# design 1

===== src/rtl/iwtu_lvl_1.sv =====
// -----------------------------------------------------------------------------
// iwtu_lvl_1 -- one level of the inverse integer S-transform (Haar lifting).
//
// Takes a coefficient pair {hs, ls} and reconstructs two samples:
//   b = ls - (hs >>> 1)     (arithmetic shift, i.e. floor(hs/2))
//   a = hs + b
// All arithmetic wraps modulo 2^W. Sample a is emitted first (out_sel=0),
// then sample b (out_sel=1).
//
// Handshake semantics (both sides): a transfer happens on a rising clk edge
// where valid=1 and ready=1. The producer holds valid and data stable until
// that edge; ready may be asserted with or without valid and has no effect
// on its own.
//
// Ports:
//   clk       in   clock, all state updates on rising edge
//   rst       in   asynchronous, active-low reset
//   in        in   [2W-1:0] coefficient pair, hs = in[2W-1:W], ls = in[W-1:0]
//   in_vld    in   in holds a valid pair
//   in_rdy    out  block can accept a pair (high exactly in IDLE)
//   out       out  [W-1:0] reconstructed sample
//   out_vld   out  out holds a valid sample (SEND_A / SEND_B)
//   out_rdy   in   downstream accepts out this cycle
//   out_sel   out  0 = sample a, 1 = sample b
//   pair_cnt  out  [15:0] number of fully emitted pairs, wraps silently
//
// The FSM state is kept in the typed signal 'state' so checkers can bind
// to it directly.
// -----------------------------------------------------------------------------
module iwtu_lvl_1 #(
    parameter int W = 24
) (
    input  logic           clk,
    input  logic           rst,
    input  logic [2*W-1:0] in,
    input  logic           in_vld,
    output logic           in_rdy,
    output logic [W-1:0]   out,
    output logic           out_vld,
    input  logic           out_rdy,
    output logic           out_sel,
    output logic [15:0]    pair_cnt
);

    typedef enum logic [1:0] {
        IDLE   = 2'd0,
        CALC   = 2'd1,
        SEND_A = 2'd2,
        SEND_B = 2'd3
    } state_t;

    state_t       state;
    state_t       state_nxt;

    logic [W-1:0] hs_q;
    logic [W-1:0] ls_q;
    logic [W-1:0] a_q;
    logic [W-1:0] b_q;

    logic [W-1:0] hs_half;
    logic [W-1:0] b_calc;
    logic [W-1:0] a_calc;

    logic         accept;
    logic         a_done;
    logic         b_done;

    // Arithmetic shift right by one: replicate the sign bit.
    assign hs_half = {hs_q[W-1], hs_q[W-1:1]};
    assign b_calc  = ls_q - hs_half;
    assign a_calc  = hs_q + b_calc;

    // out follows out_sel between the two result registers. Both registers
    // and out_sel only change at the CALC edge and the a-accept edge, so out
    // keeps its last driven value through IDLE/CALC and is stable during a
    // stall without needing its own register.
    assign out = out_sel ? b_q : a_q;

    // Next-state and handshake decode.
    always_comb begin
        state_nxt = state;
        in_rdy    = 1'b0;
        out_vld   = 1'b0;
        accept    = 1'b0;
        a_done    = 1'b0;
        b_done    = 1'b0;
        case (state)
            IDLE: begin
                in_rdy = 1'b1;
                if (in_vld) begin
                    accept    = 1'b1;
                    state_nxt = CALC;
                end
            end
            CALC: begin
                state_nxt = SEND_A;
            end
            SEND_A: begin
                out_vld = 1'b1;
                if (out_rdy) begin
                    a_done    = 1'b1;
                    state_nxt = SEND_B;
                end
            end
            SEND_B: begin
                out_vld = 1'b1;
                if (out_rdy) begin
                    b_done    = 1'b1;
                    state_nxt = IDLE;
                end
            end
            default: begin
                state_nxt = IDLE;
            end
        endcase
    end

    // State register.
    always_ff @(posedge clk or negedge rst) begin
        if (!rst) begin
            state <= IDLE;
        end else begin
            state <= state_nxt;
        end
    end

    // Datapath registers.
    always_ff @(posedge clk or negedge rst) begin
        if (!rst) begin
            hs_q     <= '0;
            ls_q     <= '0;
            a_q      <= '0;
            b_q      <= '0;
            out_sel  <= 1'b0;
            pair_cnt <= 16'd0;
        end else begin
            if (accept) begin
                hs_q <= in[2*W-1:W];
                ls_q <= in[W-1:0];
            end
            if (state == CALC) begin
                a_q     <= a_calc;
                b_q     <= b_calc;
                out_sel <= 1'b0;
            end
            if (a_done) begin
                out_sel <= 1'b1;
            end
            if (b_done) begin
                pair_cnt <= pair_cnt + 16'd1;
            end
        end
    end

endmodule

===== config.mk =====
export PLATFORM = sky130hd
export DESIGN_NAME = iwtu_lvl_1
export DESIGN_NICKNAME = d
export VERILOG_FILES = /design/src/rtl/iwtu_lvl_1.sv
export SDC_FILE = /design/constraint.sdc
export NUM_CORES = 1
export LEC_CHECK = 0
export CAP_MARGIN = 20
export CORE_ASPECT_RATIO = 0.9
export CORE_MARGIN = 2
export CORE_UTILIZATION = 56
export CTS_BUF_LIST = sky130_fd_sc_hd__clkbuf_8 sky130_fd_sc_hd__clkbuf_16
export DETAILED_ROUTE_END_ITERATION = 12
export MAX_ROUTING_LAYER = met4
export PLACE_DENSITY = 0.88
export SETUP_SLACK_MARGIN = 0.05
export SLEW_MARGIN = 20
export SYNTH_ARGS = -nofsm -noshare
export SYNTH_HDL_FRONTEND = slang
export SYNTH_SLANG_ARGS = --single-unit

===== constraint.sdc =====
create_clock -name clk -period 5.57 [get_ports clk]
set_input_delay 1.114 -clock clk [delete_from_list [all_inputs] [get_ports clk]]
set_output_delay 1.114 -clock clk [all_outputs]
set_load 0.05 [all_outputs]

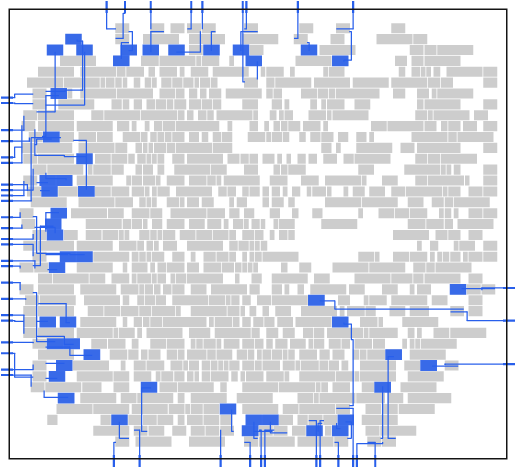
*I/O nets highlighted, design 1*
Scale: 4 px per um.
- in: blue (direction input; end cells 48; buffers 48; wire 872 um)

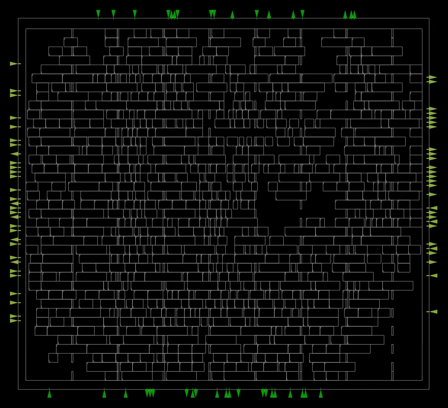
*Cell outlines without signal wires, design 1*
Layout Utilization: 0.7089
Tapcells: 164

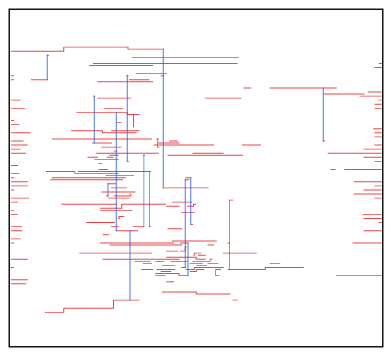
*Signal wires by layer, design 1*
Scale: 3 px per um. Two of the layers only.
- M4: blue (wire length 307 um)
- M3: red (wire length 1310 um)

==> out/writeup.txt <==
Buffers inserted to repair hold after CTS numbered 0. The total congestion overflow is 0, and the tool warning count is 31. The setup check on the worst reg-to-reg path leaves a slack of 1170 ps. The first global-routing pass estimated 28.16 mm of wire.

The run finished with clean final reports. Counting only logic cells after layout, the most numerous master is dfrtp_1. After routing the design area is 8994 um2.

After detailed routing, no signal wire sits above met4. After layout, the clock buffer instance count stands at 22. The run gives 0.06404 as the met3 routing resource usage after global routing. The final layout contains 893 nets. Hold analysis shows the worst path with a depth of 2. TritonCTS built the clock tree. With the placer's final routability congestion estimate at 0.9033, the number of clock buffers inserted by TritonCTS is 17.

# design 2

### Wire density map, design 2

Scale: 3 px per um. 28 x 28 tiles, from dark blue (low) to red (high), scaled to the fullest tile. Values are wire area over tile area, all layers added.
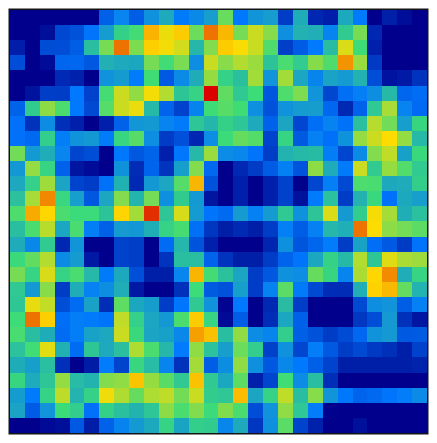
### Where the registers sit, design 2

Scale: 4 px per um. Other sequential cells in the stronger gray, the rest of the logic in the fainter gray.
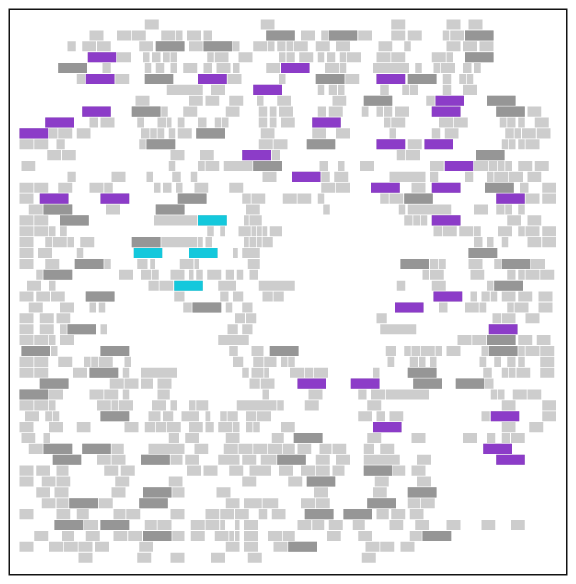
### Signal wires by layer, design 2

Scale: 3 px per um. Two of the layers only.
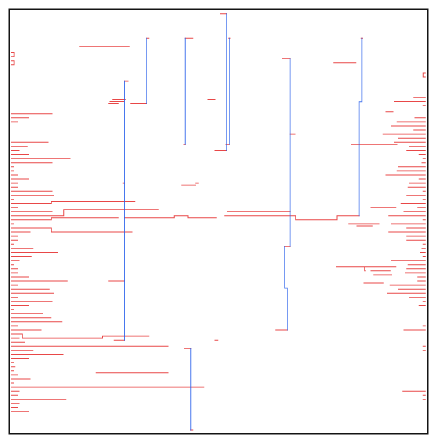
--- config.mk ---
export PLATFORM = sky130hd
export DESIGN_NAME = exception_ctrl
export DESIGN_NICKNAME = d
export VERILOG_FILES = /design/src/rtl/exception_ctrl.sv
export SDC_FILE = /design/constraint.sdc
export NUM_CORES = 1
export LEC_CHECK = 0
export CORE_AREA = 2 2 137 139
export DETAILED_ROUTE_END_ITERATION = 10
export DIE_AREA = 0 0 139 141
export PLACE_DENSITY_LB_ADDON = 0.12
export SYNTH_ARGS = -nofsm -noshare
export SYNTH_HDL_FRONTEND = slang
export SYNTH_SLANG_ARGS = --single-unit
--- constraint.sdc ---
create_clock -name clk -period 3.7 [get_ports clk]
set_input_delay 0.555 -clock clk [delete_from_list [all_inputs] [get_ports clk]]
set_output_delay 0.555 -clock clk [all_outputs]
set_load 0.05 [all_outputs]
--- src/rtl/exception_ctrl.sv ---
// Purpose: MEM-stage exception/interrupt arbiter with CP0 bypass, pipeline flush and handler PC select.
// Latency: 1 cycle from MEM inputs to registered outputs; each exception is followed by exactly one FLUSH cycle.
// Backpressure: none; MEM inputs are ignored during FLUSH. Optional timer: EXCEPTION_CTRL_TIMER_INT_EN.
module exception_ctrl #(
  parameter logic [31:0] EXC_VECTOR   = 32'hBFC00380,
  parameter int          CP0_ADDR_BUS = 5,
  parameter int          EXC_TYPE_BUS = 4
) (
  input  logic                    clk,
  input  logic                    rst,
  input  logic                    mem_valid,
  input  logic [31:0]             mem_pc,
  input  logic                    mem_delayslot,
  input  logic [7:0]              mem_exc_flags,
  input  logic [31:0]             mem_badvaddr,
  input  logic [31:0]             cp0_status_i,
  input  logic [31:0]             cp0_cause_i,
  input  logic [31:0]             cp0_epc_i,
  input  logic [31:0]             cp0_count_i,
  input  logic                    wb_cp0_we,
  input  logic [CP0_ADDR_BUS-1:0] wb_cp0_addr,
  input  logic [31:0]             wb_cp0_data,
  input  logic [5:0]              interrupt_i,
  output logic [5:0]              interrupt_o,
  output logic [EXC_TYPE_BUS-1:0] exception_type,
  output logic                    delayslot_flag,
  output logic [31:0]             current_pc_addr,
  output logic [31:0]             badvaddr_o,
  output logic                    flush_o,
  output logic [31:0]             exc_pc_o
);

  // CP0 register numbers
  localparam logic [CP0_ADDR_BUS-1:0] CP0_REG_COMPARE = CP0_ADDR_BUS'(11);
  localparam logic [CP0_ADDR_BUS-1:0] CP0_REG_STATUS  = CP0_ADDR_BUS'(12);
  localparam logic [CP0_ADDR_BUS-1:0] CP0_REG_CAUSE   = CP0_ADDR_BUS'(13);
  localparam logic [CP0_ADDR_BUS-1:0] CP0_REG_EPC     = CP0_ADDR_BUS'(14);

  // Software-writable fields: status IM[15:8], EXL[1], IE[0]; cause IP[9:8]
  localparam logic [31:0] STATUS_WMASK = 32'h0000_FF03;
  localparam logic [31:0] CAUSE_WMASK  = 32'h0000_0300;

  // Exception type encoding
  localparam logic [EXC_TYPE_BUS-1:0] EXC_TYPE_NONE = EXC_TYPE_BUS'(0);
  localparam logic [EXC_TYPE_BUS-1:0] EXC_TYPE_INT  = EXC_TYPE_BUS'(1);
  localparam logic [EXC_TYPE_BUS-1:0] EXC_TYPE_ADEL = EXC_TYPE_BUS'(2);
  localparam logic [EXC_TYPE_BUS-1:0] EXC_TYPE_ADES = EXC_TYPE_BUS'(3);
  localparam logic [EXC_TYPE_BUS-1:0] EXC_TYPE_SYS  = EXC_TYPE_BUS'(4);
  localparam logic [EXC_TYPE_BUS-1:0] EXC_TYPE_BP   = EXC_TYPE_BUS'(5);
  localparam logic [EXC_TYPE_BUS-1:0] EXC_TYPE_RI   = EXC_TYPE_BUS'(6);
  localparam logic [EXC_TYPE_BUS-1:0] EXC_TYPE_OV   = EXC_TYPE_BUS'(7);
  localparam logic [EXC_TYPE_BUS-1:0] EXC_TYPE_ERET = EXC_TYPE_BUS'(8);

  // FSM states
  localparam logic [0:0] ST_IDLE  = 1'b0;
  localparam logic [0:0] ST_FLUSH = 1'b1;

  logic [0:0]              state;
  logic [31:0]             status_byp;
  logic [31:0]             cause_byp;
  logic [31:0]             epc_byp;
  logic                    int_req;
  logic                    is_fetch_fault;
  logic [EXC_TYPE_BUS-1:0] exc_sel;
  logic                    unused_bits;

  // Forward the in-flight CP0 write so a just-written status/cause/epc is honoured immediately
  always_comb begin
    status_byp = cp0_status_i;
    cause_byp  = cp0_cause_i;
    epc_byp    = cp0_epc_i;
    if (wb_cp0_we && (wb_cp0_addr == CP0_REG_STATUS)) begin
      status_byp = (cp0_status_i & ~STATUS_WMASK) | (wb_cp0_data & STATUS_WMASK);
    end
    if (wb_cp0_we && (wb_cp0_addr == CP0_REG_CAUSE)) begin
      cause_byp = (cp0_cause_i & ~CAUSE_WMASK) | (wb_cp0_data & CAUSE_WMASK);
    end
    if (wb_cp0_we && (wb_cp0_addr == CP0_REG_EPC)) begin
      epc_byp = wb_cp0_data;
    end
  end

  // Interrupt only attaches to a valid instruction, with IE set, EXL clear and an enabled pending line
  assign int_req = mem_valid & status_byp[0] & ~status_byp[1]
                 & (|(cause_byp[15:8] & status_byp[15:8]));

  // A fetch fault reports the PC as bad address, but only if it actually wins arbitration
  assign is_fetch_fault = mem_exc_flags[7] & ~int_req;

  // Fixed-priority arbitration: INT > IF > RI > OV > BP > SYS > ADEL > ADES > ERET
  always_comb begin
    exc_sel = EXC_TYPE_NONE;
    if (!mem_valid) begin
      exc_sel = EXC_TYPE_NONE;
    end else if (int_req) begin
      exc_sel = EXC_TYPE_INT;
    end else if (mem_exc_flags[7]) begin
      exc_sel = EXC_TYPE_ADEL;
    end else if (mem_exc_flags[6]) begin
      exc_sel = EXC_TYPE_RI;
    end else if (mem_exc_flags[5]) begin
      exc_sel = EXC_TYPE_OV;
    end else if (mem_exc_flags[4]) begin
      exc_sel = EXC_TYPE_BP;
    end else if (mem_exc_flags[3]) begin
      exc_sel = EXC_TYPE_SYS;
    end else if (mem_exc_flags[2]) begin
      exc_sel = EXC_TYPE_ADEL;
    end else if (mem_exc_flags[1]) begin
      exc_sel = EXC_TYPE_ADES;
    end else if (mem_exc_flags[0]) begin
      exc_sel = EXC_TYPE_ERET;
    end
  end

  // IDLE captures the winning exception; FLUSH lasts one cycle and blocks any back-to-back exception
  always_ff @(posedge clk) begin
    if (!rst) begin
      state           <= ST_IDLE;
      exception_type  <= EXC_TYPE_NONE;
      flush_o         <= 1'b0;
      delayslot_flag  <= 1'b0;
      current_pc_addr <= 32'h0;
      badvaddr_o      <= 32'h0;
      exc_pc_o        <= 32'h0;
    end else begin
      case (state)
        ST_IDLE: begin
          if (exc_sel != EXC_TYPE_NONE) begin
            state           <= ST_FLUSH;
            exception_type  <= exc_sel;
            flush_o         <= 1'b1;
            delayslot_flag  <= mem_delayslot;
            current_pc_addr <= mem_pc;
            badvaddr_o      <= is_fetch_fault ? mem_pc : mem_badvaddr;
            exc_pc_o        <= (exc_sel == EXC_TYPE_ERET) ? epc_byp : EXC_VECTOR;
          end
        end
        ST_FLUSH: begin
          state          <= ST_IDLE;
          exception_type <= EXC_TYPE_NONE;
          flush_o        <= 1'b0;
        end
        default: begin
          state          <= ST_IDLE;
          exception_type <= EXC_TYPE_NONE;
          flush_o        <= 1'b0;
        end
      endcase
    end
  end

`ifdef EXCEPTION_CTRL_TIMER_INT_EN
  logic [31:0] compare_shadow;
  logic        timer_pending;
  logic        compare_wr;
  logic        timer_hit;

  assign compare_wr = wb_cp0_we && (wb_cp0_addr == CP0_REG_COMPARE);
  // Plain 32-bit equality; a zero compare means the timer is disarmed
  assign timer_hit  = (cp0_count_i == compare_shadow) && (compare_shadow != 32'h0);

  // Shadow compare tracks CP0 writes; a compare write clears the pending timer and beats a same-cycle hit
  always_ff @(posedge clk) begin
    if (!rst) begin
      compare_shadow <= 32'h0;
      timer_pending  <= 1'b0;
    end else if (compare_wr) begin
      compare_shadow <= wb_cp0_data;
      timer_pending  <= 1'b0;
    end else if (timer_hit) begin
      timer_pending  <= 1'b1;
    end
  end

  assign interrupt_o = {interrupt_i[5] | timer_pending, interrupt_i[4:0]};
  assign unused_bits = ^{status_byp[31:16], status_byp[7:2], cause_byp[31:16], cause_byp[7:0]};
`else
  assign interrupt_o = interrupt_i;
  assign unused_bits = ^{status_byp[31:16], status_byp[7:2], cause_byp[31:16], cause_byp[7:0],
                         cp0_count_i};
`endif

endmodule
==> out/writeup.txt <==
The floorplan report lists the tap cell count as 234. After synthesis, the largest family of logic cells by area is AND-OR/OR-AND gates. Kind of capture point of the worst setup path: a flip-flop. The count of cells resized by post-cts repair was 0; the largest fanout on the critical path was 17. The leakage component of the power was reported as 0.002785 uW.

The height of the die is 141 um. The number of rows in the core area came out at 50. The placement report lists the number of port buffers as 265. The residual DRC count was 0; the global-route track usage on met2 was 0.2798.

The synthesized instance count is 494. The run finished with clean final reports. The clock buffers instantiated in the layout total 10. The clock tree root driver cell was clkbuf_16. The first global-routing pass estimated 26.81 mm of wire.

The family with the most delay on the worst path is AND-OR/OR-AND gates. The cell taking the most area after synthesis is dfxtp_1. Dominant kind of cell: buffers. The number of flip-flops and latches in the synthesized netlist works out to 103.

In this run, power in combinational logic comes to 963 uW. Looking at the reg2reg group, the worst path ends at current_pc_addr[8]$_SDFFE_PN0P_. Summing internal, switching and leakage power gives 3321 uW. For reference, the post-synthesis area per instance comes to 9.450 um2. The report puts the cell count of the worst reg-to-reg path at 5. The run gives 4723 for the via count of the first global-routing pass.

The run gives 2 for the non-clock inverter count in the final layout.
## Picture notes: 'Wire density map' of design 2
- tiles over half the peak: 22%
- fullest tile: 0.44
- nearly empty tiles: 9.7%
- densest ninth of the die: top center
- emptiest ninth of the die: lower right

## Picture notes: 'Where the registers sit' of design 2
- current_pc_addr: purple (sequential cells 32)
- exception_type: cyan (sequential cells 4)

## Picture notes: 'Signal wires by layer' of design 2
- M3: red (wire length 1340 um)
- M4: blue (wire length 403 um)


# design 3

### Cell outlines without signal wires, design 3

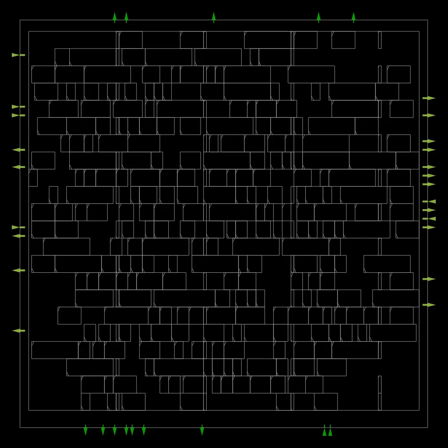
### Wire density map, design 3

Scale: 6 px per um. 13 x 13 tiles, from dark blue (low) to red (high), scaled to the fullest tile. Values are wire area over tile area, all layers added.
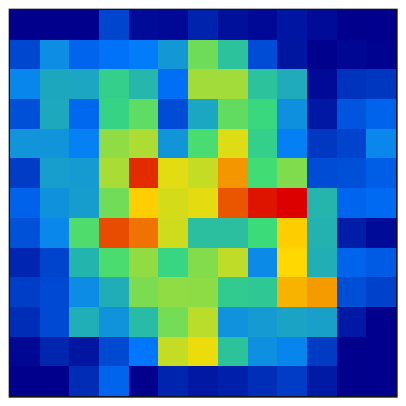
## src/rtl/vending_machine_param.sv

```systemverilog
// Parametrised vending-machine controller: coin credit, priced products,
// exact change value. Optional stock counters: define VM_STOCK_EN.
module vending_machine_param #(
  parameter int NUM_PRODUCTS = 4,
  parameter int SEL_W = 2,
  parameter int CREDIT_W = 8,
  parameter logic [NUM_PRODUCTS*CREDIT_W-1:0] PRICES =
    {8'd20, 8'd15, 8'd10, 8'd5},
  parameter int MAX_CREDIT = 100,
  parameter int STOCK_INIT = 3
) (
  input  logic                    clk,
  input  logic                    rst,
  input  logic [1:0]              coin,
  input  logic [SEL_W-1:0]        sel,
  input  logic                    sel_valid,
  input  logic                    cancel,
  output logic [NUM_PRODUCTS-1:0] vend,
  output logic                    change_valid,
  output logic [CREDIT_W-1:0]     change_amt,
  output logic [CREDIT_W-1:0]     credit,
  output logic                    coin_reject,
  output logic                    deny,
  output logic                    busy,
  output logic [NUM_PRODUCTS-1:0] sold_out
);

  localparam logic [1:0] S_IDLE   = 2'd0;
  localparam logic [1:0] S_CREDIT = 2'd1;
  localparam logic [1:0] S_DISP   = 2'd2;
  localparam logic [1:0] S_REFUND = 2'd3;

  localparam logic [CREDIT_W:0] MAX_C =
    (CREDIT_W+1)'(MAX_CREDIT);

  if (NUM_PRODUCTS < 2 ||
      (2 ** SEL_W) < NUM_PRODUCTS ||
      MAX_CREDIT >= (2 ** CREDIT_W) ||
      STOCK_INIT < 0) begin : g_bad_cfg
    $error("vending_machine_param: bad parameters");
  end

  logic [1:0]              state_q, state_d;
  logic [CREDIT_W-1:0]     credit_q, credit_d;
  logic [CREDIT_W-1:0]     amt_q, amt_d;
  logic [NUM_PRODUCTS-1:0] vend_q, vend_d;
  logic                    chg_v_q, chg_v_d;
  logic [CREDIT_W-1:0]     chg_amt_q, chg_amt_d;
  logic                    rej_q, rej_d;
  logic                    deny_q, deny_d;
  logic                    busy_q, busy_d;

  logic [CREDIT_W:0]       coin_val;
  logic [CREDIT_W:0]       coin_sum;
  logic                    coin_fits;
  logic                    coin_any;
  logic [CREDIT_W-1:0]     price;
  logic                    sel_ok;
  logic                    sel_empty;
  logic                    can_buy;
  logic [CREDIT_W-1:0]     remainder;
  logic                    ready;
  logic                    accept;
  logic [NUM_PRODUCTS-1:0] empty;

  // Decode coin value, selected price and purchase eligibility.
  always_comb begin
    case (coin)
      2'b01:   coin_val = (CREDIT_W+1)'(5);
      2'b10:   coin_val = (CREDIT_W+1)'(10);
      2'b11:   coin_val = (CREDIT_W+1)'(20);
      default: coin_val = '0;
    endcase
    coin_any  = coin != 2'b00;
    coin_sum  = {1'b0, credit_q} + coin_val;
    coin_fits = coin_sum <= MAX_C;
    price     = '0;
    sel_ok    = 1'b0;
    sel_empty = 1'b0;
    for (int i = 0; i < NUM_PRODUCTS; i++) begin
      if (sel == SEL_W'(i)) begin
        sel_ok    = 1'b1;
        price     = PRICES[i*CREDIT_W +: CREDIT_W];
        sel_empty = empty[i];
      end
    end
    can_buy   = sel_ok && (credit_q >= price) &&
                !sel_empty;
    remainder = credit_q - price;
    ready     = (state_q == S_IDLE) ||
                (state_q == S_CREDIT);
    accept    = ready && !cancel && sel_valid &&
                can_buy;
  end

  // Next-state and next-output logic of the controller.
  always_comb begin
    state_d   = state_q;
    credit_d  = credit_q;
    amt_d     = amt_q;
    vend_d    = '0;
    chg_v_d   = 1'b0;
    chg_amt_d = '0;
    rej_d     = 1'b0;
    deny_d    = 1'b0;
    busy_d    = 1'b0;
    unique case (state_q)
      S_IDLE, S_CREDIT: begin
        if (cancel) begin
          rej_d = coin_any;
          if (credit_q != '0) begin
            state_d   = S_REFUND;
            chg_v_d   = 1'b1;
            chg_amt_d = credit_q;
            busy_d    = 1'b1;
          end
        end else if (sel_valid) begin
          rej_d = coin_any;
          if (can_buy) begin
            state_d = S_DISP;
            amt_d   = remainder;
            busy_d  = 1'b1;
            for (int i = 0; i < NUM_PRODUCTS; i++) begin
              vend_d[i] = (sel == SEL_W'(i));
            end
          end else begin
            deny_d = 1'b1;
          end
        end else if (coin_any) begin
          if (coin_fits) begin
            credit_d = coin_sum[CREDIT_W-1:0];
            state_d  = S_CREDIT;
          end else begin
            rej_d = 1'b1;
          end
        end
      end
      S_DISP: begin
        rej_d = coin_any;
        if (amt_q != '0) begin
          state_d   = S_REFUND;
          chg_v_d   = 1'b1;
          chg_amt_d = amt_q;
          busy_d    = 1'b1;
        end else begin
          state_d  = S_IDLE;
          credit_d = '0;
        end
      end
      S_REFUND: begin
        rej_d    = coin_any;
        state_d  = S_IDLE;
        credit_d = '0;
      end
      default: begin
        state_d  = S_IDLE;
        credit_d = '0;
      end
    endcase
  end

  // Controller state and registered outputs.
  always_ff @(posedge clk) begin
    if (rst) begin
      state_q   <= S_IDLE;
      credit_q  <= '0;
      amt_q     <= '0;
      vend_q    <= '0;
      chg_v_q   <= 1'b0;
      chg_amt_q <= '0;
      rej_q     <= 1'b0;
      deny_q    <= 1'b0;
      busy_q    <= 1'b0;
    end else begin
      state_q   <= state_d;
      credit_q  <= credit_d;
      amt_q     <= amt_d;
      vend_q    <= vend_d;
      chg_v_q   <= chg_v_d;
      chg_amt_q <= chg_amt_d;
      rej_q     <= rej_d;
      deny_q    <= deny_d;
      busy_q    <= busy_d;
    end
  end

`ifdef VM_STOCK_EN
  localparam int STK_W =
    (STOCK_INIT > 0) ? $clog2(STOCK_INIT + 1) : 1;

  logic [STK_W-1:0]        stock_q [NUM_PRODUCTS];
  logic [STK_W-1:0]        stock_d [NUM_PRODUCTS];
  logic [NUM_PRODUCTS-1:0] sold_q, sold_d;

  // Take one unit from the product at the moment it is accepted,
  // so its empty flag rises together with the vend pulse.
  always_comb begin
    stock_d = stock_q;
    sold_d  = '0;
    for (int i = 0; i < NUM_PRODUCTS; i++) begin
      if (accept && (sel == SEL_W'(i)) &&
          (stock_q[i] != '0)) begin
        stock_d[i] = stock_q[i] - STK_W'(1);
      end
      sold_d[i] = (stock_d[i] == '0);
    end
  end

  // Stock counters and registered empty flags.
  always_ff @(posedge clk) begin
    if (rst) begin
      for (int i = 0; i < NUM_PRODUCTS; i++) begin
        stock_q[i] <= STK_W'(STOCK_INIT);
      end
      sold_q <= '0;
    end else begin
      stock_q <= stock_d;
      sold_q  <= sold_d;
    end
  end

  assign empty    = sold_q;
  assign sold_out = sold_q;
`else
  assign empty    = '0;
  assign sold_out = '0;
`endif

  assign vend         = vend_q;
  assign change_valid = chg_v_q;
  assign change_amt   = chg_amt_q;
  assign credit       = credit_q;
  assign coin_reject  = rej_q;
  assign deny         = deny_q;
  assign busy         = busy_q;

endmodule

```

## config.mk

```make
export PLATFORM = sky130hd
export DESIGN_NAME = vending_machine_param
export DESIGN_NICKNAME = d
export VERILOG_FILES = /design/src/rtl/vending_machine_param.sv
export SDC_FILE = /design/constraint.sdc
export NUM_CORES = 1
export LEC_CHECK = 0
export CORE_MARGIN = 1
export CORE_UTILIZATION = 53
export DETAILED_ROUTE_END_ITERATION = 8
export PLACE_DENSITY = 0.76
export SYNTH_ARGS = -nofsm -noshare
export SYNTH_HDL_FRONTEND = slang
export SYNTH_SLANG_ARGS = --single-unit
```

## constraint.sdc

```tcl
create_clock -name clk -period 4.6 [get_ports clk]
set_clock_uncertainty 0.2 [all_clocks]
set_input_delay 1.15 -clock clk [delete_from_list [all_inputs] [get_ports clk]]
set_output_delay 1.15 -clock clk [all_outputs]
set_load 0.02 [all_outputs]
```

==> out/writeup.txt <==
Looking at the clock tree report, the root buffer type is clkbuf_8. The run gives 0.9409 for the placer's final routability congestion estimate. The tools report the sequential cell count of the final layout as 34. The worst setup path startpoint was sel[0]. In the final design database the tool counted 294 nets.

Per the GRT log, the top usage layer is met2. For the count of instantiated cells in the yosys netlist, the log shows 244. The run gives 0.5587 as the starting density of the core.

Detailed routing inserted a total of 1818 vias. The clock-pin slew on the worst setup and hold paths was 60 ps. The top layer reached by signal wires is met4.

CTS saw 34 sinks. The via count of the first global-routing pass is 1598, and the summed standard-cell area reported by yosys is 2061 um2. The run finished with clean final reports.

The worst reg2reg path endpoint was credit[2]$_SDFFE_PP0P_. The AND-OR/OR-AND share of the synthesized area is 0.2186. The power density of the placed cells is 352.6 nW/um2, and the met1 capacity usage during global routing is 0.3348. Placement-stage cell area: 2379 um2.
Notes on 'Cell outlines without signal wires' of design 3 above:
Tapcells: 48
Std-Cell Rows: 22

Notes on 'Wire density map' of design 3 above:
- emptiest ninth of the die: upper right
- fullest tile: 0.56
- nearly empty tiles: 11%
- tiles over half the peak: 25%
- densest ninth of the die: center
- mean over tiles: 0.18


# design 4

[config.mk]
export PLATFORM = sky130hd
export DESIGN_NAME = multicycle_ctrl_rv
export DESIGN_NICKNAME = d
export VERILOG_FILES = /design/src/rtl/ctrl_pkg.sv /design/src/rtl/ctrl_opcode_decode.sv /design/src/rtl/multicycle_ctrl_rv.sv
export SDC_FILE = /design/constraint.sdc
export NUM_CORES = 1
export LEC_CHECK = 0
export ABC_AREA = 1
export CORE_MARGIN = 8
export CORE_UTILIZATION = 34
export CTS_BUF_LIST = sky130_fd_sc_hd__clkbuf_16
export DETAILED_ROUTE_END_ITERATION = 6
export MAX_ROUTING_LAYER = met4
export PLACE_DENSITY = 0.7
export SLEW_MARGIN = 20
export SYNTH_ARGS = -nofsm -noshare
export SYNTH_HDL_FRONTEND = slang
export SYNTH_SLANG_ARGS = --single-unit
[constraint.sdc]
create_clock -name clk -period 3.6 [get_ports clk]
set_input_delay 0.72 -clock clk [delete_from_list [all_inputs] [get_ports clk]]
set_output_delay 0.72 -clock clk [all_outputs]
set_load 0.02 [all_outputs]
[src/rtl/ctrl_pkg.sv]
// ctrl_pkg: shared definitions for the multicycle RV32I main controller.
//   - state_e     : controller state encodings (also exported on state_num)
//   - OPC_*       : RV32I major opcodes the controller recognises
//   - iclass_t    : one-hot instruction class produced by ctrl_opcode_decode
//   - M2R_/PCS_/SRCA_/SRCB_/ALU_* : datapath mux-select encodings
package ctrl_pkg;

  typedef enum logic [3:0] {
    ST_FETCH     = 4'd0,
    ST_DECODE    = 4'd1,
    ST_MEM_ADR   = 4'd2,
    ST_MEM_READ  = 4'd3,
    ST_MEM_WB    = 4'd4,
    ST_MEM_WRITE = 4'd5,
    ST_EXEC_R    = 4'd6,
    ST_ALU_WB    = 4'd7,
    ST_BRANCH    = 4'd8,
    ST_JAL       = 4'd9,
    ST_EXEC_I    = 4'd10,
    ST_JALR      = 4'd11,
    ST_LUI       = 4'd12,
    ST_TRAP      = 4'd13
  } state_e;

  localparam logic [6:0] OPC_LOAD   = 7'd3;
  localparam logic [6:0] OPC_STORE  = 7'd35;
  localparam logic [6:0] OPC_OP     = 7'd51;
  localparam logic [6:0] OPC_OPIMM  = 7'd19;
  localparam logic [6:0] OPC_BRANCH = 7'd99;
  localparam logic [6:0] OPC_JAL    = 7'd111;
  localparam logic [6:0] OPC_JALR   = 7'd103;
  localparam logic [6:0] OPC_LUI    = 7'd55;

  // Writeback select
  localparam logic [1:0] M2R_ALUOUT = 2'b00;
  localparam logic [1:0] M2R_MDR    = 2'b01;
  localparam logic [1:0] M2R_PC     = 2'b10;
  // PC source
  localparam logic [1:0] PCS_ALU    = 2'b00;
  localparam logic [1:0] PCS_ALUOUT = 2'b01;
  localparam logic [1:0] PCS_JALR   = 2'b10;
  // ALU A select
  localparam logic [1:0] SRCA_PC    = 2'b00;
  localparam logic [1:0] SRCA_REG   = 2'b01;
  localparam logic [1:0] SRCA_OLDPC = 2'b10;
  // ALU B select
  localparam logic [1:0] SRCB_REG   = 2'b00;
  localparam logic [1:0] SRCB_FOUR  = 2'b01;
  localparam logic [1:0] SRCB_IMM   = 2'b10;
  // ALU operation
  localparam logic [1:0] ALU_ADD    = 2'b00;
  localparam logic [1:0] ALU_SUB    = 2'b01;
  localparam logic [1:0] ALU_FUNCT  = 2'b10;
  localparam logic [1:0] ALU_PASSB  = 2'b11;

  typedef struct packed {
    logic load;
    logic store;
    logic op;
    logic opimm;
    logic branch;
    logic jal;
    logic jalr;
    logic lui;
  } iclass_t;

endpackage

[src/rtl/ctrl_opcode_decode.sv]
// ctrl_opcode_decode: purely combinational opcode classifier.
// Ports:
//   opcode  in  [OPCODE_W-1:0] : opcode field from the IR
//   iclass  out iclass_t       : one-hot instruction class (all zero if illegal)
//   illegal out 1              : opcode is not one the controller executes
module ctrl_opcode_decode
  import ctrl_pkg::*;
#(
  parameter int OPCODE_W = 7
) (
  input  logic [OPCODE_W-1:0] opcode,
  output iclass_t             iclass,
  output logic                illegal
);

  always_comb begin
    iclass  = '0;
    illegal = 1'b0;
    case (opcode)
      OPCODE_W'(OPC_LOAD):   iclass.load   = 1'b1;
      OPCODE_W'(OPC_STORE):  iclass.store  = 1'b1;
      OPCODE_W'(OPC_OP):     iclass.op     = 1'b1;
      OPCODE_W'(OPC_OPIMM):  iclass.opimm  = 1'b1;
      OPCODE_W'(OPC_BRANCH): iclass.branch = 1'b1;
      OPCODE_W'(OPC_JAL):    iclass.jal    = 1'b1;
      OPCODE_W'(OPC_JALR):   iclass.jalr   = 1'b1;
      OPCODE_W'(OPC_LUI):    iclass.lui    = 1'b1;
      default:               illegal       = 1'b1;
    endcase
  end

endmodule

[src/rtl/multicycle_ctrl_rv.sv]
// multicycle_ctrl_rv: Moore main controller for the multicycle RV32I datapath.
// Optional build macro: CTRL_PERF_EN adds the instret/stall_cnt counters.
// Ports:
//   clk, reset (sync, active-high)
//   opcode     in  [OPCODE_W-1:0] : IR opcode field
//   mem_ready  in  1 : memory completes the current access this cycle
//   pc_write, pc_write_cond, iord, mem_read, mem_write, ir_write, reg_write : enables
//   mem_to_reg, pc_source, alu_src_a, alu_src_b, alu_op [1:0] : mux selects
//   illegal    out 1 : controller is in the trap state
//   instret, stall_cnt out [CNT_W-1:0] : only with CTRL_PERF_EN
//   state_num  out [STATE_W-1:0] : current state, debug view
// Memory handshake: an access in FETCH/MEM_READ/MEM_WRITE is held (request
// and address select stable) until the cycle mem_ready=1, which completes it.
module multicycle_ctrl_rv
  import ctrl_pkg::*;
#(
  parameter int OPCODE_W      = 7,
  parameter int STATE_W       = 4,
  parameter int MEM_HANDSHAKE = 1,
  parameter int CNT_W         = 32
) (
  input  logic                clk,
  input  logic                reset,
  input  logic [OPCODE_W-1:0] opcode,
  input  logic                mem_ready,
  output logic                pc_write,
  output logic                pc_write_cond,
  output logic                iord,
  output logic                mem_read,
  output logic                mem_write,
  output logic                ir_write,
  output logic                reg_write,
  output logic [1:0]          mem_to_reg,
  output logic [1:0]          pc_source,
  output logic [1:0]          alu_src_a,
  output logic [1:0]          alu_src_b,
  output logic [1:0]          alu_op,
  output logic                illegal,
`ifdef CTRL_PERF_EN
  output logic [CNT_W-1:0]    instret,
  output logic [CNT_W-1:0]    stall_cnt,
`endif
  output logic [STATE_W-1:0]  state_num
);

  logic [3:0] state_q, state_d;
  logic       mem_rdy;
  iclass_t    iclass;
  logic       opc_illegal;

  // Without the handshake every memory access completes in its first cycle.
  assign mem_rdy = (MEM_HANDSHAKE != 0) ? mem_ready : 1'b1;

  ctrl_opcode_decode #(.OPCODE_W(OPCODE_W)) u_dec (
    .opcode  (opcode),
    .iclass  (iclass),
    .illegal (opc_illegal)
  );

  always_ff @(posedge clk) begin
    if (reset) state_q <= ST_FETCH;
    else       state_q <= state_d;
  end

  always_comb begin
    state_d = ST_FETCH;
    case (state_q)
      ST_FETCH:     state_d = mem_rdy ? ST_DECODE : ST_FETCH;
      ST_DECODE: begin
        if (opc_illegal)                    state_d = ST_TRAP;
        else if (iclass.load | iclass.store) state_d = ST_MEM_ADR;
        else if (iclass.op)                 state_d = ST_EXEC_R;
        else if (iclass.opimm)              state_d = ST_EXEC_I;
        else if (iclass.branch)             state_d = ST_BRANCH;
        else if (iclass.jal)                state_d = ST_JAL;
        else if (iclass.jalr)               state_d = ST_JALR;
        else                                state_d = ST_LUI;
      end
      ST_MEM_ADR:   state_d = iclass.load ? ST_MEM_READ : ST_MEM_WRITE;
      ST_MEM_READ:  state_d = mem_rdy ? ST_MEM_WB : ST_MEM_READ;
      ST_MEM_WRITE: state_d = mem_rdy ? ST_FETCH : ST_MEM_WRITE;
      ST_EXEC_R,
      ST_EXEC_I,
      ST_LUI:       state_d = ST_ALU_WB;
      ST_TRAP:      state_d = ST_TRAP;
      default:      state_d = ST_FETCH;  // includes all single-cycle tails
    endcase
  end

  // Moore output decode; reset overrides everything to zero.
  always_comb begin
    pc_write      = 1'b0;
    pc_write_cond = 1'b0;
    iord          = 1'b0;
    mem_read      = 1'b0;
    mem_write     = 1'b0;
    ir_write      = 1'b0;
    reg_write     = 1'b0;
    mem_to_reg    = M2R_ALUOUT;
    pc_source     = PCS_ALU;
    alu_src_a     = SRCA_PC;
    alu_src_b     = SRCB_REG;
    alu_op        = ALU_ADD;
    illegal       = 1'b0;
    if (!reset) begin
      case (state_q)
        ST_DECODE: begin
          // ALUOut <= OldPC + imm: the branch/JAL target
          alu_src_a = SRCA_OLDPC;
          alu_src_b = SRCB_IMM;
        end
        ST_MEM_ADR: begin
          alu_src_a = SRCA_REG;
          alu_src_b = SRCB_IMM;
        end
        ST_MEM_READ: begin
          iord     = 1'b1;
          mem_read = 1'b1;
        end
        ST_MEM_WB: begin
          reg_write  = 1'b1;
          mem_to_reg = M2R_MDR;
        end
        ST_MEM_WRITE: begin
          iord      = 1'b1;
          mem_write = 1'b1;
        end
        ST_EXEC_R: begin
          alu_src_a = SRCA_REG;
          alu_op    = ALU_FUNCT;
        end
        ST_EXEC_I: begin
          alu_src_a = SRCA_REG;
          alu_src_b = SRCB_IMM;
          alu_op    = ALU_FUNCT;
        end
        ST_LUI: begin
          alu_src_b = SRCB_IMM;
          alu_op    = ALU_PASSB;
        end
        ST_ALU_WB: reg_write = 1'b1;
        ST_BRANCH: begin
          alu_src_a     = SRCA_REG;
          alu_op        = ALU_SUB;
          pc_write_cond = 1'b1;
          pc_source     = PCS_ALUOUT;
        end
        ST_JAL: begin
          pc_write   = 1'b1;
          pc_source  = PCS_ALUOUT;
          reg_write  = 1'b1;
          mem_to_reg = M2R_PC;
        end
        ST_JALR: begin
          // rd gets the pre-edge PC (PC+4) since PC and RF update together
          alu_src_a  = SRCA_REG;
          alu_src_b  = SRCB_IMM;
          pc_source  = PCS_JALR;
          pc_write   = 1'b1;
          reg_write  = 1'b1;
          mem_to_reg = M2R_PC;
        end
        ST_TRAP: illegal = 1'b1;
        default: begin
          // FETCH, and any undefined encoding, behave as FETCH
          mem_read  = 1'b1;
          alu_src_b = SRCB_FOUR;
          ir_write  = mem_rdy;
          pc_write  = mem_rdy;
        end
      endcase
    end
  end

  assign state_num = reset ? '0 : STATE_W'(state_q);

`ifdef CTRL_PERF_EN
  logic [CNT_W-1:0] instret_q, stall_q;
  logic             retire, stall;

  assign retire = (state_q != ST_FETCH) && (state_d == ST_FETCH);
  assign stall  = !mem_rdy && ((state_q == ST_FETCH) || (state_q == ST_MEM_READ) ||
                               (state_q == ST_MEM_WRITE));

  always_ff @(posedge clk) begin
    if (reset) begin
      instret_q <= '0;
      stall_q   <= '0;
    end else begin
      if (retire) instret_q <= instret_q + 1'b1;
      if (stall)  stall_q   <= stall_q + 1'b1;
    end
  end

  assign instret   = reset ? '0 : instret_q;
  assign stall_cnt = reset ? '0 : stall_q;
`endif

endmodule
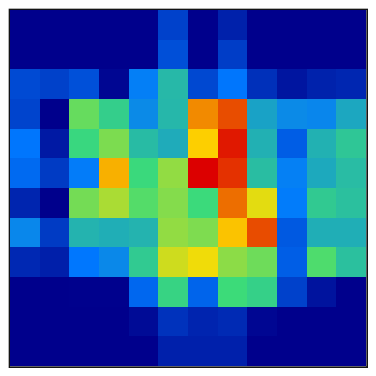
*Wire density map, design 4*
Scale: 6 px per um. 12 x 12 tiles, from dark blue (low) to red (high), scaled to the fullest tile. Values are wire area over tile area, all layers added.
- emptiest ninth of the die: lower left
- mean over tiles: 0.10
- densest ninth of the die: center

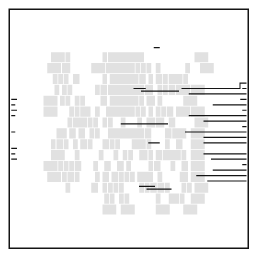
*Metal 3, design 4*
Scale: 4 px per um. Cells faint in the background.
- longest straight run: 15.1 um
- main direction: horizontal
- wire length on this layer: 198 um
- share of all routed wire: 9.0%
- nets with wire on the layer: 32

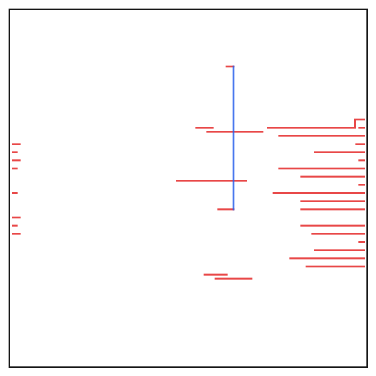
*Signal wires by layer, design 4*
Scale: 6 px per um. Two of the layers only.
- M3: red (wire length 198 um)
- M4: blue (wire length 23.8 um)

==> out/writeup.txt <==
The fraction of final layout cells sized beyond drive strength 1 works out to 0.07831. The run gives 0 as the remaining antenna violation count. In the layout the commonest cells are 35 x nand2_1, 32 x nor2_1, 31 x clkdlybuf4s50_1. The commonest register cell is dfxtp_1. Final-layout setup total negative slack: 0 ps. Hold-check failures listed in the final report amount to 0. Stage delay of the slowest cell on the critical path: 680 ps. The clock-cell share of area came out at 0.07101. The flow ran to the end, and the final reports show no timing, DRC or antenna violations. Clock latency on the worst-skew pair, taken at its later pin, is 220 ps. With the x dimension of the die at 59.41 um, the area fraction in and, or, nand and nor cells is 0.6191. The run gives 30 ps for the clock-pin slew on the worst setup and hold paths. Measured in cells, the most critical reg-to-reg path has a length of 7.

The run gives 0.431 for the combinational share of power. The most critical hold endpoint after final layout shows a slack of 734.3 ps. The largest fanout on the critical path is 22. The height of the die works out to 59.41 um. In the finished layout, the clock tree contains a buffer count of 3.

The run gives 0 for the count of cells resized by post-cts repair. Number of rows in the core area: 15. At the pin with the least slew margin, the transition time is 264.7 ps.

In the synthesized netlist, the cells that appear most often are 35 x nand2_1, 32 x nor2_1, 18 x inv_1, 9 x nand3_1, 9 x nor3_1. The logs give 640.6 um2 for the summed standard-cell area reported by yosys and 1.095 mm for the total met2 wirelength after detailed routing. For reference, the critical path is captured by pc_source[0].

# design 5

### src/rtl/dpll_div_pkg.sv
// Shared definitions for the DPLL feedback-divider configuration path.
package dpll_div_pkg;

  typedef enum logic [2:0] {
    ST_IDLE      = 3'd0,
    ST_WAIT_EDGE = 3'd1,
    ST_APPLY     = 3'd2,
    ST_SETTLE    = 3'd3,
    ST_DONE      = 3'd4
  } div_seq_state_t;

  localparam int DIV_BYPASS_CODE = 0;
  localparam int DIV_MIN_FACTOR  = 1;

endpackage

### src/rtl/div_edge_sync.sv
// Two-flop synchronizer followed by a registered rising-edge strobe.
// A rise on async_i shows up on edge_o three clk_i cycles later.
module div_edge_sync (
  input  logic clk_i,
  input  logic reset_i,
  input  logic async_i,
  output logic edge_o
);

  logic [2:0] sync_reg;
  logic       edge_reg;

  always_ff @(posedge clk_i or negedge reset_i) begin
    if (!reset_i) begin
      sync_reg <= '0;
      edge_reg <= 1'b0;
    end else begin
      sync_reg <= {sync_reg[1:0], async_i};
      edge_reg <= sync_reg[1] & ~sync_reg[2];
    end
  end

  assign edge_o = edge_reg;

endmodule

### src/rtl/div_ratio_sequencer.sv
// Owns the divider factor/bypass configuration; applies retune requests on
// divided-output edges, slew-limited to STEP_MAX per step with settle time.
module div_ratio_sequencer
  import dpll_div_pkg::*;
#(
  parameter int WIDTH        = 8,
  parameter int STEP_MAX     = 4,
  parameter int SETTLE_EDGES = 2,
  parameter int EDGE_TIMEOUT = 1024
) (
  input  logic             clk_i,
  input  logic             reset_i,
  input  logic             req_valid_i,
  input  logic [WIDTH-1:0] req_factor_i,
  output logic             req_ready_o,
  input  logic             abort_i,
  input  logic             div_i,
  output logic [WIDTH-1:0] div_factor_o,
  output logic             div_bypass_o,
  output logic             busy_o,
  output logic             done_o,
  output logic             err_o
);

  localparam int TW = $clog2(EDGE_TIMEOUT + 1);
  localparam int SW = $clog2(SETTLE_EDGES + 1);

  localparam logic [WIDTH-1:0]        MIN_F  = WIDTH'(DIV_MIN_FACTOR);
  localparam logic [WIDTH-1:0]        BYP_F  = WIDTH'(DIV_BYPASS_CODE);
  localparam logic [WIDTH-1:0]        STEP_U = WIDTH'(STEP_MAX);
  localparam logic signed [WIDTH:0]   STEP_S = (WIDTH + 1)'(STEP_MAX);

  div_seq_state_t   state_reg, state_next;
  logic [WIDTH-1:0] factor_reg, factor_next;
  logic             bypass_reg, bypass_next;
  logic [WIDTH-1:0] target_reg, target_next;
  logic [SW-1:0]    settle_reg, settle_next;
  logic [TW-1:0]    tmo_reg, tmo_next, tmo_inc;
  logic             done_reg, done_next;
  logic             err_reg, err_next;
  logic             ready_reg, ready_next;
  logic             busy_reg, busy_next;

  logic                    edge_stb;
  logic [WIDTH-1:0]        tf;
  logic signed [WIDTH:0]   diff;
  logic [WIDTH-1:0]        step_factor;
  logic                    req_match;
  logic                    tgt_match;
  logic                    tmo_hit;

  div_edge_sync u_edge_sync (
    .clk_i   (clk_i),
    .reset_i (reset_i),
    .async_i (div_i),
    .edge_o  (edge_stb)
  );

  assign tf   = (target_reg == BYP_F) ? MIN_F : target_reg;
  // One extra bit keeps the signed difference exact for any factor pair.
  assign diff = $signed({1'b0, tf}) - $signed({1'b0, factor_reg});

  always_comb begin
    step_factor = tf;
    if (diff > STEP_S)
      step_factor = factor_reg + STEP_U;
    else if (diff < -STEP_S)
      step_factor = factor_reg - STEP_U;
  end

  assign req_match = (req_factor_i == BYP_F) ? bypass_reg
                                             : (!bypass_reg && factor_reg == req_factor_i);
  assign tgt_match = (target_reg == BYP_F) ? bypass_reg
                                           : (!bypass_reg && factor_reg == target_reg);

  assign tmo_inc = tmo_reg + 1'b1;
  assign tmo_hit = (tmo_inc == TW'(EDGE_TIMEOUT));

  always_comb begin
    state_next  = state_reg;
    factor_next = factor_reg;
    bypass_next = bypass_reg;
    target_next = target_reg;
    settle_next = settle_reg;
    tmo_next    = tmo_reg;
    err_next    = 1'b0;

    case (state_reg)
      ST_IDLE: begin
        if (req_valid_i && ready_reg) begin
          if (req_match) begin
            state_next = ST_DONE;
          end else begin
            target_next = req_factor_i;
            tmo_next    = '0;
            state_next  = ST_WAIT_EDGE;
          end
        end
      end

      ST_WAIT_EDGE: begin
        if (abort_i) begin
          state_next = ST_IDLE;
        end else if (edge_stb) begin
          tmo_next   = '0;
          state_next = ST_APPLY;
        end else if (tmo_hit) begin
          err_next   = 1'b1;
          state_next = ST_IDLE;
        end else begin
          tmo_next = tmo_inc;
        end
      end

      ST_APPLY: begin
        if (abort_i) begin
          state_next = ST_IDLE;
        end else begin
          if (bypass_reg && target_reg != BYP_F) begin
            bypass_next = 1'b0;
            factor_next = MIN_F;
          end else if (factor_reg != tf) begin
            factor_next = step_factor;
          end else if (target_reg == BYP_F) begin
            bypass_next = 1'b1;
            factor_next = MIN_F;
          end
          settle_next = SW'(SETTLE_EDGES);
          tmo_next    = '0;
          state_next  = ST_SETTLE;
        end
      end

      ST_SETTLE: begin
        if (abort_i) begin
          state_next = ST_IDLE;
        end else if (edge_stb) begin
          tmo_next    = '0;
          settle_next = settle_reg - 1'b1;
          if (settle_reg == SW'(1))
            state_next = tgt_match ? ST_DONE : ST_APPLY;
        end else if (tmo_hit) begin
          err_next   = 1'b1;
          state_next = ST_IDLE;
        end else begin
          tmo_next = tmo_inc;
        end
      end

      ST_DONE: state_next = ST_IDLE;

      default: state_next = ST_IDLE;
    endcase

    done_next  = (state_next == ST_DONE);
    ready_next = (state_next == ST_IDLE);
    busy_next  = (state_next != ST_IDLE);
  end

  always_ff @(posedge clk_i or negedge reset_i) begin
    if (!reset_i) begin
      state_reg  <= ST_IDLE;
      factor_reg <= MIN_F;
      bypass_reg <= 1'b1;
      target_reg <= BYP_F;
      settle_reg <= '0;
      tmo_reg    <= '0;
      done_reg   <= 1'b0;
      err_reg    <= 1'b0;
      ready_reg  <= 1'b1;
      busy_reg   <= 1'b0;
    end else begin
      state_reg  <= state_next;
      factor_reg <= factor_next;
      bypass_reg <= bypass_next;
      target_reg <= target_next;
      settle_reg <= settle_next;
      tmo_reg    <= tmo_next;
      done_reg   <= done_next;
      err_reg    <= err_next;
      ready_reg  <= ready_next;
      busy_reg   <= busy_next;
    end
  end

  assign div_factor_o = factor_reg;
  assign div_bypass_o = bypass_reg;
  assign req_ready_o  = ready_reg;
  assign busy_o       = busy_reg;
  assign done_o       = done_reg;
  assign err_o        = err_reg;

endmodule

### config.mk
export PLATFORM = sky130hd
export DESIGN_NAME = div_ratio_sequencer
export DESIGN_NICKNAME = d
export VERILOG_FILES = /design/src/rtl/dpll_div_pkg.sv /design/src/rtl/div_edge_sync.sv /design/src/rtl/div_ratio_sequencer.sv
export SDC_FILE = /design/constraint.sdc
export NUM_CORES = 1
export LEC_CHECK = 0
export CORE_MARGIN = 2
export CORE_UTILIZATION = 55
export DETAILED_ROUTE_END_ITERATION = 10
export PLACE_DENSITY = 0.84
export SLEW_MARGIN = 10
export SYNTH_ARGS = -nofsm -noshare
export SYNTH_HDL_FRONTEND = slang
export SYNTH_HIERARCHICAL = 1
export SYNTH_SLANG_ARGS = --single-unit
### constraint.sdc
create_clock -name clk_i -period 4.1 [get_ports clk_i]
set_clock_uncertainty 0.1 [all_clocks]
set_input_delay 0.615 -clock clk_i [delete_from_list [all_inputs] [get_ports clk_i]]
set_output_delay 0.615 -clock clk_i [all_outputs]
set_load 0.03 [all_outputs]
==> out/writeup.txt <==
The run gives 2725 as the via count of the routed design. The tools report the part of the power in registers as 0.249. Mean number of vias per cell: 6.382. The wire length after detailed routing was 7.471 mm; the proportion of final cell area spent on non-clock buffers was 0.08539. The first global-routing pass estimated 12.93 mm of wire. The final max-slew violation count was 0; the largest fanout on the critical path was 8. The worst setup path is of the flip-flop to flip-flop kind. The via count of the first global-routing pass came out at 2682. The clock net in this run drives a total of 41 sinks. The timing report gives the clock slew at the launch and capture registers of the worst setup and hold paths as 90 ps. In this run, power in flip-flops and latches comes to 706 uW. The met1 capacity usage during global routing is 0.3621, and the core footprint is 5172 um2.

From left edge to right edge, the die measures 77.82 um. The kind of capture point of the worst setup path was a flip-flop. The run finished with clean final reports. The number of flip-flops and latches in the synthesized netlist is 41, and the number of rows in the core area is 26. After detailed routing, the number of remaining DRC violations is 0. The last timing report of the flow puts the setup violation total at 0. For the worst-skew pair, the clock arrives at the later sink with an insertion delay of 310 ps. The path class of the tightest hold or removal check is flip-flop to flip-flop. The count of instantiated cells in the yosys netlist is 335. At the end of routability-driven placement, the weighted congestion stood at 0.9394.

In the synthesized netlist, the dominant kind of combinational cell is AND-OR/OR-AND gates.
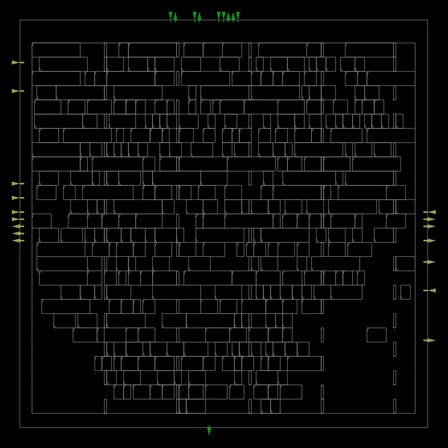
*Cell outlines without signal wires, design 5*
number of fill cells: 408
Layout Utilization: 0.6572

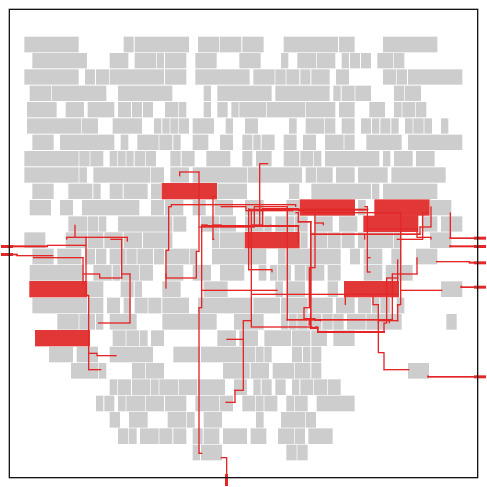
*I/O nets highlighted, design 5*
Scale: 6 px per um.
- div_factor_o: red (direction output; end cells 8; buffers 10; wire 698 um)


# design 6

`src/rtl/csr_init_seq.sv`:
```
// Boot-time CSR initialisation sequencer: replays a parameterised table of
// WRITE/WAIT/POLL/END entries on the CSR bus, then hands the bus to the master.
module csr_init_seq #(
    parameter int unsigned                   NUM_ENTRIES  = 4,
    parameter logic [16*NUM_ENTRIES-1:0]     INIT_TABLE   = 64'h0,
    parameter int unsigned                   POLL_TIMEOUT = 8
) (
    input  logic       clk,
    input  logic       rst_n,
    input  logic       tick,
    input  logic [4:0] m_csr_a,
    input  logic [7:0] m_csr_do,
    input  logic       m_csr_we,
    output logic [7:0] m_csr_di,
    output logic [4:0] csr_a,
    output logic [7:0] csr_do,
    output logic       csr_we,
    input  logic [7:0] csr_di,
    output logic       done,
    output logic       seq_err,
    output logic       m_drop
);
    localparam int unsigned AW          = 5;
    localparam int unsigned DW          = 8;
    localparam int unsigned EW          = 16;
    localparam int unsigned MAX_ENTRIES = 32;
    localparam logic [AW-1:0] LAST_IDX  = AW'(NUM_ENTRIES - 1);
    localparam logic [DW-1:0] TIMEOUT   = DW'(POLL_TIMEOUT);

    typedef enum logic {ST_SEQ, ST_DONE} state_t;
    typedef enum logic [1:0] {OP_WRITE = 2'b00, OP_WAIT = 2'b01,
                              OP_POLL  = 2'b10, OP_END  = 2'b11} op_t;

    state_t        state_q, state_d;
    logic [AW-1:0] idx_q, idx_d;
    logic [DW-1:0] cnt_q, cnt_d;
    logic          started_q;
    logic          first_q, first_d;
    logic          seq_err_q, seq_err_d;
    logic          m_drop_q, m_drop_d;

    logic [EW-1:0] tbl [MAX_ENTRIES];
    logic [EW-1:0] entry;
    op_t           op;
    logic [AW-1:0] ent_addr;
    logic [DW-1:0] ent_data;
    logic          unused_rsvd;

    logic [DW-1:0] remain;
    logic [DW-1:0] ticks;
    logic          match;
    logic          timeout;
    logic          complete;

    // Slots past NUM_ENTRIES read as END; idx never reaches them
    for (genvar k = 0; k < MAX_ENTRIES; k++) begin : g_tbl
        if (k < NUM_ENTRIES) begin : g_used
            assign tbl[k] = INIT_TABLE[EW*k +: EW];
        end else begin : g_pad
            assign tbl[k] = 16'hC000;
        end
    end

    assign entry       = tbl[idx_q];
    assign op          = op_t'(entry[15:14]);
    assign ent_addr    = entry[12:8];
    assign ent_data    = entry[7:0];
    assign unused_rsvd = entry[13];

    assign seq_err = seq_err_q;
    assign m_drop  = m_drop_q;

    always_ff @(posedge clk or negedge rst_n) begin
        if (!rst_n) begin
            state_q   <= ST_SEQ;
            idx_q     <= '0;
            cnt_q     <= '0;
            started_q <= 1'b0;
            first_q   <= 1'b1;
            seq_err_q <= 1'b0;
            m_drop_q  <= 1'b0;
        end else begin
            state_q   <= state_d;
            idx_q     <= idx_d;
            cnt_q     <= cnt_d;
            started_q <= 1'b1;
            first_q   <= first_d;
            seq_err_q <= seq_err_d;
            m_drop_q  <= m_drop_d;
        end
    end

    // Entry execution / next state; the bus muxes between table and master
    always_comb begin
        state_d   = state_q;
        idx_d     = idx_q;
        cnt_d     = cnt_q;
        first_d   = first_q;
        seq_err_d = seq_err_q;
        m_drop_d  = m_drop_q;
        csr_a     = '0;
        csr_do    = '0;
        csr_we    = 1'b0;
        m_csr_di  = '0;
        done      = 1'b0;
        remain    = '0;
        ticks     = '0;
        match     = 1'b0;
        timeout   = 1'b0;
        complete  = 1'b0;

        unique case (state_q)
            ST_SEQ: begin
                m_drop_d = m_drop_q | m_csr_we;
                if (started_q) begin
                    csr_a   = ent_addr;
                    csr_do  = ent_data;
                    first_d = 1'b0;
                    unique case (op)
                        OP_WRITE: begin
                            csr_we   = 1'b1;
                            complete = 1'b1;
                        end
                        OP_WAIT: begin
                            remain   = first_q ? ent_data : cnt_q;
                            complete = (remain == '0) || (tick && (remain == DW'(1)));
                            cnt_d    = remain - DW'(tick);
                        end
                        OP_POLL: begin
                            // First cycle only settles the address; ticks count from it
                            ticks    = (first_q ? {DW{1'b0}} : cnt_q) + DW'(tick);
                            match    = !first_q && ((csr_di & ent_data) == ent_data);
                            timeout  = (ticks >= TIMEOUT);
                            complete = match || timeout;
                            cnt_d    = ticks;
                            if (timeout && !match) begin
                                seq_err_d = 1'b1;
                            end
                        end
                        OP_END: begin
                            complete = 1'b1;
                        end
                    endcase
                    if (complete) begin
                        cnt_d   = '0;
                        first_d = 1'b1;
                        if ((op == OP_END) || (idx_q == LAST_IDX)) begin
                            state_d = ST_DONE;
                        end else begin
                            idx_d = idx_q + AW'(1);
                        end
                    end
                end
            end
            ST_DONE: begin
                done     = 1'b1;
                csr_a    = m_csr_a;
                csr_do   = m_csr_do;
                csr_we   = m_csr_we;
                m_csr_di = csr_di;
            end
        endcase
    end
endmodule

```
`config.mk`:
```
export PLATFORM = sky130hd
export DESIGN_NAME = csr_init_seq
export DESIGN_NICKNAME = d
export VERILOG_FILES = /design/src/rtl/csr_init_seq.sv
export SDC_FILE = /design/constraint.sdc
export NUM_CORES = 1
export LEC_CHECK = 0
export ABC_AREA = 1
export CAP_MARGIN = 20
export CELL_PAD_IN_SITES_DETAIL_PLACEMENT = 0
export CELL_PAD_IN_SITES_GLOBAL_PLACEMENT = 2
export CORE_MARGIN = 3
export CORE_UTILIZATION = 11
export DETAILED_ROUTE_END_ITERATION = 8
export HOLD_SLACK_MARGIN = 0.1
export PLACE_DENSITY_LB_ADDON = 0.1
export SLEW_MARGIN = 30
export SYNTH_ARGS = -nofsm -noshare
export SYNTH_HDL_FRONTEND = slang
export SYNTH_SLANG_ARGS = --single-unit
```
`constraint.sdc`:
```
create_clock -name clk -period 1.1 [get_ports clk]
set_clock_uncertainty 0.2 [all_clocks]
set_input_delay 0.22 -clock clk [delete_from_list [all_inputs] [get_ports clk]]
set_output_delay 0.22 -clock clk [all_outputs]
set_load 0.01 [all_outputs]
```
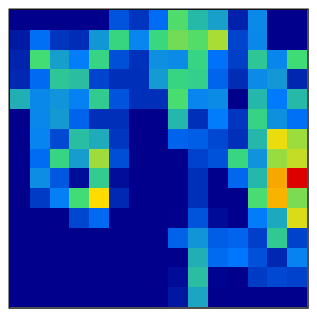
*Wire density map, design 6*
Scale: 4 px per um. 15 x 15 tiles, from dark blue (low) to red (high), scaled to the fullest tile. Values are wire area over tile area, all layers added.
- nearly empty tiles: 35%
- mean over tiles: 0.056
- fullest tile: 0.29
- tiles over half the peak: 8.9%
- emptiest ninth of the die: lower left

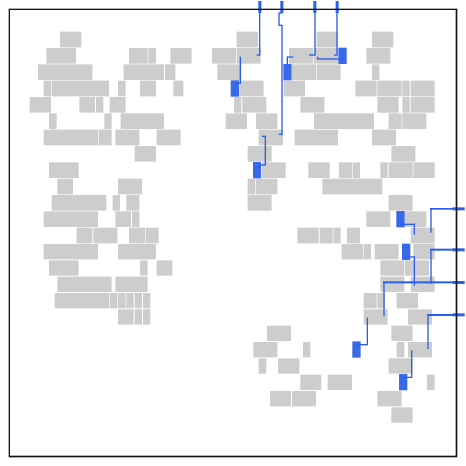
*I/O nets highlighted, design 6*
Scale: 6 px per um.
- csr_do: blue (direction output; end cells 8; buffers 8; wire 132 um)

==> out/writeup.txt <==
The run finished, with violations left. The final reports fail on negative setup slack. The tightest hold margin is 89.95 ps, and the stage delay of the slowest cell on the critical path is 480 ps. The design has 8 sequential cells. The tools report the kind of capture point of the worst setup path as an output pin.

The post-route clock period utilization came out at 1.466. The run gives 1 for the number of H-tree levels. The critical path is of the flip-flop to output pin type. Before any placement, the netlist area is recorded as 513.0 um2.

The post-synthesis adder-cell area fraction is 0.02439, and the part of the power in registers is 0.161. Summed over all layers, the global routing overflow is 0. The maximum vdd ir drop was 0.0007894 V; the clock-pin slew on the worst setup and hold paths was 40 ps. The startpoint class of the critical path was a flip-flop.

The run gives 28 for the total setup violations reported at the end of the flow. In the Yosys report the total cell count is 82. The area fraction in and, or, nand and nor cells works out to 0.2854.

The maximum operating frequency is 0.6200 GHz, and the final-layout setup total negative slack is -10850 ps. The first global-routing pass estimated 2.794 mm of wire. The routed design uses 175 um of met3 wire. The x dimension of the die works out to 74.29 um.

In the placement report, post-DP HPWL is listed as 1.417 mm. The met1 capacity usage during global routing was 0.06992; the worst setup margin was -512.8 ps. The xor and xnor fraction of the mapped netlist area is 0. Per the layout area report, the combinational gate area comes to 356.6 um2.

The detailed router used layers up to and including met4.

# design 7

### Where the registers sit, design 7

Scale: 6 px per um. Other sequential cells in the stronger gray, the rest of the logic in the fainter gray.
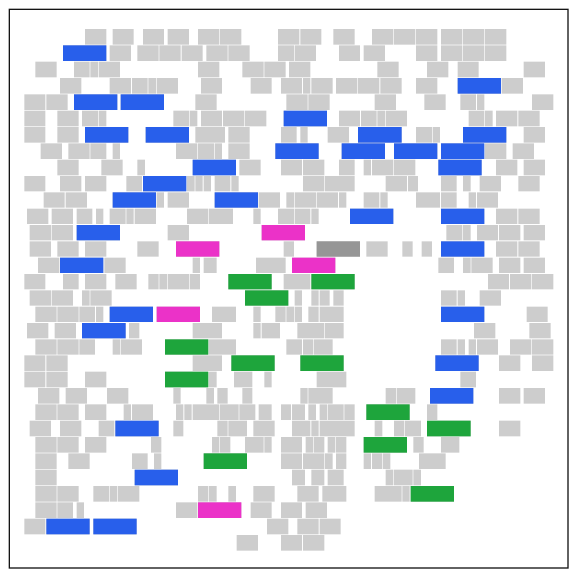
### I/O nets highlighted, design 7

Scale: 4 px per um.
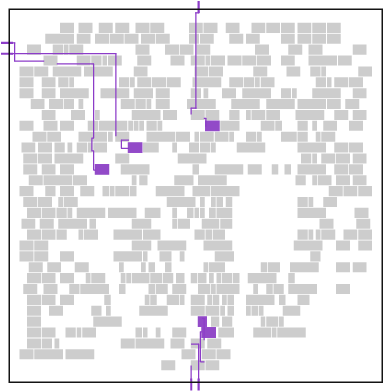
### Signal wires by layer, design 7

Scale: 4 px per um. Two of the layers only.
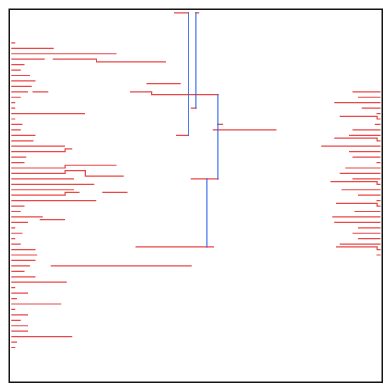
## config.mk

```make
export PLATFORM = sky130hd
export DESIGN_NAME = wb_arbiter
export DESIGN_NICKNAME = d
export VERILOG_FILES = /design/src/rtl/wb_arbiter.sv
export SDC_FILE = /design/constraint.sdc
export NUM_CORES = 1
export LEC_CHECK = 0
export CORE_MARGIN = 2
export CORE_UTILIZATION = 30
export DETAILED_ROUTE_END_ITERATION = 16
export GPL_TIMING_DRIVEN = 0
export PLACE_DENSITY = 0.69
export SLEW_MARGIN = 25
export SYNTH_ARGS = -nofsm -noshare
export SYNTH_HDL_FRONTEND = slang
export SYNTH_SLANG_ARGS = --single-unit
```

## constraint.sdc

```tcl
create_clock -name clk -period 6.1 [get_ports clk]
set_input_delay 1.22 -clock clk [delete_from_list [all_inputs] [get_ports clk]]
set_output_delay 1.22 -clock clk [all_outputs]
set_load 0.005 [all_outputs]
```

## src/rtl/wb_arbiter.sv

```systemverilog
// Writeback arbiter: LSU/MDU/ALU share one register-file write port, with starvation boost.
// Optional operand scoreboard is built when WB_SCOREBOARD_EN is defined.
module wb_arbiter #(
  parameter int STARVE_LIMIT = 4
) (
  input  logic        clk,
  input  logic        reset,
  input  logic        lsu_valid,
  input  logic [4:0]  lsu_rd,
  input  logic [31:0] lsu_wdata,
  output logic        lsu_ready,
  input  logic        alu_valid,
  input  logic [4:0]  alu_rd,
  input  logic [31:0] alu_wdata,
  output logic        alu_ready,
  input  logic        mdu_valid,
  input  logic [4:0]  mdu_rd,
  input  logic [31:0] mdu_wdata,
  output logic        mdu_ready,
`ifdef WB_SCOREBOARD_EN
  input  logic        alloc_en,
  input  logic [4:0]  alloc_rd,
  input  logic        flush,
  input  logic [4:0]  rs1_index,
  input  logic [4:0]  rs2_index,
  output logic        rs1_busy,
  output logic        rs2_busy,
`endif
  output logic        wreg_en,
  output logic [4:0]  wreg_index,
  output logic [31:0] wdata
);

  localparam int CW = 4;
  localparam logic [CW-1:0] LIMIT = CW'(STARVE_LIMIT);

  // Requester slots in base-priority order: 0 = LSU, 1 = MDU, 2 = ALU.
  logic [2:0]    vld;
  logic [2:0]    boost;
  logic [2:0]    gnt;
  logic [CW-1:0] cnt_q [3];
  logic [CW-1:0] cnt_d [3];
  logic          xfer;
  logic [4:0]    sel_rd;
  logic [31:0]   sel_data;
  logic          wreg_en_d;
  logic [4:0]    wreg_index_d;
  logic [31:0]   wdata_d;
  logic          wreg_en_q;
  logic [4:0]    wreg_index_q;
  logic [31:0]   wdata_q;

  assign vld = {alu_valid, mdu_valid, lsu_valid};

  always_comb begin
    for (int i = 0; i < 3; i++) begin
      boost[i] = vld[i] && (cnt_q[i] == LIMIT);
    end
    gnt = 3'b000;
    if (!reset)        gnt = 3'b000;
    else if (boost[0]) gnt = 3'b001;
    else if (boost[1]) gnt = 3'b010;
    else if (boost[2]) gnt = 3'b100;
    else if (vld[0])   gnt = 3'b001;
    else if (vld[1])   gnt = 3'b010;
    else if (vld[2])   gnt = 3'b100;
  end

  assign lsu_ready = gnt[0];
  assign mdu_ready = gnt[1];
  assign alu_ready = gnt[2];

  always_comb begin
    for (int i = 0; i < 3; i++) begin
      cnt_d[i] = '0;
      if (vld[i] && !gnt[i]) begin
        cnt_d[i] = (cnt_q[i] == LIMIT) ? cnt_q[i] : cnt_q[i] + 1'b1;
      end
    end
  end

  always_comb begin
    xfer     = |gnt;
    sel_rd   = '0;
    sel_data = '0;
    unique case (gnt)
      3'b001:  begin sel_rd = lsu_rd; sel_data = lsu_wdata; end
      3'b010:  begin sel_rd = mdu_rd; sel_data = mdu_wdata; end
      3'b100:  begin sel_rd = alu_rd; sel_data = alu_wdata; end
      default: ;
    endcase
    // An rd=0 transfer is consumed but never writes the register file.
    wreg_en_d    = xfer && (sel_rd != 5'd0);
    wreg_index_d = xfer ? sel_rd : wreg_index_q;
    wdata_d      = xfer ? sel_data : wdata_q;
  end

  always_ff @(posedge clk) begin
    if (!reset) begin
      wreg_en_q    <= 1'b0;
      wreg_index_q <= '0;
      wdata_q      <= '0;
      for (int i = 0; i < 3; i++) cnt_q[i] <= '0;
    end else begin
      wreg_en_q    <= wreg_en_d;
      wreg_index_q <= wreg_index_d;
      wdata_q      <= wdata_d;
      for (int i = 0; i < 3; i++) cnt_q[i] <= cnt_d[i];
    end
  end

  assign wreg_en    = wreg_en_q;
  assign wreg_index = wreg_index_q;
  assign wdata      = wdata_q;

`ifdef WB_SCOREBOARD_EN
  logic [31:0] busy_q;
  logic [31:0] busy_d;

  // Clear from the registered write first so a same-index alloc wins.
  always_comb begin
    busy_d = busy_q;
    if (flush) begin
      busy_d = '0;
    end else begin
      if (wreg_en_q) busy_d[wreg_index_q] = 1'b0;
      if (alloc_en && (alloc_rd != 5'd0)) busy_d[alloc_rd] = 1'b1;
    end
  end

  always_ff @(posedge clk) begin
    if (!reset) busy_q <= '0;
    else        busy_q <= busy_d;
  end

  // The register file forwards the in-flight write, so that index reads as ready.
  assign rs1_busy = (rs1_index != 5'd0) && !(wreg_en_q && (wreg_index_q == rs1_index))
                    && busy_q[rs1_index];
  assign rs2_busy = (rs2_index != 5'd0) && !(wreg_en_q && (wreg_index_q == rs2_index))
                    && busy_q[rs2_index];
`endif

endmodule

```

==> out/writeup.txt <==
The number of buffers and inverters on the critical path works out to 4. The kind of capture point of the worst setup path is an output pin. With the count of inserted antenna diode cells at 0, the multi-input combinational cell area is 1217 um2. For the required arrival time at the worst endpoint, the log shows 4880 ps. The flow ran to the end, and the final reports show no timing, DRC or antenna violations.

The proportion of netlist area held by the largest area contributor works out to 0.4224. Per the final timing report, the hold violations number 0. The number of optimization iterations in the first detailed-route pass is 8.

According to the timing report, the critical path is captured at alu_ready. The worst setup path is launched from an input port. Per the CTS log, the root buffer master is clkbuf_8. The mean number of vias per cell came out at 5.025. The critical path is of the input port to output pin type. The proportion of final cell area spent on non-clock buffers was 0.4051; the largest fanout on the critical path was 10. Per STA, the worst path accumulates the most delay in the family buffers and inverters.

The skew report gives the latency at the later pin of the worst-skew pair as 310 ps.
Notes on 'Where the registers sit' of design 7 above:
- wreg_index: magenta (sequential cells 5)
- wdata: blue (sequential cells 32)
- cnt_q: green (sequential cells 12)
- not colored: 1

Notes on 'I/O nets highlighted' of design 7 above:
- alu_rd: purple (direction input; end cells 5; buffers 5; wire 161 um)

Notes on 'Signal wires by layer' of design 7 above:
- M4: blue (wire length 92.5 um)
- M3: red (wire length 795 um)


# design 8

### Wire density map, design 8

Scale: 4 px per um. 15 x 15 tiles, from dark blue (low) to red (high), scaled to the fullest tile. Values are wire area over tile area, all layers added.
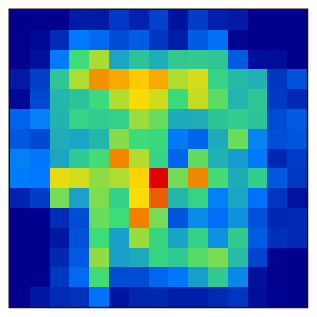
### I/O nets highlighted, design 8

Scale: 6 px per um.
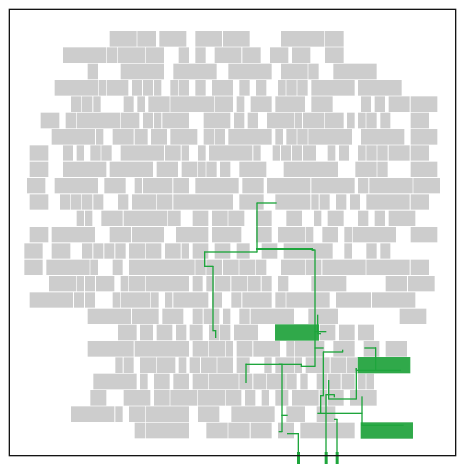
### Signal wires by layer, design 8

Scale: 4 px per um. Two of the layers only.
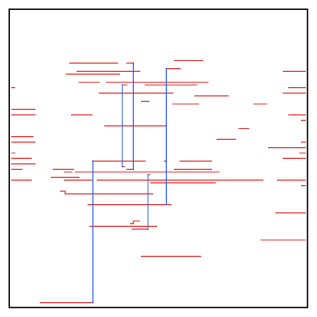
**config.mk**
```make
export PLATFORM = sky130hd
export DESIGN_NAME = operand_entry
export DESIGN_NICKNAME = d
export VERILOG_FILES = /design/src/rtl/operand_entry.sv
export SDC_FILE = /design/constraint.sdc
export NUM_CORES = 1
export LEC_CHECK = 0
export CORE_MARGIN = 2
export CORE_UTILIZATION = 46
export CTS_CLUSTER_DIAMETER = 50
export DETAILED_ROUTE_END_ITERATION = 10
export GPL_TIMING_DRIVEN = 1
export MAX_ROUTING_LAYER = met4
export PLACE_DENSITY = 0.76
export SETUP_SLACK_MARGIN = 0.1
export SLEW_MARGIN = 20
export SYNTH_ARGS = -nofsm -noshare
export SYNTH_HDL_FRONTEND = slang
export SYNTH_SLANG_ARGS = --single-unit
```
**constraint.sdc**
```tcl
create_clock -name clk -period 2.15 [get_ports clk]
set_clock_uncertainty 0.15 [all_clocks]
set_input_delay 0.43 -clock clk [delete_from_list [all_inputs] [get_ports clk]]
set_output_delay 0.43 -clock clk [all_outputs]
set_load 0.05 [all_outputs]
```
**src/rtl/operand_entry.sv**
```systemverilog
`default_nettype none
// ============================================================================
//  Module      : operand_entry
//  Description : Keypad operand entry. Collects NOPS BCD operands of up to
//                DIGITS digits, separated by operator keys, and ends with
//                enter. The completed entry is held until the consumer acks.
//  Revision    : 1.0 - initial release
// ----------------------------------------------------------------------------
//  Ports
//    clk        in   clock; all state changes on the rising edge
//    reset      in   synchronous active-high reset
//    key_valid  in   one-cycle strobe qualifying key
//    key        in   4   0-9 digit, 10-13 operator, 14 backspace, 15 enter
//    ack        in   consumer accepts the completed entry
//    operands   out  NOPS*4*DIGITS  operand i in slice i, BCD, LS digit low
//    opcode     out  2   last accepted operator (key-10)
//    cur_idx    out  IW  operand currently being entered
//    digit_cnt  out  CW  digits held in the current operand
//    ready      out  entry complete, held until ack
//    ovf        out  sticky: a digit was dropped because the operand was full
//    err        out  one-cycle pulse after a rejected key
// ============================================================================
module operand_entry #(
    parameter int  DIGITS = 4,
    parameter int  NOPS   = 2,
    localparam int IW     = (NOPS > 2) ? $clog2(NOPS) : 1,
    localparam int CW     = $clog2(DIGITS + 1)
) (
    input  logic                     clk,
    input  logic                     reset,
    input  logic                     key_valid,
    input  logic [3:0]               key,
    input  logic                     ack,
    output logic [NOPS*4*DIGITS-1:0] operands,
    output logic [1:0]               opcode,
    output logic [IW-1:0]            cur_idx,
    output logic [CW-1:0]            digit_cnt,
    output logic                     ready,
    output logic                     ovf,
    output logic                     err
);

    localparam int          W       = 4 * DIGITS;
    localparam logic [IW-1:0] C_LAST = IW'(NOPS - 1);
    localparam logic [CW-1:0] C_FULL = CW'(DIGITS);

    typedef enum logic [0:0] {
        ST_ENTRY = 1'b0,
        ST_DONE  = 1'b1
    } state_t;

    state_t                     r_state, w_state;
    logic [NOPS-1:0][W-1:0]     r_ops,   w_ops;
    logic [1:0]                 r_opcode, w_opcode;
    logic [IW-1:0]              r_idx,   w_idx;
    logic [CW-1:0]              r_cnt,   w_cnt;
    logic                       r_ready, w_ready;
    logic                       r_ovf,   w_ovf;
    logic                       r_err,   w_err;

    logic [W-1:0]               w_cur;      // operand selected by r_idx
    logic [W-1:0]               w_new;      // replacement value for it
    logic                       w_wr;       // write w_new into current slot
    logic [1:0]                 w_key_op;   // key - 10, wrapped to 2 bits

    logic                       w_is_digit, w_is_op, w_is_bs, w_is_enter;

    assign w_is_digit = (key < 4'd10);
    assign w_is_op    = (key >= 4'd10) && (key <= 4'd13);
    assign w_is_bs    = (key == 4'd14);
    assign w_is_enter = (key == 4'd15);
    // Operators 10..13 have low bits 2,3,0,1; adding 2 mod 4 maps them to 0..3.
    assign w_key_op   = key[1:0] + 2'd2;

    // Current-operand mux; loop compare avoids indexing past NOPS-1 when
    // NOPS is not a power of two.
    always_comb begin
        w_cur = '0;
        for (int i = 0; i < NOPS; i++) begin
            if (IW'(i) == r_idx) begin
                w_cur = r_ops[i];
            end
        end
    end

    always_comb begin
        w_state  = r_state;
        w_ops    = r_ops;
        w_opcode = r_opcode;
        w_idx    = r_idx;
        w_cnt    = r_cnt;
        w_ready  = r_ready;
        w_ovf    = r_ovf;
        w_err    = 1'b0;
        w_new    = w_cur;
        w_wr     = 1'b0;

        case (r_state)
            ST_ENTRY: begin
                if (key_valid) begin
                    if (w_is_digit) begin
                        if (r_cnt < C_FULL) begin
                            w_new = (w_cur << 4) | W'(key);
                            w_wr  = 1'b1;
                            w_cnt = r_cnt + 1'b1;
                        end else begin
                            // Full operand: drop the digit silently, flag it.
                            w_ovf = 1'b1;
                        end
                    end else if (w_is_op) begin
                        if ((r_cnt != '0) && (r_idx != C_LAST)) begin
                            w_opcode = w_key_op;
                            w_idx    = r_idx + 1'b1;
                            w_cnt    = '0;
                        end else if ((r_cnt == '0) && (r_idx != '0)) begin
                            // Operator typed again before any digit: correction.
                            w_opcode = w_key_op;
                        end else begin
                            w_err = 1'b1;
                        end
                    end else if (w_is_bs) begin
                        if (r_cnt != '0) begin
                            w_new = w_cur >> 4;
                            w_wr  = 1'b1;
                            w_cnt = r_cnt - 1'b1;
                        end
                    end else if (w_is_enter) begin
                        if ((r_idx == C_LAST) && (r_cnt != '0)) begin
                            w_state = ST_DONE;
                            w_ready = 1'b1;
                        end else begin
                            w_err = 1'b1;
                        end
                    end
                end
            end

            ST_DONE: begin
                if (ack) begin
                    // ack takes priority over any key arriving with it.
                    w_state  = ST_ENTRY;
                    w_ops    = '0;
                    w_opcode = '0;
                    w_idx    = '0;
                    w_cnt    = '0;
                    w_ready  = 1'b0;
                    w_ovf    = 1'b0;
                end else if (key_valid) begin
                    w_err = 1'b1;
                end
            end

            default: begin
                w_state = ST_ENTRY;
            end
        endcase

        if (w_wr) begin
            for (int i = 0; i < NOPS; i++) begin
                if (IW'(i) == r_idx) begin
                    w_ops[i] = w_new;
                end
            end
        end
    end

    always_ff @(posedge clk) begin
        if (reset) begin
            r_state  <= ST_ENTRY;
            r_ops    <= '0;
            r_opcode <= '0;
            r_idx    <= '0;
            r_cnt    <= '0;
            r_ready  <= 1'b0;
            r_ovf    <= 1'b0;
            r_err    <= 1'b0;
        end else begin
            r_state  <= w_state;
            r_ops    <= w_ops;
            r_opcode <= w_opcode;
            r_idx    <= w_idx;
            r_cnt    <= w_cnt;
            r_ready  <= w_ready;
            r_ovf    <= w_ovf;
            r_err    <= w_err;
        end
    end

    assign operands  = r_ops;
    assign opcode    = r_opcode;
    assign cur_idx   = r_idx;
    assign digit_cnt = r_cnt;
    assign ready     = r_ready;
    assign ovf       = r_ovf;
    assign err       = r_err;

endmodule
`default_nettype wire

```
==> out/writeup.txt <==
For the finished layout, the period the worst path requires is 2087 ps. The beginning of the worst hold path was ready$_SDFFE_PP0P_. TritonCTS built the clock tree.

Among all stages on the critical path, the maximum delay recorded is 380 ps. The proportion of netlist area held by the largest area contributor came out at 0.3713. The placer's final routability congestion estimate is 0.9068. The via count of the first global-routing pass was 2158. The met1 capacity usage during global routing is 0.3395, and the proportion of final cell area spent on non-clock buffers is 0.2642. The core region is 4723 um2. The flow ran to the end, and the final reports show no timing, DRC or antenna violations. The multiplexer share of the synthesized area came out at 0.07569.

The critical path in the final layout is reported with a setup slack of 63.33 ps. The final max-slew violation count came out at 0. The number of clock sinks seen by CTS came out at 42. The kind of capture point of the worst setup path was a flip-flop. The post-synthesis adder-cell area fraction was 0.02762; the post-synthesis instance area was 2265 um2.

In the setup report, the worst path falls into the class flip-flop to flip-flop. The run gives 1384 uW for the internal power contribution. Setup repair after global routing could not meet its margin everywhere. The worst reg-to-reg path cell count works out to 9.

The synthesized design spends more area on one cell type than any other, namely dfxtp_1. Yosys reports that the most numerous cell types are 42 x dfxtp_1, 40 x a21oi_1, 40 x nand2_1, 38 x nand3_1, 16 x mux2i_1. The run gives 607.6 nW/um2 for the power density of the placed cells. Most repeated cell in the gate-level netlist after synthesis: dfxtp_1. The endpoint of the worst hold path is reported as ready$_SDFFE_PP0P_.
Notes on 'Wire density map' of design 8 above:
- densest ninth of the die: center
- fullest tile: 0.67
- mean over tiles: 0.20
- tiles over half the peak: 20%
- nearly empty tiles: 13%

Notes on 'I/O nets highlighted' of design 8 above:
- digit_cnt: green (direction output; end cells 3; buffers 4; wire 182 um)

Notes on 'Signal wires by layer' of design 8 above:
- M4: blue (wire length 130 um)
- M3: red (wire length 510 um)


# design 9

### Wire density map, design 9

Scale: 6 px per um. 11 x 11 tiles, from dark blue (low) to red (high), scaled to the fullest tile. Values are wire area over tile area, all layers added.
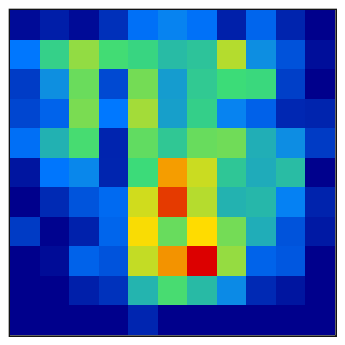
### Cell outlines without signal wires, design 9

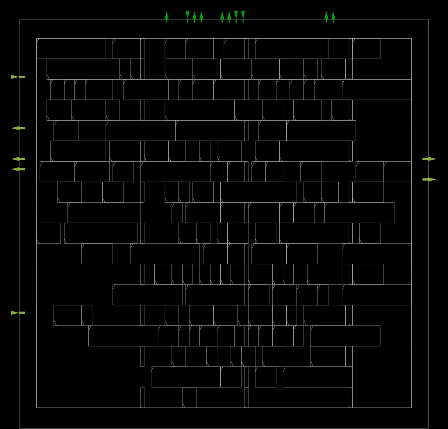
**src/rtl/parking_gate_arbiter.sv**
```systemverilog
// Single barrier shared by entry and exit lanes: round-robin arbitration,
// open/close sequencing with pass timeout, and lot occupancy tracking.
module parking_gate_arbiter #(
  parameter int CAPACITY     = 8,
  parameter int CNT_W        = 4,
  parameter int OPEN_TIMEOUT = 16,
  parameter int CLOSE_CYCLES = 4
) (
  input  logic             clk,
  input  logic             rst,
  input  logic             entry_req,
  input  logic             exit_req,
  input  logic             car_pass,
  output logic             gate_open,
  output logic             grant_entry,
  output logic             grant_exit,
  output logic             entry_done,
  output logic             exit_done,
  output logic             timeout,
  output logic [CNT_W-1:0] occupancy,
  output logic             full,
  output logic             empty
);

  typedef enum logic [1:0] {
    IDLE  = 2'd0,
    OPEN  = 2'd1,
    CLOSE = 2'd2
  } state_t;

  localparam logic [7:0] OPEN_LAST  = 8'(OPEN_TIMEOUT - 1);
  localparam logic [7:0] CLOSE_LAST = 8'(CLOSE_CYCLES - 1);
  localparam logic [CNT_W-1:0] CAP  = CNT_W'(CAPACITY);
  localparam logic [CNT_W-1:0] ONE  = CNT_W'(1);

  state_t           state, state_n;
  logic [7:0]       timer, timer_n;
  logic [CNT_W-1:0] occ_n;
  logic             gate_n, ge_n, gx_n;
  logic             ed_n, xd_n, to_n;
  logic             last_exit, last_exit_n;
  logic             entry_ok, exit_ok, pick_entry;

  assign full  = (occupancy == CAP);
  assign empty = (occupancy == '0);

  assign entry_ok   = entry_req && !full;
  assign exit_ok    = exit_req && !empty;
  // Tie goes to the lane that was not served last.
  assign pick_entry = entry_ok && (!exit_ok || last_exit);

  always_ff @(posedge clk or posedge rst) begin
    if (rst) begin
      state       <= IDLE;
      timer       <= '0;
      occupancy   <= '0;
      gate_open   <= 1'b0;
      grant_entry <= 1'b0;
      grant_exit  <= 1'b0;
      entry_done  <= 1'b0;
      exit_done   <= 1'b0;
      timeout     <= 1'b0;
      last_exit   <= 1'b1;
    end else begin
      state       <= state_n;
      timer       <= timer_n;
      occupancy   <= occ_n;
      gate_open   <= gate_n;
      grant_entry <= ge_n;
      grant_exit  <= gx_n;
      entry_done  <= ed_n;
      exit_done   <= xd_n;
      timeout     <= to_n;
      last_exit   <= last_exit_n;
    end
  end

  always_comb begin
    state_n     = state;
    timer_n     = timer;
    occ_n       = occupancy;
    gate_n      = gate_open;
    ge_n        = grant_entry;
    gx_n        = grant_exit;
    ed_n        = 1'b0;
    xd_n        = 1'b0;
    to_n        = 1'b0;
    last_exit_n = last_exit;
    unique case (state)
      IDLE: begin
        if (entry_ok || exit_ok) begin
          state_n     = OPEN;
          timer_n     = '0;
          gate_n      = 1'b1;
          ge_n        = pick_entry;
          gx_n        = !pick_entry;
          last_exit_n = !pick_entry;
        end
      end
      OPEN: begin
        if (car_pass || timer == OPEN_LAST) begin
          state_n = CLOSE;
          timer_n = '0;
          gate_n  = 1'b0;
          ge_n    = 1'b0;
          gx_n    = 1'b0;
          if (!car_pass) begin
            to_n = 1'b1;
          end else if (grant_entry) begin
            occ_n = occupancy + ONE;
            ed_n  = 1'b1;
          end else begin
            occ_n = occupancy - ONE;
            xd_n  = 1'b1;
          end
        end else begin
          timer_n = timer + 8'd1;
        end
      end
      CLOSE: begin
        if (timer == CLOSE_LAST) begin
          state_n = IDLE;
          timer_n = '0;
        end else begin
          timer_n = timer + 8'd1;
        end
      end
      default: begin
        state_n = IDLE;
        timer_n = '0;
      end
    endcase
  end

endmodule

```
**config.mk**
```make
export PLATFORM = sky130hd
export DESIGN_NAME = parking_gate_arbiter
export DESIGN_NICKNAME = d
export VERILOG_FILES = /design/src/rtl/parking_gate_arbiter.sv
export SDC_FILE = /design/constraint.sdc
export NUM_CORES = 1
export LEC_CHECK = 0
export CORE_MARGIN = 2
export CORE_UTILIZATION = 48
export CTS_CLUSTER_SIZE = 30
export DETAILED_ROUTE_END_ITERATION = 7
export GPL_ROUTABILITY_DRIVEN = 0
export GPL_TIMING_DRIVEN = 0
export PLACE_DENSITY = 0.74
export SYNTH_ARGS = -nofsm -noshare
export SYNTH_HDL_FRONTEND = slang
export SYNTH_SLANG_ARGS = --single-unit
```
**constraint.sdc**
```tcl
create_clock -name clk -period 2.05 [get_ports clk]
set_input_delay 0.615 -clock clk [delete_from_list [all_inputs] [get_ports clk]]
set_output_delay 0.615 -clock clk [all_outputs]
set_load 0.03 [all_outputs]
```
==> out/writeup.txt <==
The run finished, with violations left. The final reports fail on negative setup slack. Number of clock sinks seen by CTS: 21. The largest part of the power goes to combinational cells. The run gives -6.936 ps for the worst setup margin. After layout, the setup clock skew is reported as 2.071 ps. Total setup violations reported at the end of the flow: 1.

The area fraction in and, or, nand and nor cells was 0.1818; the number of buffers and inverters on the critical path was 1. The total met2 wirelength after detailed routing was 1.317 mm. With the final max-slew violation count at 0, the overall fraction of global-route tracks in use is 0.2074. The multiplexer share of the synthesized area is 0.04442, and the AND-OR/OR-AND share of the synthesized area is 0.2004.

With the number of I/O pins at 17, the wire length after detailed routing is 2.597 mm. In the finished design the tool counted flip-flops and latches totalling 21. The run gives 0 as the hold buffer count at CTS.

In the synthesized netlist the dominant register cell turns out to be dfrtp_1. The run gives 0.4979 for the starting density of the core. The number of flip-flops and latches in the synthesized netlist works out to 21. The tool flagged a number of max-cap violations equal to 0. Per the run report, area growth between synthesis and finish was 28.72%. Hold timing on the final database bottoms out at a slack of 524.7 ps. The final hold violation count recorded for this run is 0.

The tools report the total congestion overflow as 0. The startpoint identified for the worst register-to-register timing path is state[1]$_DFFE_PP0P_. The highest clock rate this design can be run at is 0.4862 GHz.
Notes on 'Wire density map' of design 9 above:
- emptiest ninth of the die: lower left
- densest ninth of the die: center
- mean over tiles: 0.14
- fullest tile: 0.49

Notes on 'Cell outlines without signal wires' of design 9 above:
Std-Cell Rows: 18
core region area: 2432 um2


# design 10

### Signal wires by layer, design 10

Scale: 4 px per um. Two of the layers only.
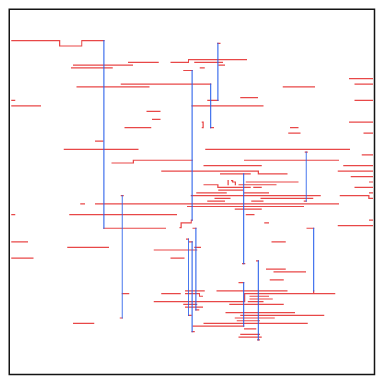
`src/rtl/seq_alu.sv`:
```
// Sequential ALU: single-cycle add/sub/logic/compare operations plus a
// multi-cycle unsigned shift-and-add multiplier producing a double-width product.
module seq_alu #(
    parameter int WIDTH = 8
) (
    input  logic             clk,
    input  logic             clr_n,
    input  logic             start,
    input  logic [2:0]       op,
    input  logic [WIDTH-1:0] a,
    input  logic [WIDTH-1:0] b,
    output logic [WIDTH-1:0] result,
    output logic [WIDTH-1:0] result_hi,
    output logic             flag_c,
    output logic             flag_z,
    output logic             flag_n,
    output logic             flag_v,
    output logic             busy,
    output logic             done
);

    localparam int CNT_W = $clog2(WIDTH);

    localparam logic [2:0] OP_ADD = 3'b000;
    localparam logic [2:0] OP_SUB = 3'b001;
    localparam logic [2:0] OP_AND = 3'b010;
    localparam logic [2:0] OP_OR  = 3'b011;
    localparam logic [2:0] OP_XOR = 3'b100;
    localparam logic [2:0] OP_ADC = 3'b101;
    localparam logic [2:0] OP_MUL = 3'b110;
    localparam logic [2:0] OP_CMP = 3'b111;

    typedef enum logic [0:0] {
        IDLE = 1'b0,
        MUL  = 1'b1
    } state_t;

    typedef struct packed {
        logic [WIDTH-1:0] r;
        logic             c;
        logic             v;
    } arith_t;

    state_t             state, state_nxt;
    logic [WIDTH-1:0]   mcand, mcand_nxt;
    logic [WIDTH-1:0]   mplier, mplier_nxt;
    logic [2*WIDTH-1:0] acc, acc_nxt;
    logic [CNT_W-1:0]   cnt, cnt_nxt;
    logic [WIDTH-1:0]   result_nxt, result_hi_nxt;
    logic               c_nxt, z_nxt, n_nxt, v_nxt, done_nxt;
    arith_t             ar;
    logic [WIDTH:0]     psum;
    logic [2*WIDTH-1:0] prod;

    // Subtraction is add_op(x, ~y, 1), so carry-out is the no-borrow flag and
    // the overflow test sees the already-inverted B operand.
    function automatic arith_t add_op(input logic [WIDTH-1:0] x,
                                      input logic [WIDTH-1:0] y,
                                      input logic             cin);
        arith_t         res;
        logic [WIDTH:0] s;
        s     = {1'b0, x} + {1'b0, y} + {{WIDTH{1'b0}}, cin};
        res.r = s[WIDTH-1:0];
        res.c = s[WIDTH];
        res.v = (x[WIDTH-1] == y[WIDTH-1]) && (s[WIDTH-1] != x[WIDTH-1]);
        return res;
    endfunction

    assign busy = (state == MUL);

    always_comb begin
        state_nxt     = state;
        mcand_nxt     = mcand;
        mplier_nxt    = mplier;
        acc_nxt       = acc;
        cnt_nxt       = cnt;
        result_nxt    = result;
        result_hi_nxt = result_hi;
        c_nxt         = flag_c;
        z_nxt         = flag_z;
        n_nxt         = flag_n;
        v_nxt         = flag_v;
        done_nxt      = 1'b0;
        ar            = '0;
        psum          = {1'b0, acc[2*WIDTH-1:WIDTH]} + {1'b0, (mplier[0] ? mcand : {WIDTH{1'b0}})};
        prod          = {psum, acc[WIDTH-1:1]};

        unique case (state)
            IDLE: begin
                if (start) begin
                    mcand_nxt  = a;
                    mplier_nxt = b;
                    if (op == OP_MUL) begin
                        state_nxt = MUL;
                        acc_nxt   = '0;
                        cnt_nxt   = '0;
                    end else begin
                        done_nxt = 1'b1;
                        unique case (op)
                            OP_ADD:  ar = add_op(a, b, 1'b0);
                            OP_ADC:  ar = add_op(a, b, flag_c);
                            OP_SUB,
                            OP_CMP:  ar = add_op(a, ~b, 1'b1);
                            OP_AND:  ar.r = a & b;
                            OP_OR:   ar.r = a | b;
                            OP_XOR:  ar.r = a ^ b;
                            default: ar = '0;
                        endcase
                        c_nxt = ar.c;
                        v_nxt = ar.v;
                        z_nxt = (ar.r == '0);
                        n_nxt = ar.r[WIDTH-1];
                        // CMP only updates flags; the result registers keep their value.
                        if (op != OP_CMP) begin
                            result_nxt    = ar.r;
                            result_hi_nxt = '0;
                        end
                    end
                end
            end
            MUL: begin
                acc_nxt    = prod;
                mplier_nxt = mplier >> 1;
                cnt_nxt    = cnt + CNT_W'(1);
                if (cnt == CNT_W'(WIDTH - 1)) begin
                    state_nxt     = IDLE;
                    cnt_nxt       = '0;
                    result_nxt    = prod[WIDTH-1:0];
                    result_hi_nxt = prod[2*WIDTH-1:WIDTH];
                    c_nxt         = (prod[2*WIDTH-1:WIDTH] != '0);
                    z_nxt         = (prod == '0);
                    n_nxt         = prod[2*WIDTH-1];
                    v_nxt         = 1'b0;
                    done_nxt      = 1'b1;
                end
            end
            default: state_nxt = IDLE;
        endcase
    end

    always_ff @(posedge clk) begin
        if (!clr_n) begin
            state     <= IDLE;
            mcand     <= '0;
            mplier    <= '0;
            acc       <= '0;
            cnt       <= '0;
            result    <= '0;
            result_hi <= '0;
            flag_c    <= 1'b0;
            flag_z    <= 1'b0;
            flag_n    <= 1'b0;
            flag_v    <= 1'b0;
            done      <= 1'b0;
        end else begin
            state     <= state_nxt;
            mcand     <= mcand_nxt;
            mplier    <= mplier_nxt;
            acc       <= acc_nxt;
            cnt       <= cnt_nxt;
            result    <= result_nxt;
            result_hi <= result_hi_nxt;
            flag_c    <= c_nxt;
            flag_z    <= z_nxt;
            flag_n    <= n_nxt;
            flag_v    <= v_nxt;
            done      <= done_nxt;
        end
    end

endmodule

```
`config.mk`:
```
export PLATFORM = sky130hd
export DESIGN_NAME = seq_alu
export DESIGN_NICKNAME = d
export VERILOG_FILES = /design/src/rtl/seq_alu.sv
export SDC_FILE = /design/constraint.sdc
export NUM_CORES = 1
export LEC_CHECK = 0
export ABC_AREA = 1
export ABC_CLOCK_PERIOD_IN_PS = 5790
export CORE_MARGIN = 2
export CORE_UTILIZATION = 55
export CTS_CLUSTER_DIAMETER = 150
export DETAILED_ROUTE_END_ITERATION = 7
export PLACE_DENSITY = 0.88
export RECOVER_POWER = 100
export SETUP_SLACK_MARGIN = 0.2
export SLEW_MARGIN = 15
export SYNTH_ARGS = -nofsm -noshare
export SYNTH_HDL_FRONTEND = slang
export SYNTH_SLANG_ARGS = --single-unit
```
`constraint.sdc`:
```
create_clock -name clk -period 5.79 [get_ports clk]
set_input_delay 1.4475 -clock clk [delete_from_list [all_inputs] [get_ports clk]]
set_output_delay 1.4475 -clock clk [all_outputs]
set_load 0.01 [all_outputs]
```
==> out/writeup.txt <==
The total met2 wirelength after detailed routing was 5.383 mm. The checks that failed: max-capacitance violations, max-slew violations. The layout overhead on the synthesized area was 13.03%. The group drawing the most power is sequential cells.

For the wire length of the first global-routing pass, the log shows 19.14 mm. The flip-flop cell with the highest count after synthesis was dfxtp_1. The run gives 0.4765 as the global-route track usage on met2. The final timing report lists a max-slew violation count of 20. IR analysis of the VDD net gives a maximum drop of 0.0001177 V. The flow ran to the end, but the final reports show violations. The multi-input combinational gate total was 451. Counting every net in the synthesized netlist gives 669. Beginning of the worst hold path: result_hi[3]$_SDFFE_PN0P_.

The xor and xnor fraction of the mapped netlist area came out at 0.01264. The via count of the first global-routing pass is 4090, and the number of post-CTS setup repair buffers is 0. In this run the static leakage power is 0.002313 uW.

Leaving out fill and tap cells, the most frequent cells in the layout are 166 x nand2_1, 72 x inv_1, 56 x dfxtp_1. The AND-OR/OR-AND share of the synthesized area is 0.1736. With the max-capacitance violation count at 1, the worst slew margin relative to its limit is -0.1787. Per the layout report, the design carries 690 filler cells. The post-route clock period utilization works out to 0.7909.
## Picture notes: 'Signal wires by layer' of design 10
- M3: red (wire length 958 um)
- M4: blue (wire length 283 um)


# design 11

### Signal wires by layer, design 11

Scale: 2 px per um. Two of the layers only.
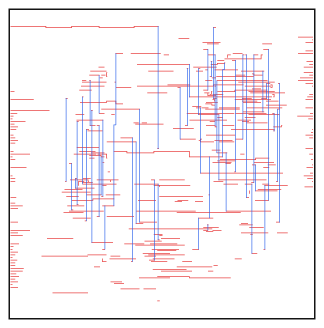
### Wire density map, design 11

Scale: 2 px per um. 30 x 31 tiles, from dark blue (low) to red (high), scaled to the fullest tile. Values are wire area over tile area, all layers added.
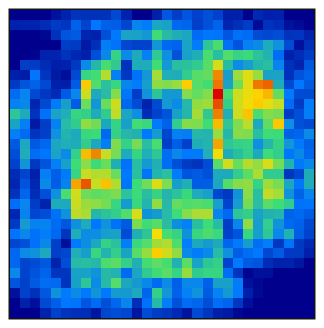
### Cell outlines without signal wires, design 11

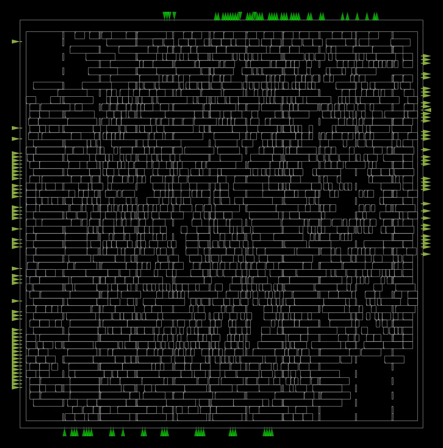
$ cat src/rtl/re_mitchell_mul.sv
// re_mitchell_mul: three-stage pipelined Mitchell logarithmic multiplier.
// Each operand arrives with its leading-one position from the upstream LOD.
// The block forms fixed-point log2 values, adds them, and applies a
// piecewise-linear antilog to produce an approximate 64-bit product.
// A single global stall moves every stage together under valid/ready flow control.

module re_mitchell_mul #(
  parameter int FRAC_W = 31,
  parameter int TAG_W  = 4
) (
  input  logic             clk,
  input  logic             rst_n,
  input  logic             in_valid,
  output logic             in_ready,
  input  logic [31:0]      a,
  input  logic [31:0]      b,
  input  logic [4:0]       k_a,
  input  logic [4:0]       k_b,
  input  logic [TAG_W-1:0] in_tag,
  output logic             out_valid,
  input  logic             out_ready,
  output logic [63:0]      p,
  output logic [TAG_W-1:0] out_tag
);

  // Low fraction bits beyond FRAC_W are forced to zero to model a coarser log.
  localparam int          DROP_W    = 31 - FRAC_W;
  localparam logic [30:0] FRAC_MASK = ~((31'(1) << DROP_W) - 31'(1));

  // Stage 1: captured operands.
  logic             r_s1Valid;
  logic [31:0]      r_s1A;
  logic [31:0]      r_s1B;
  logic [4:0]       r_s1Ka;
  logic [4:0]       r_s1Kb;
  logic             r_s1Z;
  logic [TAG_W-1:0] r_s1Tag;

  // Stage 2: summed log, split into integer exponent and mantissa.
  logic             r_s2Valid;
  logic [5:0]       r_s2Exp;
  logic [31:0]      r_s2Mant;
  logic             r_s2Z;
  logic [TAG_W-1:0] r_s2Tag;

  // Stage 3 holds only its valid here; its data lives directly in p/out_tag.
  logic             r_s3Valid;

  logic             w_adv;
  logic [30:0]      w_fracA;
  logic [30:0]      w_fracB;
  logic [31:0]      w_sum;
  logic [5:0]       w_exp;
  logic [31:0]      w_mant;
  logic [94:0]      w_prodWide;
  logic [63:0]      w_prod;

  // The whole pipe advances whenever the output slot is empty or being drained.
  // in_ready therefore depends on out_ready but never on in_valid.
  assign w_adv     = ~r_s3Valid | out_ready;
  assign in_ready  = w_adv;
  assign out_valid = r_s3Valid;

  // Stage valids shift together on advance; reset empties the pipe.
  always_ff @(posedge clk) begin
    if (!rst_n) begin
      r_s1Valid <= 1'b0;
      r_s2Valid <= 1'b0;
      r_s3Valid <= 1'b0;
    end else if (w_adv) begin
      r_s1Valid <= in_valid;
      r_s2Valid <= r_s1Valid;
      r_s3Valid <= r_s2Valid;
    end
  end

  // Capture operands, and flag zero operands because k cannot tell 0 from 1.
  always_ff @(posedge clk) begin
    if (w_adv && in_valid) begin
      r_s1A   <= a;
      r_s1B   <= b;
      r_s1Ka  <= k_a;
      r_s1Kb  <= k_b;
      r_s1Z   <= (a == 32'd0) | (b == 32'd0);
      r_s1Tag <= in_tag;
    end
  end

  // Log conversion: normalise each operand so its leading one sits at bit 31.
  // The bits below it form the Mitchell fraction. The fractions are then added,
  // and a carry out of the fraction bumps the exponent.
  always_comb begin
    w_fracA = 31'(r_s1A << (5'd31 - r_s1Ka)) & FRAC_MASK;
    w_fracB = 31'(r_s1B << (5'd31 - r_s1Kb)) & FRAC_MASK;
    w_sum   = {1'b0, w_fracA} + {1'b0, w_fracB};
    w_exp   = 6'(r_s1Ka) + 6'(r_s1Kb) + 6'(w_sum[31]);
    w_mant  = {1'b1, w_sum[30:0]};
  end

  // Register the summed log for the antilog stage.
  always_ff @(posedge clk) begin
    if (w_adv && r_s1Valid) begin
      r_s2Exp  <= w_exp;
      r_s2Mant <= w_mant;
      r_s2Z    <= r_s1Z;
      r_s2Tag  <= r_s1Tag;
    end
  end

  // Antilog: place the 1.f mantissa at the exponent, then drop the 31 fraction bits.
  // The largest mantissa shifted by 63 still fits in 95 bits, so the result fits in 64.
  always_comb begin
    w_prodWide = 95'(r_s2Mant) << r_s2Exp;
    w_prod     = r_s2Z ? 64'd0 : 64'(w_prodWide >> 31);
  end

  // Output register. It loads only for a real operation, so p and out_tag
  // keep their last value while bubbles pass.
  always_ff @(posedge clk) begin
    if (!rst_n) begin
      p       <= 64'd0;
      out_tag <= '0;
    end else if (w_adv && r_s2Valid) begin
      p       <= w_prod;
      out_tag <= r_s2Tag;
    end
  end

endmodule
$ cat config.mk
export PLATFORM = sky130hd
export DESIGN_NAME = re_mitchell_mul
export DESIGN_NICKNAME = d
export VERILOG_FILES = /design/src/rtl/re_mitchell_mul.sv
export SDC_FILE = /design/constraint.sdc
export NUM_CORES = 1
export LEC_CHECK = 0
export CORE_AREA = 2 2 150 152
export CTS_BUF_LIST = sky130_fd_sc_hd__clkbuf_8 sky130_fd_sc_hd__clkbuf_16
export DETAILED_ROUTE_END_ITERATION = 16
export DIE_AREA = 0 0 152 154
export PLACE_DENSITY = 0.84
export SETUP_SLACK_MARGIN = 0.15
export SYNTH_ARGS = -nofsm -noshare
export SYNTH_HDL_FRONTEND = slang
export SYNTH_SLANG_ARGS = --single-unit
$ cat constraint.sdc
create_clock -name clk -period 10.35 [get_ports clk]
set_input_delay 1.035 -clock clk [delete_from_list [all_inputs] [get_ports clk]]
set_output_delay 1.035 -clock clk [all_outputs]
set_load 0.01 [all_outputs]
==> out/writeup.txt <==
The run gives 14560 um2 for the placement-stage cell area. The run gives 0.2764 for the proportion of netlist area held by the largest area contributor. The tool flagged a number of max-cap violations equal to 0.

The wire length after detailed routing was 36.12 mm. The synthesized area per cell works out to 9.928 um2. The global routing stage identified its most utilized layer as met2. The proportion of cell area occupied by multi-input gates works out to 0.4916. The routed design uses 2.528 mm of met3 wire.

For the count of routing violations after the opening detailed-route iteration, the log shows 1114. The tools report the summed standard-cell area reported by yosys as 12930 um2. Per the Yosys statistics, synthesis produced 1302 cells. The run gives 7450 um2 as the multi-input combinational cell area. Largest combinational cell category by area: multiplexers.

The number of post-CTS setup repair buffers is 0. The mapped netlist covers 12930 um2. In the layout the commonest cells are 170 x nand2_1, 151 x clkdlybuf4s50_1, 127 x nor2_1. The startpoint class of the critical path was a flip-flop. The final max-slew violation count recorded for this run is 0.

The timing report attributes the biggest portion of critical-path delay to AND-OR/OR-AND gates. The timing report notes that buffer and inverter cells on the critical path total 2. The run finished with clean final reports. With the stage delay of the slowest cell on the critical path at 580 ps, the post-layout net count is 1530.

TritonCTS built the clock tree. Most common cell after layout, fill and taps aside: nand2_1. During I/O placement, the number of pins put on the boundary was 152. The most repeated cell in the gate-level netlist after synthesis was nand2_1.
About 'Signal wires by layer' of design 11:
- M4: blue (wire length 1750 um)
- M3: red (wire length 2530 um)

About 'Wire density map' of design 11:
- mean over tiles: 0.26
- fullest tile: 0.83
- densest ninth of the die: middle right
- nearly empty tiles: 6.5%
- tiles over half the peak: 18%

About 'Cell outlines without signal wires' of design 11:
Std-Cell Rows: 54
flop count: 190
core region area: 21690 um2
Non-Filler Instances: 1703
Layout Utilization: 0.6987


# design 12

### Wire density map, design 12

Scale: 4 px per um. 16 x 20 tiles, from dark blue (low) to red (high), scaled to the fullest tile. Values are wire area over tile area, all layers added.
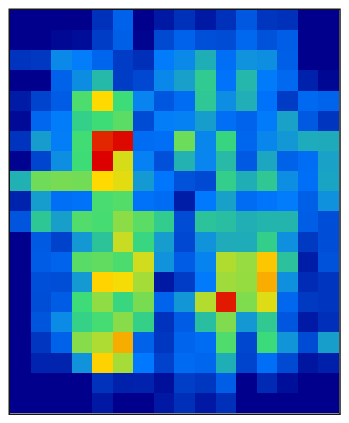
### Signal wires by layer, design 12

Scale: 4 px per um. Two of the layers only.
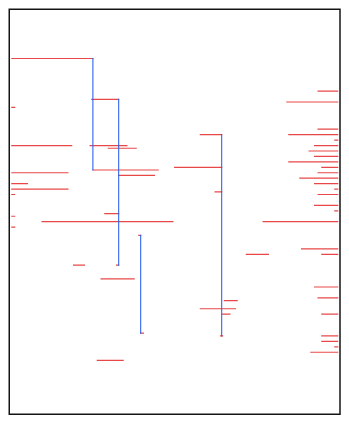
**src/rtl/ram_bist_ctrl_if.sv**
```systemverilog
// RAM write/read port bundle between the BIST initiator and the 16x8 synchronous RAM.
interface ram_bist_ctrl_if #(
    parameter int ADDR_W = 4,
    parameter int DATA_W = 8
);
    logic              wr_enb;
    logic [ADDR_W-1:0] wr_addr;
    logic [DATA_W-1:0] wr_data;
    logic              rd_enb;
    logic [ADDR_W-1:0] rd_addr;
    logic [DATA_W-1:0] rd_data;

    modport master (
        output wr_enb, wr_addr, wr_data, rd_enb, rd_addr,
        input  rd_data
    );

    modport slave (
        input  wr_enb, wr_addr, wr_data, rd_enb, rd_addr,
        output rd_data
    );
endinterface

```
**src/rtl/ram_bist_ctrl.sv**
```systemverilog
// March BIST initiator: write P, read/compare P, write ~P, read/compare ~P descending.
// Reports pass/fail, a saturating mismatch count and the first failing access.
//
// state    | meaning
// ---------+-------------------------------------------------
// S_IDLE   | waiting for start, status held
// S_WR0    | write P(a), address ascending
// S_RD0    | read, expect P(a), address ascending
// S_WR1    | write ~P(a), address ascending
// S_RD1    | read, expect ~P(a), address descending
// S_DRAIN  | last read compare, no RAM access
// S_DONE   | done pulse, pass resolved
module ram_bist_ctrl #(
    parameter int ADDR_W = 4,
    parameter int DATA_W = 8,
    parameter int DEPTH  = 16,
    parameter int CNT_W  = 8
) (
    input  logic              clk,
    input  logic              rst,
    input  logic              start,
    input  logic [1:0]        pattern_sel,
    output logic              busy,
    output logic              done,
    output logic              pass,
    output logic [CNT_W-1:0]  err_cnt,
    output logic [ADDR_W-1:0] fail_addr,
    output logic [DATA_W-1:0] fail_exp,
    output logic [DATA_W-1:0] fail_got,
    ram_bist_ctrl_if.master   ram
);

    localparam logic [2:0] S_IDLE  = 3'd0;
    localparam logic [2:0] S_WR0   = 3'd1;
    localparam logic [2:0] S_RD0   = 3'd2;
    localparam logic [2:0] S_WR1   = 3'd3;
    localparam logic [2:0] S_RD1   = 3'd4;
    localparam logic [2:0] S_DRAIN = 3'd5;
    localparam logic [2:0] S_DONE  = 3'd6;

    localparam logic [ADDR_W-1:0] ADDR_LAST = ADDR_W'(DEPTH - 1);
    localparam logic [ADDR_W-1:0] ADDR_ONE  = ADDR_W'(1);
    localparam logic [CNT_W-1:0]  CNT_ONE   = CNT_W'(1);

    function automatic logic [DATA_W-1:0] pat(input logic [1:0] s, input logic [ADDR_W-1:0] a);
        logic [DATA_W-1:0] p;
        p = '0;
        case (s)
            2'd0: for (int i = 0; i < DATA_W; i++) p[i] = a[0] ~^ i[0];
            2'd1: p = DATA_W'(a);
            2'd2: p = '0;
            default: p = '1;
        endcase
        return p;
    endfunction

    logic [2:0]        state_q, state_d;
    logic [ADDR_W-1:0] addr_q, addr_d;
    logic [1:0]        sel_q, sel_d;
    logic              wr_enb_q, wr_enb_d;
    logic [ADDR_W-1:0] wr_addr_q, wr_addr_d;
    logic [DATA_W-1:0] wr_data_q, wr_data_d;
    logic              rd_enb_q, rd_enb_d;
    logic [ADDR_W-1:0] rd_addr_q, rd_addr_d;
    logic [DATA_W-1:0] exp_q, exp_d;
    logic              cmp_vld_q, cmp_vld_d;
    logic [ADDR_W-1:0] cmp_addr_q, cmp_addr_d;
    logic [DATA_W-1:0] cmp_exp_q, cmp_exp_d;
    logic              busy_q, busy_d;
    logic              done_q, done_d;
    logic              pass_q, pass_d;
    logic [CNT_W-1:0]  err_cnt_q, err_cnt_d;
    logic [ADDR_W-1:0] fail_addr_q, fail_addr_d;
    logic [DATA_W-1:0] fail_exp_q, fail_exp_d;
    logic [DATA_W-1:0] fail_got_q, fail_got_d;
    logic [DATA_W-1:0] pat_d;

    always_comb begin
        state_d = state_q;
        addr_d  = addr_q;
        sel_d   = sel_q;
        case (state_q)
            S_IDLE: begin
                if (start) begin
                    state_d = S_WR0;
                    addr_d  = '0;
                    sel_d   = pattern_sel;
                end
            end
            S_WR0, S_RD0: begin
                if (addr_q == ADDR_LAST) begin
                    state_d = (state_q == S_WR0) ? S_RD0 : S_WR1;
                    addr_d  = '0;
                end else begin
                    addr_d = addr_q + ADDR_ONE;
                end
            end
            S_WR1: begin
                if (addr_q == ADDR_LAST) begin
                    state_d = S_RD1;
                    addr_d  = ADDR_LAST;
                end else begin
                    addr_d = addr_q + ADDR_ONE;
                end
            end
            S_RD1: begin
                if (addr_q == '0) begin
                    state_d = S_DRAIN;
                end else begin
                    addr_d = addr_q - ADDR_ONE;
                end
            end
            S_DRAIN: state_d = S_DONE;
            S_DONE:  state_d = S_IDLE;
            default: state_d = S_IDLE;
        endcase
    end

    // Port and status outputs are registered from the next state so they line up with it.
    always_comb begin
        pat_d     = pat(sel_d, addr_d);
        wr_enb_d  = (state_d == S_WR0) || (state_d == S_WR1);
        rd_enb_d  = (state_d == S_RD0) || (state_d == S_RD1);
        wr_addr_d = wr_enb_d ? addr_d : '0;
        rd_addr_d = rd_enb_d ? addr_d : '0;
        wr_data_d = (state_d == S_WR0) ? pat_d : (state_d == S_WR1) ? ~pat_d : '0;
        exp_d     = (state_d == S_RD0) ? pat_d : (state_d == S_RD1) ? ~pat_d : '0;
        busy_d    = (state_d != S_IDLE) && (state_d != S_DONE);
        done_d    = (state_d == S_DONE);

        cmp_vld_d  = rd_enb_q;
        cmp_addr_d = rd_addr_q;
        cmp_exp_d  = exp_q;

        err_cnt_d   = err_cnt_q;
        fail_addr_d = fail_addr_q;
        fail_exp_d  = fail_exp_q;
        fail_got_d  = fail_got_q;
        pass_d      = pass_q;
        if (state_q == S_IDLE && start) begin
            err_cnt_d   = '0;
            fail_addr_d = '0;
            fail_exp_d  = '0;
            fail_got_d  = '0;
            pass_d      = 1'b0;
        end else if (cmp_vld_q && (ram.rd_data != cmp_exp_q)) begin
            if (err_cnt_q != '1) err_cnt_d = err_cnt_q + CNT_ONE;
            if (err_cnt_q == '0) begin
                fail_addr_d = cmp_addr_q;
                fail_exp_d  = cmp_exp_q;
                fail_got_d  = ram.rd_data;
            end
        end
        // The final compare lands in DRAIN, so pass must see this cycle's count.
        if (state_d == S_DONE) pass_d = (err_cnt_d == '0);
    end

    always_ff @(posedge clk or negedge rst) begin
        if (!rst) begin
            state_q     <= S_IDLE;
            addr_q      <= '0;
            sel_q       <= '0;
            wr_enb_q    <= 1'b0;
            wr_addr_q   <= '0;
            wr_data_q   <= '0;
            rd_enb_q    <= 1'b0;
            rd_addr_q   <= '0;
            exp_q       <= '0;
            cmp_vld_q   <= 1'b0;
            cmp_addr_q  <= '0;
            cmp_exp_q   <= '0;
            busy_q      <= 1'b0;
            done_q      <= 1'b0;
            pass_q      <= 1'b0;
            err_cnt_q   <= '0;
            fail_addr_q <= '0;
            fail_exp_q  <= '0;
            fail_got_q  <= '0;
        end else begin
            state_q     <= state_d;
            addr_q      <= addr_d;
            sel_q       <= sel_d;
            wr_enb_q    <= wr_enb_d;
            wr_addr_q   <= wr_addr_d;
            wr_data_q   <= wr_data_d;
            rd_enb_q    <= rd_enb_d;
            rd_addr_q   <= rd_addr_d;
            exp_q       <= exp_d;
            cmp_vld_q   <= cmp_vld_d;
            cmp_addr_q  <= cmp_addr_d;
            cmp_exp_q   <= cmp_exp_d;
            busy_q      <= busy_d;
            done_q      <= done_d;
            pass_q      <= pass_d;
            err_cnt_q   <= err_cnt_d;
            fail_addr_q <= fail_addr_d;
            fail_exp_q  <= fail_exp_d;
            fail_got_q  <= fail_got_d;
        end
    end

    assign ram.wr_enb  = wr_enb_q;
    assign ram.wr_addr = wr_addr_q;
    assign ram.wr_data = wr_data_q;
    assign ram.rd_enb  = rd_enb_q;
    assign ram.rd_addr = rd_addr_q;
    assign busy        = busy_q;
    assign done        = done_q;
    assign pass        = pass_q;
    assign err_cnt     = err_cnt_q;
    assign fail_addr   = fail_addr_q;
    assign fail_exp    = fail_exp_q;
    assign fail_got    = fail_got_q;

endmodule

```
**src/flat_wrapper.sv**
```systemverilog
// flat-port wrapper written by rule: the top's interface ports become plain ports
module ram_bist_ctrl_flat 
#(
    parameter int ADDR_W = 4,
    parameter int DATA_W = 8,
    parameter int DEPTH  = 16,
    parameter int CNT_W  = 8
)
  (clk, rst, start, pattern_sel, busy, done, pass, err_cnt, fail_addr, fail_exp, fail_got, ram_wr_enb, ram_wr_addr, ram_wr_data, ram_rd_enb, ram_rd_addr, ram_rd_data);
  ram_bist_ctrl_if #(.ADDR_W(ADDR_W), .DATA_W(DATA_W)) ram_i ();
  input  logic clk;
  input  logic rst;
  input  logic start;
  input  logic [1:0] pattern_sel;
  output logic busy;
  output logic done;
  output logic pass;
  output logic [CNT_W-1:0] err_cnt;
  output logic [ADDR_W-1:0] fail_addr;
  output logic [DATA_W-1:0] fail_exp;
  output logic [DATA_W-1:0] fail_got;
  output wire logic [$bits(ram_i.wr_enb)-1:0] ram_wr_enb;
  output wire logic [$bits(ram_i.wr_addr)-1:0] ram_wr_addr;
  output wire logic [$bits(ram_i.wr_data)-1:0] ram_wr_data;
  output wire logic [$bits(ram_i.rd_enb)-1:0] ram_rd_enb;
  output wire logic [$bits(ram_i.rd_addr)-1:0] ram_rd_addr;
  input wire logic [$bits(ram_i.rd_data)-1:0] ram_rd_data;
  assign ram_wr_enb = ram_i.wr_enb;
  assign ram_wr_addr = ram_i.wr_addr;
  assign ram_wr_data = ram_i.wr_data;
  assign ram_rd_enb = ram_i.rd_enb;
  assign ram_rd_addr = ram_i.rd_addr;
  assign ram_i.rd_data = ram_rd_data;
  ram_bist_ctrl #(.ADDR_W(ADDR_W), .DATA_W(DATA_W), .DEPTH(DEPTH), .CNT_W(CNT_W)) u_core (.clk(clk), .rst(rst), .start(start), .pattern_sel(pattern_sel), .busy(busy), .done(done), .pass(pass), .err_cnt(err_cnt), .fail_addr(fail_addr), .fail_exp(fail_exp), .fail_got(fail_got), .ram(ram_i));
endmodule
```
**config.mk**
```make
export PLATFORM = sky130hd
export DESIGN_NAME = ram_bist_ctrl_flat
export DESIGN_NICKNAME = d
export VERILOG_FILES = /design/src/rtl/ram_bist_ctrl_if.sv /design/src/rtl/ram_bist_ctrl.sv /design/src/flat_wrapper.sv
export SDC_FILE = /design/constraint.sdc
export NUM_CORES = 1
export LEC_CHECK = 0
export CAP_MARGIN = 20
export CORE_ASPECT_RATIO = 1.25
export CORE_MARGIN = 4
export CORE_UTILIZATION = 50
export DETAILED_ROUTE_END_ITERATION = 16
export HOLD_SLACK_MARGIN = 0.02
export PLACE_DENSITY_LB_ADDON = 0.2
export SLEW_MARGIN = 20
export SYNTH_ARGS = -nofsm -noshare
export SYNTH_HDL_FRONTEND = slang
export SYNTH_SLANG_ARGS = --single-unit
```
**constraint.sdc**
```tcl
create_clock -name clk -period 4 [get_ports clk]
set_input_delay 0.6 -clock clk [delete_from_list [all_inputs] [get_ports clk]]
set_output_delay 0.6 -clock clk [all_outputs]
set_load 0.05 [all_outputs]
```
==> out/writeup.txt <==
The run finished with clean final reports. The power density of the placed cells is 563.2 nW/um2, and the internal power contribution is 1488 uW. On the worst path, the slowest cell contributes a delay of 480 ps. Setup repair after global routing left no endpoint under its margin.

Proportion of synthesized chip area in sequential cells: 0.5151. The AND-OR/OR-AND share of the synthesized area came out at 0.1055. Leaving out fill and tap cells, the most frequent cell in the layout is dfrtp_1.

After layout, the buffer instance count without clock buffers stands at 64. Clock tree root driver cell: clkbuf_8. The number of setup buffers added after CTS is 0. The run gives 0.5151 for the proportion of netlist area held by the largest area contributor. Entering global routing, the biggest net connects 43 pins.

The run gives 0.3819 for the net switching share of the total power. The run gives 0.1283 for the fraction of final layout cells sized beyond drive strength 1. For this design the total switching power over the nets is 919.1 uW. During tapcell insertion the tool placed 87 well taps. Per the timing report, the biggest fanout along the worst path comes to 9. Per the post-synthesis report, the nets total 331. The tool warning count was 28; the wire length on met1 was 3.171 mm. The tools report the met1 capacity usage during global routing as 0.2422.

The run gives 70 ps for the clock-pin slew on the worst setup and hold paths. Per the timing report, the most critical flop-to-flop path finishes at u_core.ram.wr_data[3]$_DFF_PN0_.
About 'Wire density map' of design 12:
- nearly empty tiles: 14%
- mean over tiles: 0.14
- tiles over half the peak: 16%

About 'Signal wires by layer' of design 12:
- M4: blue (wire length 144 um)
- M3: red (wire length 374 um)


# design 13

[config.mk]
export PLATFORM = sky130hd
export DESIGN_NAME = reg_alu
export DESIGN_NICKNAME = d
export VERILOG_FILES = /design/src/rtl/reg_alu.sv
export SDC_FILE = /design/constraint.sdc
export NUM_CORES = 1
export LEC_CHECK = 0
export CAP_MARGIN = 40
export CELL_PAD_IN_SITES_DETAIL_PLACEMENT = 0
export CELL_PAD_IN_SITES_GLOBAL_PLACEMENT = 2
export CORE_ASPECT_RATIO = 2
export CORE_MARGIN = 8
export CORE_UTILIZATION = 48
export CTS_CLUSTER_SIZE = 24
export DETAILED_ROUTE_END_ITERATION = 8
export GPL_ROUTABILITY_DRIVEN = 0
export PLACE_DENSITY_LB_ADDON = 0.1
export SLEW_MARGIN = 20
export SYNTH_ARGS = -nofsm -noshare
export SYNTH_HDL_FRONTEND = slang
export SYNTH_SLANG_ARGS = --single-unit
[constraint.sdc]
create_clock -name clk -period 13.4 [get_ports clk]
set_input_delay 2.68 -clock clk [delete_from_list [all_inputs] [get_ports clk]]
set_output_delay 2.68 -clock clk [all_outputs]
set_load 0.005 [all_outputs]
[src/rtl/reg_alu.sv]
// Datapath slice with a 32 x 16-bit register file and a combinational 16-bit ALU.
// The ALU result drives Q and is also the register file's write data.
module reg_alu (
  input  logic        clk,
  input  logic        rst_n,
  input  logic        RF_W_en,
  input  logic [4:0]  RF_W_addr,
  input  logic [4:0]  RF_Ra_addr,
  input  logic [4:0]  RF_Rb_addr,
  input  logic [2:0]  ALU_s0,
  output logic [15:0] Q
);

  localparam int unsigned DATA_W   = 16;
  localparam int unsigned NUM_REGS = 32;

  typedef enum logic [2:0] {
    OP_PASS_A = 3'b000,
    OP_ADD    = 3'b001,
    OP_SUB    = 3'b010,
    OP_AND    = 3'b011,
    OP_OR     = 3'b100,
    OP_XOR    = 3'b101,
    OP_NOT_A  = 3'b110,
    OP_PASS_B = 3'b111
  } alu_op_e;

  logic [DATA_W-1:0] rf_q [NUM_REGS];
  logic [DATA_W-1:0] rf_d [NUM_REGS];
  logic [DATA_W-1:0] op_a;
  logic [DATA_W-1:0] op_b;
  alu_op_e           alu_op;

  // Combinational read ports: old contents until the write edge lands.
  assign op_a   = rf_q[RF_Ra_addr];
  assign op_b   = rf_q[RF_Rb_addr];
  assign alu_op = alu_op_e'(ALU_s0);

  // ALU; add/sub wrap mod 2^16 with carry/borrow dropped.
  always_comb begin
    Q = '0;
    case (alu_op)
      OP_PASS_A: Q = op_a;
      OP_ADD:    Q = DATA_W'(op_a + op_b);
      OP_SUB:    Q = DATA_W'(op_a - op_b);
      OP_AND:    Q = op_a & op_b;
      OP_OR:     Q = op_a | op_b;
      OP_XOR:    Q = op_a ^ op_b;
      OP_NOT_A:  Q = ~op_a;
      OP_PASS_B: Q = op_b;
      default:   Q = '0;
    endcase
  end

  // Write-back; the register breaks the Q -> rf -> Q path, so accumulate steps once per edge.
  always_comb begin
    rf_d = rf_q;
    if (RF_W_en) begin
      rf_d[RF_W_addr] = Q;
    end
  end

  always_ff @(posedge clk or negedge rst_n) begin
    if (!rst_n) begin
      for (int i = 0; i < NUM_REGS; i++) begin
        rf_q[i] <= '0;
      end
    end else begin
      rf_q <= rf_d;
    end
  end

endmodule

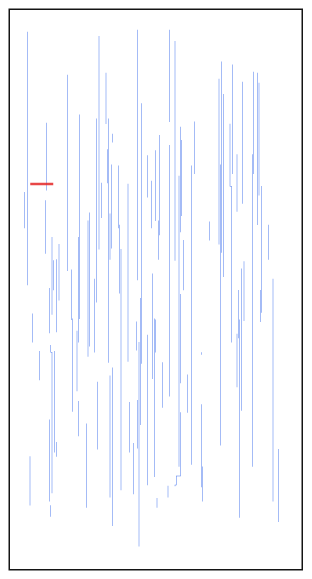
*Signal wires by layer, design 13*
Scale: 1.5 px per um. Two of the layers only.
- M5: red (wire length 13.8 um)
- M4: blue (wire length 7140 um)

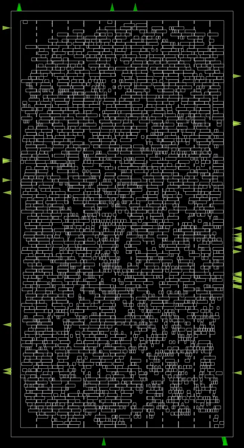
*Cell outlines without signal wires, design 13*
flop count: 512
fraction of area in registers: 0.3818
core region area: 63430 um2

==> out/writeup.txt <==
The tools report the total setup violations reported at the end of the flow as 0. The critical path runs through a total of 20 cells. Including well taps, the total number of placed cells is 3263.

The run gives 0.04060 for the proportion of final cell area spent on non-clock buffers. Proportion of netlist area held by the largest area contributor: 0.4195. The highest supply drop recorded on VDD is 0.0001328 V. Setup repair after global routing left no endpoint under its margin. The met1 capacity usage during global routing came out at 0.3736. The flip-flop cell with the highest count after synthesis is dfrtp_1. The run gives 0.01510 uW for the leakage power of the design. The dominant kind of cell is logic gates. The launch point of the worst register-to-register path is recorded as rf_q[256]$_DFFE_PN0P_.

The number of antenna violations at the first check in global routing is 1, and the remaining antenna violation count is 0. The proportion of cell area occupied by multi-input gates works out to 0.4886. Logged for this run, the post-placement worst setup slack is 1198 ps. Per the detailed-route log, wirelength across all metal layers totals 108.6 mm. The combinational share of power came out at 0.333. The first global-routing pass estimated 159.9 mm of wire. For this block, the via count after detailed routing is 21830. Yosys mapped a number of flops with a built-in enable equal to 0.

The register with the most flip-flops in the layout has 512 of them. Clock latency on the worst-skew pair: 630 ps. Per the layout area report, the register area comes to 12810 um2. Summing all non-filler instances in the final layout gives an area of 33560 um2.

The flow ran to the end, and the final reports show no timing, DRC or antenna violations. The number of H-tree levels is 2.
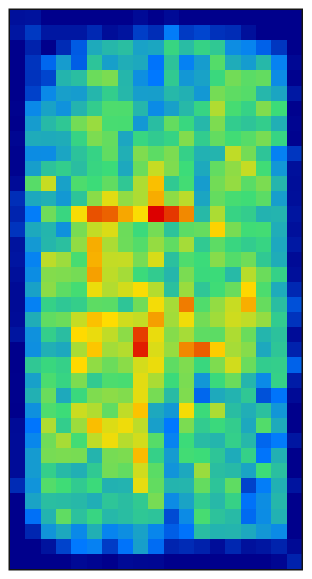
*Wire density map, design 13*
Scale: 1.5 px per um. 19 x 37 tiles, from dark blue (low) to red (high), scaled to the fullest tile. Values are wire area over tile area, all layers added.
- densest ninth of the die: center
- mean over tiles: 0.25
- fullest tile: 0.62
- nearly empty tiles: 9.7%
- tiles over half the peak: 35%


# design 14

### Cell outlines without signal wires, design 14

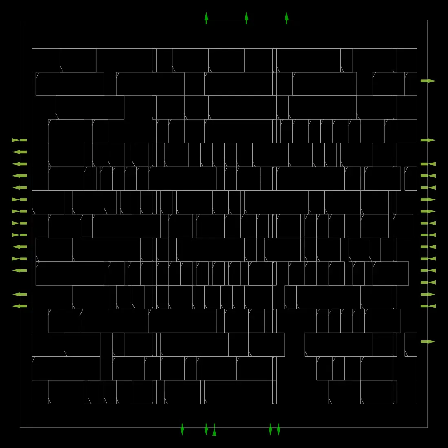
### Wire density map, design 14

Scale: 8 px per um. 9 x 9 tiles, from dark blue (low) to red (high), scaled to the fullest tile. Values are wire area over tile area, all layers added.
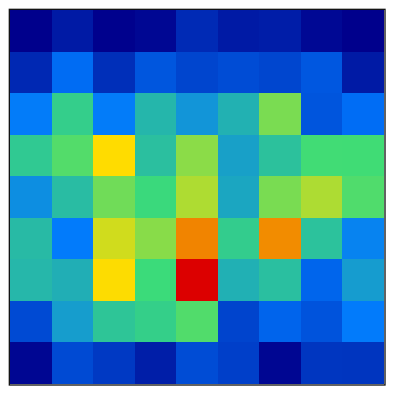
===== src/rtl/msc_pkg.sv =====
// rtl/msc_pkg.sv - register map and control bit positions for the memory subsystem controller
package msc_pkg;

    typedef enum logic [1:0] {
        MSC_PRG_CTRL  = 2'd0,
        MSC_PRG_PAGE  = 2'd1,
        MSC_DATA_CTRL = 2'd2,
        MSC_DATA_PAGE = 2'd3
    } msc_addr_e;

    localparam int MSC_BIT_RESET    = 0;
    localparam int MSC_BIT_FLUSH    = 1;
    localparam int MSC_BIT_PREFETCH = 2;
    localparam int MSC_BIT_CTRL_EN  = 3;

endpackage


===== src/rtl/msc_port.sv =====
// rtl/msc_port.sv - one cache port: page register, pending strobes held until idle (MSC_PREFETCH_EN adds prefetch level)
module msc_port
    import msc_pkg::*;
#(
    parameter bit FLUSH_EN = 1'b0
) (
    input  logic       i_clk,
    input  logic       i_rst,
    input  logic       i_page_wr,
    input  logic       i_ctrl_wr,
    input  logic [7:0] i_data,
    input  logic       i_req,
    input  logic       i_ready,
    output logic [7:0] o_page,
    output logic       o_reset,
    output logic       o_flush,
    output logic       o_prefetch
);

    logic [7:0] r_page;
    logic       r_pend_reset;
    logic       r_pend_flush;
    logic       r_reset;
    logic       r_flush;

    logic w_idle;
    logic w_ctrl_ok;
    logic w_want_reset;
    logic w_want_flush;

    // A port is idle when it has no request outstanding or the memory is ready this cycle
    assign w_idle       = ~i_req | i_ready;
    assign w_ctrl_ok    = i_ctrl_wr & i_data[MSC_BIT_CTRL_EN];
    // A new arm merges with an existing pending strobe, so re-arming never yields a second pulse
    assign w_want_reset = r_pend_reset | (w_ctrl_ok & i_data[MSC_BIT_RESET]);
    assign w_want_flush = r_pend_flush | (FLUSH_EN & w_ctrl_ok & i_data[MSC_BIT_FLUSH]);

    // Page load plus strobe generation: fire at the first idle edge, otherwise keep it pending
    always_ff @(posedge i_clk) begin
        if (i_rst) begin
            r_page       <= 8'h00;
            r_pend_reset <= 1'b0;
            r_pend_flush <= 1'b0;
            r_reset      <= 1'b1;
            r_flush      <= 1'b0;
        end else begin
            if (i_page_wr) begin
                r_page <= i_data;
            end
            r_reset      <= w_want_reset & w_idle;
            r_pend_reset <= w_want_reset & ~w_idle;
            r_flush      <= w_want_flush & w_idle;
            r_pend_flush <= w_want_flush & ~w_idle;
        end
    end

    assign o_page  = r_page;
    assign o_reset = r_reset;
    assign o_flush = r_flush;

`ifdef MSC_PREFETCH_EN
    logic r_prefetch;

    // Prefetch enable is a stored level, rewritten by every enabled control write
    always_ff @(posedge i_clk) begin
        if (i_rst) begin
            r_prefetch <= 1'b0;
        end else if (w_ctrl_ok) begin
            r_prefetch <= i_data[MSC_BIT_PREFETCH];
        end
    end

    assign o_prefetch = r_prefetch;
`else
    logic w_prefetch_unused;
    assign w_prefetch_unused = i_data[MSC_BIT_PREFETCH];
    assign o_prefetch        = 1'b0;
`endif

endmodule


===== src/rtl/msc_ctrl.sv =====
// rtl/msc_ctrl.sv - write-only controller for program and data cache ports (MSC_PREFETCH_EN enables prefetch bits)
module msc_ctrl
    import msc_pkg::*;
(
    input  logic       clk,
    input  logic       rst,
    input  logic       wren,
    input  logic [1:0] A,
    input  logic [7:0] data,
    input  logic       p1_req,
    input  logic       p1_ready,
    input  logic       p2_req,
    input  logic       p2_ready,
    output logic [7:0] p1_page,
    output logic [7:0] p2_page,
    output logic       p1_reset,
    output logic       p2_reset,
    output logic       p2_flush,
    output logic       p1_prefetch,
    output logic       p2_prefetch
);

    logic w_p1_page_wr;
    logic w_p1_ctrl_wr;
    logic w_p2_page_wr;
    logic w_p2_ctrl_wr;
    logic w_p1_flush_unused;

    assign w_p1_page_wr = wren & (A == MSC_PRG_PAGE);
    assign w_p1_ctrl_wr = wren & (A == MSC_PRG_CTRL);
    assign w_p2_page_wr = wren & (A == MSC_DATA_PAGE);
    assign w_p2_ctrl_wr = wren & (A == MSC_DATA_CTRL);

    msc_port #(.FLUSH_EN(1'b0)) u_prg_port (
        .i_clk      (clk),
        .i_rst      (rst),
        .i_page_wr  (w_p1_page_wr),
        .i_ctrl_wr  (w_p1_ctrl_wr),
        .i_data     (data),
        .i_req      (p1_req),
        .i_ready    (p1_ready),
        .o_page     (p1_page),
        .o_reset    (p1_reset),
        .o_flush    (w_p1_flush_unused),
        .o_prefetch (p1_prefetch)
    );

    msc_port #(.FLUSH_EN(1'b1)) u_data_port (
        .i_clk      (clk),
        .i_rst      (rst),
        .i_page_wr  (w_p2_page_wr),
        .i_ctrl_wr  (w_p2_ctrl_wr),
        .i_data     (data),
        .i_req      (p2_req),
        .i_ready    (p2_ready),
        .o_page     (p2_page),
        .o_reset    (p2_reset),
        .o_flush    (p2_flush),
        .o_prefetch (p2_prefetch)
    );

endmodule


===== config.mk =====
export PLATFORM = sky130hd
export DESIGN_NAME = msc_ctrl
export DESIGN_NICKNAME = d
export VERILOG_FILES = /design/src/rtl/msc_pkg.sv /design/src/rtl/msc_port.sv /design/src/rtl/msc_ctrl.sv
export SDC_FILE = /design/constraint.sdc
export NUM_CORES = 1
export LEC_CHECK = 0
export ABC_AREA = 1
export CORE_MARGIN = 1
export CORE_UTILIZATION = 42
export CTS_BUF_LIST = sky130_fd_sc_hd__clkbuf_4
export DETAILED_ROUTE_END_ITERATION = 8
export GPL_TIMING_DRIVEN = 1
export PLACE_DENSITY = 0.92
export SETUP_SLACK_MARGIN = 0.1
export SLEW_MARGIN = 0
export SYNTH_ARGS = -nofsm -noshare
export SYNTH_HDL_FRONTEND = slang
export SYNTH_SLANG_ARGS = --single-unit

===== constraint.sdc =====
create_clock -name clk -period 1 [get_ports clk]
set_clock_uncertainty 0.05 [all_clocks]
set_input_delay 0.2 -clock clk [delete_from_list [all_inputs] [get_ports clk]]
set_output_delay 0.2 -clock clk [all_outputs]
set_load 0.02 [all_outputs]

==> out/writeup.txt <==
The flow ran to the end, but the final reports show violations. The library cells used most frequently in the layout, excluding fill and tap cells, are 29 x nor2_1, 19 x buf_6, 19 x dfxtp_2. The tightest hold path in the finished design has a slack of 191.1 ps.

Max-slew check failures listed in the final report amount to 0. The proportion of synthesized chip area in sequential cells was 0.5230; the via count of the first global-routing pass was 802. Summed over all layers, the global routing overflow is 0.

Buffers inserted during clock tree synthesis total 3. The worst setup margin was -46.41 ps. Fraction of final layout cells sized beyond drive strength 1: 0.3885. The worst setup path is launched from a flip-flop.

In the final report, the number of endpoints failing setup comes to 19. Looking at the hold checks, the worst path lands on u_prg_port.o_page[0]$_SDFFE_PP0P_. The analysis reports a worst IR drop on VDD of 0.001195 V. After clock tree synthesis, the repair step resized 140 gates.

The checks that failed: negative setup slack. The largest combinational cell category by area is simple AND/OR/NAND/NOR gates. With the area fraction in and, or, nand and nor cells at 0.2719, the combinational share of power is 0.198.
About 'Cell outlines without signal wires' of design 14:
number of fill cells: 146
Layout Utilization: 0.7528
Non-Filler Instances: 182
flop count: 22
core region area: 1802 um2

About 'Wire density map' of design 14:
- nearly empty tiles: 8.6%
- mean over tiles: 0.18
- fullest tile: 0.54
- tiles over half the peak: 22%


# design 15

### Signal wires by layer, design 15

Scale: 1 px per um. Two of the layers only.
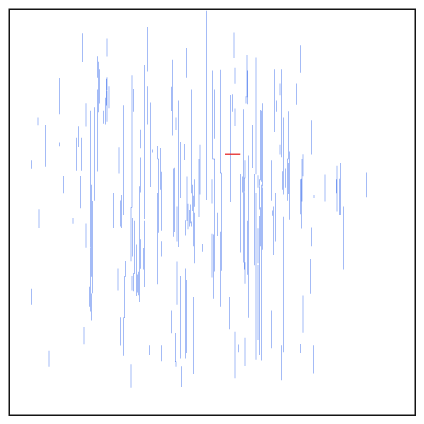
### I/O nets highlighted, design 15

Scale: 1 px per um.
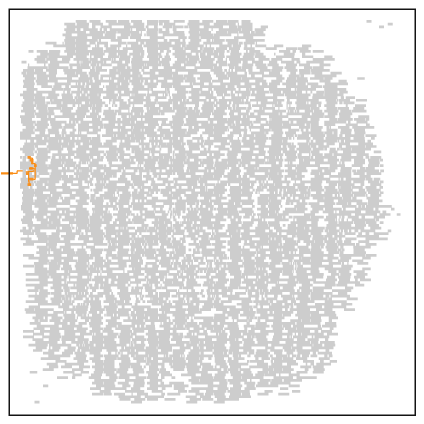
### Cell outlines without signal wires, design 15

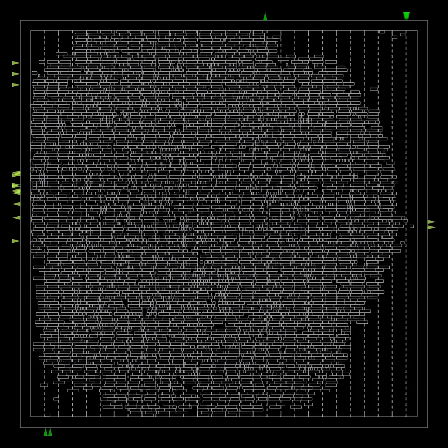
===== config.mk =====
export PLATFORM = sky130hd
export DESIGN_NAME = spi_ram_ctrl
export DESIGN_NICKNAME = d
export VERILOG_FILES = /design/src/rtl/spi_ram_ctrl.sv
export SDC_FILE = /design/constraint.sdc
export NUM_CORES = 2
export LEC_CHECK = 0
export CAP_MARGIN = 20
export CORE_MARGIN = 10
export CORE_UTILIZATION = 55
export DETAILED_ROUTE_END_ITERATION = 12
export PLACE_DENSITY = 0.71
export SYNTH_ARGS = -nofsm -noshare
export SYNTH_HDL_FRONTEND = slang
export SYNTH_SLANG_ARGS = --single-unit

===== constraint.sdc =====
create_clock -name clk -period 3.4 [get_ports clk]
set_input_delay 1.02 -clock clk [delete_from_list [all_inputs] [get_ports clk]]
set_output_delay 1.02 -clock clk [all_outputs]
set_load 0.02 [all_outputs]

===== src/rtl/spi_ram_ctrl.sv =====
// -----------------------------------------------------------------------------
// spi_ram_ctrl
//   Single-port RAM controller that sits directly behind the SPI slave. It
//   takes 10-bit command words (opcode + payload) and keeps separate write and
//   read address pointers. RD_DATA commands return one byte on tx_data/tx_valid
//   for the slave to shift out. cmd_err is a sticky flag for protocol misuse.
//
// Ports
//   clk       in   1   rising-edge clock, shared with the SPI slave
//   rst       in   1   asynchronous assert, synchronous release, active high
//   rx_data   in   10  command word: [9:8] opcode, [7:0] payload
//   rx_valid  in   1   one-cycle strobe qualifying rx_data
//   tx_data   out  8   read data (holds last value while tx_valid=0)
//   tx_valid  out  1   one-cycle strobe, one cycle after an accepted RD_DATA
//   cmd_err   out  1   sticky error: data op without an address, or an opcode
//                      not legal in the current protocol state
// -----------------------------------------------------------------------------
module spi_ram_ctrl #(
   parameter int MEM_DEPTH = 256,
   parameter int ADDR_SIZE = 8,
   parameter int AUTO_INC  = 0
) (
   input  logic       clk,
   input  logic       rst,
   input  logic [9:0] rx_data,
   input  logic       rx_valid,
   output logic [7:0] tx_data,
   output logic       tx_valid,
   output logic       cmd_err
);

   typedef enum logic [1:0] {
      IDLE    = 2'd0,
      WR_ARMD = 2'd1,
      RD_ARMD = 2'd2,
      RD_RESP = 2'd3
   } state_t;

   localparam logic [1:0] OP_WR_ADDR = 2'b00;
   localparam logic [1:0] OP_WR_DATA = 2'b01;
   localparam logic [1:0] OP_RD_ADDR = 2'b10;
   localparam logic [1:0] OP_RD_DATA = 2'b11;

   logic [7:0]           mem [MEM_DEPTH];

   state_t               state_reg, state_next;
   logic [ADDR_SIZE-1:0] wr_ptr_reg, rd_ptr_reg;
   logic                 wr_ptr_vld_reg, rd_ptr_vld_reg;

   logic [1:0]           opcode;
   logic [ADDR_SIZE-1:0] addr_payload;
   logic [7:0]           data_payload;
   logic                 do_write, do_read, op_legal, err_next;

   assign opcode       = rx_data[9:8];
   assign addr_payload = rx_data[ADDR_SIZE-1:0];
   assign data_payload = rx_data[7:0];

   // The pointer-valid flags alone decide whether memory is accessed; the
   // protocol state only affects cmd_err.
   assign do_write = rx_valid && (opcode == OP_WR_DATA) && wr_ptr_vld_reg;
   assign do_read  = rx_valid && (opcode == OP_RD_DATA) && rd_ptr_vld_reg;

   // Legal opcodes per state. RD_RESP accepts the same set as RD_ARMD so that
   // back-to-back reads and re-addressing after a read are allowed.
   always_comb begin
      op_legal = 1'b0;
      case (state_reg)
         IDLE:    op_legal = (opcode == OP_WR_ADDR) || (opcode == OP_RD_ADDR);
         WR_ARMD: op_legal = (opcode != OP_RD_DATA);
         RD_ARMD,
         RD_RESP: op_legal = (opcode != OP_WR_DATA);
         default: op_legal = 1'b0;
      endcase
   end

   always_comb begin
      err_next = 1'b0;
      if (rx_valid) begin
         err_next = !op_legal
                 || ((opcode == OP_WR_DATA) && !wr_ptr_vld_reg)
                 || ((opcode == OP_RD_DATA) && !rd_ptr_vld_reg);
      end
   end

   // Next state. An illegal data op that is still performed (its pointer is
   // valid) moves to the state matching the access, so a read always lands in
   // RD_RESP and produces exactly one tx_valid pulse.
   always_comb begin
      state_next = state_reg;
      if (rx_valid) begin
         case (opcode)
            OP_WR_ADDR: state_next = WR_ARMD;
            OP_RD_ADDR: state_next = RD_ARMD;
            OP_WR_DATA: if (do_write) state_next = WR_ARMD;
            OP_RD_DATA: if (do_read)  state_next = RD_RESP;
            default:    state_next = state_reg;
         endcase
      end else if (state_reg == RD_RESP) begin
         state_next = RD_ARMD;
      end
   end

   // RAM write port; never reset, contents survive rst.
   always_ff @(posedge clk) begin
      if (do_write) begin
         mem[wr_ptr_reg] <= data_payload;
      end
   end

   always_ff @(posedge clk or posedge rst) begin
      if (rst) begin
         state_reg      <= IDLE;
         wr_ptr_reg     <= '0;
         rd_ptr_reg     <= '0;
         wr_ptr_vld_reg <= 1'b0;
         rd_ptr_vld_reg <= 1'b0;
         tx_data        <= 8'h00;
         tx_valid       <= 1'b0;
         cmd_err        <= 1'b0;
      end else begin
         state_reg <= state_next;
         tx_valid  <= (state_next == RD_RESP);
         // Registered read port. A write on the previous edge is already in
         // the array, so write-then-read returns the new data.
         if (do_read) begin
            tx_data <= mem[rd_ptr_reg];
         end
         if (err_next) begin
            cmd_err <= 1'b1;
         end
         if (rx_valid && (opcode == OP_WR_ADDR)) begin
            wr_ptr_reg     <= addr_payload;
            wr_ptr_vld_reg <= 1'b1;
         end else if (do_write && (AUTO_INC != 0)) begin
            // MEM_DEPTH == 2**ADDR_SIZE, so natural overflow wraps to 0.
            wr_ptr_reg <= wr_ptr_reg + ADDR_SIZE'(1);
         end
         if (rx_valid && (opcode == OP_RD_ADDR)) begin
            rd_ptr_reg     <= addr_payload;
            rd_ptr_vld_reg <= 1'b1;
         end
      end
   end

endmodule


==> out/writeup.txt <==
Per the layout report, the design carries 9662 filler cells. The cell with the biggest individual delay on the critical path is nor2b_1. Among the non-sequential cells, multiplexers take the most area. The run gives 0.8948 for the placer's final routability congestion estimate.

The logs give 2 for the total setup violations reported at the end of the flow and 91 for the largest net degree at the start of global routing. In the final routing, the length of wire on met1 measures 77.02 mm. The flow ran to the end, but the final reports show violations. The final reports fail on negative setup slack. 2 antenna diodes ended up in the layout.

The layout report lists the combined flip-flop and latch area as 62260 um2. Looking at the group totals, the largest power group turns out to be sequential cells. The global route stage reports its total congestion overflow as 0.

More flip-flops sit in one register than any other, and that register is mem. The clock-cell share of area was 0.06512. The min-delay analysis places its worst path in the category flip-flop to flip-flop.

The worst slew margin relative to its limit is 0.3391, and the stage delay of the slowest cell on the critical path is 760 ps. The count of cell instances traversed by the critical path works out to 8. The run gives -109.5 ps for the worst setup margin.
## Picture notes: 'Signal wires by layer' of design 15
- M5: red (wire length 13.8 um)
- M4: blue (wire length 8950 um)

## Picture notes: 'I/O nets highlighted' of design 15
- rx_valid: orange (direction input; end cells 9; buffers 2; wire 74.7 um)

## Picture notes: 'Cell outlines without signal wires' of design 15
core region area: 147300 um2
Non-Filler Instances: 6811
Std-Cell Rows: 141


# design 16

### Wire density map, design 16

Scale: 4 px per um. 20 x 20 tiles, from dark blue (low) to red (high), scaled to the fullest tile. Values are wire area over tile area, all layers added.
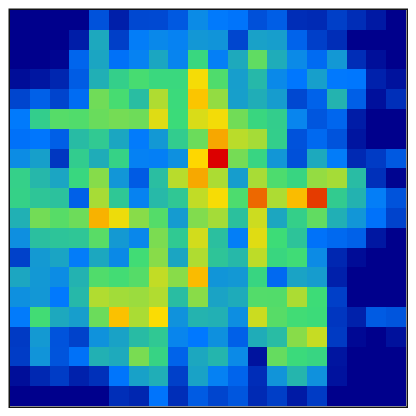
--- config.mk ---
export PLATFORM = sky130hd
export DESIGN_NAME = queue_instruction_decoder
export DESIGN_NICKNAME = d
export VERILOG_FILES = /design/src/rtl/queue_instruction_decoder.sv
export SDC_FILE = /design/constraint.sdc
export NUM_CORES = 1
export LEC_CHECK = 0
export ABC_CLOCK_PERIOD_IN_PS = 1890
export CAP_MARGIN = 20
export CORE_UTILIZATION = 45
export DETAILED_ROUTE_END_ITERATION = 16
export PLACE_DENSITY = 0.77
export SLEW_MARGIN = 15
export SYNTH_ARGS = -nofsm -noshare
export SYNTH_HDL_FRONTEND = slang
export SYNTH_SLANG_ARGS = --single-unit
--- constraint.sdc ---
create_clock -name CLKx4 -period 1.89 [get_ports CLKx4]
set_input_delay 0.2835 -clock CLKx4 [delete_from_list [all_inputs] [get_ports CLKx4]]
set_output_delay 0.2835 -clock CLKx4 [all_outputs]
set_load 0.02 [all_outputs]
--- src/rtl/queue_instruction_decoder.sv ---
// Purpose: pops bytes from the prefetch queue and assembles one 8088 instruction record.
// Latency: one fetch cycle plus GAP_CYCLES per byte; record valid the cycle after the last gap.
// Backpressure: holds the record (no fetches) until instReady; stalls while prefetchEmpty.
`timescale 1ns/1ps
module queue_instruction_decoder #(
  parameter int GAP_CYCLES = 1,
  parameter int MAX_LEN    = 15
) (
  input  logic        CLKx4,
  input  logic        RESET,
  input  logic [7:0]  prefetchTop,
  input  logic        prefetchEmpty,
  input  logic        flush,
  output logic        advanceTop,
  output logic        instValid,
  input  logic        instReady,
  output logic [7:0]  instOpcode,
  output logic        instHasModrm,
  output logic [7:0]  instModrm,
  output logic [15:0] instDisp,
  output logic [31:0] instImm,
  output logic [2:0]  instSeg,
  output logic [1:0]  instRep,
  output logic        instLock,
  output logic [3:0]  instLength
);

  localparam int GW = (GAP_CYCLES > 1) ? $clog2(GAP_CYCLES) : 1;

  typedef enum logic [3:0] {
    S_PREFIX_OPC, S_MODRM, S_DISP0, S_DISP1,
    S_IMM0, S_IMM1, S_IMM2, S_IMM3, S_GAP, S_DONE
  } state_t;

  state_t        state, state_nxt;
  state_t        ret_state, ret_nxt;
  logic [GW-1:0] gap_cnt;
  logic          gap_last;
  logic          take;
  logic [2:0]    il_cur;
  logic [1:0]    dl_cur;

  function automatic logic is_prefix(input logic [7:0] b);
    return (b == 8'h26) || (b == 8'h2E) || (b == 8'h36) || (b == 8'h3E) ||
           (b == 8'hF0) || (b == 8'hF2) || (b == 8'hF3);
  endfunction

  function automatic logic has_modrm(input logic [7:0] op);
    logic r;
    r = 1'b0;
    if (op[7:6] == 2'b00 && !op[2]) r = 1'b1;
    if (op[7:4] == 4'h8)            r = 1'b1;   // 80-8F
    if (op[7:2] == 6'b110001)       r = 1'b1;   // C4-C7
    if (op[7:2] == 6'b110100)       r = 1'b1;   // D0-D3
    if (op[7:3] == 5'b11011)        r = 1'b1;   // D8-DF (ESC)
    if (op == 8'hF6 || op == 8'hF7 || op == 8'hFE || op == 8'hFF) r = 1'b1;
    return r;
  endfunction

  // rg is the ModRM reg field; only group-3 (F6/F7) uses it, and those always carry ModRM
  function automatic logic [2:0] imm_len(input logic [7:0] op, input logic [2:0] rg);
    logic [2:0] n;
    n = 3'd0;
    if (op[7:6] == 2'b00 && op[2:0] == 3'b100) n = 3'd1;
    if (op[7:6] == 2'b00 && op[2:0] == 3'b101) n = 3'd2;
    if (op[7:4] == 4'h7) n = 3'd1;                                   // Jcc rel8
    if (op[7:3] == 5'b10110 || op[7:3] == 5'b11100) n = 3'd1;        // B0-B7, E0-E7
    if (op[7:3] == 5'b10111 || op[7:2] == 6'b101000) n = 3'd2;       // B8-BF, A0-A3
    case (op)
      8'h80, 8'h82, 8'h83, 8'hA8, 8'hC6, 8'hCD, 8'hD4, 8'hD5, 8'hEB: n = 3'd1;
      8'h81, 8'hA9, 8'hC2, 8'hCA, 8'hC7, 8'hE8, 8'hE9:               n = 3'd2;
      8'h9A, 8'hEA:                                                   n = 3'd4;
      8'hF6: n = (rg == 3'b000) ? 3'd1 : 3'd0;
      8'hF7: n = (rg == 3'b000) ? 3'd2 : 3'd0;
      default: ;
    endcase
    return n;
  endfunction

  function automatic logic [1:0] disp_len(input logic [7:0] m);
    logic [1:0] n;
    n = 2'd0;
    if (m[7:6] == 2'b01) n = 2'd1;
    if (m[7:6] == 2'b10) n = 2'd2;
    if (m[7:6] == 2'b00 && m[2:0] == 3'b110) n = 2'd2;
    return n;
  endfunction

  function automatic state_t imm_or_done(input logic [2:0] n);
    return (n != 3'd0) ? S_IMM0 : S_DONE;
  endfunction

  assign il_cur    = imm_len(instOpcode, instModrm[5:3]);
  assign dl_cur    = disp_len(instModrm);
  assign gap_last  = (gap_cnt == GW'(GAP_CYCLES - 1));
  assign instValid = (state == S_DONE);

  // state register and the fetch state to resume after the gap
  always_ff @(posedge CLKx4) begin
    if (RESET) begin
      state     <= S_PREFIX_OPC;
      ret_state <= S_PREFIX_OPC;
    end else begin
      state     <= state_nxt;
      ret_state <= ret_nxt;
    end
  end

  // next state, pop strobe, and where the byte being consumed leads
  always_comb begin
    state_nxt  = state;
    ret_nxt    = ret_state;
    advanceTop = 1'b0;
    take       = 1'b0;
    case (state)
      S_GAP:  if (gap_last)  state_nxt = ret_state;
      S_DONE: if (instReady) state_nxt = S_PREFIX_OPC;
      default: begin
        if (!prefetchEmpty) begin
          take       = 1'b1;
          advanceTop = 1'b1;
          state_nxt  = S_GAP;
          case (state)
            S_PREFIX_OPC: begin
              if (is_prefix(prefetchTop))      ret_nxt = S_PREFIX_OPC;
              else if (has_modrm(prefetchTop)) ret_nxt = S_MODRM;
              else ret_nxt = imm_or_done(imm_len(prefetchTop, 3'b000));
            end
            S_MODRM: begin
              if (disp_len(prefetchTop) != 2'd0) ret_nxt = S_DISP0;
              else ret_nxt = imm_or_done(imm_len(instOpcode, prefetchTop[5:3]));
            end
            S_DISP0: ret_nxt = (dl_cur == 2'd2) ? S_DISP1 : imm_or_done(il_cur);
            S_DISP1: ret_nxt = imm_or_done(il_cur);
            S_IMM0:  ret_nxt = (il_cur >= 3'd2) ? S_IMM1 : S_DONE;
            S_IMM1:  ret_nxt = (il_cur == 3'd4) ? S_IMM2 : S_DONE;
            S_IMM2:  ret_nxt = S_IMM3;
            default: ret_nxt = S_DONE;
          endcase
        end
      end
    endcase
    // abort wins over everything, including a pop that would otherwise happen now
    if (RESET || flush) begin
      state_nxt  = S_PREFIX_OPC;
      ret_nxt    = S_PREFIX_OPC;
      advanceTop = 1'b0;
      take       = 1'b0;
    end
  end

  // record fields, length counter and gap timer
  always_ff @(posedge CLKx4) begin
    if (RESET || flush || (state == S_DONE && instReady)) begin
      instOpcode   <= 8'h00;
      instHasModrm <= 1'b0;
      instModrm    <= 8'h00;
      instDisp     <= 16'h0000;
      instImm      <= 32'h0000_0000;
      instSeg      <= 3'b100;
      instRep      <= 2'b00;
      instLock     <= 1'b0;
      instLength   <= 4'd0;
      gap_cnt      <= '0;
    end else if (take) begin
      gap_cnt <= '0;
      if (instLength != 4'(MAX_LEN)) instLength <= instLength + 4'd1;
      case (state)
        S_PREFIX_OPC: begin
          case (prefetchTop)
            8'h26: instSeg  <= 3'd0;
            8'h2E: instSeg  <= 3'd1;
            8'h36: instSeg  <= 3'd2;
            8'h3E: instSeg  <= 3'd3;
            8'hF2: instRep  <= 2'b10;
            8'hF3: instRep  <= 2'b11;
            8'hF0: instLock <= 1'b1;
            default: begin
              instOpcode   <= prefetchTop;
              instHasModrm <= has_modrm(prefetchTop);
            end
          endcase
        end
        S_MODRM: instModrm <= prefetchTop;
        S_DISP0: instDisp  <= (dl_cur == 2'd1) ? {{8{prefetchTop[7]}}, prefetchTop}
                                               : {8'h00, prefetchTop};
        S_DISP1: instDisp[15:8]  <= prefetchTop;
        S_IMM0:  instImm[7:0]    <= prefetchTop;
        S_IMM1:  instImm[15:8]   <= prefetchTop;
        S_IMM2:  instImm[23:16]  <= prefetchTop;
        S_IMM3:  instImm[31:24]  <= prefetchTop;
        default: ;
      endcase
    end else if (state == S_GAP) begin
      gap_cnt <= gap_cnt + GW'(1);
    end
  end

endmodule

==> out/writeup.txt <==
The run finished, with violations left. The final reports fail on negative setup slack. The worst setup margin came out at -18.59 ps.

According to the report, the first pass of detailed routing completed in 5 iterations. The critical path crosses 6 cells after its start point. The biggest area contributor in the post-synthesis netlist is dfxtp_1.

instImm holds more flip-flops than any other register. Final max-slew violation count: 0. Summed over all failing endpoints, the final setup total negative slack is -18.59 ps.

The tools report the source of the worst register-to-register timing path as instOpcode[3]$_SDFFE_PP0P_. Summing all flip-flop and latch instances after layout gives 1689 um2. Among all cell classes, the greatest summed area belongs to logic gates. For reference, the most critical setup path is categorized as flip-flop to flip-flop.

The clock-pin slew on the worst setup and hold paths works out to 90 ps. Looking at the group totals, the largest power group turns out to be sequential cells. The capture point of the worst register-to-register path is recorded as ret_state[3]$_SDFFE_PP0P_. The total setup violations reported at the end of the flow was 1; the share of async-settable or async-resettable flops after synthesis was 0.
About 'Wire density map' of design 16:
- fullest tile: 0.64
- densest ninth of the die: center
- tiles over half the peak: 22%
- emptiest ninth of the die: upper right


# design 17

### Wire density map, design 17

Scale: 3 px per um. 24 x 24 tiles, from dark blue (low) to red (high), scaled to the fullest tile. Values are wire area over tile area, all layers added.
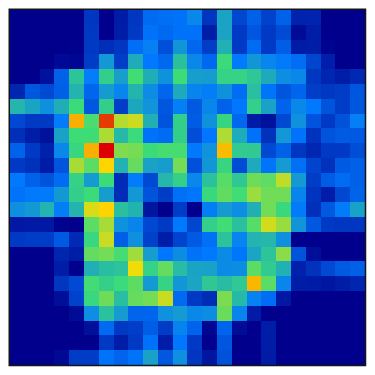
### I/O nets highlighted, design 17

Scale: 4 px per um.
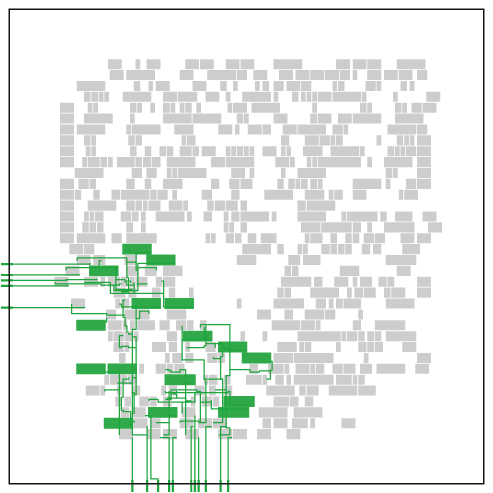
### Cell outlines without signal wires, design 17

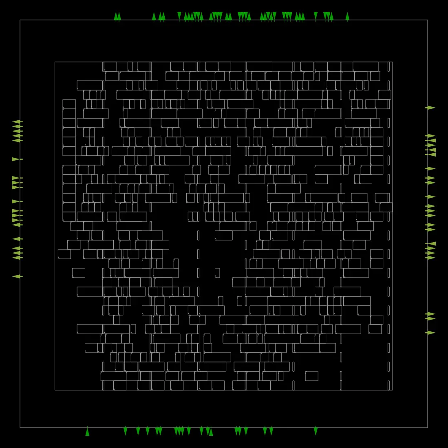
==> config.mk <==
export PLATFORM = sky130hd
export DESIGN_NAME = instr_issue
export DESIGN_NICKNAME = d
export VERILOG_FILES = /design/src/rtl/instr_issue.sv
export SDC_FILE = /design/constraint.sdc
export NUM_CORES = 1
export LEC_CHECK = 0
export CAP_MARGIN = 20
export CELL_PAD_IN_SITES_DETAIL_PLACEMENT = 0
export CELL_PAD_IN_SITES_GLOBAL_PLACEMENT = 1
export CORE_MARGIN = 10
export CORE_UTILIZATION = 34
export DETAILED_ROUTE_END_ITERATION = 8
export GPL_TIMING_DRIVEN = 0
export PLACE_DENSITY = 0.84
export SKIP_CTS_REPAIR_TIMING = 1
export SLEW_MARGIN = 20
export SYNTH_ARGS = -nofsm -noshare
export SYNTH_HDL_FRONTEND = slang
export SYNTH_SLANG_ARGS = --single-unit
==> constraint.sdc <==
create_clock -name clk -period 2.6 [get_ports clk]
set_input_delay 0.39 -clock clk [delete_from_list [all_inputs] [get_ports clk]]
set_output_delay 0.39 -clock clk [all_outputs]
set_load 0.1 [all_outputs]
==> src/rtl/instr_issue.sv <==
// Fetch/issue sequencer: fetches one 16-bit instruction at a time, splits it into fields and
// hands it to decode over valid/ready, stalling after a BEZ until execute resolves the branch.
module instr_issue #(
  parameter int unsigned PC_W     = 8,
  parameter int unsigned RESET_PC = 0,
  parameter int unsigned CNT_W    = 16
) (
  input  logic             clk,
  input  logic             rst,
  input  logic             halt,
  output logic             imem_req,
  output logic [PC_W-1:0]  imem_addr,
  input  logic             imem_rvalid,
  input  logic [15:0]      imem_rdata,
  output logic             iss_valid,
  input  logic             iss_ready,
  output logic [3:0]       iss_opcode,
  output logic [3:0]       iss_rd,
  output logic [3:0]       iss_rs,
  output logic [3:0]       iss_rt,
  output logic [PC_W-1:0]  iss_pc,
  output logic             iss_illegal,
  input  logic             br_valid,
  input  logic             br_taken,
  input  logic [PC_W-1:0]  br_target,
  output logic [CNT_W-1:0] issue_cnt,
  output logic [CNT_W-1:0] illegal_cnt
);

  typedef enum logic [1:0] {StFetch, StWait, StIssue, StBranch} state_e;

  localparam logic [3:0] OpBez = 4'b1011;

  state_e           state_q;
  logic [PC_W-1:0]  pc_q;
  logic [PC_W-1:0]  iss_pc_q;
  logic [15:0]      ir_q;
  logic [CNT_W-1:0] issue_cnt_q, issue_cnt_d;
  logic [CNT_W-1:0] illegal_cnt_q, illegal_cnt_d;
  logic             ir_legal;
  logic             ir_is_bez;

  always_comb begin
    ir_legal = 1'b0;
    case (ir_q[15:12])
      4'h0, 4'h1, 4'h2, 4'h3, 4'h4, 4'h5, 4'h8, 4'h9, 4'hA, 4'hB: ir_legal = 1'b1;
      default:                                                   ir_legal = 1'b0;
    endcase
  end

  assign ir_is_bez = ir_legal && (ir_q[15:12] == OpBez);

  // Counters stick at all-ones instead of wrapping.
  always_comb begin
    issue_cnt_d   = (&issue_cnt_q) ? issue_cnt_q : issue_cnt_q + CNT_W'(1);
    illegal_cnt_d = (&illegal_cnt_q) ? illegal_cnt_q : illegal_cnt_q + CNT_W'(1);
  end

  always_ff @(posedge clk) begin
    if (rst) begin
      state_q       <= StFetch;
      pc_q          <= PC_W'(RESET_PC);
      iss_pc_q      <= '0;
      ir_q          <= '0;
      issue_cnt_q   <= '0;
      illegal_cnt_q <= '0;
    end else begin
      case (state_q)
        StFetch: begin
          if (!halt) state_q <= StWait;
        end
        StWait: begin
          if (imem_rvalid) begin
            ir_q     <= imem_rdata;
            iss_pc_q <= pc_q;
            pc_q     <= pc_q + PC_W'(1);
            state_q  <= StIssue;
          end
        end
        StIssue: begin
          if (iss_ready) begin
            issue_cnt_q <= issue_cnt_d;
            if (!ir_legal) illegal_cnt_q <= illegal_cnt_d;
            state_q <= ir_is_bez ? StBranch : StFetch;
          end
        end
        StBranch: begin
          // pc_q already holds the fall-through address.
          if (br_valid) begin
            if (br_taken) pc_q <= br_target;
            state_q <= StFetch;
          end
        end
        default: state_q <= StFetch;
      endcase
    end
  end

  assign imem_req    = (state_q == StFetch) && !halt && !rst;
  assign imem_addr   = pc_q;
  assign iss_valid   = (state_q == StIssue);
  assign iss_illegal = iss_valid && !ir_legal;
  assign iss_opcode  = ir_legal ? ir_q[15:12] : 4'h0;
  assign iss_rd      = ir_q[11:8];
  assign iss_rs      = ir_q[7:4];
  assign iss_rt      = ir_q[3:0];
  assign iss_pc      = iss_pc_q;
  assign issue_cnt   = issue_cnt_q;
  assign illegal_cnt = illegal_cnt_q;

endmodule
==> out/writeup.txt <==
Synthesis instantiated 49 different standard cells from the library. The clock net in this run drives a total of 67 sinks. The flow ran to the end, and the final reports show no timing, DRC or antenna violations. The largest net degree at the start of global routing came out at 13.

The worst-case IR drop observed on VDD is 0.0002717 V. For hold timing, the worst endpoint is ir_q[5]$_SDFFE_PP0N_. TritonCTS built the clock tree. With the required arrival time at the worst endpoint at 2210 ps, the detailed placer's ending HPWL is 7.269 mm. Per the OpenROAD power report, switching power amounts to 816.2 uW. The worst hold path class was flip-flop to flip-flop. The run gives 3283 um2 as the summed standard-cell area reported by yosys. The top layer reached by signal wires was met4. The clock group power was 1030 uW. The total overflow left after global routing is 0. The clock passes through at most 2 buffers. Clock period minus final worst setup slack: 2470 ps. The run gives 560.0 nW/um2 for the power density of the placed cells.
## Picture notes: 'Wire density map' of design 17
- tiles over half the peak: 10%
- mean over tiles: 0.11
- nearly empty tiles: 20%

## Picture notes: 'I/O nets highlighted' of design 17
- illegal_cnt: green (direction output; end cells 16; buffers 16; wire 845 um)

## Picture notes: 'Cell outlines without signal wires' of design 17
fraction of area in registers: 0.2890
Tapcells: 129


# design 18

### Wire density map, design 18

Scale: 2 px per um. 30 x 30 tiles, from dark blue (low) to red (high), scaled to the fullest tile. Values are wire area over tile area, all layers added.
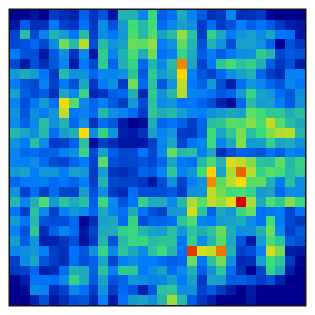
### Cell outlines without signal wires, design 18

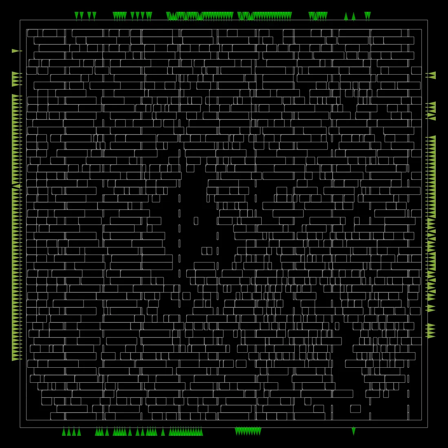
`src/rtl/usb_status_tx.sv`:
```
// Key-and-status packetizer: snapshots GBA keys plus status words on request and
// streams a fixed 2+STATUS_WORDS word frame out of an AXI-stream master port.
module usb_status_tx #(
  parameter int         STATUS_WORDS = 6,
  parameter int         AUTO_PERIOD  = 0,
  parameter logic [2:0] TRANS_TYPE   = 3'b011
) (
  input  logic                      clk,
  input  logic                      rst,
  input  logic                      req,
  input  logic [9:0]                keys,
  input  logic [32*STATUS_WORDS-1:0] status_data,
  output logic [31:0]               tx_tdata,
  output logic                      tx_tlast,
  output logic                      tx_tvalid,
  input  logic                      tx_tready,
  output logic                      busy,
  output logic                      frame_done,
  output logic [7:0]                drop_cnt
);

  localparam int LAST = 1 + STATUS_WORDS;
  localparam int IW   = $clog2(LAST + 1);
  localparam logic [IW-1:0] LAST_IDX = IW'(LAST);

  typedef enum logic {IDLE, SEND} state_t;

  state_t        state, state_next;
  logic [IW-1:0] idx;
  logic [IW-1:0] idx_next;
  logic [15:0]   seq;
  logic [15:0]   frame_seq;
  logic          pending;
  logic          timer_hit;
  logic          req_any;
  logic          hs;
  logic          last_hs;
  logic          start;
  logic [31:0]   frame_buf [1:LAST];

  generate
    if (AUTO_PERIOD > 0) begin : g_timer
      localparam int TW = (AUTO_PERIOD > 1) ? $clog2(AUTO_PERIOD) : 1;
      localparam logic [TW-1:0] TERM = TW'(AUTO_PERIOD - 1);
      logic [TW-1:0] timer;

      always_ff @(posedge clk) begin
        if (rst || timer == TERM) timer <= '0;
        else                      timer <= timer + 1'b1;
      end

      assign timer_hit = (timer == TERM);
    end else begin : g_no_timer
      assign timer_hit = 1'b0;
    end
  endgenerate

  assign req_any  = req | timer_hit;
  assign hs       = tx_tvalid & tx_tready;
  assign last_hs  = hs & tx_tlast;
  assign idx_next = idx + 1'b1;
  // A frame started on the closing handshake already carries the incremented sequence number.
  assign frame_seq = last_hs ? seq + 16'd1 : seq;
  assign busy     = (state == SEND);

  always_ff @(posedge clk) begin
    if (rst) state <= IDLE;
    else     state <= state_next;
  end

  always_comb begin
    state_next = state;
    start      = 1'b0;
    case (state)
      IDLE: begin
        if (pending || req_any) begin
          start      = 1'b1;
          state_next = SEND;
        end
      end
      SEND: begin
        if (last_hs) begin
          if (pending || req_any) start = 1'b1;
          else                    state_next = IDLE;
        end
      end
      default: state_next = IDLE;
    endcase
  end

  // Snapshot buffer; its contents only matter while a frame is in flight, so no reset.
  always_ff @(posedge clk) begin
    if (start) begin
      frame_buf[1] <= {22'b0, keys};
      for (int i = 0; i < STATUS_WORDS; i++)
        frame_buf[i+2] <= status_data[32*i +: 32];
    end
  end

  always_ff @(posedge clk) begin
    if (rst) begin
      tx_tdata   <= '0;
      tx_tlast   <= 1'b0;
      tx_tvalid  <= 1'b0;
      frame_done <= 1'b0;
      drop_cnt   <= '0;
      seq        <= '0;
      pending    <= 1'b0;
      idx        <= '0;
    end else begin
      frame_done <= last_hs;
      if (last_hs) seq <= seq + 16'd1;

      if (start) begin
        tx_tdata  <= {frame_seq, 8'h00, 5'b0, TRANS_TYPE};
        tx_tvalid <= 1'b1;
        tx_tlast  <= 1'b0;
        idx       <= '0;
      end else if (last_hs) begin
        tx_tvalid <= 1'b0;
        tx_tlast  <= 1'b0;
      end else if (hs) begin
        idx      <= idx_next;
        tx_tdata <= frame_buf[idx_next];
        tx_tlast <= (idx_next == LAST_IDX);
      end

      // A request arriving with the restart is kept as the next pending frame.
      if (start) begin
        pending <= (state == SEND) && pending && req_any;
      end else if (state == SEND && req_any) begin
        if (!pending)               pending  <= 1'b1;
        else if (drop_cnt != 8'hFF) drop_cnt <= drop_cnt + 8'd1;
      end
    end
  end

endmodule

```
`config.mk`:
```
export PLATFORM = sky130hd
export DESIGN_NAME = usb_status_tx
export DESIGN_NICKNAME = d
export VERILOG_FILES = /design/src/rtl/usb_status_tx.sv
export SDC_FILE = /design/constraint.sdc
export NUM_CORES = 1
export LEC_CHECK = 0
export ABC_CLOCK_PERIOD_IN_PS = 20600
export CAP_MARGIN = 15
export CORE_MARGIN = 2
export CORE_UTILIZATION = 50
export CTS_BUF_LIST = sky130_fd_sc_hd__clkbuf_4 sky130_fd_sc_hd__clkbuf_8
export CTS_CLUSTER_DIAMETER = 120
export DETAILED_ROUTE_END_ITERATION = 6
export PLACE_DENSITY_LB_ADDON = 0.08
export SYNTH_ARGS = -nofsm -noshare
export SYNTH_HDL_FRONTEND = slang
export SYNTH_SLANG_ARGS = --single-unit
export TNS_END_PERCENT = 50
```
`constraint.sdc`:
```
create_clock -name clk -period 20.6 [get_ports clk]
set_clock_uncertainty 0.1 [all_clocks]
set_input_delay 2.06 -clock clk [delete_from_list [all_inputs] [get_ports clk]]
set_output_delay 2.06 -clock clk [all_outputs]
set_load 0.005 [all_outputs]
```
==> out/writeup.txt <==
The run gives 20930 ps for the required arrival time at the worst endpoint. The height of the die works out to 147.5 um. Per the GRT log, the top usage layer is met2. The main area contributors are edfxtp_1 59%, dfxtp_1 12%, mux4_2 7.0%. The leakage power in the latest report is 0.004575 uW. The run gives 0 as the final max-slew violation count.

The run gives 5.494 for the mean number of vias per cell. The critical path goes through clkdlybuf4s50_1 > nand3_4 > a21o_1 > inv_8 > buf_4 > buf_16 > nor3_1 > a2111oi_0. The critical path runs through a total of 8 cells. In the synthesized netlist, the dominant kind of combinational cell is multiplexers. The worst slew margin relative to its limit came out at 0.3665.

The register name with the most flops is frame_buf. For this run, the number of standard cells in the final layout without fillers is 1221. The tree is rooted in a clkbuf_8. The count of cells resized by post-cts repair is 0, and the combinational share of power is 0.093.

Dominant kind of cell: sequential cells. The worst reg2reg path endpoint was tx_tdata[30]$_SDFFE_PP0P_. The type of the setup path with the least slack was input port to flip-flop. The flow ran to the end, and the final reports show no timing, DRC or antenna violations.

The detailed router placed 6708 vias in this run. The script reports the combined buffer and inverter count of the critical path as 4. For the net count entering floorplan, the log shows 859.
## Picture notes: 'Wire density map' of design 18
- fullest tile: 0.61
- tiles over half the peak: 9.8%
- densest ninth of the die: middle right
- nearly empty tiles: 3.7%
- mean over tiles: 0.17

## Picture notes: 'Cell outlines without signal wires' of design 18
Layout Utilization: 0.6880
flop count: 266
number of fill cells: 1409


# design 19

`src/rtl/fetch_unit_if.sv`:
```
// -----------------------------------------------------------------------------
// fetch_unit_if
// Instruction-memory bus between the fetch unit and the instruction memory.
//   imemRequestValid    fetch -> mem  read request valid
//   imemRequestAddress  fetch -> mem  word-aligned read address
//   imemRequestReady    mem -> fetch  request accepted this cycle
//   imemResponseValid   mem -> fetch  instruction data returned (in order)
//   imemResponseData    mem -> fetch  returned instruction word
// Modports: master = fetch unit side, slave = memory side.
// -----------------------------------------------------------------------------
interface fetch_unit_if;
  logic        imemRequestValid;
  logic [31:0] imemRequestAddress;
  logic        imemRequestReady;
  logic        imemResponseValid;
  logic [31:0] imemResponseData;

  modport master (
    output imemRequestValid,
    output imemRequestAddress,
    input  imemRequestReady,
    input  imemResponseValid,
    input  imemResponseData
  );

  modport slave (
    input  imemRequestValid,
    input  imemRequestAddress,
    output imemRequestReady,
    output imemResponseValid,
    output imemResponseData
  );
endinterface

```
`src/rtl/fetch_unit.sv`:
```
// -----------------------------------------------------------------------------
// fetch_unit
// Instruction fetch front end: issues word-aligned reads to instruction memory,
// queues the in-order responses and presents them to decode. A redirect drops
// everything queued and discards responses still in flight (FLUSH state).
//
// Ports
//   clk              rising-edge clock
//   reset            asynchronous active-high reset
//   stall            decode cannot accept; head of queue is held
//   redirectValid    taken branch / jump from a later stage
//   redirectTarget   new fetch address (bits [1:0] ignored)
//   imem             instruction-memory bus (fetch_unit_if.master)
//   fetchValid       fetchInstruction / fetchPc are valid
//   fetchInstruction instruction presented to decode (0 when not valid)
//   fetchPc          address of fetchInstruction (0 when not valid)
//
// Parameters
//   RESET_PC     first fetch address after reset
//   QUEUE_DEPTH  queue entries and maximum in-flight requests (power of 2, >= 2)
//
// Configuration macro
//   FETCH_UNIT_BYPASS_EN  when defined, a response arriving into an empty queue
//                         with no stall and no redirect is forwarded to the
//                         fetch outputs in the same cycle instead of queued.
// -----------------------------------------------------------------------------
module fetch_unit #(
  parameter logic [31:0] RESET_PC    = 32'h0000_0000,
  parameter int          QUEUE_DEPTH = 2
) (
  input  logic         clk,
  input  logic         reset,
  input  logic         stall,
  input  logic         redirectValid,
  input  logic [31:0]  redirectTarget,
  fetch_unit_if.master imem,
  output logic         fetchValid,
  output logic [31:0]  fetchInstruction,
  output logic [31:0]  fetchPc
);

  localparam int PTR_W = $clog2(QUEUE_DEPTH);
  localparam int CNT_W = $clog2(QUEUE_DEPTH + 1);
  localparam logic [CNT_W-1:0] CNT_ZERO = {CNT_W{1'b0}};
  localparam logic [CNT_W:0]   DEPTH_W  = (CNT_W + 1)'(QUEUE_DEPTH);
  localparam logic [PTR_W-1:0] PTR_ZERO = {PTR_W{1'b0}};

  typedef enum logic [1:0] {
    START = 2'd0,
    FETCH = 2'd1,
    FLUSH = 2'd2
  } state_t;

  state_t           state_q, state_d;
  logic [31:0]      fetch_addr_q, fetch_addr_d;
  logic [31:0]      resp_addr_q, resp_addr_d;
  logic [CNT_W-1:0] outstanding_q, outstanding_d;
  logic [CNT_W-1:0] count_q, count_d;
  logic [PTR_W-1:0] head_q, head_d;
  logic [PTR_W-1:0] tail_q, tail_d;
  logic [31:0]      q_pc_q    [QUEUE_DEPTH];
  logic [31:0]      q_instr_q [QUEUE_DEPTH];

  logic [31:0]      target_s;
  logic [CNT_W:0]   occupancy_s;
  logic             req_valid_s;
  logic             req_accept_s;
  logic             resp_take_s;
  logic             bypass_s;
  logic             push_s;
  logic             pop_s;

  // Handshake decode: request gating, response acceptance, queue push/pop.
  always_comb begin
    target_s     = {redirectTarget[31:2], 2'b00};
    occupancy_s  = {1'b0, outstanding_q} + {1'b0, count_q};
    // In-flight plus queued entries never exceed the depth, so a response
    // always finds room even when nothing pops.
    req_valid_s  = (state_q == FETCH) && !redirectValid && (occupancy_s < DEPTH_W);
    req_accept_s = req_valid_s && imem.imemRequestReady;
    // Responses with nothing outstanding belong to no request.
    resp_take_s  = imem.imemResponseValid && (outstanding_q != CNT_ZERO);
`ifdef FETCH_UNIT_BYPASS_EN
    bypass_s     = resp_take_s && (state_q == FETCH) && (count_q == CNT_ZERO)
                   && !stall && !redirectValid;
`else
    bypass_s     = 1'b0;
`endif
    push_s       = resp_take_s && (state_q == FETCH) && !redirectValid && !bypass_s;
    pop_s        = (count_q != CNT_ZERO) && !stall && !redirectValid;
  end

  // Next-state logic for the FSM, address counters and queue pointers.
  always_comb begin
    state_d       = state_q;
    outstanding_d = outstanding_q + CNT_W'(req_accept_s) - CNT_W'(resp_take_s);
    if (req_accept_s) begin
      fetch_addr_d = fetch_addr_q + 32'd4;
    end else begin
      fetch_addr_d = fetch_addr_q;
    end
    // Discarded (FLUSH) responses do not advance the response address.
    if (resp_take_s && (state_q == FETCH) && !redirectValid) begin
      resp_addr_d = resp_addr_q + 32'd4;
    end else begin
      resp_addr_d = resp_addr_q;
    end
    if (redirectValid) begin
      fetch_addr_d = target_s;
      resp_addr_d  = target_s;
      head_d       = PTR_ZERO;
      tail_d       = PTR_ZERO;
      count_d      = CNT_ZERO;
    end else begin
      head_d       = head_q + PTR_W'(pop_s);
      tail_d       = tail_q + PTR_W'(push_s);
      count_d      = count_q + CNT_W'(push_s) - CNT_W'(pop_s);
    end
    case (state_q)
      START: state_d = FETCH;
      FETCH: begin
        if (redirectValid && (outstanding_d != CNT_ZERO)) begin
          state_d = FLUSH;
        end else begin
          state_d = FETCH;
        end
      end
      FLUSH: begin
        if (outstanding_d == CNT_ZERO) begin
          state_d = FETCH;
        end else begin
          state_d = FLUSH;
        end
      end
      default: state_d = START;
    endcase
  end

  // Control state registers.
  always_ff @(posedge clk or posedge reset) begin
    if (reset) begin
      state_q       <= START;
      fetch_addr_q  <= RESET_PC;
      resp_addr_q   <= RESET_PC;
      outstanding_q <= CNT_ZERO;
      count_q       <= CNT_ZERO;
      head_q        <= PTR_ZERO;
      tail_q        <= PTR_ZERO;
    end else begin
      state_q       <= state_d;
      fetch_addr_q  <= fetch_addr_d;
      resp_addr_q   <= resp_addr_d;
      outstanding_q <= outstanding_d;
      count_q       <= count_d;
      head_q        <= head_d;
      tail_q        <= tail_d;
    end
  end

  // Queue storage: written at the tail on each push.
  always_ff @(posedge clk or posedge reset) begin
    if (reset) begin
      for (int i = 0; i < QUEUE_DEPTH; i++) begin
        q_pc_q[i]    <= 32'h0000_0000;
        q_instr_q[i] <= 32'h0000_0000;
      end
    end else if (push_s) begin
      q_pc_q[tail_q]    <= resp_addr_q;
      q_instr_q[tail_q] <= imem.imemResponseData;
    end else begin
      q_pc_q[tail_q]    <= q_pc_q[tail_q];
      q_instr_q[tail_q] <= q_instr_q[tail_q];
    end
  end

  // Memory request outputs.
  always_comb begin
    imem.imemRequestValid   = req_valid_s;
    imem.imemRequestAddress = fetch_addr_q;
  end

  // Fetch outputs: queue head, forced to zero when nothing is valid.
  always_comb begin
    fetchValid       = 1'b0;
    fetchInstruction = 32'h0000_0000;
    fetchPc          = 32'h0000_0000;
    if (count_q != CNT_ZERO) begin
      fetchValid       = 1'b1;
      fetchInstruction = q_instr_q[head_q];
      fetchPc          = q_pc_q[head_q];
    end
`ifdef FETCH_UNIT_BYPASS_EN
    else if (bypass_s) begin
      fetchValid       = 1'b1;
      fetchInstruction = imem.imemResponseData;
      fetchPc          = resp_addr_q;
    end
`endif
    else begin
      fetchValid       = 1'b0;
      fetchInstruction = 32'h0000_0000;
      fetchPc          = 32'h0000_0000;
    end
  end

endmodule
```
`src/flat_wrapper.sv`:
```
// flat-port wrapper written by rule: the top's interface ports become plain ports
module fetch_unit_flat 
#(
  parameter logic [31:0] RESET_PC    = 32'h0000_0000,
  parameter int          QUEUE_DEPTH = 2
)
  (clk, reset, stall, redirectValid, redirectTarget, fetchValid, fetchInstruction, fetchPc, imem_imemRequestValid, imem_imemRequestAddress, imem_imemRequestReady, imem_imemResponseValid, imem_imemResponseData);
  fetch_unit_if imem_i ();
  input  logic clk;
  input  logic reset;
  input  logic stall;
  input  logic redirectValid;
  input  logic [31:0] redirectTarget;
  output logic fetchValid;
  output logic [31:0] fetchInstruction;
  output logic [31:0] fetchPc;
  output wire logic [$bits(imem_i.imemRequestValid)-1:0] imem_imemRequestValid;
  output wire logic [$bits(imem_i.imemRequestAddress)-1:0] imem_imemRequestAddress;
  input wire logic [$bits(imem_i.imemRequestReady)-1:0] imem_imemRequestReady;
  input wire logic [$bits(imem_i.imemResponseValid)-1:0] imem_imemResponseValid;
  input wire logic [$bits(imem_i.imemResponseData)-1:0] imem_imemResponseData;
  assign imem_imemRequestValid = imem_i.imemRequestValid;
  assign imem_imemRequestAddress = imem_i.imemRequestAddress;
  assign imem_i.imemRequestReady = imem_imemRequestReady;
  assign imem_i.imemResponseValid = imem_imemResponseValid;
  assign imem_i.imemResponseData = imem_imemResponseData;
  fetch_unit #(.RESET_PC(RESET_PC), .QUEUE_DEPTH(QUEUE_DEPTH)) u_core (.clk(clk), .reset(reset), .stall(stall), .redirectValid(redirectValid), .redirectTarget(redirectTarget), .imem(imem_i), .fetchValid(fetchValid), .fetchInstruction(fetchInstruction), .fetchPc(fetchPc));
endmodule
```
`config.mk`:
```
export PLATFORM = sky130hd
export DESIGN_NAME = fetch_unit_flat
export DESIGN_NICKNAME = d
export VERILOG_FILES = /design/src/rtl/fetch_unit_if.sv /design/src/rtl/fetch_unit.sv /design/src/flat_wrapper.sv
export SDC_FILE = /design/constraint.sdc
export NUM_CORES = 1
export LEC_CHECK = 0
export CORE_MARGIN = 1
export CORE_UTILIZATION = 40
export CTS_CLUSTER_SIZE = 12
export DETAILED_ROUTE_END_ITERATION = 8
export PLACE_DENSITY_LB_ADDON = 0.3
export SETUP_SLACK_MARGIN = 0.3
export SYNTH_ARGS = -nofsm -noshare
export SYNTH_HDL_FRONTEND = slang
export SYNTH_SLANG_ARGS = --single-unit
```
`constraint.sdc`:
```
create_clock -name clk -period 7.6 [get_ports clk]
set_input_delay 1.52 -clock clk [delete_from_list [all_inputs] [get_ports clk]]
set_output_delay 1.52 -clock clk [all_outputs]
set_load 0.03 [all_outputs]
```
==> out/writeup.txt <==
The flow ran to the end, and the final reports show no timing, DRC or antenna violations. The proportion of netlist area held by the largest area contributor was 0.5043. Per the post-run analysis, buffers plus inverters along the critical path come to 2.

For the maximum operating frequency, the log shows 0.2161 GHz. The logs give 0.4107 for the starting density of the core and 0.227 for the share of power burned in the clock network. The clock-cell share of area works out to 0.04826.

Power comes to 3937 uW. Broken down by cell family, the worst path's largest delay share belongs to simple AND/OR/NAND/NOR gates. The core footprint is 23680 um2, and the proportion of cell area occupied by multi-input gates is 0.3722. The sequential cell count of the final layout is 196, and the x dimension of the die is 157.9 um. The tools report the via count of the routed design as 7286. The worst setup path is captured at an output pin.

The finished cells cover 12190 um2. In the layout the commonest cells are 195 x dfrtp_1, 162 x clkdlybuf4s50_1, 128 x mux2_2. The share of async-settable or async-resettable flops after synthesis was 1.000. The critical path capture point was imem_imemRequestValid. Per the detail_route log, met3 wirelength is 1.186 mm. The synthesized area per cell is 11.05 um2. The combinational share of power was 0.362. The run gives 24940 um2 as the die area. The highest supply drop recorded on VDD is 0.0001401 V. The HPWL after detailed placement is 15.38 mm.
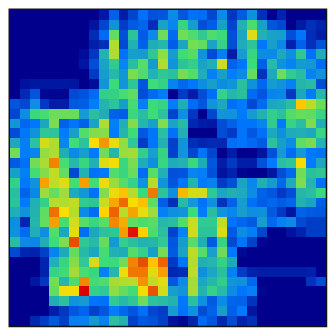
*Wire density map, design 19*
Scale: 2 px per um. 32 x 32 tiles, from dark blue (low) to red (high), scaled to the fullest tile. Values are wire area over tile area, all layers added.
- fullest tile: 0.48
- nearly empty tiles: 16%
- mean over tiles: 0.14
- tiles over half the peak: 19%


# design 20

### Wire density map, design 20

Scale: 4 px per um. 14 x 20 tiles, from dark blue (low) to red (high), scaled to the fullest tile. Values are wire area over tile area, all layers added.
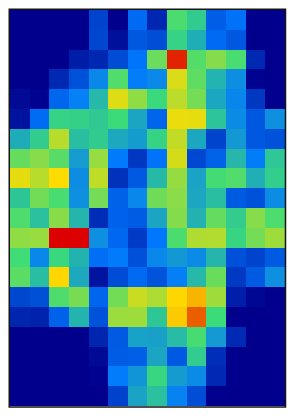
### Cell outlines without signal wires, design 20

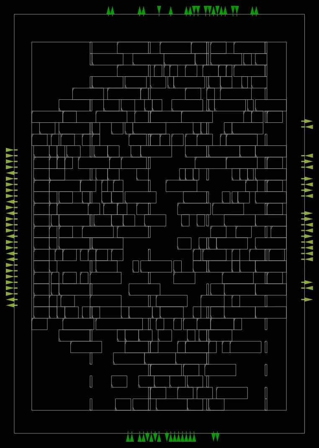
**src/rtl/alu_pkg.sv**
```systemverilog
// Shared ALU definitions: default widths, opcodes, sequencer states and
// response flag payload.
package alu_pkg;

  localparam int unsigned WIDTH = 8;
  localparam int unsigned OPW   = 3;

  typedef enum logic [OPW-1:0] {
    OP_ADD = 3'b000,
    OP_RSH = 3'b001,
    OP_LSH = 3'b010,
    OP_XOR = 3'b011
  } alu_op_e;

  typedef enum logic [1:0] {
    IDLE = 2'd0,
    EXEC = 2'd1,
    RESP = 2'd2
  } seq_state_e;

  typedef struct packed {
    logic zero;
    logic sign;
    logic err;
  } rsp_flags_t;

  // Opcodes above OP_XOR are reserved and never reach the ALU result path.
  function automatic logic is_legal_op(input int unsigned op);
    return op <= 32'(OP_XOR);
  endfunction

endpackage

```
**src/rtl/alu_rr_sequencer_if.sv**
```systemverilog
// Request, ALU and response signals of the shared-ALU sequencer.
// The master modport is the sequencer side, slave is its environment.
interface alu_rr_sequencer_if #(
  parameter int unsigned NUM_REQ = 2,
  parameter int unsigned WIDTH   = alu_pkg::WIDTH,
  parameter int unsigned OPW     = alu_pkg::OPW,
  parameter int unsigned IDW     = (NUM_REQ > 1) ? $clog2(NUM_REQ) : 1
);

  logic [NUM_REQ-1:0]       req_valid;
  logic [NUM_REQ-1:0]       req_ready;
  logic [NUM_REQ*WIDTH-1:0] req_a;
  logic [NUM_REQ*WIDTH-1:0] req_b;
  logic [NUM_REQ*OPW-1:0]   req_op;

  logic [WIDTH-1:0]         alu_a;
  logic [WIDTH-1:0]         alu_b;
  logic [OPW-1:0]           alu_op;
  logic [WIDTH-1:0]         alu_out;
  logic                     alu_zero;
  logic                     alu_sign;

  logic                     rsp_valid;
  logic                     rsp_ready;
  logic [IDW-1:0]           rsp_id;
  logic [WIDTH-1:0]         rsp_result;
  logic                     rsp_zero;
  logic                     rsp_sign;
  logic                     rsp_err;

  modport master (
    input  req_valid, req_a, req_b, req_op,
    output req_ready,
    output alu_a, alu_b, alu_op,
    input  alu_out, alu_zero, alu_sign,
    output rsp_valid, rsp_id, rsp_result, rsp_zero, rsp_sign, rsp_err,
    input  rsp_ready
  );

  modport slave (
    output req_valid, req_a, req_b, req_op,
    input  req_ready,
    input  alu_a, alu_b, alu_op,
    output alu_out, alu_zero, alu_sign,
    input  rsp_valid, rsp_id, rsp_result, rsp_zero, rsp_sign, rsp_err,
    output rsp_ready
  );

endinterface

```
**src/rtl/rr_arbiter.sv**
```systemverilog
// Combinational round-robin pick: first asserted request at or after ptr,
// wrapping modulo NUM_REQ.
module rr_arbiter #(
  parameter int unsigned NUM_REQ = 2,
  parameter int unsigned IDW     = (NUM_REQ > 1) ? $clog2(NUM_REQ) : 1
) (
  input  logic [NUM_REQ-1:0] req,
  input  logic [IDW-1:0]     ptr,
  output logic [NUM_REQ-1:0] grant,
  output logic [IDW-1:0]     grant_idx
);

  always_comb begin
    logic        found;
    int unsigned j;
    grant     = '0;
    grant_idx = '0;
    found     = 1'b0;
    j         = 0;
    for (int unsigned k = 0; k < NUM_REQ; k++) begin
      j = (32'(ptr) + k) % NUM_REQ;
      if (!found && req[IDW'(j)]) begin
        found            = 1'b1;
        grant[IDW'(j)]   = 1'b1;
        grant_idx        = IDW'(j);
      end
    end
  end

endmodule

```
**src/rtl/alu_rr_sequencer.sv**
```systemverilog
// Shares one external combinational ALU between NUM_REQ requesters using a
// round-robin pick, returning tagged results on a single response port.
module alu_rr_sequencer
  import alu_pkg::*;
#(
  parameter int unsigned NUM_REQ = 2,
  parameter int unsigned WIDTH   = alu_pkg::WIDTH,
  parameter int unsigned OPW     = alu_pkg::OPW,
  parameter int unsigned IDW     = (NUM_REQ > 1) ? $clog2(NUM_REQ) : 1
) (
  input logic                clk,
  input logic                reset,
  alu_rr_sequencer_if.master bus
);

  seq_state_e         state_q;
  seq_state_e         state_d;

  logic [NUM_REQ-1:0] grant;
  logic [IDW-1:0]     grant_idx;
  logic               any_req;

  logic [IDW-1:0]     ptr_q;
  logic [IDW-1:0]     id_q;
  logic [WIDTH-1:0]   a_q;
  logic [WIDTH-1:0]   b_q;
  logic [OPW-1:0]     op_q;
  logic [WIDTH-1:0]   result_q;
  rsp_flags_t         flags_q;

  logic [WIDTH-1:0]   a_arr  [NUM_REQ];
  logic [WIDTH-1:0]   b_arr  [NUM_REQ];
  logic [OPW-1:0]     op_arr [NUM_REQ];

  for (genvar g = 0; g < NUM_REQ; g++) begin : g_unpack
    assign a_arr[g]  = bus.req_a[g*WIDTH +: WIDTH];
    assign b_arr[g]  = bus.req_b[g*WIDTH +: WIDTH];
    assign op_arr[g] = bus.req_op[g*OPW +: OPW];
  end

  assign any_req = |bus.req_valid;

  rr_arbiter #(
    .NUM_REQ (NUM_REQ),
    .IDW     (IDW)
  ) u_arb (
    .req       (bus.req_valid),
    .ptr       (ptr_q),
    .grant     (grant),
    .grant_idx (grant_idx)
  );

  always_ff @(posedge clk) begin
    if (reset) state_q <= IDLE;
    else       state_q <= state_d;
  end

  always_comb begin
    state_d = state_q;
    case (state_q)
      IDLE:    if (any_req) state_d = EXEC;
      EXEC:    state_d = RESP;
      RESP:    if (bus.rsp_ready) state_d = IDLE;
      default: state_d = IDLE;
    endcase
  end

  // Grant is only offered while idle; everything else comes from registers.
  always_comb begin
    bus.req_ready  = '0;
    bus.rsp_valid  = 1'b0;
    bus.alu_a      = a_q;
    bus.alu_b      = b_q;
    bus.alu_op     = op_q;
    bus.rsp_id     = id_q;
    bus.rsp_result = result_q;
    bus.rsp_zero   = flags_q.zero;
    bus.rsp_sign   = flags_q.sign;
    bus.rsp_err    = flags_q.err;
    case (state_q)
      IDLE:    bus.req_ready = grant;
      RESP:    bus.rsp_valid = 1'b1;
      default: ;
    endcase
  end

  // Operand capture, result capture and pointer rotation.
  always_ff @(posedge clk) begin
    if (reset) begin
      ptr_q    <= '0;
      id_q     <= '0;
      a_q      <= '0;
      b_q      <= '0;
      op_q     <= '0;
      result_q <= '0;
      flags_q  <= '0;
    end else begin
      case (state_q)
        IDLE: begin
          if (any_req) begin
            a_q  <= a_arr[grant_idx];
            b_q  <= b_arr[grant_idx];
            op_q <= op_arr[grant_idx];
            id_q <= grant_idx;
          end
        end
        EXEC: begin
          if (is_legal_op(32'(op_q))) begin
            result_q <= bus.alu_out;
            flags_q  <= '{zero: bus.alu_zero, sign: bus.alu_sign, err: 1'b0};
          end else begin
            result_q <= '0;
            flags_q  <= '{zero: 1'b1, sign: 1'b0, err: 1'b1};
          end
        end
        RESP: begin
          if (bus.rsp_ready) ptr_q <= IDW'((32'(id_q) + 32'd1) % NUM_REQ);
        end
        default: ;
      endcase
    end
  end

endmodule

```
**src/flat_wrapper.sv**
```systemverilog
// flat-port wrapper written by rule: the top's interface ports become plain ports
module alu_rr_sequencer_flat import alu_pkg::*;
#(
  parameter int unsigned NUM_REQ = 2,
  parameter int unsigned WIDTH   = alu_pkg::WIDTH,
  parameter int unsigned OPW     = alu_pkg::OPW,
  parameter int unsigned IDW     = (NUM_REQ > 1) ? $clog2(NUM_REQ) : 1
)
  (clk, reset, bus_req_valid, bus_req_a, bus_req_b, bus_req_op, bus_req_ready, bus_alu_a, bus_alu_b, bus_alu_op, bus_alu_out, bus_alu_zero, bus_alu_sign, bus_rsp_valid, bus_rsp_id, bus_rsp_result, bus_rsp_zero, bus_rsp_sign, bus_rsp_err, bus_rsp_ready);
  alu_rr_sequencer_if #(.NUM_REQ(NUM_REQ), .WIDTH(WIDTH), .OPW(OPW), .IDW(IDW)) bus_i ();
  input logic clk;
  input logic reset;
  input wire logic [$bits(bus_i.req_valid)-1:0] bus_req_valid;
  input wire logic [$bits(bus_i.req_a)-1:0] bus_req_a;
  input wire logic [$bits(bus_i.req_b)-1:0] bus_req_b;
  input wire logic [$bits(bus_i.req_op)-1:0] bus_req_op;
  output wire logic [$bits(bus_i.req_ready)-1:0] bus_req_ready;
  output wire logic [$bits(bus_i.alu_a)-1:0] bus_alu_a;
  output wire logic [$bits(bus_i.alu_b)-1:0] bus_alu_b;
  output wire logic [$bits(bus_i.alu_op)-1:0] bus_alu_op;
  input wire logic [$bits(bus_i.alu_out)-1:0] bus_alu_out;
  input wire logic [$bits(bus_i.alu_zero)-1:0] bus_alu_zero;
  input wire logic [$bits(bus_i.alu_sign)-1:0] bus_alu_sign;
  output wire logic [$bits(bus_i.rsp_valid)-1:0] bus_rsp_valid;
  output wire logic [$bits(bus_i.rsp_id)-1:0] bus_rsp_id;
  output wire logic [$bits(bus_i.rsp_result)-1:0] bus_rsp_result;
  output wire logic [$bits(bus_i.rsp_zero)-1:0] bus_rsp_zero;
  output wire logic [$bits(bus_i.rsp_sign)-1:0] bus_rsp_sign;
  output wire logic [$bits(bus_i.rsp_err)-1:0] bus_rsp_err;
  input wire logic [$bits(bus_i.rsp_ready)-1:0] bus_rsp_ready;
  assign bus_i.req_valid = bus_req_valid;
  assign bus_i.req_a = bus_req_a;
  assign bus_i.req_b = bus_req_b;
  assign bus_i.req_op = bus_req_op;
  assign bus_req_ready = bus_i.req_ready;
  assign bus_alu_a = bus_i.alu_a;
  assign bus_alu_b = bus_i.alu_b;
  assign bus_alu_op = bus_i.alu_op;
  assign bus_i.alu_out = bus_alu_out;
  assign bus_i.alu_zero = bus_alu_zero;
  assign bus_i.alu_sign = bus_alu_sign;
  assign bus_rsp_valid = bus_i.rsp_valid;
  assign bus_rsp_id = bus_i.rsp_id;
  assign bus_rsp_result = bus_i.rsp_result;
  assign bus_rsp_zero = bus_i.rsp_zero;
  assign bus_rsp_sign = bus_i.rsp_sign;
  assign bus_rsp_err = bus_i.rsp_err;
  assign bus_i.rsp_ready = bus_rsp_ready;
  alu_rr_sequencer #(.NUM_REQ(NUM_REQ), .WIDTH(WIDTH), .OPW(OPW), .IDW(IDW)) u_core (.clk(clk), .reset(reset), .bus(bus_i));
endmodule
```
**config.mk**
```make
export PLATFORM = sky130hd
export DESIGN_NAME = alu_rr_sequencer_flat
export DESIGN_NICKNAME = d
export VERILOG_FILES = /design/src/rtl/alu_pkg.sv /design/src/rtl/alu_rr_sequencer_if.sv /design/src/rtl/rr_arbiter.sv /design/src/rtl/alu_rr_sequencer.sv /design/src/flat_wrapper.sv
export SDC_FILE = /design/constraint.sdc
export NUM_CORES = 1
export LEC_CHECK = 0
export CORE_ASPECT_RATIO = 1.5
export CORE_MARGIN = 4
export CORE_UTILIZATION = 30
export DETAILED_ROUTE_END_ITERATION = 12
export PLACE_DENSITY = 0.73
export SYNTH_ARGS = -nofsm -noshare
export SYNTH_HDL_FRONTEND = slang
export SYNTH_SLANG_ARGS = --single-unit
export TNS_END_PERCENT = 100
```
**constraint.sdc**
```tcl
create_clock -name clk -period 1.5 [get_ports clk]
set_input_delay 0.15 -clock clk [delete_from_list [all_inputs] [get_ports clk]]
set_output_delay 0.15 -clock clk [all_outputs]
set_load 0.1 [all_outputs]
```
==> out/writeup.txt <==
The run finished with clean final reports. The number of nets in the synthesized netlist is 235. The part of the power in registers was 0.312.

The number of non-clock buffers in the layout was 103. The placer's final routability congestion estimate came out at 0.7581. STA reports the tightest min-delay check as being of type input port to flip-flop. The area recorded from the Yosys report for this design is 1658 um2. The layout overhead on the synthesized area came out at 88.83%. The largest net degree at the start of global routing came out at 35.

Post-synthesis adder-cell area fraction: 0. The startpoint class of the critical path is an input port. The multi-input combinational cell area is 865.8 um2, and the via count of the routed design is 1692. The top cell types in the final layout, fill and taps aside, are 52 x clkdlybuf4s50_1, 38 x buf_12, 31 x a21oi_1, 31 x dfxtp_1, 19 x nand3_1. Most repeated cell in the gate-level netlist after synthesis: dfxtp_1.

Global routing put the most usage on met2. Wire segments on met2 add up to 2.489 mm in the final route. Per the run summary, max-cap violations total 0. TritonRoute reported its final design rule violation total as 0. The internal power contribution came out at 2140 uW.

The net switching share of the total power was 0.3948. For reference, the post-synthesis area per instance comes to 9.109 um2. The mean number of vias per cell works out to 4.947. According to the floorplan report, the placeable core area is 5245 um2. The hold buffer count at CTS is 0, and the number of unique standard cell types used by synthesis is 28.
About 'Wire density map' of design 20:
- mean over tiles: 0.12
- emptiest ninth of the die: lower left
- nearly empty tiles: 21%
- densest ninth of the die: middle left
- fullest tile: 0.39

About 'Cell outlines without signal wires' of design 20:
Layout Utilization: 0.5969
flop count: 34


# design 21

### Where the registers sit, design 21

Scale: 4 px per um. Other sequential cells in the stronger gray, the rest of the logic in the fainter gray.
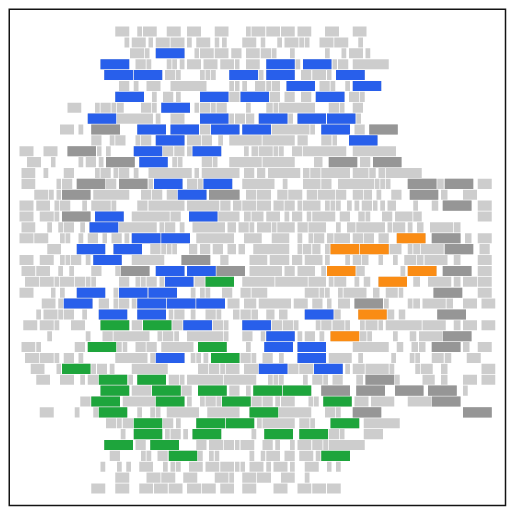
File: src/rtl/evm_pkg.sv
// evm_pkg: shared defaults and scan state type for the EVM tally path
package evm_pkg;
    localparam int EVM_NUM_CAND = 8;
    localparam int EVM_CNT_W = 8;
    localparam int EVM_ID_W = 4;
    typedef enum logic {IDLE, SCAN} state_t;
endpackage

File: src/rtl/winner_scan_seq_if.sv
// winner_scan_seq_if: request/result bundle between the vote-counter bank and the winner scanner
interface winner_scan_seq_if
    import evm_pkg::*;
#(
    parameter int NUM_CAND = EVM_NUM_CAND,
    parameter int CNT_W = EVM_CNT_W,
    parameter int ID_W = EVM_ID_W
);
    logic start;
    logic [NUM_CAND-1:0] cand_valid;
    logic [NUM_CAND*ID_W-1:0] candidate_numbers;
    logic [NUM_CAND*CNT_W-1:0] vote_counts;
    logic busy;
    logic done;
    logic [ID_W-1:0] winner_candidate;
    logic [CNT_W-1:0] winner_vote_count;
    logic tie;
    logic no_winner;
    modport master (
        output start, cand_valid, candidate_numbers, vote_counts,
        input busy, done, winner_candidate, winner_vote_count, tie, no_winner
    );
    modport slave (
        input start, cand_valid, candidate_numbers, vote_counts,
        output busy, done, winner_candidate, winner_vote_count, tie, no_winner
    );
endinterface

File: src/rtl/vote_compare_step.sv
// vote_compare_step: folds one candidate slot into the running maximum, keeping the earlier slot on ties
module vote_compare_step #(
    parameter int CNT_W = 8,
    parameter int ID_W = 4
) (
    input  logic [CNT_W-1:0] cur_max,
    input  logic [ID_W-1:0]  cur_id,
    input  logic             cur_tie,
    input  logic             cur_found,
    input  logic             valid,
    input  logic [ID_W-1:0]  num,
    input  logic [CNT_W-1:0] count,
    output logic [CNT_W-1:0] nxt_max,
    output logic [ID_W-1:0]  nxt_id,
    output logic             nxt_tie,
    output logic             nxt_found
);
    logic take;
    assign take = valid && (!cur_found || count > cur_max);
    assign nxt_max = take ? count : cur_max;
    assign nxt_id = take ? num : cur_id;
    assign nxt_found = cur_found | valid;
    assign nxt_tie = take ? 1'b0 : (valid && count == cur_max) ? 1'b1 : cur_tie;
endmodule

File: src/rtl/winner_scan_seq.sv
// winner_scan_seq: snapshots the tally on start and scans one slot per cycle for the highest count
module winner_scan_seq
    import evm_pkg::*;
#(
    parameter int NUM_CAND = EVM_NUM_CAND,
    parameter int CNT_W = EVM_CNT_W,
    parameter int ID_W = EVM_ID_W
) (
    input logic clk,
    input logic rst_n,
    winner_scan_seq_if.slave bus
);
    localparam int IDX_W = $clog2(NUM_CAND);
    localparam logic [IDX_W-1:0] LAST = IDX_W'(NUM_CAND - 1);
    state_t state;
    logic [IDX_W-1:0] idx;
    logic [NUM_CAND-1:0] snap_valid;
    logic [NUM_CAND*ID_W-1:0] snap_num;
    logic [NUM_CAND*CNT_W-1:0] snap_cnt;
    logic [CNT_W-1:0] run_max, nxt_max;
    logic [ID_W-1:0] run_id, nxt_id;
    logic run_tie, nxt_tie, run_found, nxt_found;

    vote_compare_step #(.CNT_W(CNT_W), .ID_W(ID_W)) u_step (
        .cur_max(run_max),
        .cur_id(run_id),
        .cur_tie(run_tie),
        .cur_found(run_found),
        .valid(snap_valid[idx]),
        .num(snap_num[idx*ID_W +: ID_W]),
        .count(snap_cnt[idx*CNT_W +: CNT_W]),
        .nxt_max(nxt_max),
        .nxt_id(nxt_id),
        .nxt_tie(nxt_tie),
        .nxt_found(nxt_found)
    );

    always_ff @(posedge clk) begin
        if (!rst_n) begin
            state <= IDLE;
            idx <= '0;
            snap_valid <= '0;
            snap_num <= '0;
            snap_cnt <= '0;
            run_max <= '0;
            run_id <= '0;
            run_tie <= 1'b0;
            run_found <= 1'b0;
            bus.busy <= 1'b0;
            bus.done <= 1'b0;
            bus.winner_candidate <= '0;
            bus.winner_vote_count <= '0;
            bus.tie <= 1'b0;
            bus.no_winner <= 1'b0;
        end else begin
            bus.done <= 1'b0;
            if (state == IDLE) begin
                if (bus.start) begin
                    state <= SCAN;
                    bus.busy <= 1'b1;
                    snap_valid <= bus.cand_valid;
                    snap_num <= bus.candidate_numbers;
                    snap_cnt <= bus.vote_counts;
                    run_max <= '0;
                    run_id <= '0;
                    run_tie <= 1'b0;
                    run_found <= 1'b0;
                    idx <= '0;
                end
            end else begin
                run_max <= nxt_max;
                run_id <= nxt_id;
                run_tie <= nxt_tie;
                run_found <= nxt_found;
                idx <= idx + 1'b1;
                if (idx == LAST) begin
                    // running max/id stay zero when no slot was valid, so they publish directly
                    state <= IDLE;
                    bus.busy <= 1'b0;
                    bus.done <= 1'b1;
                    bus.winner_candidate <= nxt_id;
                    bus.winner_vote_count <= nxt_max;
                    bus.tie <= nxt_tie;
                    bus.no_winner <= !nxt_found || nxt_max == '0;
                end
            end
        end
    end
endmodule

File: src/flat_wrapper.sv
// flat-port wrapper written by rule: the top's interface ports become plain ports
module winner_scan_seq_flat import evm_pkg::*;
#(
    parameter int NUM_CAND = EVM_NUM_CAND,
    parameter int CNT_W = EVM_CNT_W,
    parameter int ID_W = EVM_ID_W
)
  (clk, rst_n, bus_start, bus_cand_valid, bus_candidate_numbers, bus_vote_counts, bus_busy, bus_done, bus_winner_candidate, bus_winner_vote_count, bus_tie, bus_no_winner);
  winner_scan_seq_if #(.NUM_CAND(NUM_CAND), .CNT_W(CNT_W), .ID_W(ID_W)) bus_i ();
  input logic clk;
  input logic rst_n;
  input wire logic [$bits(bus_i.start)-1:0] bus_start;
  input wire logic [$bits(bus_i.cand_valid)-1:0] bus_cand_valid;
  input wire logic [$bits(bus_i.candidate_numbers)-1:0] bus_candidate_numbers;
  input wire logic [$bits(bus_i.vote_counts)-1:0] bus_vote_counts;
  output wire logic [$bits(bus_i.busy)-1:0] bus_busy;
  output wire logic [$bits(bus_i.done)-1:0] bus_done;
  output wire logic [$bits(bus_i.winner_candidate)-1:0] bus_winner_candidate;
  output wire logic [$bits(bus_i.winner_vote_count)-1:0] bus_winner_vote_count;
  output wire logic [$bits(bus_i.tie)-1:0] bus_tie;
  output wire logic [$bits(bus_i.no_winner)-1:0] bus_no_winner;
  assign bus_i.start = bus_start;
  assign bus_i.cand_valid = bus_cand_valid;
  assign bus_i.candidate_numbers = bus_candidate_numbers;
  assign bus_i.vote_counts = bus_vote_counts;
  assign bus_busy = bus_i.busy;
  assign bus_done = bus_i.done;
  assign bus_winner_candidate = bus_i.winner_candidate;
  assign bus_winner_vote_count = bus_i.winner_vote_count;
  assign bus_tie = bus_i.tie;
  assign bus_no_winner = bus_i.no_winner;
  winner_scan_seq #(.NUM_CAND(NUM_CAND), .CNT_W(CNT_W), .ID_W(ID_W)) u_core (.clk(clk), .rst_n(rst_n), .bus(bus_i));
endmodule
File: config.mk
export PLATFORM = sky130hd
export DESIGN_NAME = winner_scan_seq_flat
export DESIGN_NICKNAME = d
export VERILOG_FILES = /design/src/rtl/evm_pkg.sv /design/src/rtl/winner_scan_seq_if.sv /design/src/rtl/vote_compare_step.sv /design/src/rtl/winner_scan_seq.sv /design/src/flat_wrapper.sv
export SDC_FILE = /design/constraint.sdc
export NUM_CORES = 1
export LEC_CHECK = 0
export CORE_MARGIN = 2
export CORE_UTILIZATION = 45
export DETAILED_ROUTE_END_ITERATION = 10
export PLACE_DENSITY = 0.8
export SLEW_MARGIN = 20
export SYNTH_ARGS = -nofsm -noshare
export SYNTH_HDL_FRONTEND = slang
export SYNTH_SLANG_ARGS = --single-unit
File: constraint.sdc
create_clock -name clk -period 3.25 [get_ports clk]
set_input_delay 0.65 -clock clk [delete_from_list [all_inputs] [get_ports clk]]
set_output_delay 0.65 -clock clk [all_outputs]
set_load 0.01 [all_outputs]
==> out/writeup.txt <==
Worst hold path class: flip-flop to flip-flop. The largest fanout on the critical path works out to 16. The stage delay of the slowest cell on the critical path was 540 ps; the multiplexer share of the synthesized area was 0.1178.

The flow reported a cell area power density of 509.5 nW/um2. The group that draws the most power in this run is clock. The run gives 0.1138 for the fraction of final layout cells sized beyond drive strength 1.

Setup repair after global routing could not meet its margin everywhere. The commonest register cell is dfxtp_1. The routed layout has 5493 vias. For the number of clock sinks seen by CTS, the log shows 138. The data required time reported for the critical path is 3540 ps. At floorplan, the net count of the design was reported as 831.

In the final layout, the registers with the most flip-flops are u_core.snap_cnt: 64 flops, u_core.snap_num: 32 flops. The post-synthesis adder-cell area fraction was 0.01940; the residual DRC count was 0. The run gives 0.122 for the combinational share of power. The layout clock buffer count is 23.

The startpoint class of the critical path is a flip-flop. The run finished with clean final reports. The tools report the worst setup path startpoint as u_core.idx[0]$_SDFFE_PN0P_. STA lists the startpoint of the worst register-to-register path as u_core.idx[0]$_SDFFE_PN0P_. Clock period minus final worst setup slack: 3068 ps. For the global-route track usage on met2, the log shows 0.3499. The wire length per cell works out to 15.98 um.

The synthesized design contains 138 register bits. The layer flagged by global routing as most heavily used is met2. The count of inserted antenna diode cells is 0.
Notes on 'Where the registers sit' of design 21 above:
- u_core.run_max: orange (sequential cells 8; where middle right)
- u_core.snap_num: green (sequential cells 32)
- u_core.snap_cnt: blue (sequential cells 64)
- not colored: 34


# design 22

### Where the registers sit, design 22

Scale: 4 px per um. Other sequential cells in the stronger gray, the rest of the logic in the fainter gray.
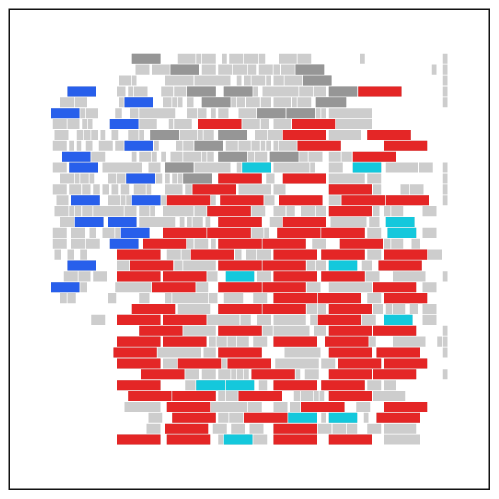
==> src/rtl/tr_prefetch_buff.sv <==
// tr_prefetch_buff: reads frame pixels from SRAM ahead of need into a small FIFO,
// so the VGA controller can pop one pixel per request without seeing SRAM latency.
module tr_prefetch_buff #(
    parameter int addr_bus_size = 16,
    parameter int data_bus_size = 16,
    parameter int pix_w         = 12,
    parameter int depth         = 8,
    parameter int base_addr     = 0,
    parameter int frame_pixels  = 19200
) (
    input  logic                     i_clk,
    input  logic                     i_reset,
    input  logic                     i_frame_start,
    input  logic                     i_pix_req,
    input  logic                     i_blank,
    input  logic                     i_ready,
    input  logic [data_bus_size-1:0] i_sram_data,
    output logic [addr_bus_size-1:0] o_sram_addr,
    output logic [data_bus_size-1:0] o_dummy_data,
    output logic                     o_start,
    output logic                     o_rw,
    output logic [pix_w-1:0]         o_data_out,
    output logic [$clog2(depth):0]   o_level,
    output logic                     o_underrun
);
    localparam int PW = $clog2(depth);
    localparam int LW = PW + 1;
    localparam logic [addr_bus_size-1:0] BASE = addr_bus_size'(base_addr);
    localparam logic [addr_bus_size-1:0] LAST = addr_bus_size'(base_addr + frame_pixels - 1);

    typedef enum logic [1:0] {IDLE, ISSUE, WAIT} state_t;

    state_t                   r_state;
    logic                     r_start;
    logic                     r_drain;
    logic [addr_bus_size-1:0] r_rd_addr;
    logic [pix_w-1:0]         r_mem [depth];
    logic [PW-1:0]            r_wptr;
    logic [PW-1:0]            r_rptr;
    logic [LW-1:0]            r_level;
    logic [pix_w-1:0]         r_data_out;
    logic                     r_underrun;
    logic                     w_push;
    logic                     w_pop;
    logic                     w_req;
    logic                     w_not_full;

    // frame_start overrides both sides: no pop, and an in-flight read is dropped
    assign w_req      = i_pix_req && !i_blank && !i_frame_start;
    assign w_pop      = w_req && (r_level != '0);
    assign w_push     = (r_state == WAIT) && i_ready && !r_drain && !i_frame_start;
    assign w_not_full = r_level < LW'(depth);

    always_ff @(posedge i_clk) begin
        if (!i_reset) begin
            r_state   <= IDLE;
            r_start   <= 1'b1;
            r_drain   <= 1'b0;
            r_rd_addr <= BASE;
        end else begin
            case (r_state)
                IDLE: begin
                    if (i_frame_start || w_not_full) begin
                        r_state <= ISSUE;
                        r_start <= 1'b0;
                    end
                end
                ISSUE: begin
                    r_state <= WAIT;
                    r_start <= 1'b1;
                    if (i_frame_start) r_drain <= 1'b1;
                end
                WAIT: begin
                    if (i_ready) begin
                        r_state <= IDLE;
                        r_drain <= 1'b0;
                    end else if (i_frame_start) begin
                        r_drain <= 1'b1;
                    end
                end
                default: begin
                    r_state <= IDLE;
                    r_start <= 1'b1;
                end
            endcase
            if (i_frame_start) r_rd_addr <= BASE;
            else if (w_push) r_rd_addr <= (r_rd_addr == LAST) ? BASE : r_rd_addr + addr_bus_size'(1);
        end
    end

    always_ff @(posedge i_clk) begin
        if (w_push) r_mem[r_wptr] <= i_sram_data[pix_w-1:0];
    end

    always_ff @(posedge i_clk) begin
        if (!i_reset || i_frame_start) begin
            r_wptr  <= '0;
            r_rptr  <= '0;
            r_level <= '0;
        end else begin
            if (w_push) r_wptr <= r_wptr + PW'(1);
            if (w_pop) r_rptr <= r_rptr + PW'(1);
            r_level <= r_level + LW'(w_push) - LW'(w_pop);
        end
    end

    // an empty pop still reads as a request: output 0 and flag the underrun
    always_ff @(posedge i_clk) begin
        if (!i_reset || i_frame_start) begin
            r_data_out <= '0;
            r_underrun <= 1'b0;
        end else if (i_blank) begin
            r_data_out <= '0;
        end else if (i_pix_req) begin
            r_data_out <= w_pop ? r_mem[r_rptr] : '0;
            r_underrun <= r_underrun || !w_pop;
        end
    end

    generate
        if (pix_w < data_bus_size) begin : g_pad
            logic w_unused;
            assign w_unused = ^i_sram_data[data_bus_size-1:pix_w];
        end
    endgenerate

    assign o_sram_addr  = r_rd_addr;
    assign o_dummy_data = '0;
    assign o_start      = r_start;
    assign o_rw         = 1'b1;
    assign o_data_out   = r_data_out;
    assign o_level      = r_level;
    assign o_underrun   = r_underrun;
endmodule

==> config.mk <==
export PLATFORM = sky130hd
export DESIGN_NAME = tr_prefetch_buff
export DESIGN_NICKNAME = d
export VERILOG_FILES = /design/src/rtl/tr_prefetch_buff.sv
export SDC_FILE = /design/constraint.sdc
export NUM_CORES = 1
export LEC_CHECK = 0
export ABC_CLOCK_PERIOD_IN_PS = 5450
export CORE_MARGIN = 10
export CORE_UTILIZATION = 59
export CTS_CLUSTER_DIAMETER = 50
export DETAILED_ROUTE_END_ITERATION = 7
export PLACE_DENSITY = 0.95
export SYNTH_ARGS = -nofsm -noshare
export SYNTH_HDL_FRONTEND = slang
export SYNTH_SLANG_ARGS = --single-unit
==> constraint.sdc <==
create_clock -name i_clk -period 5.45 [get_ports i_clk]
set_input_delay 0.545 -clock i_clk [delete_from_list [all_inputs] [get_ports i_clk]]
set_output_delay 0.545 -clock i_clk [all_outputs]
set_load 0.1 [all_outputs]
==> out/writeup.txt <==
The flow ran to the end, and the final reports show no timing, DRC or antenna violations. The warning tally printed by Yosys for this design is 0. Per the OpenROAD floorplan log, the area of the die is 14310 um2. For the final-layout fill cell count, the log shows 591. The proportion of netlist area held by the largest area contributor works out to 0.4922. The final report lists the setup-violating endpoint count as 0. The synthesized design contains 96 enable-type register cells.

Measured in cells, the most critical reg-to-reg path has a length of 10. The main area contributors are edfxtp_1 49%, dfxtp_1 16%, mux2i_1 5.0%. The global-route track usage on met2 came out at 0.3226. The tools report the net switching power as 559.7 uW.

Summed over all instances, the cell type with the most area after synthesis is edfxtp_1. Registers take 3805 um2. The synthesis stat section lists a flop and latch total of 142. Detailed routing placed a total of 6.787 mm of wire on met2.
Notes on 'Where the registers sit' of design 22 above:
- r_mem: red (sequential cells 96)
- o_sram_addr: blue (sequential cells 16)
- o_data_out: cyan (sequential cells 12)


# design 23

File: config.mk
export PLATFORM = sky130hd
export DESIGN_NAME = prbs_pattern_engine
export DESIGN_NICKNAME = d
export VERILOG_FILES = /design/src/rtl/prbs_pattern_engine.sv
export SDC_FILE = /design/constraint.sdc
export NUM_CORES = 1
export LEC_CHECK = 0
export ABC_AREA = 0
export CORE_ASPECT_RATIO = 1.5
export CORE_MARGIN = 2
export CORE_UTILIZATION = 25
export DETAILED_ROUTE_END_ITERATION = 12
export DONT_BUFFER_PORTS = 1
export GPL_ROUTABILITY_DRIVEN = 1
export PLACE_DENSITY_LB_ADDON = 0.12
export RECOVER_POWER = 100
export SLEW_MARGIN = 20
export SYNTH_ARGS = -nofsm -noshare
export SYNTH_HDL_FRONTEND = slang
export SYNTH_SLANG_ARGS = --single-unit
File: constraint.sdc
create_clock -name clk -period 7.9 [get_ports clk]
set_input_delay 1.58 -clock clk [delete_from_list [all_inputs] [get_ports clk]]
set_output_delay 1.58 -clock clk [all_outputs]
set_load 0.1 [all_outputs]
File: src/rtl/prbs_pattern_engine.sv
// prbs_pattern_engine
//   PRBS stream generator that emits HEAD_WORDS PRBS beats, then pattern_in
//   n_repeats times back-to-back, then TAIL_WORDS PRBS beats.
//   It also watches its own accepted beats and counts consecutive aligned
//   occurrences of pattern_in.
//   The window logic assumes PAT_W >= 2*DATA_W.
// Ports
//   clk, rst        rising-edge clock, synchronous active-high reset
//   start           run request, honoured only while idle
//   mode            0=PRBS7, 1=PRBS15, 2=PRBS23, 3=PRBS31
//   seed            LFSR seed, low L bits used; all-zero loads all-ones
//   pattern_in      injected/detected pattern, MSB beat first
//   n_repeats       injected copies and required consecutive matches
//   out_ready       sink ready
//   prbs_out        stream beat, first-in-time bit in MSB
//   prbs_valid      prbs_out valid
//   busy            run in progress
//   match_count     consecutive aligned matches, saturating
//   pattern_found   sticky, set once match_count reaches n_repeats (!=0)
module prbs_pattern_engine #(
    parameter int DATA_W     = 8,
    parameter int PAT_W      = 32,
    parameter int CNT_W      = 8,
    parameter int HEAD_WORDS = 4,
    parameter int TAIL_WORDS = 4
) (
    input  logic              clk,
    input  logic              rst,
    input  logic              start,
    input  logic [1:0]        mode,
    input  logic [30:0]       seed,
    input  logic [PAT_W-1:0]  pattern_in,
    input  logic [CNT_W-1:0]  n_repeats,
    input  logic              out_ready,
    output logic [DATA_W-1:0] prbs_out,
    output logic              prbs_valid,
    output logic              busy,
    output logic [CNT_W-1:0]  match_count,
    output logic              pattern_found
);

    localparam int PAT_BEATS = PAT_W / DATA_W;
    localparam int SLW       = (PAT_BEATS > 1) ? $clog2(PAT_BEATS) : 1;
    localparam int FLW       = $clog2(PAT_BEATS + 1);
    localparam int PCW       = CNT_W + SLW + 1;
    localparam int HTMAX     = (HEAD_WORDS > TAIL_WORDS) ? HEAD_WORDS : TAIL_WORDS;
    localparam int HTW       = $clog2(HTMAX + 1);
    localparam int HW        = PAT_W - DATA_W;

    typedef enum logic [1:0] {S_IDLE, S_HEAD, S_PAT, S_TAIL} state_t;

    state_t           state;
    logic [1:0]       mode_reg;
    logic [PAT_W-1:0] pat_reg;
    logic [PAT_W-1:0] pat_rot;
    logic [CNT_W-1:0] n_reg;
    logic [30:0]      lfsr;
    logic [HTW-1:0]   ht_cnt;
    logic [PCW-1:0]   pat_cnt;

    logic              xfer;
    logic              start_acc;
    logic [30:0]       seed_mask;
    logic [30:0]       seed_load;
    logic [30:0]       gen_src;
    logic [1:0]        gen_mode;
    logic [30:0]       gen_s;
    logic              gen_fb;
    logic [DATA_W-1:0] gen_beat;
    logic [30:0]       gen_state;
    logic [DATA_W-1:0] pat_top;
    logic [PAT_W-1:0]  pat_rot_next;
    logic [PCW-1:0]    pat_total;

    function automatic logic lfsr_fb(input logic [30:0] s, input logic [1:0] m);
        case (m)
            2'd0:    return s[6]  ^ s[5];
            2'd1:    return s[14] ^ s[13];
            2'd2:    return s[22] ^ s[17];
            default: return s[30] ^ s[27];
        endcase
    endfunction

    assign xfer      = prbs_valid & out_ready;
    assign start_acc = (state == S_IDLE) & start;

    always_comb begin
        case (mode)
            2'd0:    seed_mask = 31'h0000_007F;
            2'd1:    seed_mask = 31'h0000_7FFF;
            2'd2:    seed_mask = 31'h007F_FFFF;
            default: seed_mask = 31'h7FFF_FFFF;
        endcase
        seed_load = ((seed & seed_mask) == '0) ? '1 : (seed & seed_mask);
    end

    // One beat of DATA_W serial steps. While idle the generator runs from the
    // seed so the first HEAD beat is registered on the accepted-start edge.
    always_comb begin
        gen_src  = (state == S_IDLE) ? seed_load : lfsr;
        gen_mode = (state == S_IDLE) ? mode : mode_reg;
        gen_beat = '0;
        gen_fb   = 1'b0;
        gen_s    = gen_src;
        for (int unsigned i = 0; i < DATA_W; i++) begin
            gen_fb                = lfsr_fb(gen_s, gen_mode);
            gen_beat[DATA_W-1-i]  = gen_fb;
            gen_s                 = {gen_s[29:0], gen_fb};
        end
        gen_state = gen_s;
    end

    // The pattern is emitted from a rotating copy, so beat k naturally picks
    // slice k mod PAT_BEATS across repeats.
    assign pat_top      = pat_rot[PAT_W-1 -: DATA_W];
    assign pat_rot_next = {pat_rot[PAT_W-DATA_W-1:0], pat_rot[PAT_W-1 -: DATA_W]};
    assign pat_total    = PCW'(n_reg) * PCW'(PAT_BEATS);

    always_ff @(posedge clk) begin
        if (rst) begin
            state      <= S_IDLE;
            prbs_out   <= '0;
            prbs_valid <= 1'b0;
            busy       <= 1'b0;
            lfsr       <= '1;
            mode_reg   <= '0;
            pat_reg    <= '0;
            pat_rot    <= '0;
            n_reg      <= '0;
            ht_cnt     <= '0;
            pat_cnt    <= '0;
        end else begin
            case (state)
                S_IDLE: if (start) begin
                    mode_reg   <= mode;
                    pat_reg    <= pattern_in;
                    pat_rot    <= pattern_in;
                    n_reg      <= n_repeats;
                    prbs_out   <= gen_beat;
                    lfsr       <= gen_state;
                    prbs_valid <= 1'b1;
                    busy       <= 1'b1;
                    ht_cnt     <= HTW'(1);
                    state      <= S_HEAD;
                end
                S_HEAD: if (xfer) begin
                    if (ht_cnt == HTW'(HEAD_WORDS)) begin
                        if (n_reg != '0) begin
                            prbs_out <= pat_top;
                            pat_rot  <= pat_rot_next;
                            pat_cnt  <= PCW'(1);
                            state    <= S_PAT;
                        end else begin
                            prbs_out <= gen_beat;
                            lfsr     <= gen_state;
                            ht_cnt   <= HTW'(1);
                            state    <= S_TAIL;
                        end
                    end else begin
                        prbs_out <= gen_beat;
                        lfsr     <= gen_state;
                        ht_cnt   <= ht_cnt + 1'b1;
                    end
                end
                // LFSR is left untouched here so TAIL resumes the HEAD sequence.
                S_PAT: if (xfer) begin
                    if (pat_cnt == pat_total) begin
                        prbs_out <= gen_beat;
                        lfsr     <= gen_state;
                        ht_cnt   <= HTW'(1);
                        state    <= S_TAIL;
                    end else begin
                        prbs_out <= pat_top;
                        pat_rot  <= pat_rot_next;
                        pat_cnt  <= pat_cnt + 1'b1;
                    end
                end
                S_TAIL: if (xfer) begin
                    if (ht_cnt == HTW'(TAIL_WORDS)) begin
                        prbs_valid <= 1'b0;
                        busy       <= 1'b0;
                        state      <= S_IDLE;
                    end else begin
                        prbs_out <= gen_beat;
                        lfsr     <= gen_state;
                        ht_cnt   <= ht_cnt + 1'b1;
                    end
                end
                default: state <= S_IDLE;
            endcase
        end
    end

    // Detector: hist keeps the previous PAT_BEATS-1 accepted beats; together
    // with the beat being accepted it forms the full comparison window.
    logic [HW-1:0]    hist;
    logic [FLW-1:0]   fill;
    logic             locked;
    logic [SLW-1:0]   phase;
    logic [PAT_W-1:0] win_next;
    logic             check_pt;
    logic             is_match;
    logic [CNT_W-1:0] cnt_inc;

    always_comb begin
        win_next = {hist, prbs_out};
        check_pt = (fill >= FLW'(PAT_BEATS - 1)) &&
                   (!locked || phase == SLW'(PAT_BEATS - 1));
        is_match = (win_next == pat_reg);
        cnt_inc  = (match_count == '1) ? match_count : match_count + 1'b1;
    end

    always_ff @(posedge clk) begin
        if (rst || start_acc) begin
            hist          <= '0;
            fill          <= '0;
            locked        <= 1'b0;
            phase         <= '0;
            match_count   <= '0;
            pattern_found <= 1'b0;
        end else if (xfer) begin
            hist <= win_next[HW-1:0];
            if (fill != FLW'(PAT_BEATS))
                fill <= fill + 1'b1;
            if (check_pt) begin
                phase <= '0;
                if (is_match) begin
                    match_count <= cnt_inc;
                    locked      <= 1'b1;
                    if (n_reg != '0 && cnt_inc >= n_reg)
                        pattern_found <= 1'b1;
                end else begin
                    match_count <= '0;
                    locked      <= 1'b0;
                end
            end else if (locked) begin
                phase <= phase + 1'b1;
            end
        end
    end

endmodule
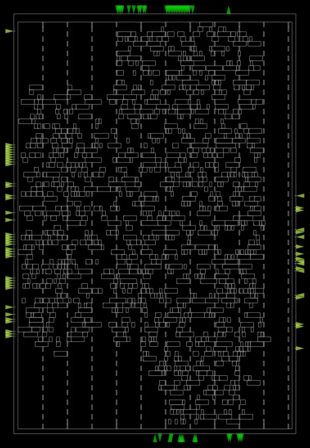
*Cell outlines without signal wires, design 23*
Tapcells: 473
Layout Utilization: 0.2820
fraction of area in registers: 0.3408

==> out/writeup.txt <==
Summing every instance area after synthesis gives 8954 um2. For the combinational group, total power comes out at 1950 uW. The number of cells on the worst reg-to-reg path is 8. The tool flagged a number of max-cap violations equal to 5.

The tools report the placement-stage cell area as 9400 um2. The beginning of the worst hold path is phase[1]$_SDFFE_PP0P_. The die is 158.5 um wide. For reference, the top logic cell family by area is simple AND/OR/NAND/NOR gates.

The clock reaches the later pin of the worst-skew pair after 450 ps. Setup repair after global routing left no endpoint under its margin. The final max-slew violation count is 164. With the synthesized area per cell at 8.229 um2, the final-layout setup total negative slack is 0 ps.

The largest individual stage delay along the critical path comes from the cell dfxtp_1. The net switching share of the total power is 0.4635. For the count of routing violations after the opening detailed-route iteration, the log shows 381. The final reports fail on max-capacitance violations, max-slew violations. The fraction of final layout cells sized beyond drive strength 1 is 0.05811. For reference, the most critical setup path is categorized as flip-flop to flip-flop. The tools report the global-route track usage on met2 as 0.3111. The tools report the maximum operating frequency as 0.1787 GHz. The run finished, with violations left. The run gives 0.1853 for the met1 capacity usage during global routing.
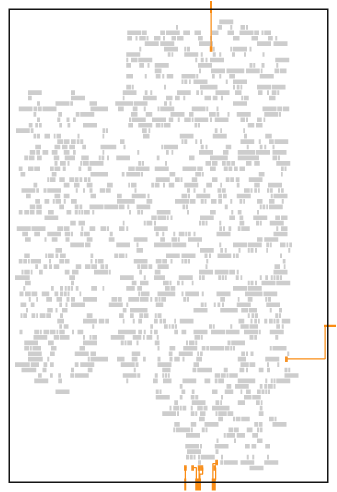
*I/O nets highlighted, design 23*
Scale: 2 px per um.
- n_repeats: orange (direction input; end cells 8; buffers 0; wire 105 um)


# design 24

### Where the registers sit, design 24

Scale: 10 px per um. Other sequential cells in the stronger gray, the rest of the logic in the fainter gray.
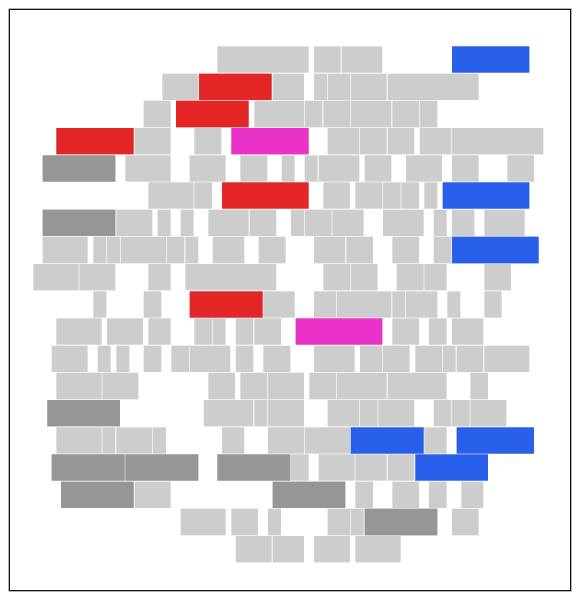
### Cell outlines without signal wires, design 24

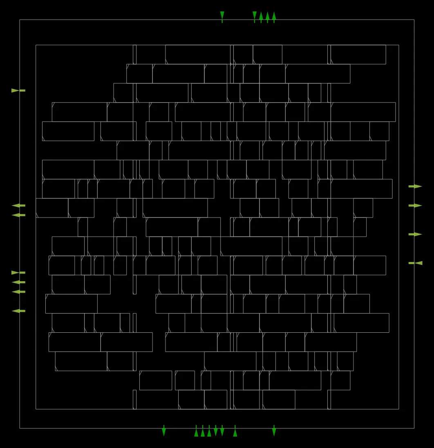
--- src/rtl/ser_shift_ctrl.sv ---
// Control FSM that feeds a downstream bit-serial shifter. It captures a 32-bit operand
// and a shift amount LSB-first, waits for the shifter under a watchdog, then drains the result.
module ser_shift_ctrl (
  input  logic       i_clk,
  input  logic       i_rst,
  input  logic       i_start,
  input  logic       i_right,
  input  logic       i_arith,
  input  logic       i_op_a,
  input  logic       i_op_b,
  input  logic       i_done,
  input  logic       i_q,
  output logic       o_load,
  output logic       o_d,
  output logic [4:0] o_shamt,
  output logic       o_shamt_msb,
  output logic       o_signbit,
  output logic       o_right,
  output logic       o_busy,
  output logic       o_rd,
  output logic       o_rd_valid,
  output logic       o_ready,
  output logic       o_err
);

  localparam logic [1:0] S_IDLE    = 2'd0;
  localparam logic [1:0] S_CAPTURE = 2'd1;
  localparam logic [1:0] S_SHIFT   = 2'd2;
  localparam logic [1:0] S_DRAIN   = 2'd3;

  logic [1:0] state;
  logic [4:0] cnt;
  logic [5:0] wd;
  logic       arith_q;

  logic in_capture, in_shift, in_drain, last_bit, timeout;

  assign in_capture = (state == S_CAPTURE);
  assign in_shift   = (state == S_SHIFT);
  assign in_drain   = (state == S_DRAIN);
  assign last_bit   = (cnt == 5'd31);
  assign timeout    = in_shift && !i_done && (wd == 6'd63);

  // NOTE: all state below uses non-blocking assignments so every register samples
  // the pre-edge values of its neighbours, independent of statement order.
  always_ff @(posedge i_clk) begin
    if (!i_rst) begin
      state       <= S_IDLE;
      cnt         <= '0;
      wd          <= '0;
      arith_q     <= 1'b0;
      o_shamt     <= '0;
      o_shamt_msb <= 1'b0;
      o_signbit   <= 1'b0;
      o_right     <= 1'b0;
    end else begin
      case (state)
        S_IDLE: begin
          if (i_start) begin
            state   <= S_CAPTURE;
            cnt     <= '0;
            o_right <= i_right;
            arith_q <= i_arith;
          end
        end
        S_CAPTURE: begin
          for (int i = 0; i < 5; i++) begin
            if (cnt == 5'(i)) o_shamt[i] <= i_op_b;
          end
          if (cnt == 5'd5) o_shamt_msb <= i_op_b;
          if (last_bit) begin
            // Sign fill only matters for arithmetic right shifts; otherwise fill with zero.
            o_signbit <= i_op_a & o_right & arith_q;
            wd        <= '0;
            state     <= S_SHIFT;
          end
          cnt <= cnt + 5'd1;
        end
        S_SHIFT: begin
          wd <= wd + 6'd1;
          if (i_done) begin
            state <= S_DRAIN;
            cnt   <= '0;
          end else if (wd == 6'd63) begin
            state <= S_IDLE;
          end
        end
        default: begin
          cnt <= cnt + 5'd1;
          if (last_bit) state <= S_IDLE;
        end
      endcase
    end
  end

  // Outputs are forced low while reset is asserted so an aborted operation never pulses.
  assign o_load     = i_rst & in_capture;
  assign o_d        = i_rst & in_capture & i_op_a;
  assign o_busy     = i_rst & (state != S_IDLE);
  assign o_rd       = i_rst & in_drain & i_q;
  assign o_rd_valid = i_rst & in_drain;
  assign o_ready    = i_rst & in_drain & last_bit;
  assign o_err      = i_rst & timeout;

endmodule

--- config.mk ---
export PLATFORM = sky130hd
export DESIGN_NAME = ser_shift_ctrl
export DESIGN_NICKNAME = d
export VERILOG_FILES = /design/src/rtl/ser_shift_ctrl.sv
export SDC_FILE = /design/constraint.sdc
export NUM_CORES = 1
export LEC_CHECK = 0
export CAP_MARGIN = 20
export CORE_AREA = 2 2 54 56
export DETAILED_ROUTE_END_ITERATION = 12
export DIE_AREA = 0 0 56 58
export GPL_TIMING_DRIVEN = 0
export HOLD_SLACK_MARGIN = 0.02
export PLACE_DENSITY_LB_ADDON = 0.3
export SYNTH_ARGS = -nofsm -noshare
export SYNTH_HDL_FRONTEND = slang
export SYNTH_SLANG_ARGS = --single-unit
--- constraint.sdc ---
create_clock -name i_clk -period 1.8 [get_ports i_clk]
set_clock_uncertainty 0.15 [all_clocks]
set_input_delay 0.36 -clock i_clk [delete_from_list [all_inputs] [get_ports i_clk]]
set_output_delay 0.36 -clock i_clk [all_outputs]
set_load 0.02 [all_outputs]
==> out/writeup.txt <==
From the final report, the count of setup violators was given as 2. The run gives 1 for the number of H-tree levels. With the transition time of the tightest slew-check pin at 478.9 ps, the final max-slew violation count is 0. Setup total negative slack on the finished layout was measured at -135.7 ps. Family with the most delay on the worst path: flip-flops. Cell taking the most area after synthesis: dfxtp_1. The run gives 0 for the yosys warning tally.

Cell with the biggest individual delay on the critical path: dfxtp_4. The count of cell instances traversed by the critical path works out to 5. After synthesis, the chip area reported by Yosys is 1102 um2. The flow ran to the end, but the final reports show violations.

For the sequential group, total power comes out at 500 uW. The final reports fail on negative setup slack. With the number of clock buffers inserted by TritonCTS at 3, the critical path arrival is 1400 ps.

The proportion of netlist area held by the largest area contributor is 0.3995. In this run the mean area of a mapped cell was 8.818 um2. The worst setup margin was -106.9 ps. The detailed placer's ending HPWL is 1.948 mm, and the height of the die is 58 um. The detail route stage leaves a number of antenna-violating nets equal to 0.

The largest net degree at the start of global routing was 12; the fraction of final layout cells sized beyond drive strength 1 was 0.3621. Logged for this run, the post-placement worst setup slack is -1018 ps. Hold timing on the final database bottoms out at a slack of 311.4 ps. The required arrival time at the worst endpoint is 1290 ps, and the AND-OR/OR-AND share of the synthesized area is 0.1430.

CTS reports a maximum clock tree buffer depth of 2. 93 cells are multi-input combinational gates.
About 'Where the registers sit' of design 24:
- cnt: red (sequential cells 5; where top center)
- wd: blue (sequential cells 6)
- state: magenta (sequential cells 2)
- not colored: 9

About 'Cell outlines without signal wires' of design 24:
core region area: 2663 um2
flop count: 22
Non-Filler Instances: 205


# design 25

$ cat src/rtl/seg_scan_if.sv
// seg_scan_if: seven-segment scan bus inputs and decoded frame outputs
interface seg_scan_if;
  logic [5:0] sel_in;
  logic [7:0] seg_in;
  logic [7:0] addr_out;
  logic [7:0] data_out;
  logic       frame_valid;
  logic       frame_drop;
  logic       seg_err;
  logic       dp_err;
  logic       ovf;
  modport master (
    output sel_in, seg_in,
    input  addr_out, data_out, frame_valid, frame_drop, seg_err, dp_err, ovf
  );
  modport slave (
    input  sel_in, seg_in,
    output addr_out, data_out, frame_valid, frame_drop, seg_err, dp_err, ovf
  );
endinterface

$ cat src/rtl/seg_scan_decoder.sv
// seg_scan_decoder: recovers addr/data frames from the seven-segment scan bus (optional SEG_DP_CHECK_EN)
module seg_scan_decoder #(
  parameter int TIMEOUT_CYCLES = 100000
) (
  input logic     clk,
  input logic     rst,
  seg_scan_if.slave bus
);
  typedef enum logic [1:0] {COLLECT, CONVERT, PUBLISH} state_t;
  state_t      state_q, state_d;
  logic [3:0]  dig_q [6];
  logic [5:0]  mask_q, mask_d;
  logic        segacc_q, segacc_d, dpacc_q, dpacc_d;
  logic [19:0] cnt_q, cnt_d;
  logic        drop_q, drop_d;
  logic [7:0]  addr_c_q, data_c_q, addr_q, data_q;
  logic        ovf_c_q, ovf_q, seg_err_q, dp_err_q, valid_q;
  logic        onehot, cap, bad, dpbad;
  logic [2:0]  pos;
  logic [3:0]  digit;
  logic [9:0]  av, dv;
  function automatic logic [4:0] dec7(input logic [6:0] s);
    case (s)
      7'h40: return 5'd0;
      7'h79: return 5'd1;
      7'h24: return 5'd2;
      7'h30: return 5'd3;
      7'h19: return 5'd4;
      7'h12: return 5'd5;
      7'h02: return 5'd6;
      7'h78: return 5'd7;
      7'h00: return 5'd8;
      7'h10: return 5'd9;
      default: return 5'h10;
    endcase
  endfunction
  // decode the bus, then frame collection, timeout and state sequencing
  always_comb begin
    onehot = bus.sel_in != 6'd0 && (bus.sel_in & (bus.sel_in - 6'd1)) == 6'd0;
    pos = 3'd0;
    for (int i = 0; i < 6; i++) if (bus.sel_in[i]) pos = 3'(i);
    cap = state_q == COLLECT && onehot;
    {bad, digit} = dec7(bus.seg_in[6:0]);
`ifdef SEG_DP_CHECK_EN
    dpbad = bus.seg_in[7] != (pos != 3'd3);
`else
    dpbad = 1'b0;
`endif
    av = 10'(dig_q[5]) * 10'd100 + 10'(dig_q[4]) * 10'd10 + 10'(dig_q[3]);
    dv = 10'(dig_q[2]) * 10'd100 + 10'(dig_q[1]) * 10'd10 + 10'(dig_q[0]);
    state_d = state_q;
    mask_d = mask_q;
    segacc_d = segacc_q;
    dpacc_d = dpacc_q;
    cnt_d = cnt_q;
    drop_d = 1'b0;
    case (state_q)
      COLLECT: begin
        if (cap) begin
          mask_d = mask_q | (6'd1 << pos);
          segacc_d = segacc_q | bad;
          dpacc_d = dpacc_q | dpbad;
          cnt_d = 20'd0;
        end else if (mask_q != 6'd0 && mask_q != 6'h3F) begin
          if (cnt_q == 20'(TIMEOUT_CYCLES - 1)) begin
            mask_d = 6'd0;
            segacc_d = 1'b0;
            dpacc_d = 1'b0;
            cnt_d = 20'd0;
            drop_d = 1'b1;
          end else cnt_d = cnt_q + 20'd1;
        end
        state_d = mask_q == 6'h3F ? CONVERT : COLLECT;
      end
      CONVERT: state_d = PUBLISH;
      default: begin
        state_d = COLLECT;
        mask_d = 6'd0;
        segacc_d = 1'b0;
        dpacc_d = 1'b0;
        cnt_d = 20'd0;
      end
    endcase
  end
  // state, capture registers, conversion and published outputs
  always_ff @(posedge clk) begin
    if (rst) begin
      state_q <= COLLECT;
      dig_q <= '{default: '0};
      mask_q <= 6'd0;
      segacc_q <= 1'b0;
      dpacc_q <= 1'b0;
      cnt_q <= 20'd0;
      drop_q <= 1'b0;
      addr_c_q <= 8'd0;
      data_c_q <= 8'd0;
      ovf_c_q <= 1'b0;
      addr_q <= 8'd0;
      data_q <= 8'd0;
      ovf_q <= 1'b0;
      seg_err_q <= 1'b0;
      dp_err_q <= 1'b0;
      valid_q <= 1'b0;
    end else begin
      state_q <= state_d;
      mask_q <= mask_d;
      segacc_q <= segacc_d;
      dpacc_q <= dpacc_d;
      cnt_q <= cnt_d;
      drop_q <= drop_d;
      valid_q <= state_q == PUBLISH;
      if (cap) dig_q[pos] <= bad ? 4'd0 : digit;
      if (state_q == CONVERT) begin
        addr_c_q <= av > 10'd255 ? 8'hFF : av[7:0];
        data_c_q <= dv > 10'd255 ? 8'hFF : dv[7:0];
        ovf_c_q <= av > 10'd255 || dv > 10'd255;
      end
      if (state_q == PUBLISH) begin
        addr_q <= addr_c_q;
        data_q <= data_c_q;
        ovf_q <= ovf_c_q;
        seg_err_q <= segacc_q;
        dp_err_q <= dpacc_q;
      end
    end
  end
  assign bus.addr_out = addr_q;
  assign bus.data_out = data_q;
  assign bus.frame_valid = valid_q;
  assign bus.frame_drop = drop_q;
  assign bus.seg_err = seg_err_q;
  assign bus.dp_err = dp_err_q;
  assign bus.ovf = ovf_q;
endmodule

$ cat src/flat_wrapper.sv
// flat-port wrapper written by rule: the top's interface ports become plain ports
module seg_scan_decoder_flat 
#(
  parameter int TIMEOUT_CYCLES = 100000
)
  (clk, rst, bus_sel_in, bus_seg_in, bus_addr_out, bus_data_out, bus_frame_valid, bus_frame_drop, bus_seg_err, bus_dp_err, bus_ovf);
  seg_scan_if bus_i ();
  input logic clk;
  input logic rst;
  input wire logic [$bits(bus_i.sel_in)-1:0] bus_sel_in;
  input wire logic [$bits(bus_i.seg_in)-1:0] bus_seg_in;
  output wire logic [$bits(bus_i.addr_out)-1:0] bus_addr_out;
  output wire logic [$bits(bus_i.data_out)-1:0] bus_data_out;
  output wire logic [$bits(bus_i.frame_valid)-1:0] bus_frame_valid;
  output wire logic [$bits(bus_i.frame_drop)-1:0] bus_frame_drop;
  output wire logic [$bits(bus_i.seg_err)-1:0] bus_seg_err;
  output wire logic [$bits(bus_i.dp_err)-1:0] bus_dp_err;
  output wire logic [$bits(bus_i.ovf)-1:0] bus_ovf;
  assign bus_i.sel_in = bus_sel_in;
  assign bus_i.seg_in = bus_seg_in;
  assign bus_addr_out = bus_i.addr_out;
  assign bus_data_out = bus_i.data_out;
  assign bus_frame_valid = bus_i.frame_valid;
  assign bus_frame_drop = bus_i.frame_drop;
  assign bus_seg_err = bus_i.seg_err;
  assign bus_dp_err = bus_i.dp_err;
  assign bus_ovf = bus_i.ovf;
  seg_scan_decoder #(.TIMEOUT_CYCLES(TIMEOUT_CYCLES)) u_core (.clk(clk), .rst(rst), .bus(bus_i));
endmodule
$ cat config.mk
export PLATFORM = sky130hd
export DESIGN_NAME = seg_scan_decoder_flat
export DESIGN_NICKNAME = d
export VERILOG_FILES = /design/src/rtl/seg_scan_if.sv /design/src/rtl/seg_scan_decoder.sv /design/src/flat_wrapper.sv
export SDC_FILE = /design/constraint.sdc
export NUM_CORES = 1
export LEC_CHECK = 0
export CAP_MARGIN = 20
export CORE_ASPECT_RATIO = 0.75
export CORE_UTILIZATION = 48
export CTS_CLUSTER_SIZE = 30
export DETAILED_ROUTE_END_ITERATION = 12
export HOLD_SLACK_MARGIN = 0.03
export PLACE_DENSITY_LB_ADDON = 0.05
export SYNTH_ARGS = -nofsm -noshare
export SYNTH_HDL_FRONTEND = slang
export SYNTH_SLANG_ARGS = --single-unit
export TNS_END_PERCENT = 5
$ cat constraint.sdc
create_clock -name clk -period 4.7 [get_ports clk]
set_clock_uncertainty 0.05 [all_clocks]
set_input_delay 0.705 -clock clk [delete_from_list [all_inputs] [get_ports clk]]
set_output_delay 0.705 -clock clk [all_outputs]
set_load 0.05 [all_outputs]
==> out/writeup.txt <==
The run finished with clean final reports. The logs give 0.0001743 V for the maximum vdd ir drop and 0 for the hold buffer count at CTS. The final timing report counts setup violations totalling 0. The non-clock inverter count in the final layout works out to 32. The worst setup path is launched from a flip-flop. In the power breakdown, the internal column shows 1270 uW.

0 antenna diodes ended up in the layout. Family with the most delay on the worst path: adder cells. Relative to the synthesized area, the layout overhead comes to 13.79%.

The most repeated cell in the gate-level netlist after synthesis is dfxtp_1. Power density of the placed cells: 278.5 nW/um2. The proportion of synthesized chip area in sequential cells came out at 0.3477.

The largest registers in the layout are u_core.dig_q: 24 flops, u_core.cnt_q: 20 flops. The run gives 18.91 mm as the wire length of the first global-routing pass. The net switching share of the total power is 0.2268, and the layout clock buffer count is 10. The critical path capture point is u_core.addr_c_q[4]$_SDFFE_PP0P_.
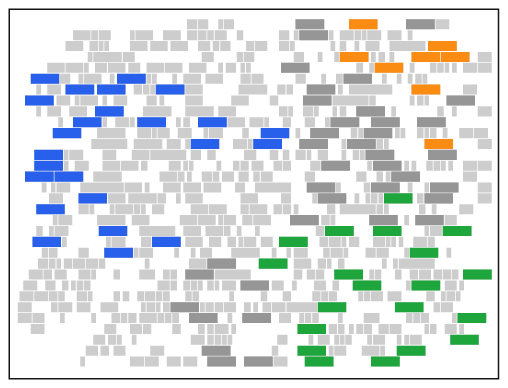
*Where the registers sit, design 25*
Scale: 4 px per um. Other sequential cells in the stronger gray, the rest of the logic in the fainter gray.
- u_core.dig_q: blue (sequential cells 24)
- u_core.bus.data_out: orange (sequential cells 8; where upper right)
- u_core.cnt_q: green (sequential cells 20)
- not colored: 38

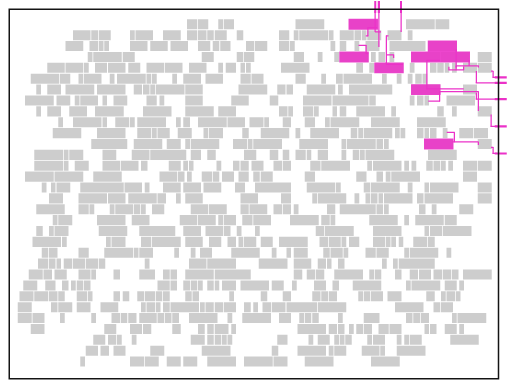
*I/O nets highlighted, design 25*
Scale: 4 px per um.
- bus_data_out: magenta (direction output; end cells 8; buffers 8; wire 136 um)


# design 26

### Cell outlines without signal wires, design 26

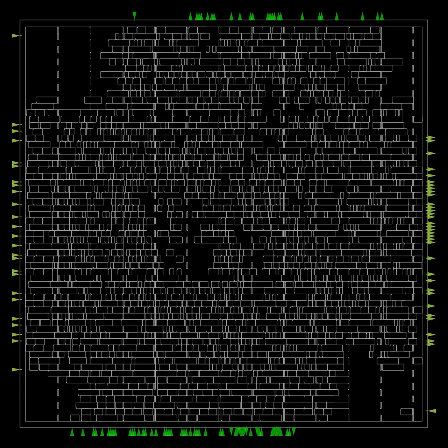
### I/O nets highlighted, design 26

Scale: 3 px per um.
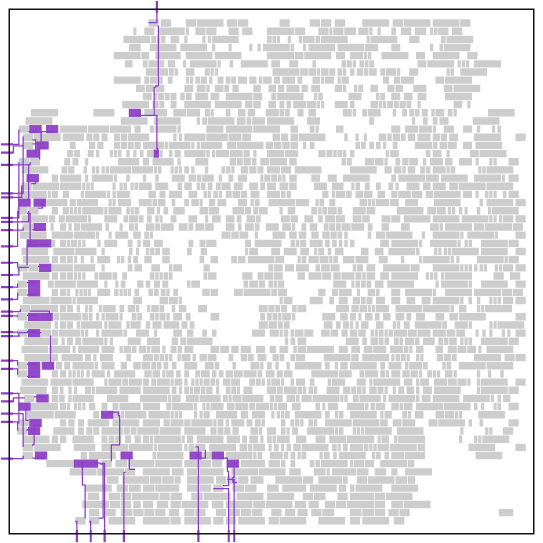
--- config.mk ---
export PLATFORM = sky130hd
export DESIGN_NAME = booth16_mult_ctrl
export DESIGN_NICKNAME = d
export VERILOG_FILES = /design/src/rtl/booth16_mult_ctrl.sv
export SDC_FILE = /design/constraint.sdc
export NUM_CORES = 1
export LEC_CHECK = 0
export CORE_MARGIN = 2
export CORE_UTILIZATION = 57
export DETAILED_ROUTE_END_ITERATION = 16
export PLACE_DENSITY = 0.84
export SYNTH_ARGS = -nofsm -noshare
export SYNTH_HDL_FRONTEND = slang
export SYNTH_SLANG_ARGS = --single-unit
--- constraint.sdc ---
create_clock -name clk -period 23.3 [get_ports clk]
set_input_delay 2.33 -clock clk [delete_from_list [all_inputs] [get_ports clk]]
set_output_delay 2.33 -clock clk [all_outputs]
set_load 0.1 [all_outputs]
--- src/rtl/booth16_mult_ctrl.sv ---
// booth16_mult_ctrl
// Sequential radix-16 Booth multiplier controller for the MIPS multiplier unit.
// One overlapping 5-bit window of the multiplier is consumed per clock, most
// significant digit first. Each digit is recoded to {sign, magnitude 0..8}, the
// signed multiple of the multiplicand is formed, and the result is accumulated
// into a 2*WIDTH product that drives HI/LO for MULT/MULTU.
//
// Build option: define BOOTH16_SKIP_LEAD_EN to start the digit walk at the
// highest nonzero digit. This shortens latency, and the products are unchanged.
//
// Ports
//   clk        rising-edge clock
//   resetn     asynchronous active-low reset
//   start      request pulse, sampled only in IDLE
//   is_signed  1 = MULT (two's complement), 0 = MULTU, sampled with start
//   a          multiplicand, sampled with start
//   b          multiplier, sampled with start
//   busy       high while digits are being accumulated
//   done       one-cycle pulse when hi/lo become valid
//   hi         product[2*WIDTH-1:WIDTH]
//   lo         product[WIDTH-1:0]
//
// state  | meaning
// S_IDLE | waiting for start; operands latched on the accepting edge
// S_RUN  | one digit accumulated per cycle, cnt counts down to 0
// S_DONE | hi/lo valid, done pulsed, start ignored
module booth16_mult_ctrl #(
    parameter int WIDTH = 32,
    parameter int CNTW  = 4
) (
    input  logic             clk,
    input  logic             resetn,
    input  logic             start,
    input  logic             is_signed,
    input  logic [WIDTH-1:0] a,
    input  logic [WIDTH-1:0] b,
    output logic             busy,
    output logic             done,
    output logic [WIDTH-1:0] hi,
    output logic [WIDTH-1:0] lo
);

    localparam int ND   = (WIDTH + 4) / 4;
    localparam int EXTW = 4 * ND;
    localparam int PW   = 2 * WIDTH;

    typedef enum logic [1:0] {
        S_IDLE = 2'd0,
        S_RUN  = 2'd1,
        S_DONE = 2'd2
    } state_t;

    state_t          state_q, state_d;
    logic [PW-1:0]   mx_q;
    logic [EXTW:0]   bz_q;     // extended multiplier with the implicit Bx[-1]=0 at bit 0
    logic [PW-1:0]   acc_q;
    logic [CNTW-1:0] cnt_q;

    // Multiplicand is kept at product width so that the partial product wraps
    // modulo 2^(2*WIDTH) without a separate extension step.
    logic [PW-1:0]   mx_in;
    logic [EXTW:0]   bz_in;

    assign mx_in = is_signed ? {{(PW-WIDTH){a[WIDTH-1]}}, a}
                             : {{(PW-WIDTH){1'b0}}, a};
    assign bz_in = is_signed ? {{(EXTW-WIDTH){b[WIDTH-1]}}, b, 1'b0}
                             : {{(EXTW-WIDTH){1'b0}}, b, 1'b0};

    logic [4:0]    win;
    logic [4:0]    dig;      // two's complement digit in -8..8
    logic          neg;
    logic [3:0]    mag;
    logic [PW-1:0] pp_mag;
    logic [PW-1:0] pp;
    logic [PW-1:0] acc_next;

    // Window for digit cnt sits at bit 4*cnt of the zero-appended multiplier.
    assign win = 5'(bz_q >> {cnt_q, 2'b00});

    // d = -8*w4 + 4*w3 + 2*w2 + w1 + w0, i.e. signed(w[4:1]) + w[0].
    // 11111 sums to 0, so its sign comes out clear without a special case.
    assign dig      = {win[4], win[4:1]} + {4'b0000, win[0]};
    assign neg      = dig[4];
    assign mag      = neg ? 4'(5'd0 - dig) : dig[3:0];
    assign pp_mag   = {{(PW-4){1'b0}}, mag} * mx_q;
    assign pp       = neg ? (PW'(0) - pp_mag) : pp_mag;
    assign acc_next = {acc_q[PW-5:0], 4'b0000} + pp;

    logic            lead_any;
    logic [CNTW-1:0] lead_idx;

`ifdef BOOTH16_SKIP_LEAD_EN
    logic [4:0] lead_win;

    // The accumulator starts at zero, so digits above the highest nonzero one
    // contribute nothing and can be skipped.
    always_comb begin
        lead_any = 1'b0;
        lead_idx = '0;
        lead_win = '0;
        for (int i = 0; i < ND; i++) begin
            lead_win = 5'(bz_in >> (4 * i));
            if (lead_win != 5'b00000 && lead_win != 5'b11111) begin
                lead_any = 1'b1;
                lead_idx = CNTW'(i);
            end
        end
    end
`else
    assign lead_any = 1'b1;
    assign lead_idx = CNTW'(ND - 1);
`endif

    always_comb begin
        state_d = state_q;
        busy    = 1'b0;
        done    = 1'b0;
        case (state_q)
            S_IDLE: begin
                if (start) begin
                    state_d = lead_any ? S_RUN : S_DONE;
                end
            end
            S_RUN: begin
                busy = 1'b1;
                if (cnt_q == '0) begin
                    state_d = S_DONE;
                end
            end
            S_DONE: begin
                done    = 1'b1;
                state_d = S_IDLE;
            end
            default: begin
                state_d = S_IDLE;
            end
        endcase
    end

    always_ff @(posedge clk or negedge resetn) begin
        if (!resetn) begin
            state_q <= S_IDLE;
            mx_q    <= '0;
            bz_q    <= '0;
            acc_q   <= '0;
            cnt_q   <= '0;
            hi      <= '0;
            lo      <= '0;
        end else begin
            state_q <= state_d;
            case (state_q)
                S_IDLE: begin
                    if (start) begin
                        mx_q  <= mx_in;
                        bz_q  <= bz_in;
                        acc_q <= '0;
                        cnt_q <= lead_idx;
                        if (!lead_any) begin
                            hi <= '0;
                            lo <= '0;
                        end
                    end
                end
                S_RUN: begin
                    acc_q <= acc_next;
                    if (cnt_q == '0) begin
                        hi <= acc_next[PW-1:WIDTH];
                        lo <= acc_next[WIDTH-1:0];
                    end else begin
                        cnt_q <= cnt_q - CNTW'(1);
                    end
                end
                default: begin
                end
            endcase
        end
    end

endmodule

==> out/writeup.txt <==
The cell type that accounts for the most area after synthesis is dfrtp_1. The via count of the first global-routing pass was 13630; the largest clock skew in the final design was 16.08 ps. For the proportion of synthesized chip area in sequential cells, the log shows 0.2965. The worst setup path startpoint was cnt_q[0]$_DFFE_PN0P_. The detailed router finished its first iteration with 1221 violations. The cell with the biggest individual delay on the critical path is ha_1. The most common logic cells in the final layout are 252 x nand2_1, 196 x dfrtp_1, 155 x inv_1. The run gives 60 for the number of flip-flops in the largest register. The run finished with clean final reports.

Summed over all layers, the routed wires come to 40.55 mm. For the worst-skew pair, the clock arrives at the later sink with an insertion delay of 450 ps. The synthesis report lists the most area-consuming cells as dfrtp_1 30%, fa_1 8.4%, ha_1 8.1%.
About 'Cell outlines without signal wires' of design 26:
fraction of area in registers: 0.2615
Non-Filler Instances: 2341
Std-Cell Rows: 62
core region area: 28630 um2
flop count: 196

About 'I/O nets highlighted' of design 26:
- a: purple (direction input; end cells 33; buffers 32; wire 603 um)


# design 27

[src/rtl/pc_sequencer.sv]
// pc_sequencer: BUSCA/DECODIFICA/EXECUTA sequencer for the 8-bit nRisc PC.
// Picks the next PC from return/call/jump/branch/PC+1 and drives EscPC/EscIR.
// Optional feature macro: RETURN_STACK_EN (adds a STACK_DEPTH-entry return stack).
module pc_sequencer #(
  parameter int                ADDR_W      = 8,
  parameter logic [ADDR_W-1:0] RESET_VEC   = '0,
  parameter int                STACK_DEPTH = 4
) (
  input  logic              Clock,
  input  logic              Reset,
  input  logic              Stall,
  input  logic              Fim,
  input  logic              Salto,
  input  logic              Desvio,
  input  logic              Condicao,
  input  logic              Chamada,
  input  logic              Retorno,
  input  logic [ADDR_W-1:0] Alvo,
  input  logic [ADDR_W-1:0] PCAtual,
  output logic [ADDR_W-1:0] Endereco,
  output logic              EscPC,
  output logic              EscIR,
  output logic [1:0]        Estado,
  output logic              Parado,
  output logic              ErroPilha
);

  typedef enum logic [1:0] {
    BUSCA      = 2'b00,
    DECODIFICA = 2'b01,
    EXECUTA    = 2'b10,
    PARADO     = 2'b11
  } state_t;

  localparam logic [ADDR_W-1:0] ONE = 1;

  state_t            state, state_nx;
  logic [ADDR_W-1:0] pc_inc;
  logic [ADDR_W-1:0] end_nx;
  logic              load;

  // PC+1 wraps naturally at ADDR_W bits
  assign pc_inc = PCAtual + ONE;

  // Endereco is only captured when DECODIFICA actually advances to EXECUTA
  assign load = (state == DECODIFICA) && !Stall && !Fim;

  // State register; Stall is folded into next-state as a hold
  always_ff @(posedge Clock or posedge Reset) begin
    if (Reset) state <= BUSCA;
    else       state <= state_nx;
  end

  // Next-state logic; PARADO only leaves through Reset
  always_comb begin
    state_nx = state;
    if (!Stall) begin
      case (state)
        BUSCA:      state_nx = DECODIFICA;
        DECODIFICA: state_nx = Fim ? PARADO : EXECUTA;
        EXECUTA:    state_nx = BUSCA;
        default:    state_nx = PARADO;
      endcase
    end
  end

  // Strobes are combinational so Reset/Stall kill them in the same cycle
  assign EscIR  = (state == BUSCA)   && !Stall && !Reset;
  assign EscPC  = (state == EXECUTA) && !Stall && !Reset;
  assign Estado = state;
  assign Parado = (state == PARADO);

`ifdef RETURN_STACK_EN
  localparam int IDX_W = $clog2(STACK_DEPTH);
  localparam int SP_W  = IDX_W + 1;
  localparam logic [SP_W-1:0] SP_FULL = SP_W'(STACK_DEPTH);
  localparam logic [SP_W-1:0] SP_ONE  = 1;

  logic [ADDR_W-1:0] stack_mem [STACK_DEPTH];
  logic [SP_W-1:0]   sp;
  logic [IDX_W-1:0]  top_idx;
  logic              empty, full, push, pop, err_set;

  assign empty   = (sp == '0);
  assign full    = (sp == SP_FULL);
  assign top_idx = IDX_W'(sp - SP_ONE);

  // Source select: Retorno > Chamada > Salto > taken branch > PC+1
  always_comb begin
    end_nx  = pc_inc;
    push    = 1'b0;
    pop     = 1'b0;
    err_set = 1'b0;
    if (Retorno) begin
      if (!empty) begin
        end_nx = stack_mem[top_idx];
        pop    = 1'b1;
      end else begin
        err_set = 1'b1;
      end
    end else if (Chamada) begin
      end_nx = Alvo;
      if (full) err_set = 1'b1;
      else      push    = 1'b1;
    end else if (Salto || (Desvio && Condicao)) begin
      end_nx = Alvo;
    end
  end

  // Stack pointer moves only on the DECODIFICA->EXECUTA edge
  always_ff @(posedge Clock or posedge Reset) begin
    if (Reset)             sp <= '0;
    else if (load && push) sp <= sp + SP_ONE;
    else if (load && pop)  sp <= sp - SP_ONE;
  end

  // Stack storage needs no reset; sp alone defines validity
  always_ff @(posedge Clock) begin
    if (load && push && !Reset) stack_mem[sp[IDX_W-1:0]] <= pc_inc;
  end

  // Sticky over/underflow flag
  always_ff @(posedge Clock or posedge Reset) begin
    if (Reset)                ErroPilha <= 1'b0;
    else if (load && err_set) ErroPilha <= 1'b1;
  end
`else
  logic unused_retorno;
  assign unused_retorno = Retorno;

  // Source select without a stack: Chamada acts as Salto, Retorno ignored
  always_comb begin
    end_nx = pc_inc;
    if (Chamada || Salto || (Desvio && Condicao)) end_nx = Alvo;
  end

  assign ErroPilha = 1'b0;
`endif

  // Next-address register, held through Stall, PARADO and the rest of the instruction
  always_ff @(posedge Clock or posedge Reset) begin
    if (Reset)     Endereco <= RESET_VEC;
    else if (load) Endereco <= end_nx;
  end

endmodule
[config.mk]
export PLATFORM = sky130hd
export DESIGN_NAME = pc_sequencer
export DESIGN_NICKNAME = d
export VERILOG_FILES = /design/src/rtl/pc_sequencer.sv
export SDC_FILE = /design/constraint.sdc
export NUM_CORES = 1
export LEC_CHECK = 0
export CAP_MARGIN = 20
export CORE_MARGIN = 5
export CORE_UTILIZATION = 34
export CTS_CLUSTER_SIZE = 10
export DETAILED_ROUTE_END_ITERATION = 6
export PLACE_DENSITY_LB_ADDON = 0.3
export SLEW_MARGIN = 5
export SYNTH_ARGS = -nofsm -noshare
export SYNTH_HDL_FRONTEND = slang
export SYNTH_SLANG_ARGS = --single-unit
[constraint.sdc]
create_clock -name Clock -period 1.5 [get_ports Clock]
set_input_delay 0.3 -clock Clock [delete_from_list [all_inputs] [get_ports Clock]]
set_output_delay 0.3 -clock Clock [all_outputs]
set_load 0.02 [all_outputs]
==> out/writeup.txt <==
Global routing finished with a remaining overflow of 0. The tools report the share of power burned in the clock network as 0.158. The pre-antenna-repair detailed-routing pass consisted of 4 iterations. By startpoint and endpoint, the worst setup path is classified as flip-flop to output pin. The run gives 0 as the number of hold violations in the final report. After its last routability iteration, the placer logged a weighted congestion of 0.7383.

The count of library flops with an enable pin was 0; the net count entering floorplan was 93. The group drawing the most power is combinational cells. With the multiplexer share of the synthesized area at 0.03579, the via count of the first global-routing pass is 688. The endpoint identified for the worst register-to-register timing path is Endereco[1]$_DFFE_PP0P_. The run finished with clean final reports. The count of placed standard cells including taps is 136. The register fraction of the total cell area came out at 0.2164. Counting every instance in the synthesized netlist gives 67.

Together, buffers and inverters on the worst path number 2. By count the netlist is led by 10 x dfrtp_1, 8 x nand2_1, 8 x nor2_1, 7 x o21ai_0, 4 x a21oi_1. The logs give 0.0005234 V for the maximum vdd ir drop and 0.0005466 uW for the leakage power of the design. The plain and repair buffers instantiated in the layout total 55. The height of the die is 51.81 um, and the tightest hold margin is 198.4 ps.

The xor and xnor fraction of the mapped netlist area is 0.02947. The design has 10 sequential cells. The number of clock sinks seen by CTS came out at 10. The number of different library cells used by synthesis comes to 28. The tightest min-delay check is of the input port to async pin type. The dominant kind of cell is buffers.
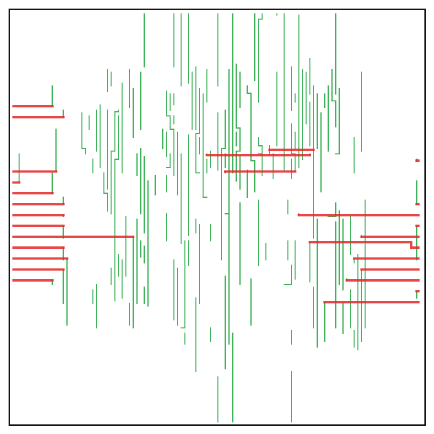
*Signal wires by layer, design 27*
Scale: 8 px per um. Two of the layers only.
- M3: red (wire length 180 um)
- M2: green (wire length 974 um)



## Gallery

Signal wires by layer.
picture 1
Scale: 6 px per um. Two of the layers only.
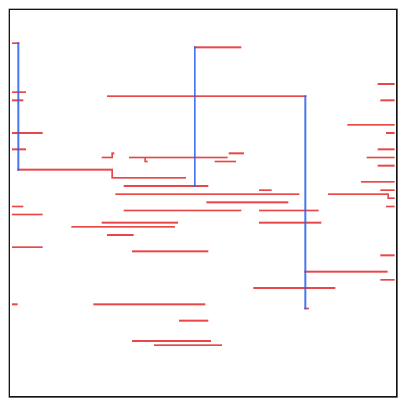
picture 2
Scale: 2 px per um. Two of the layers only.
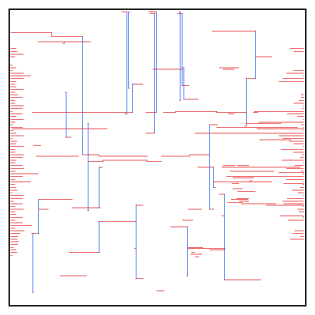
picture 3
Scale: 4 px per um. Two of the layers only.
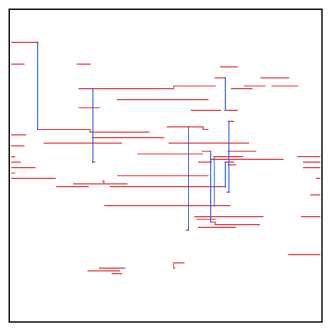
picture 4
Scale: 8 px per um. Two of the layers only.
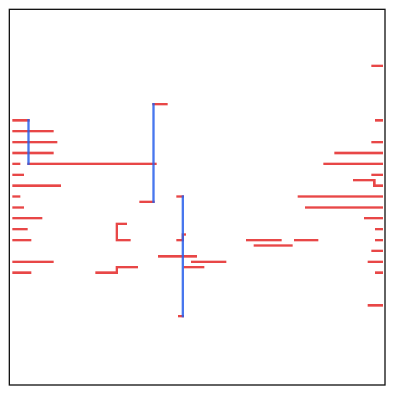
picture 5
Scale: 6 px per um. Two of the layers only.
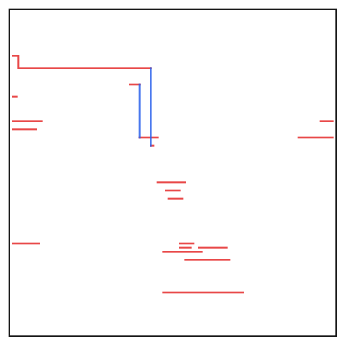
picture 6
Scale: 4 px per um. Two of the layers only.
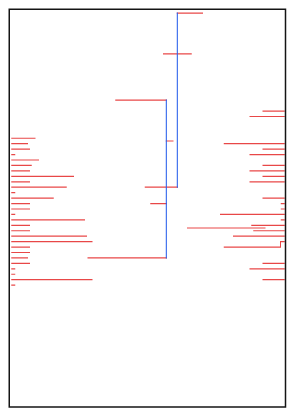
- design 9 = picture 5
- design 3 = picture 1
- design 5 = picture 3
- design 18 = picture 2
- design 20 = picture 6
- design 14 = picture 4
Of these, largest die: picture 2
Of these, smallest die: picture 4

Key to picture 3:
- M4: blue (wire length 128 um)
- M3: red (wire length 495 um)


==> screenshots <==
Signal wires by layer.
shot_01.png
Scale: 3 px per um. Two of the layers only.
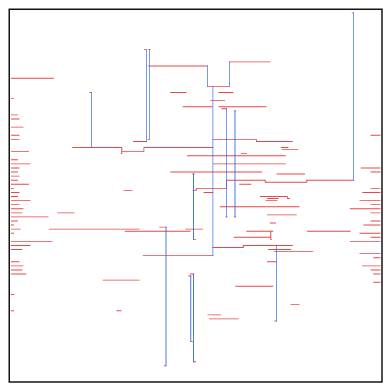
shot_02.png
Scale: 4 px per um. Two of the layers only.
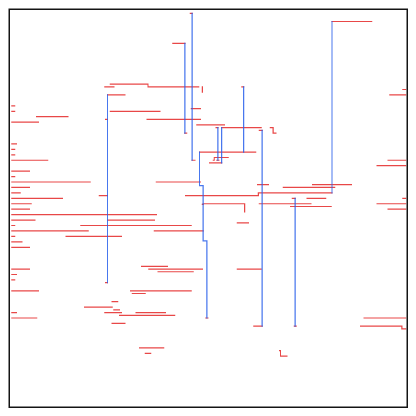
shot_03.png
Scale: 2 px per um. Two of the layers only.
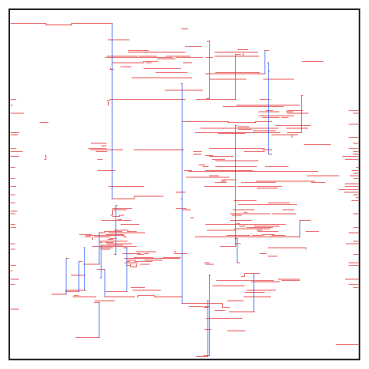
shot_04.png
Scale: 3 px per um. Two of the layers only.
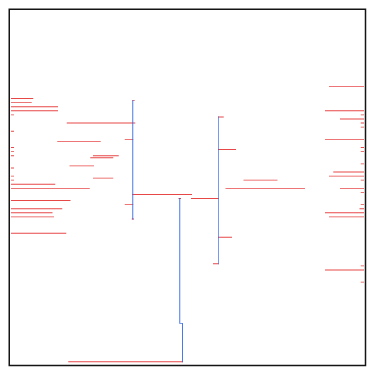
shot_05.png
Scale: 3 px per um. Two of the layers only.
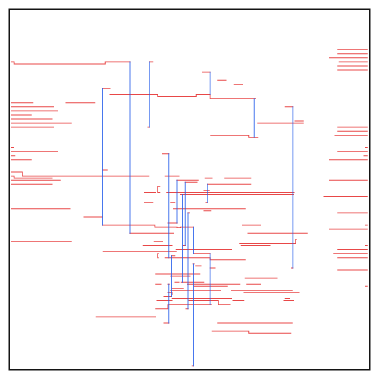
shot_06.png
Scale: 6 px per um. Two of the layers only.
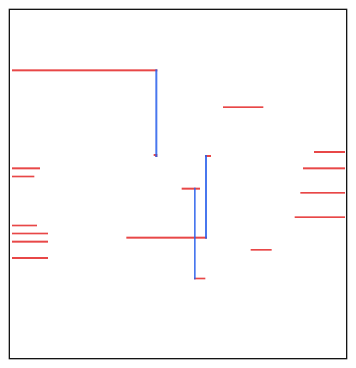
- shot_03.png = design 26
- shot_01.png = design 21
- shot_05.png = design 22
- shot_04.png = design 17
- shot_02.png = design 16
- shot_06.png = design 24
The one with the most wire is shot_03.png.
The one with the smallest die is shot_06.png.

Power figures rest on the tool's default switching activity, not on a simulated workload.
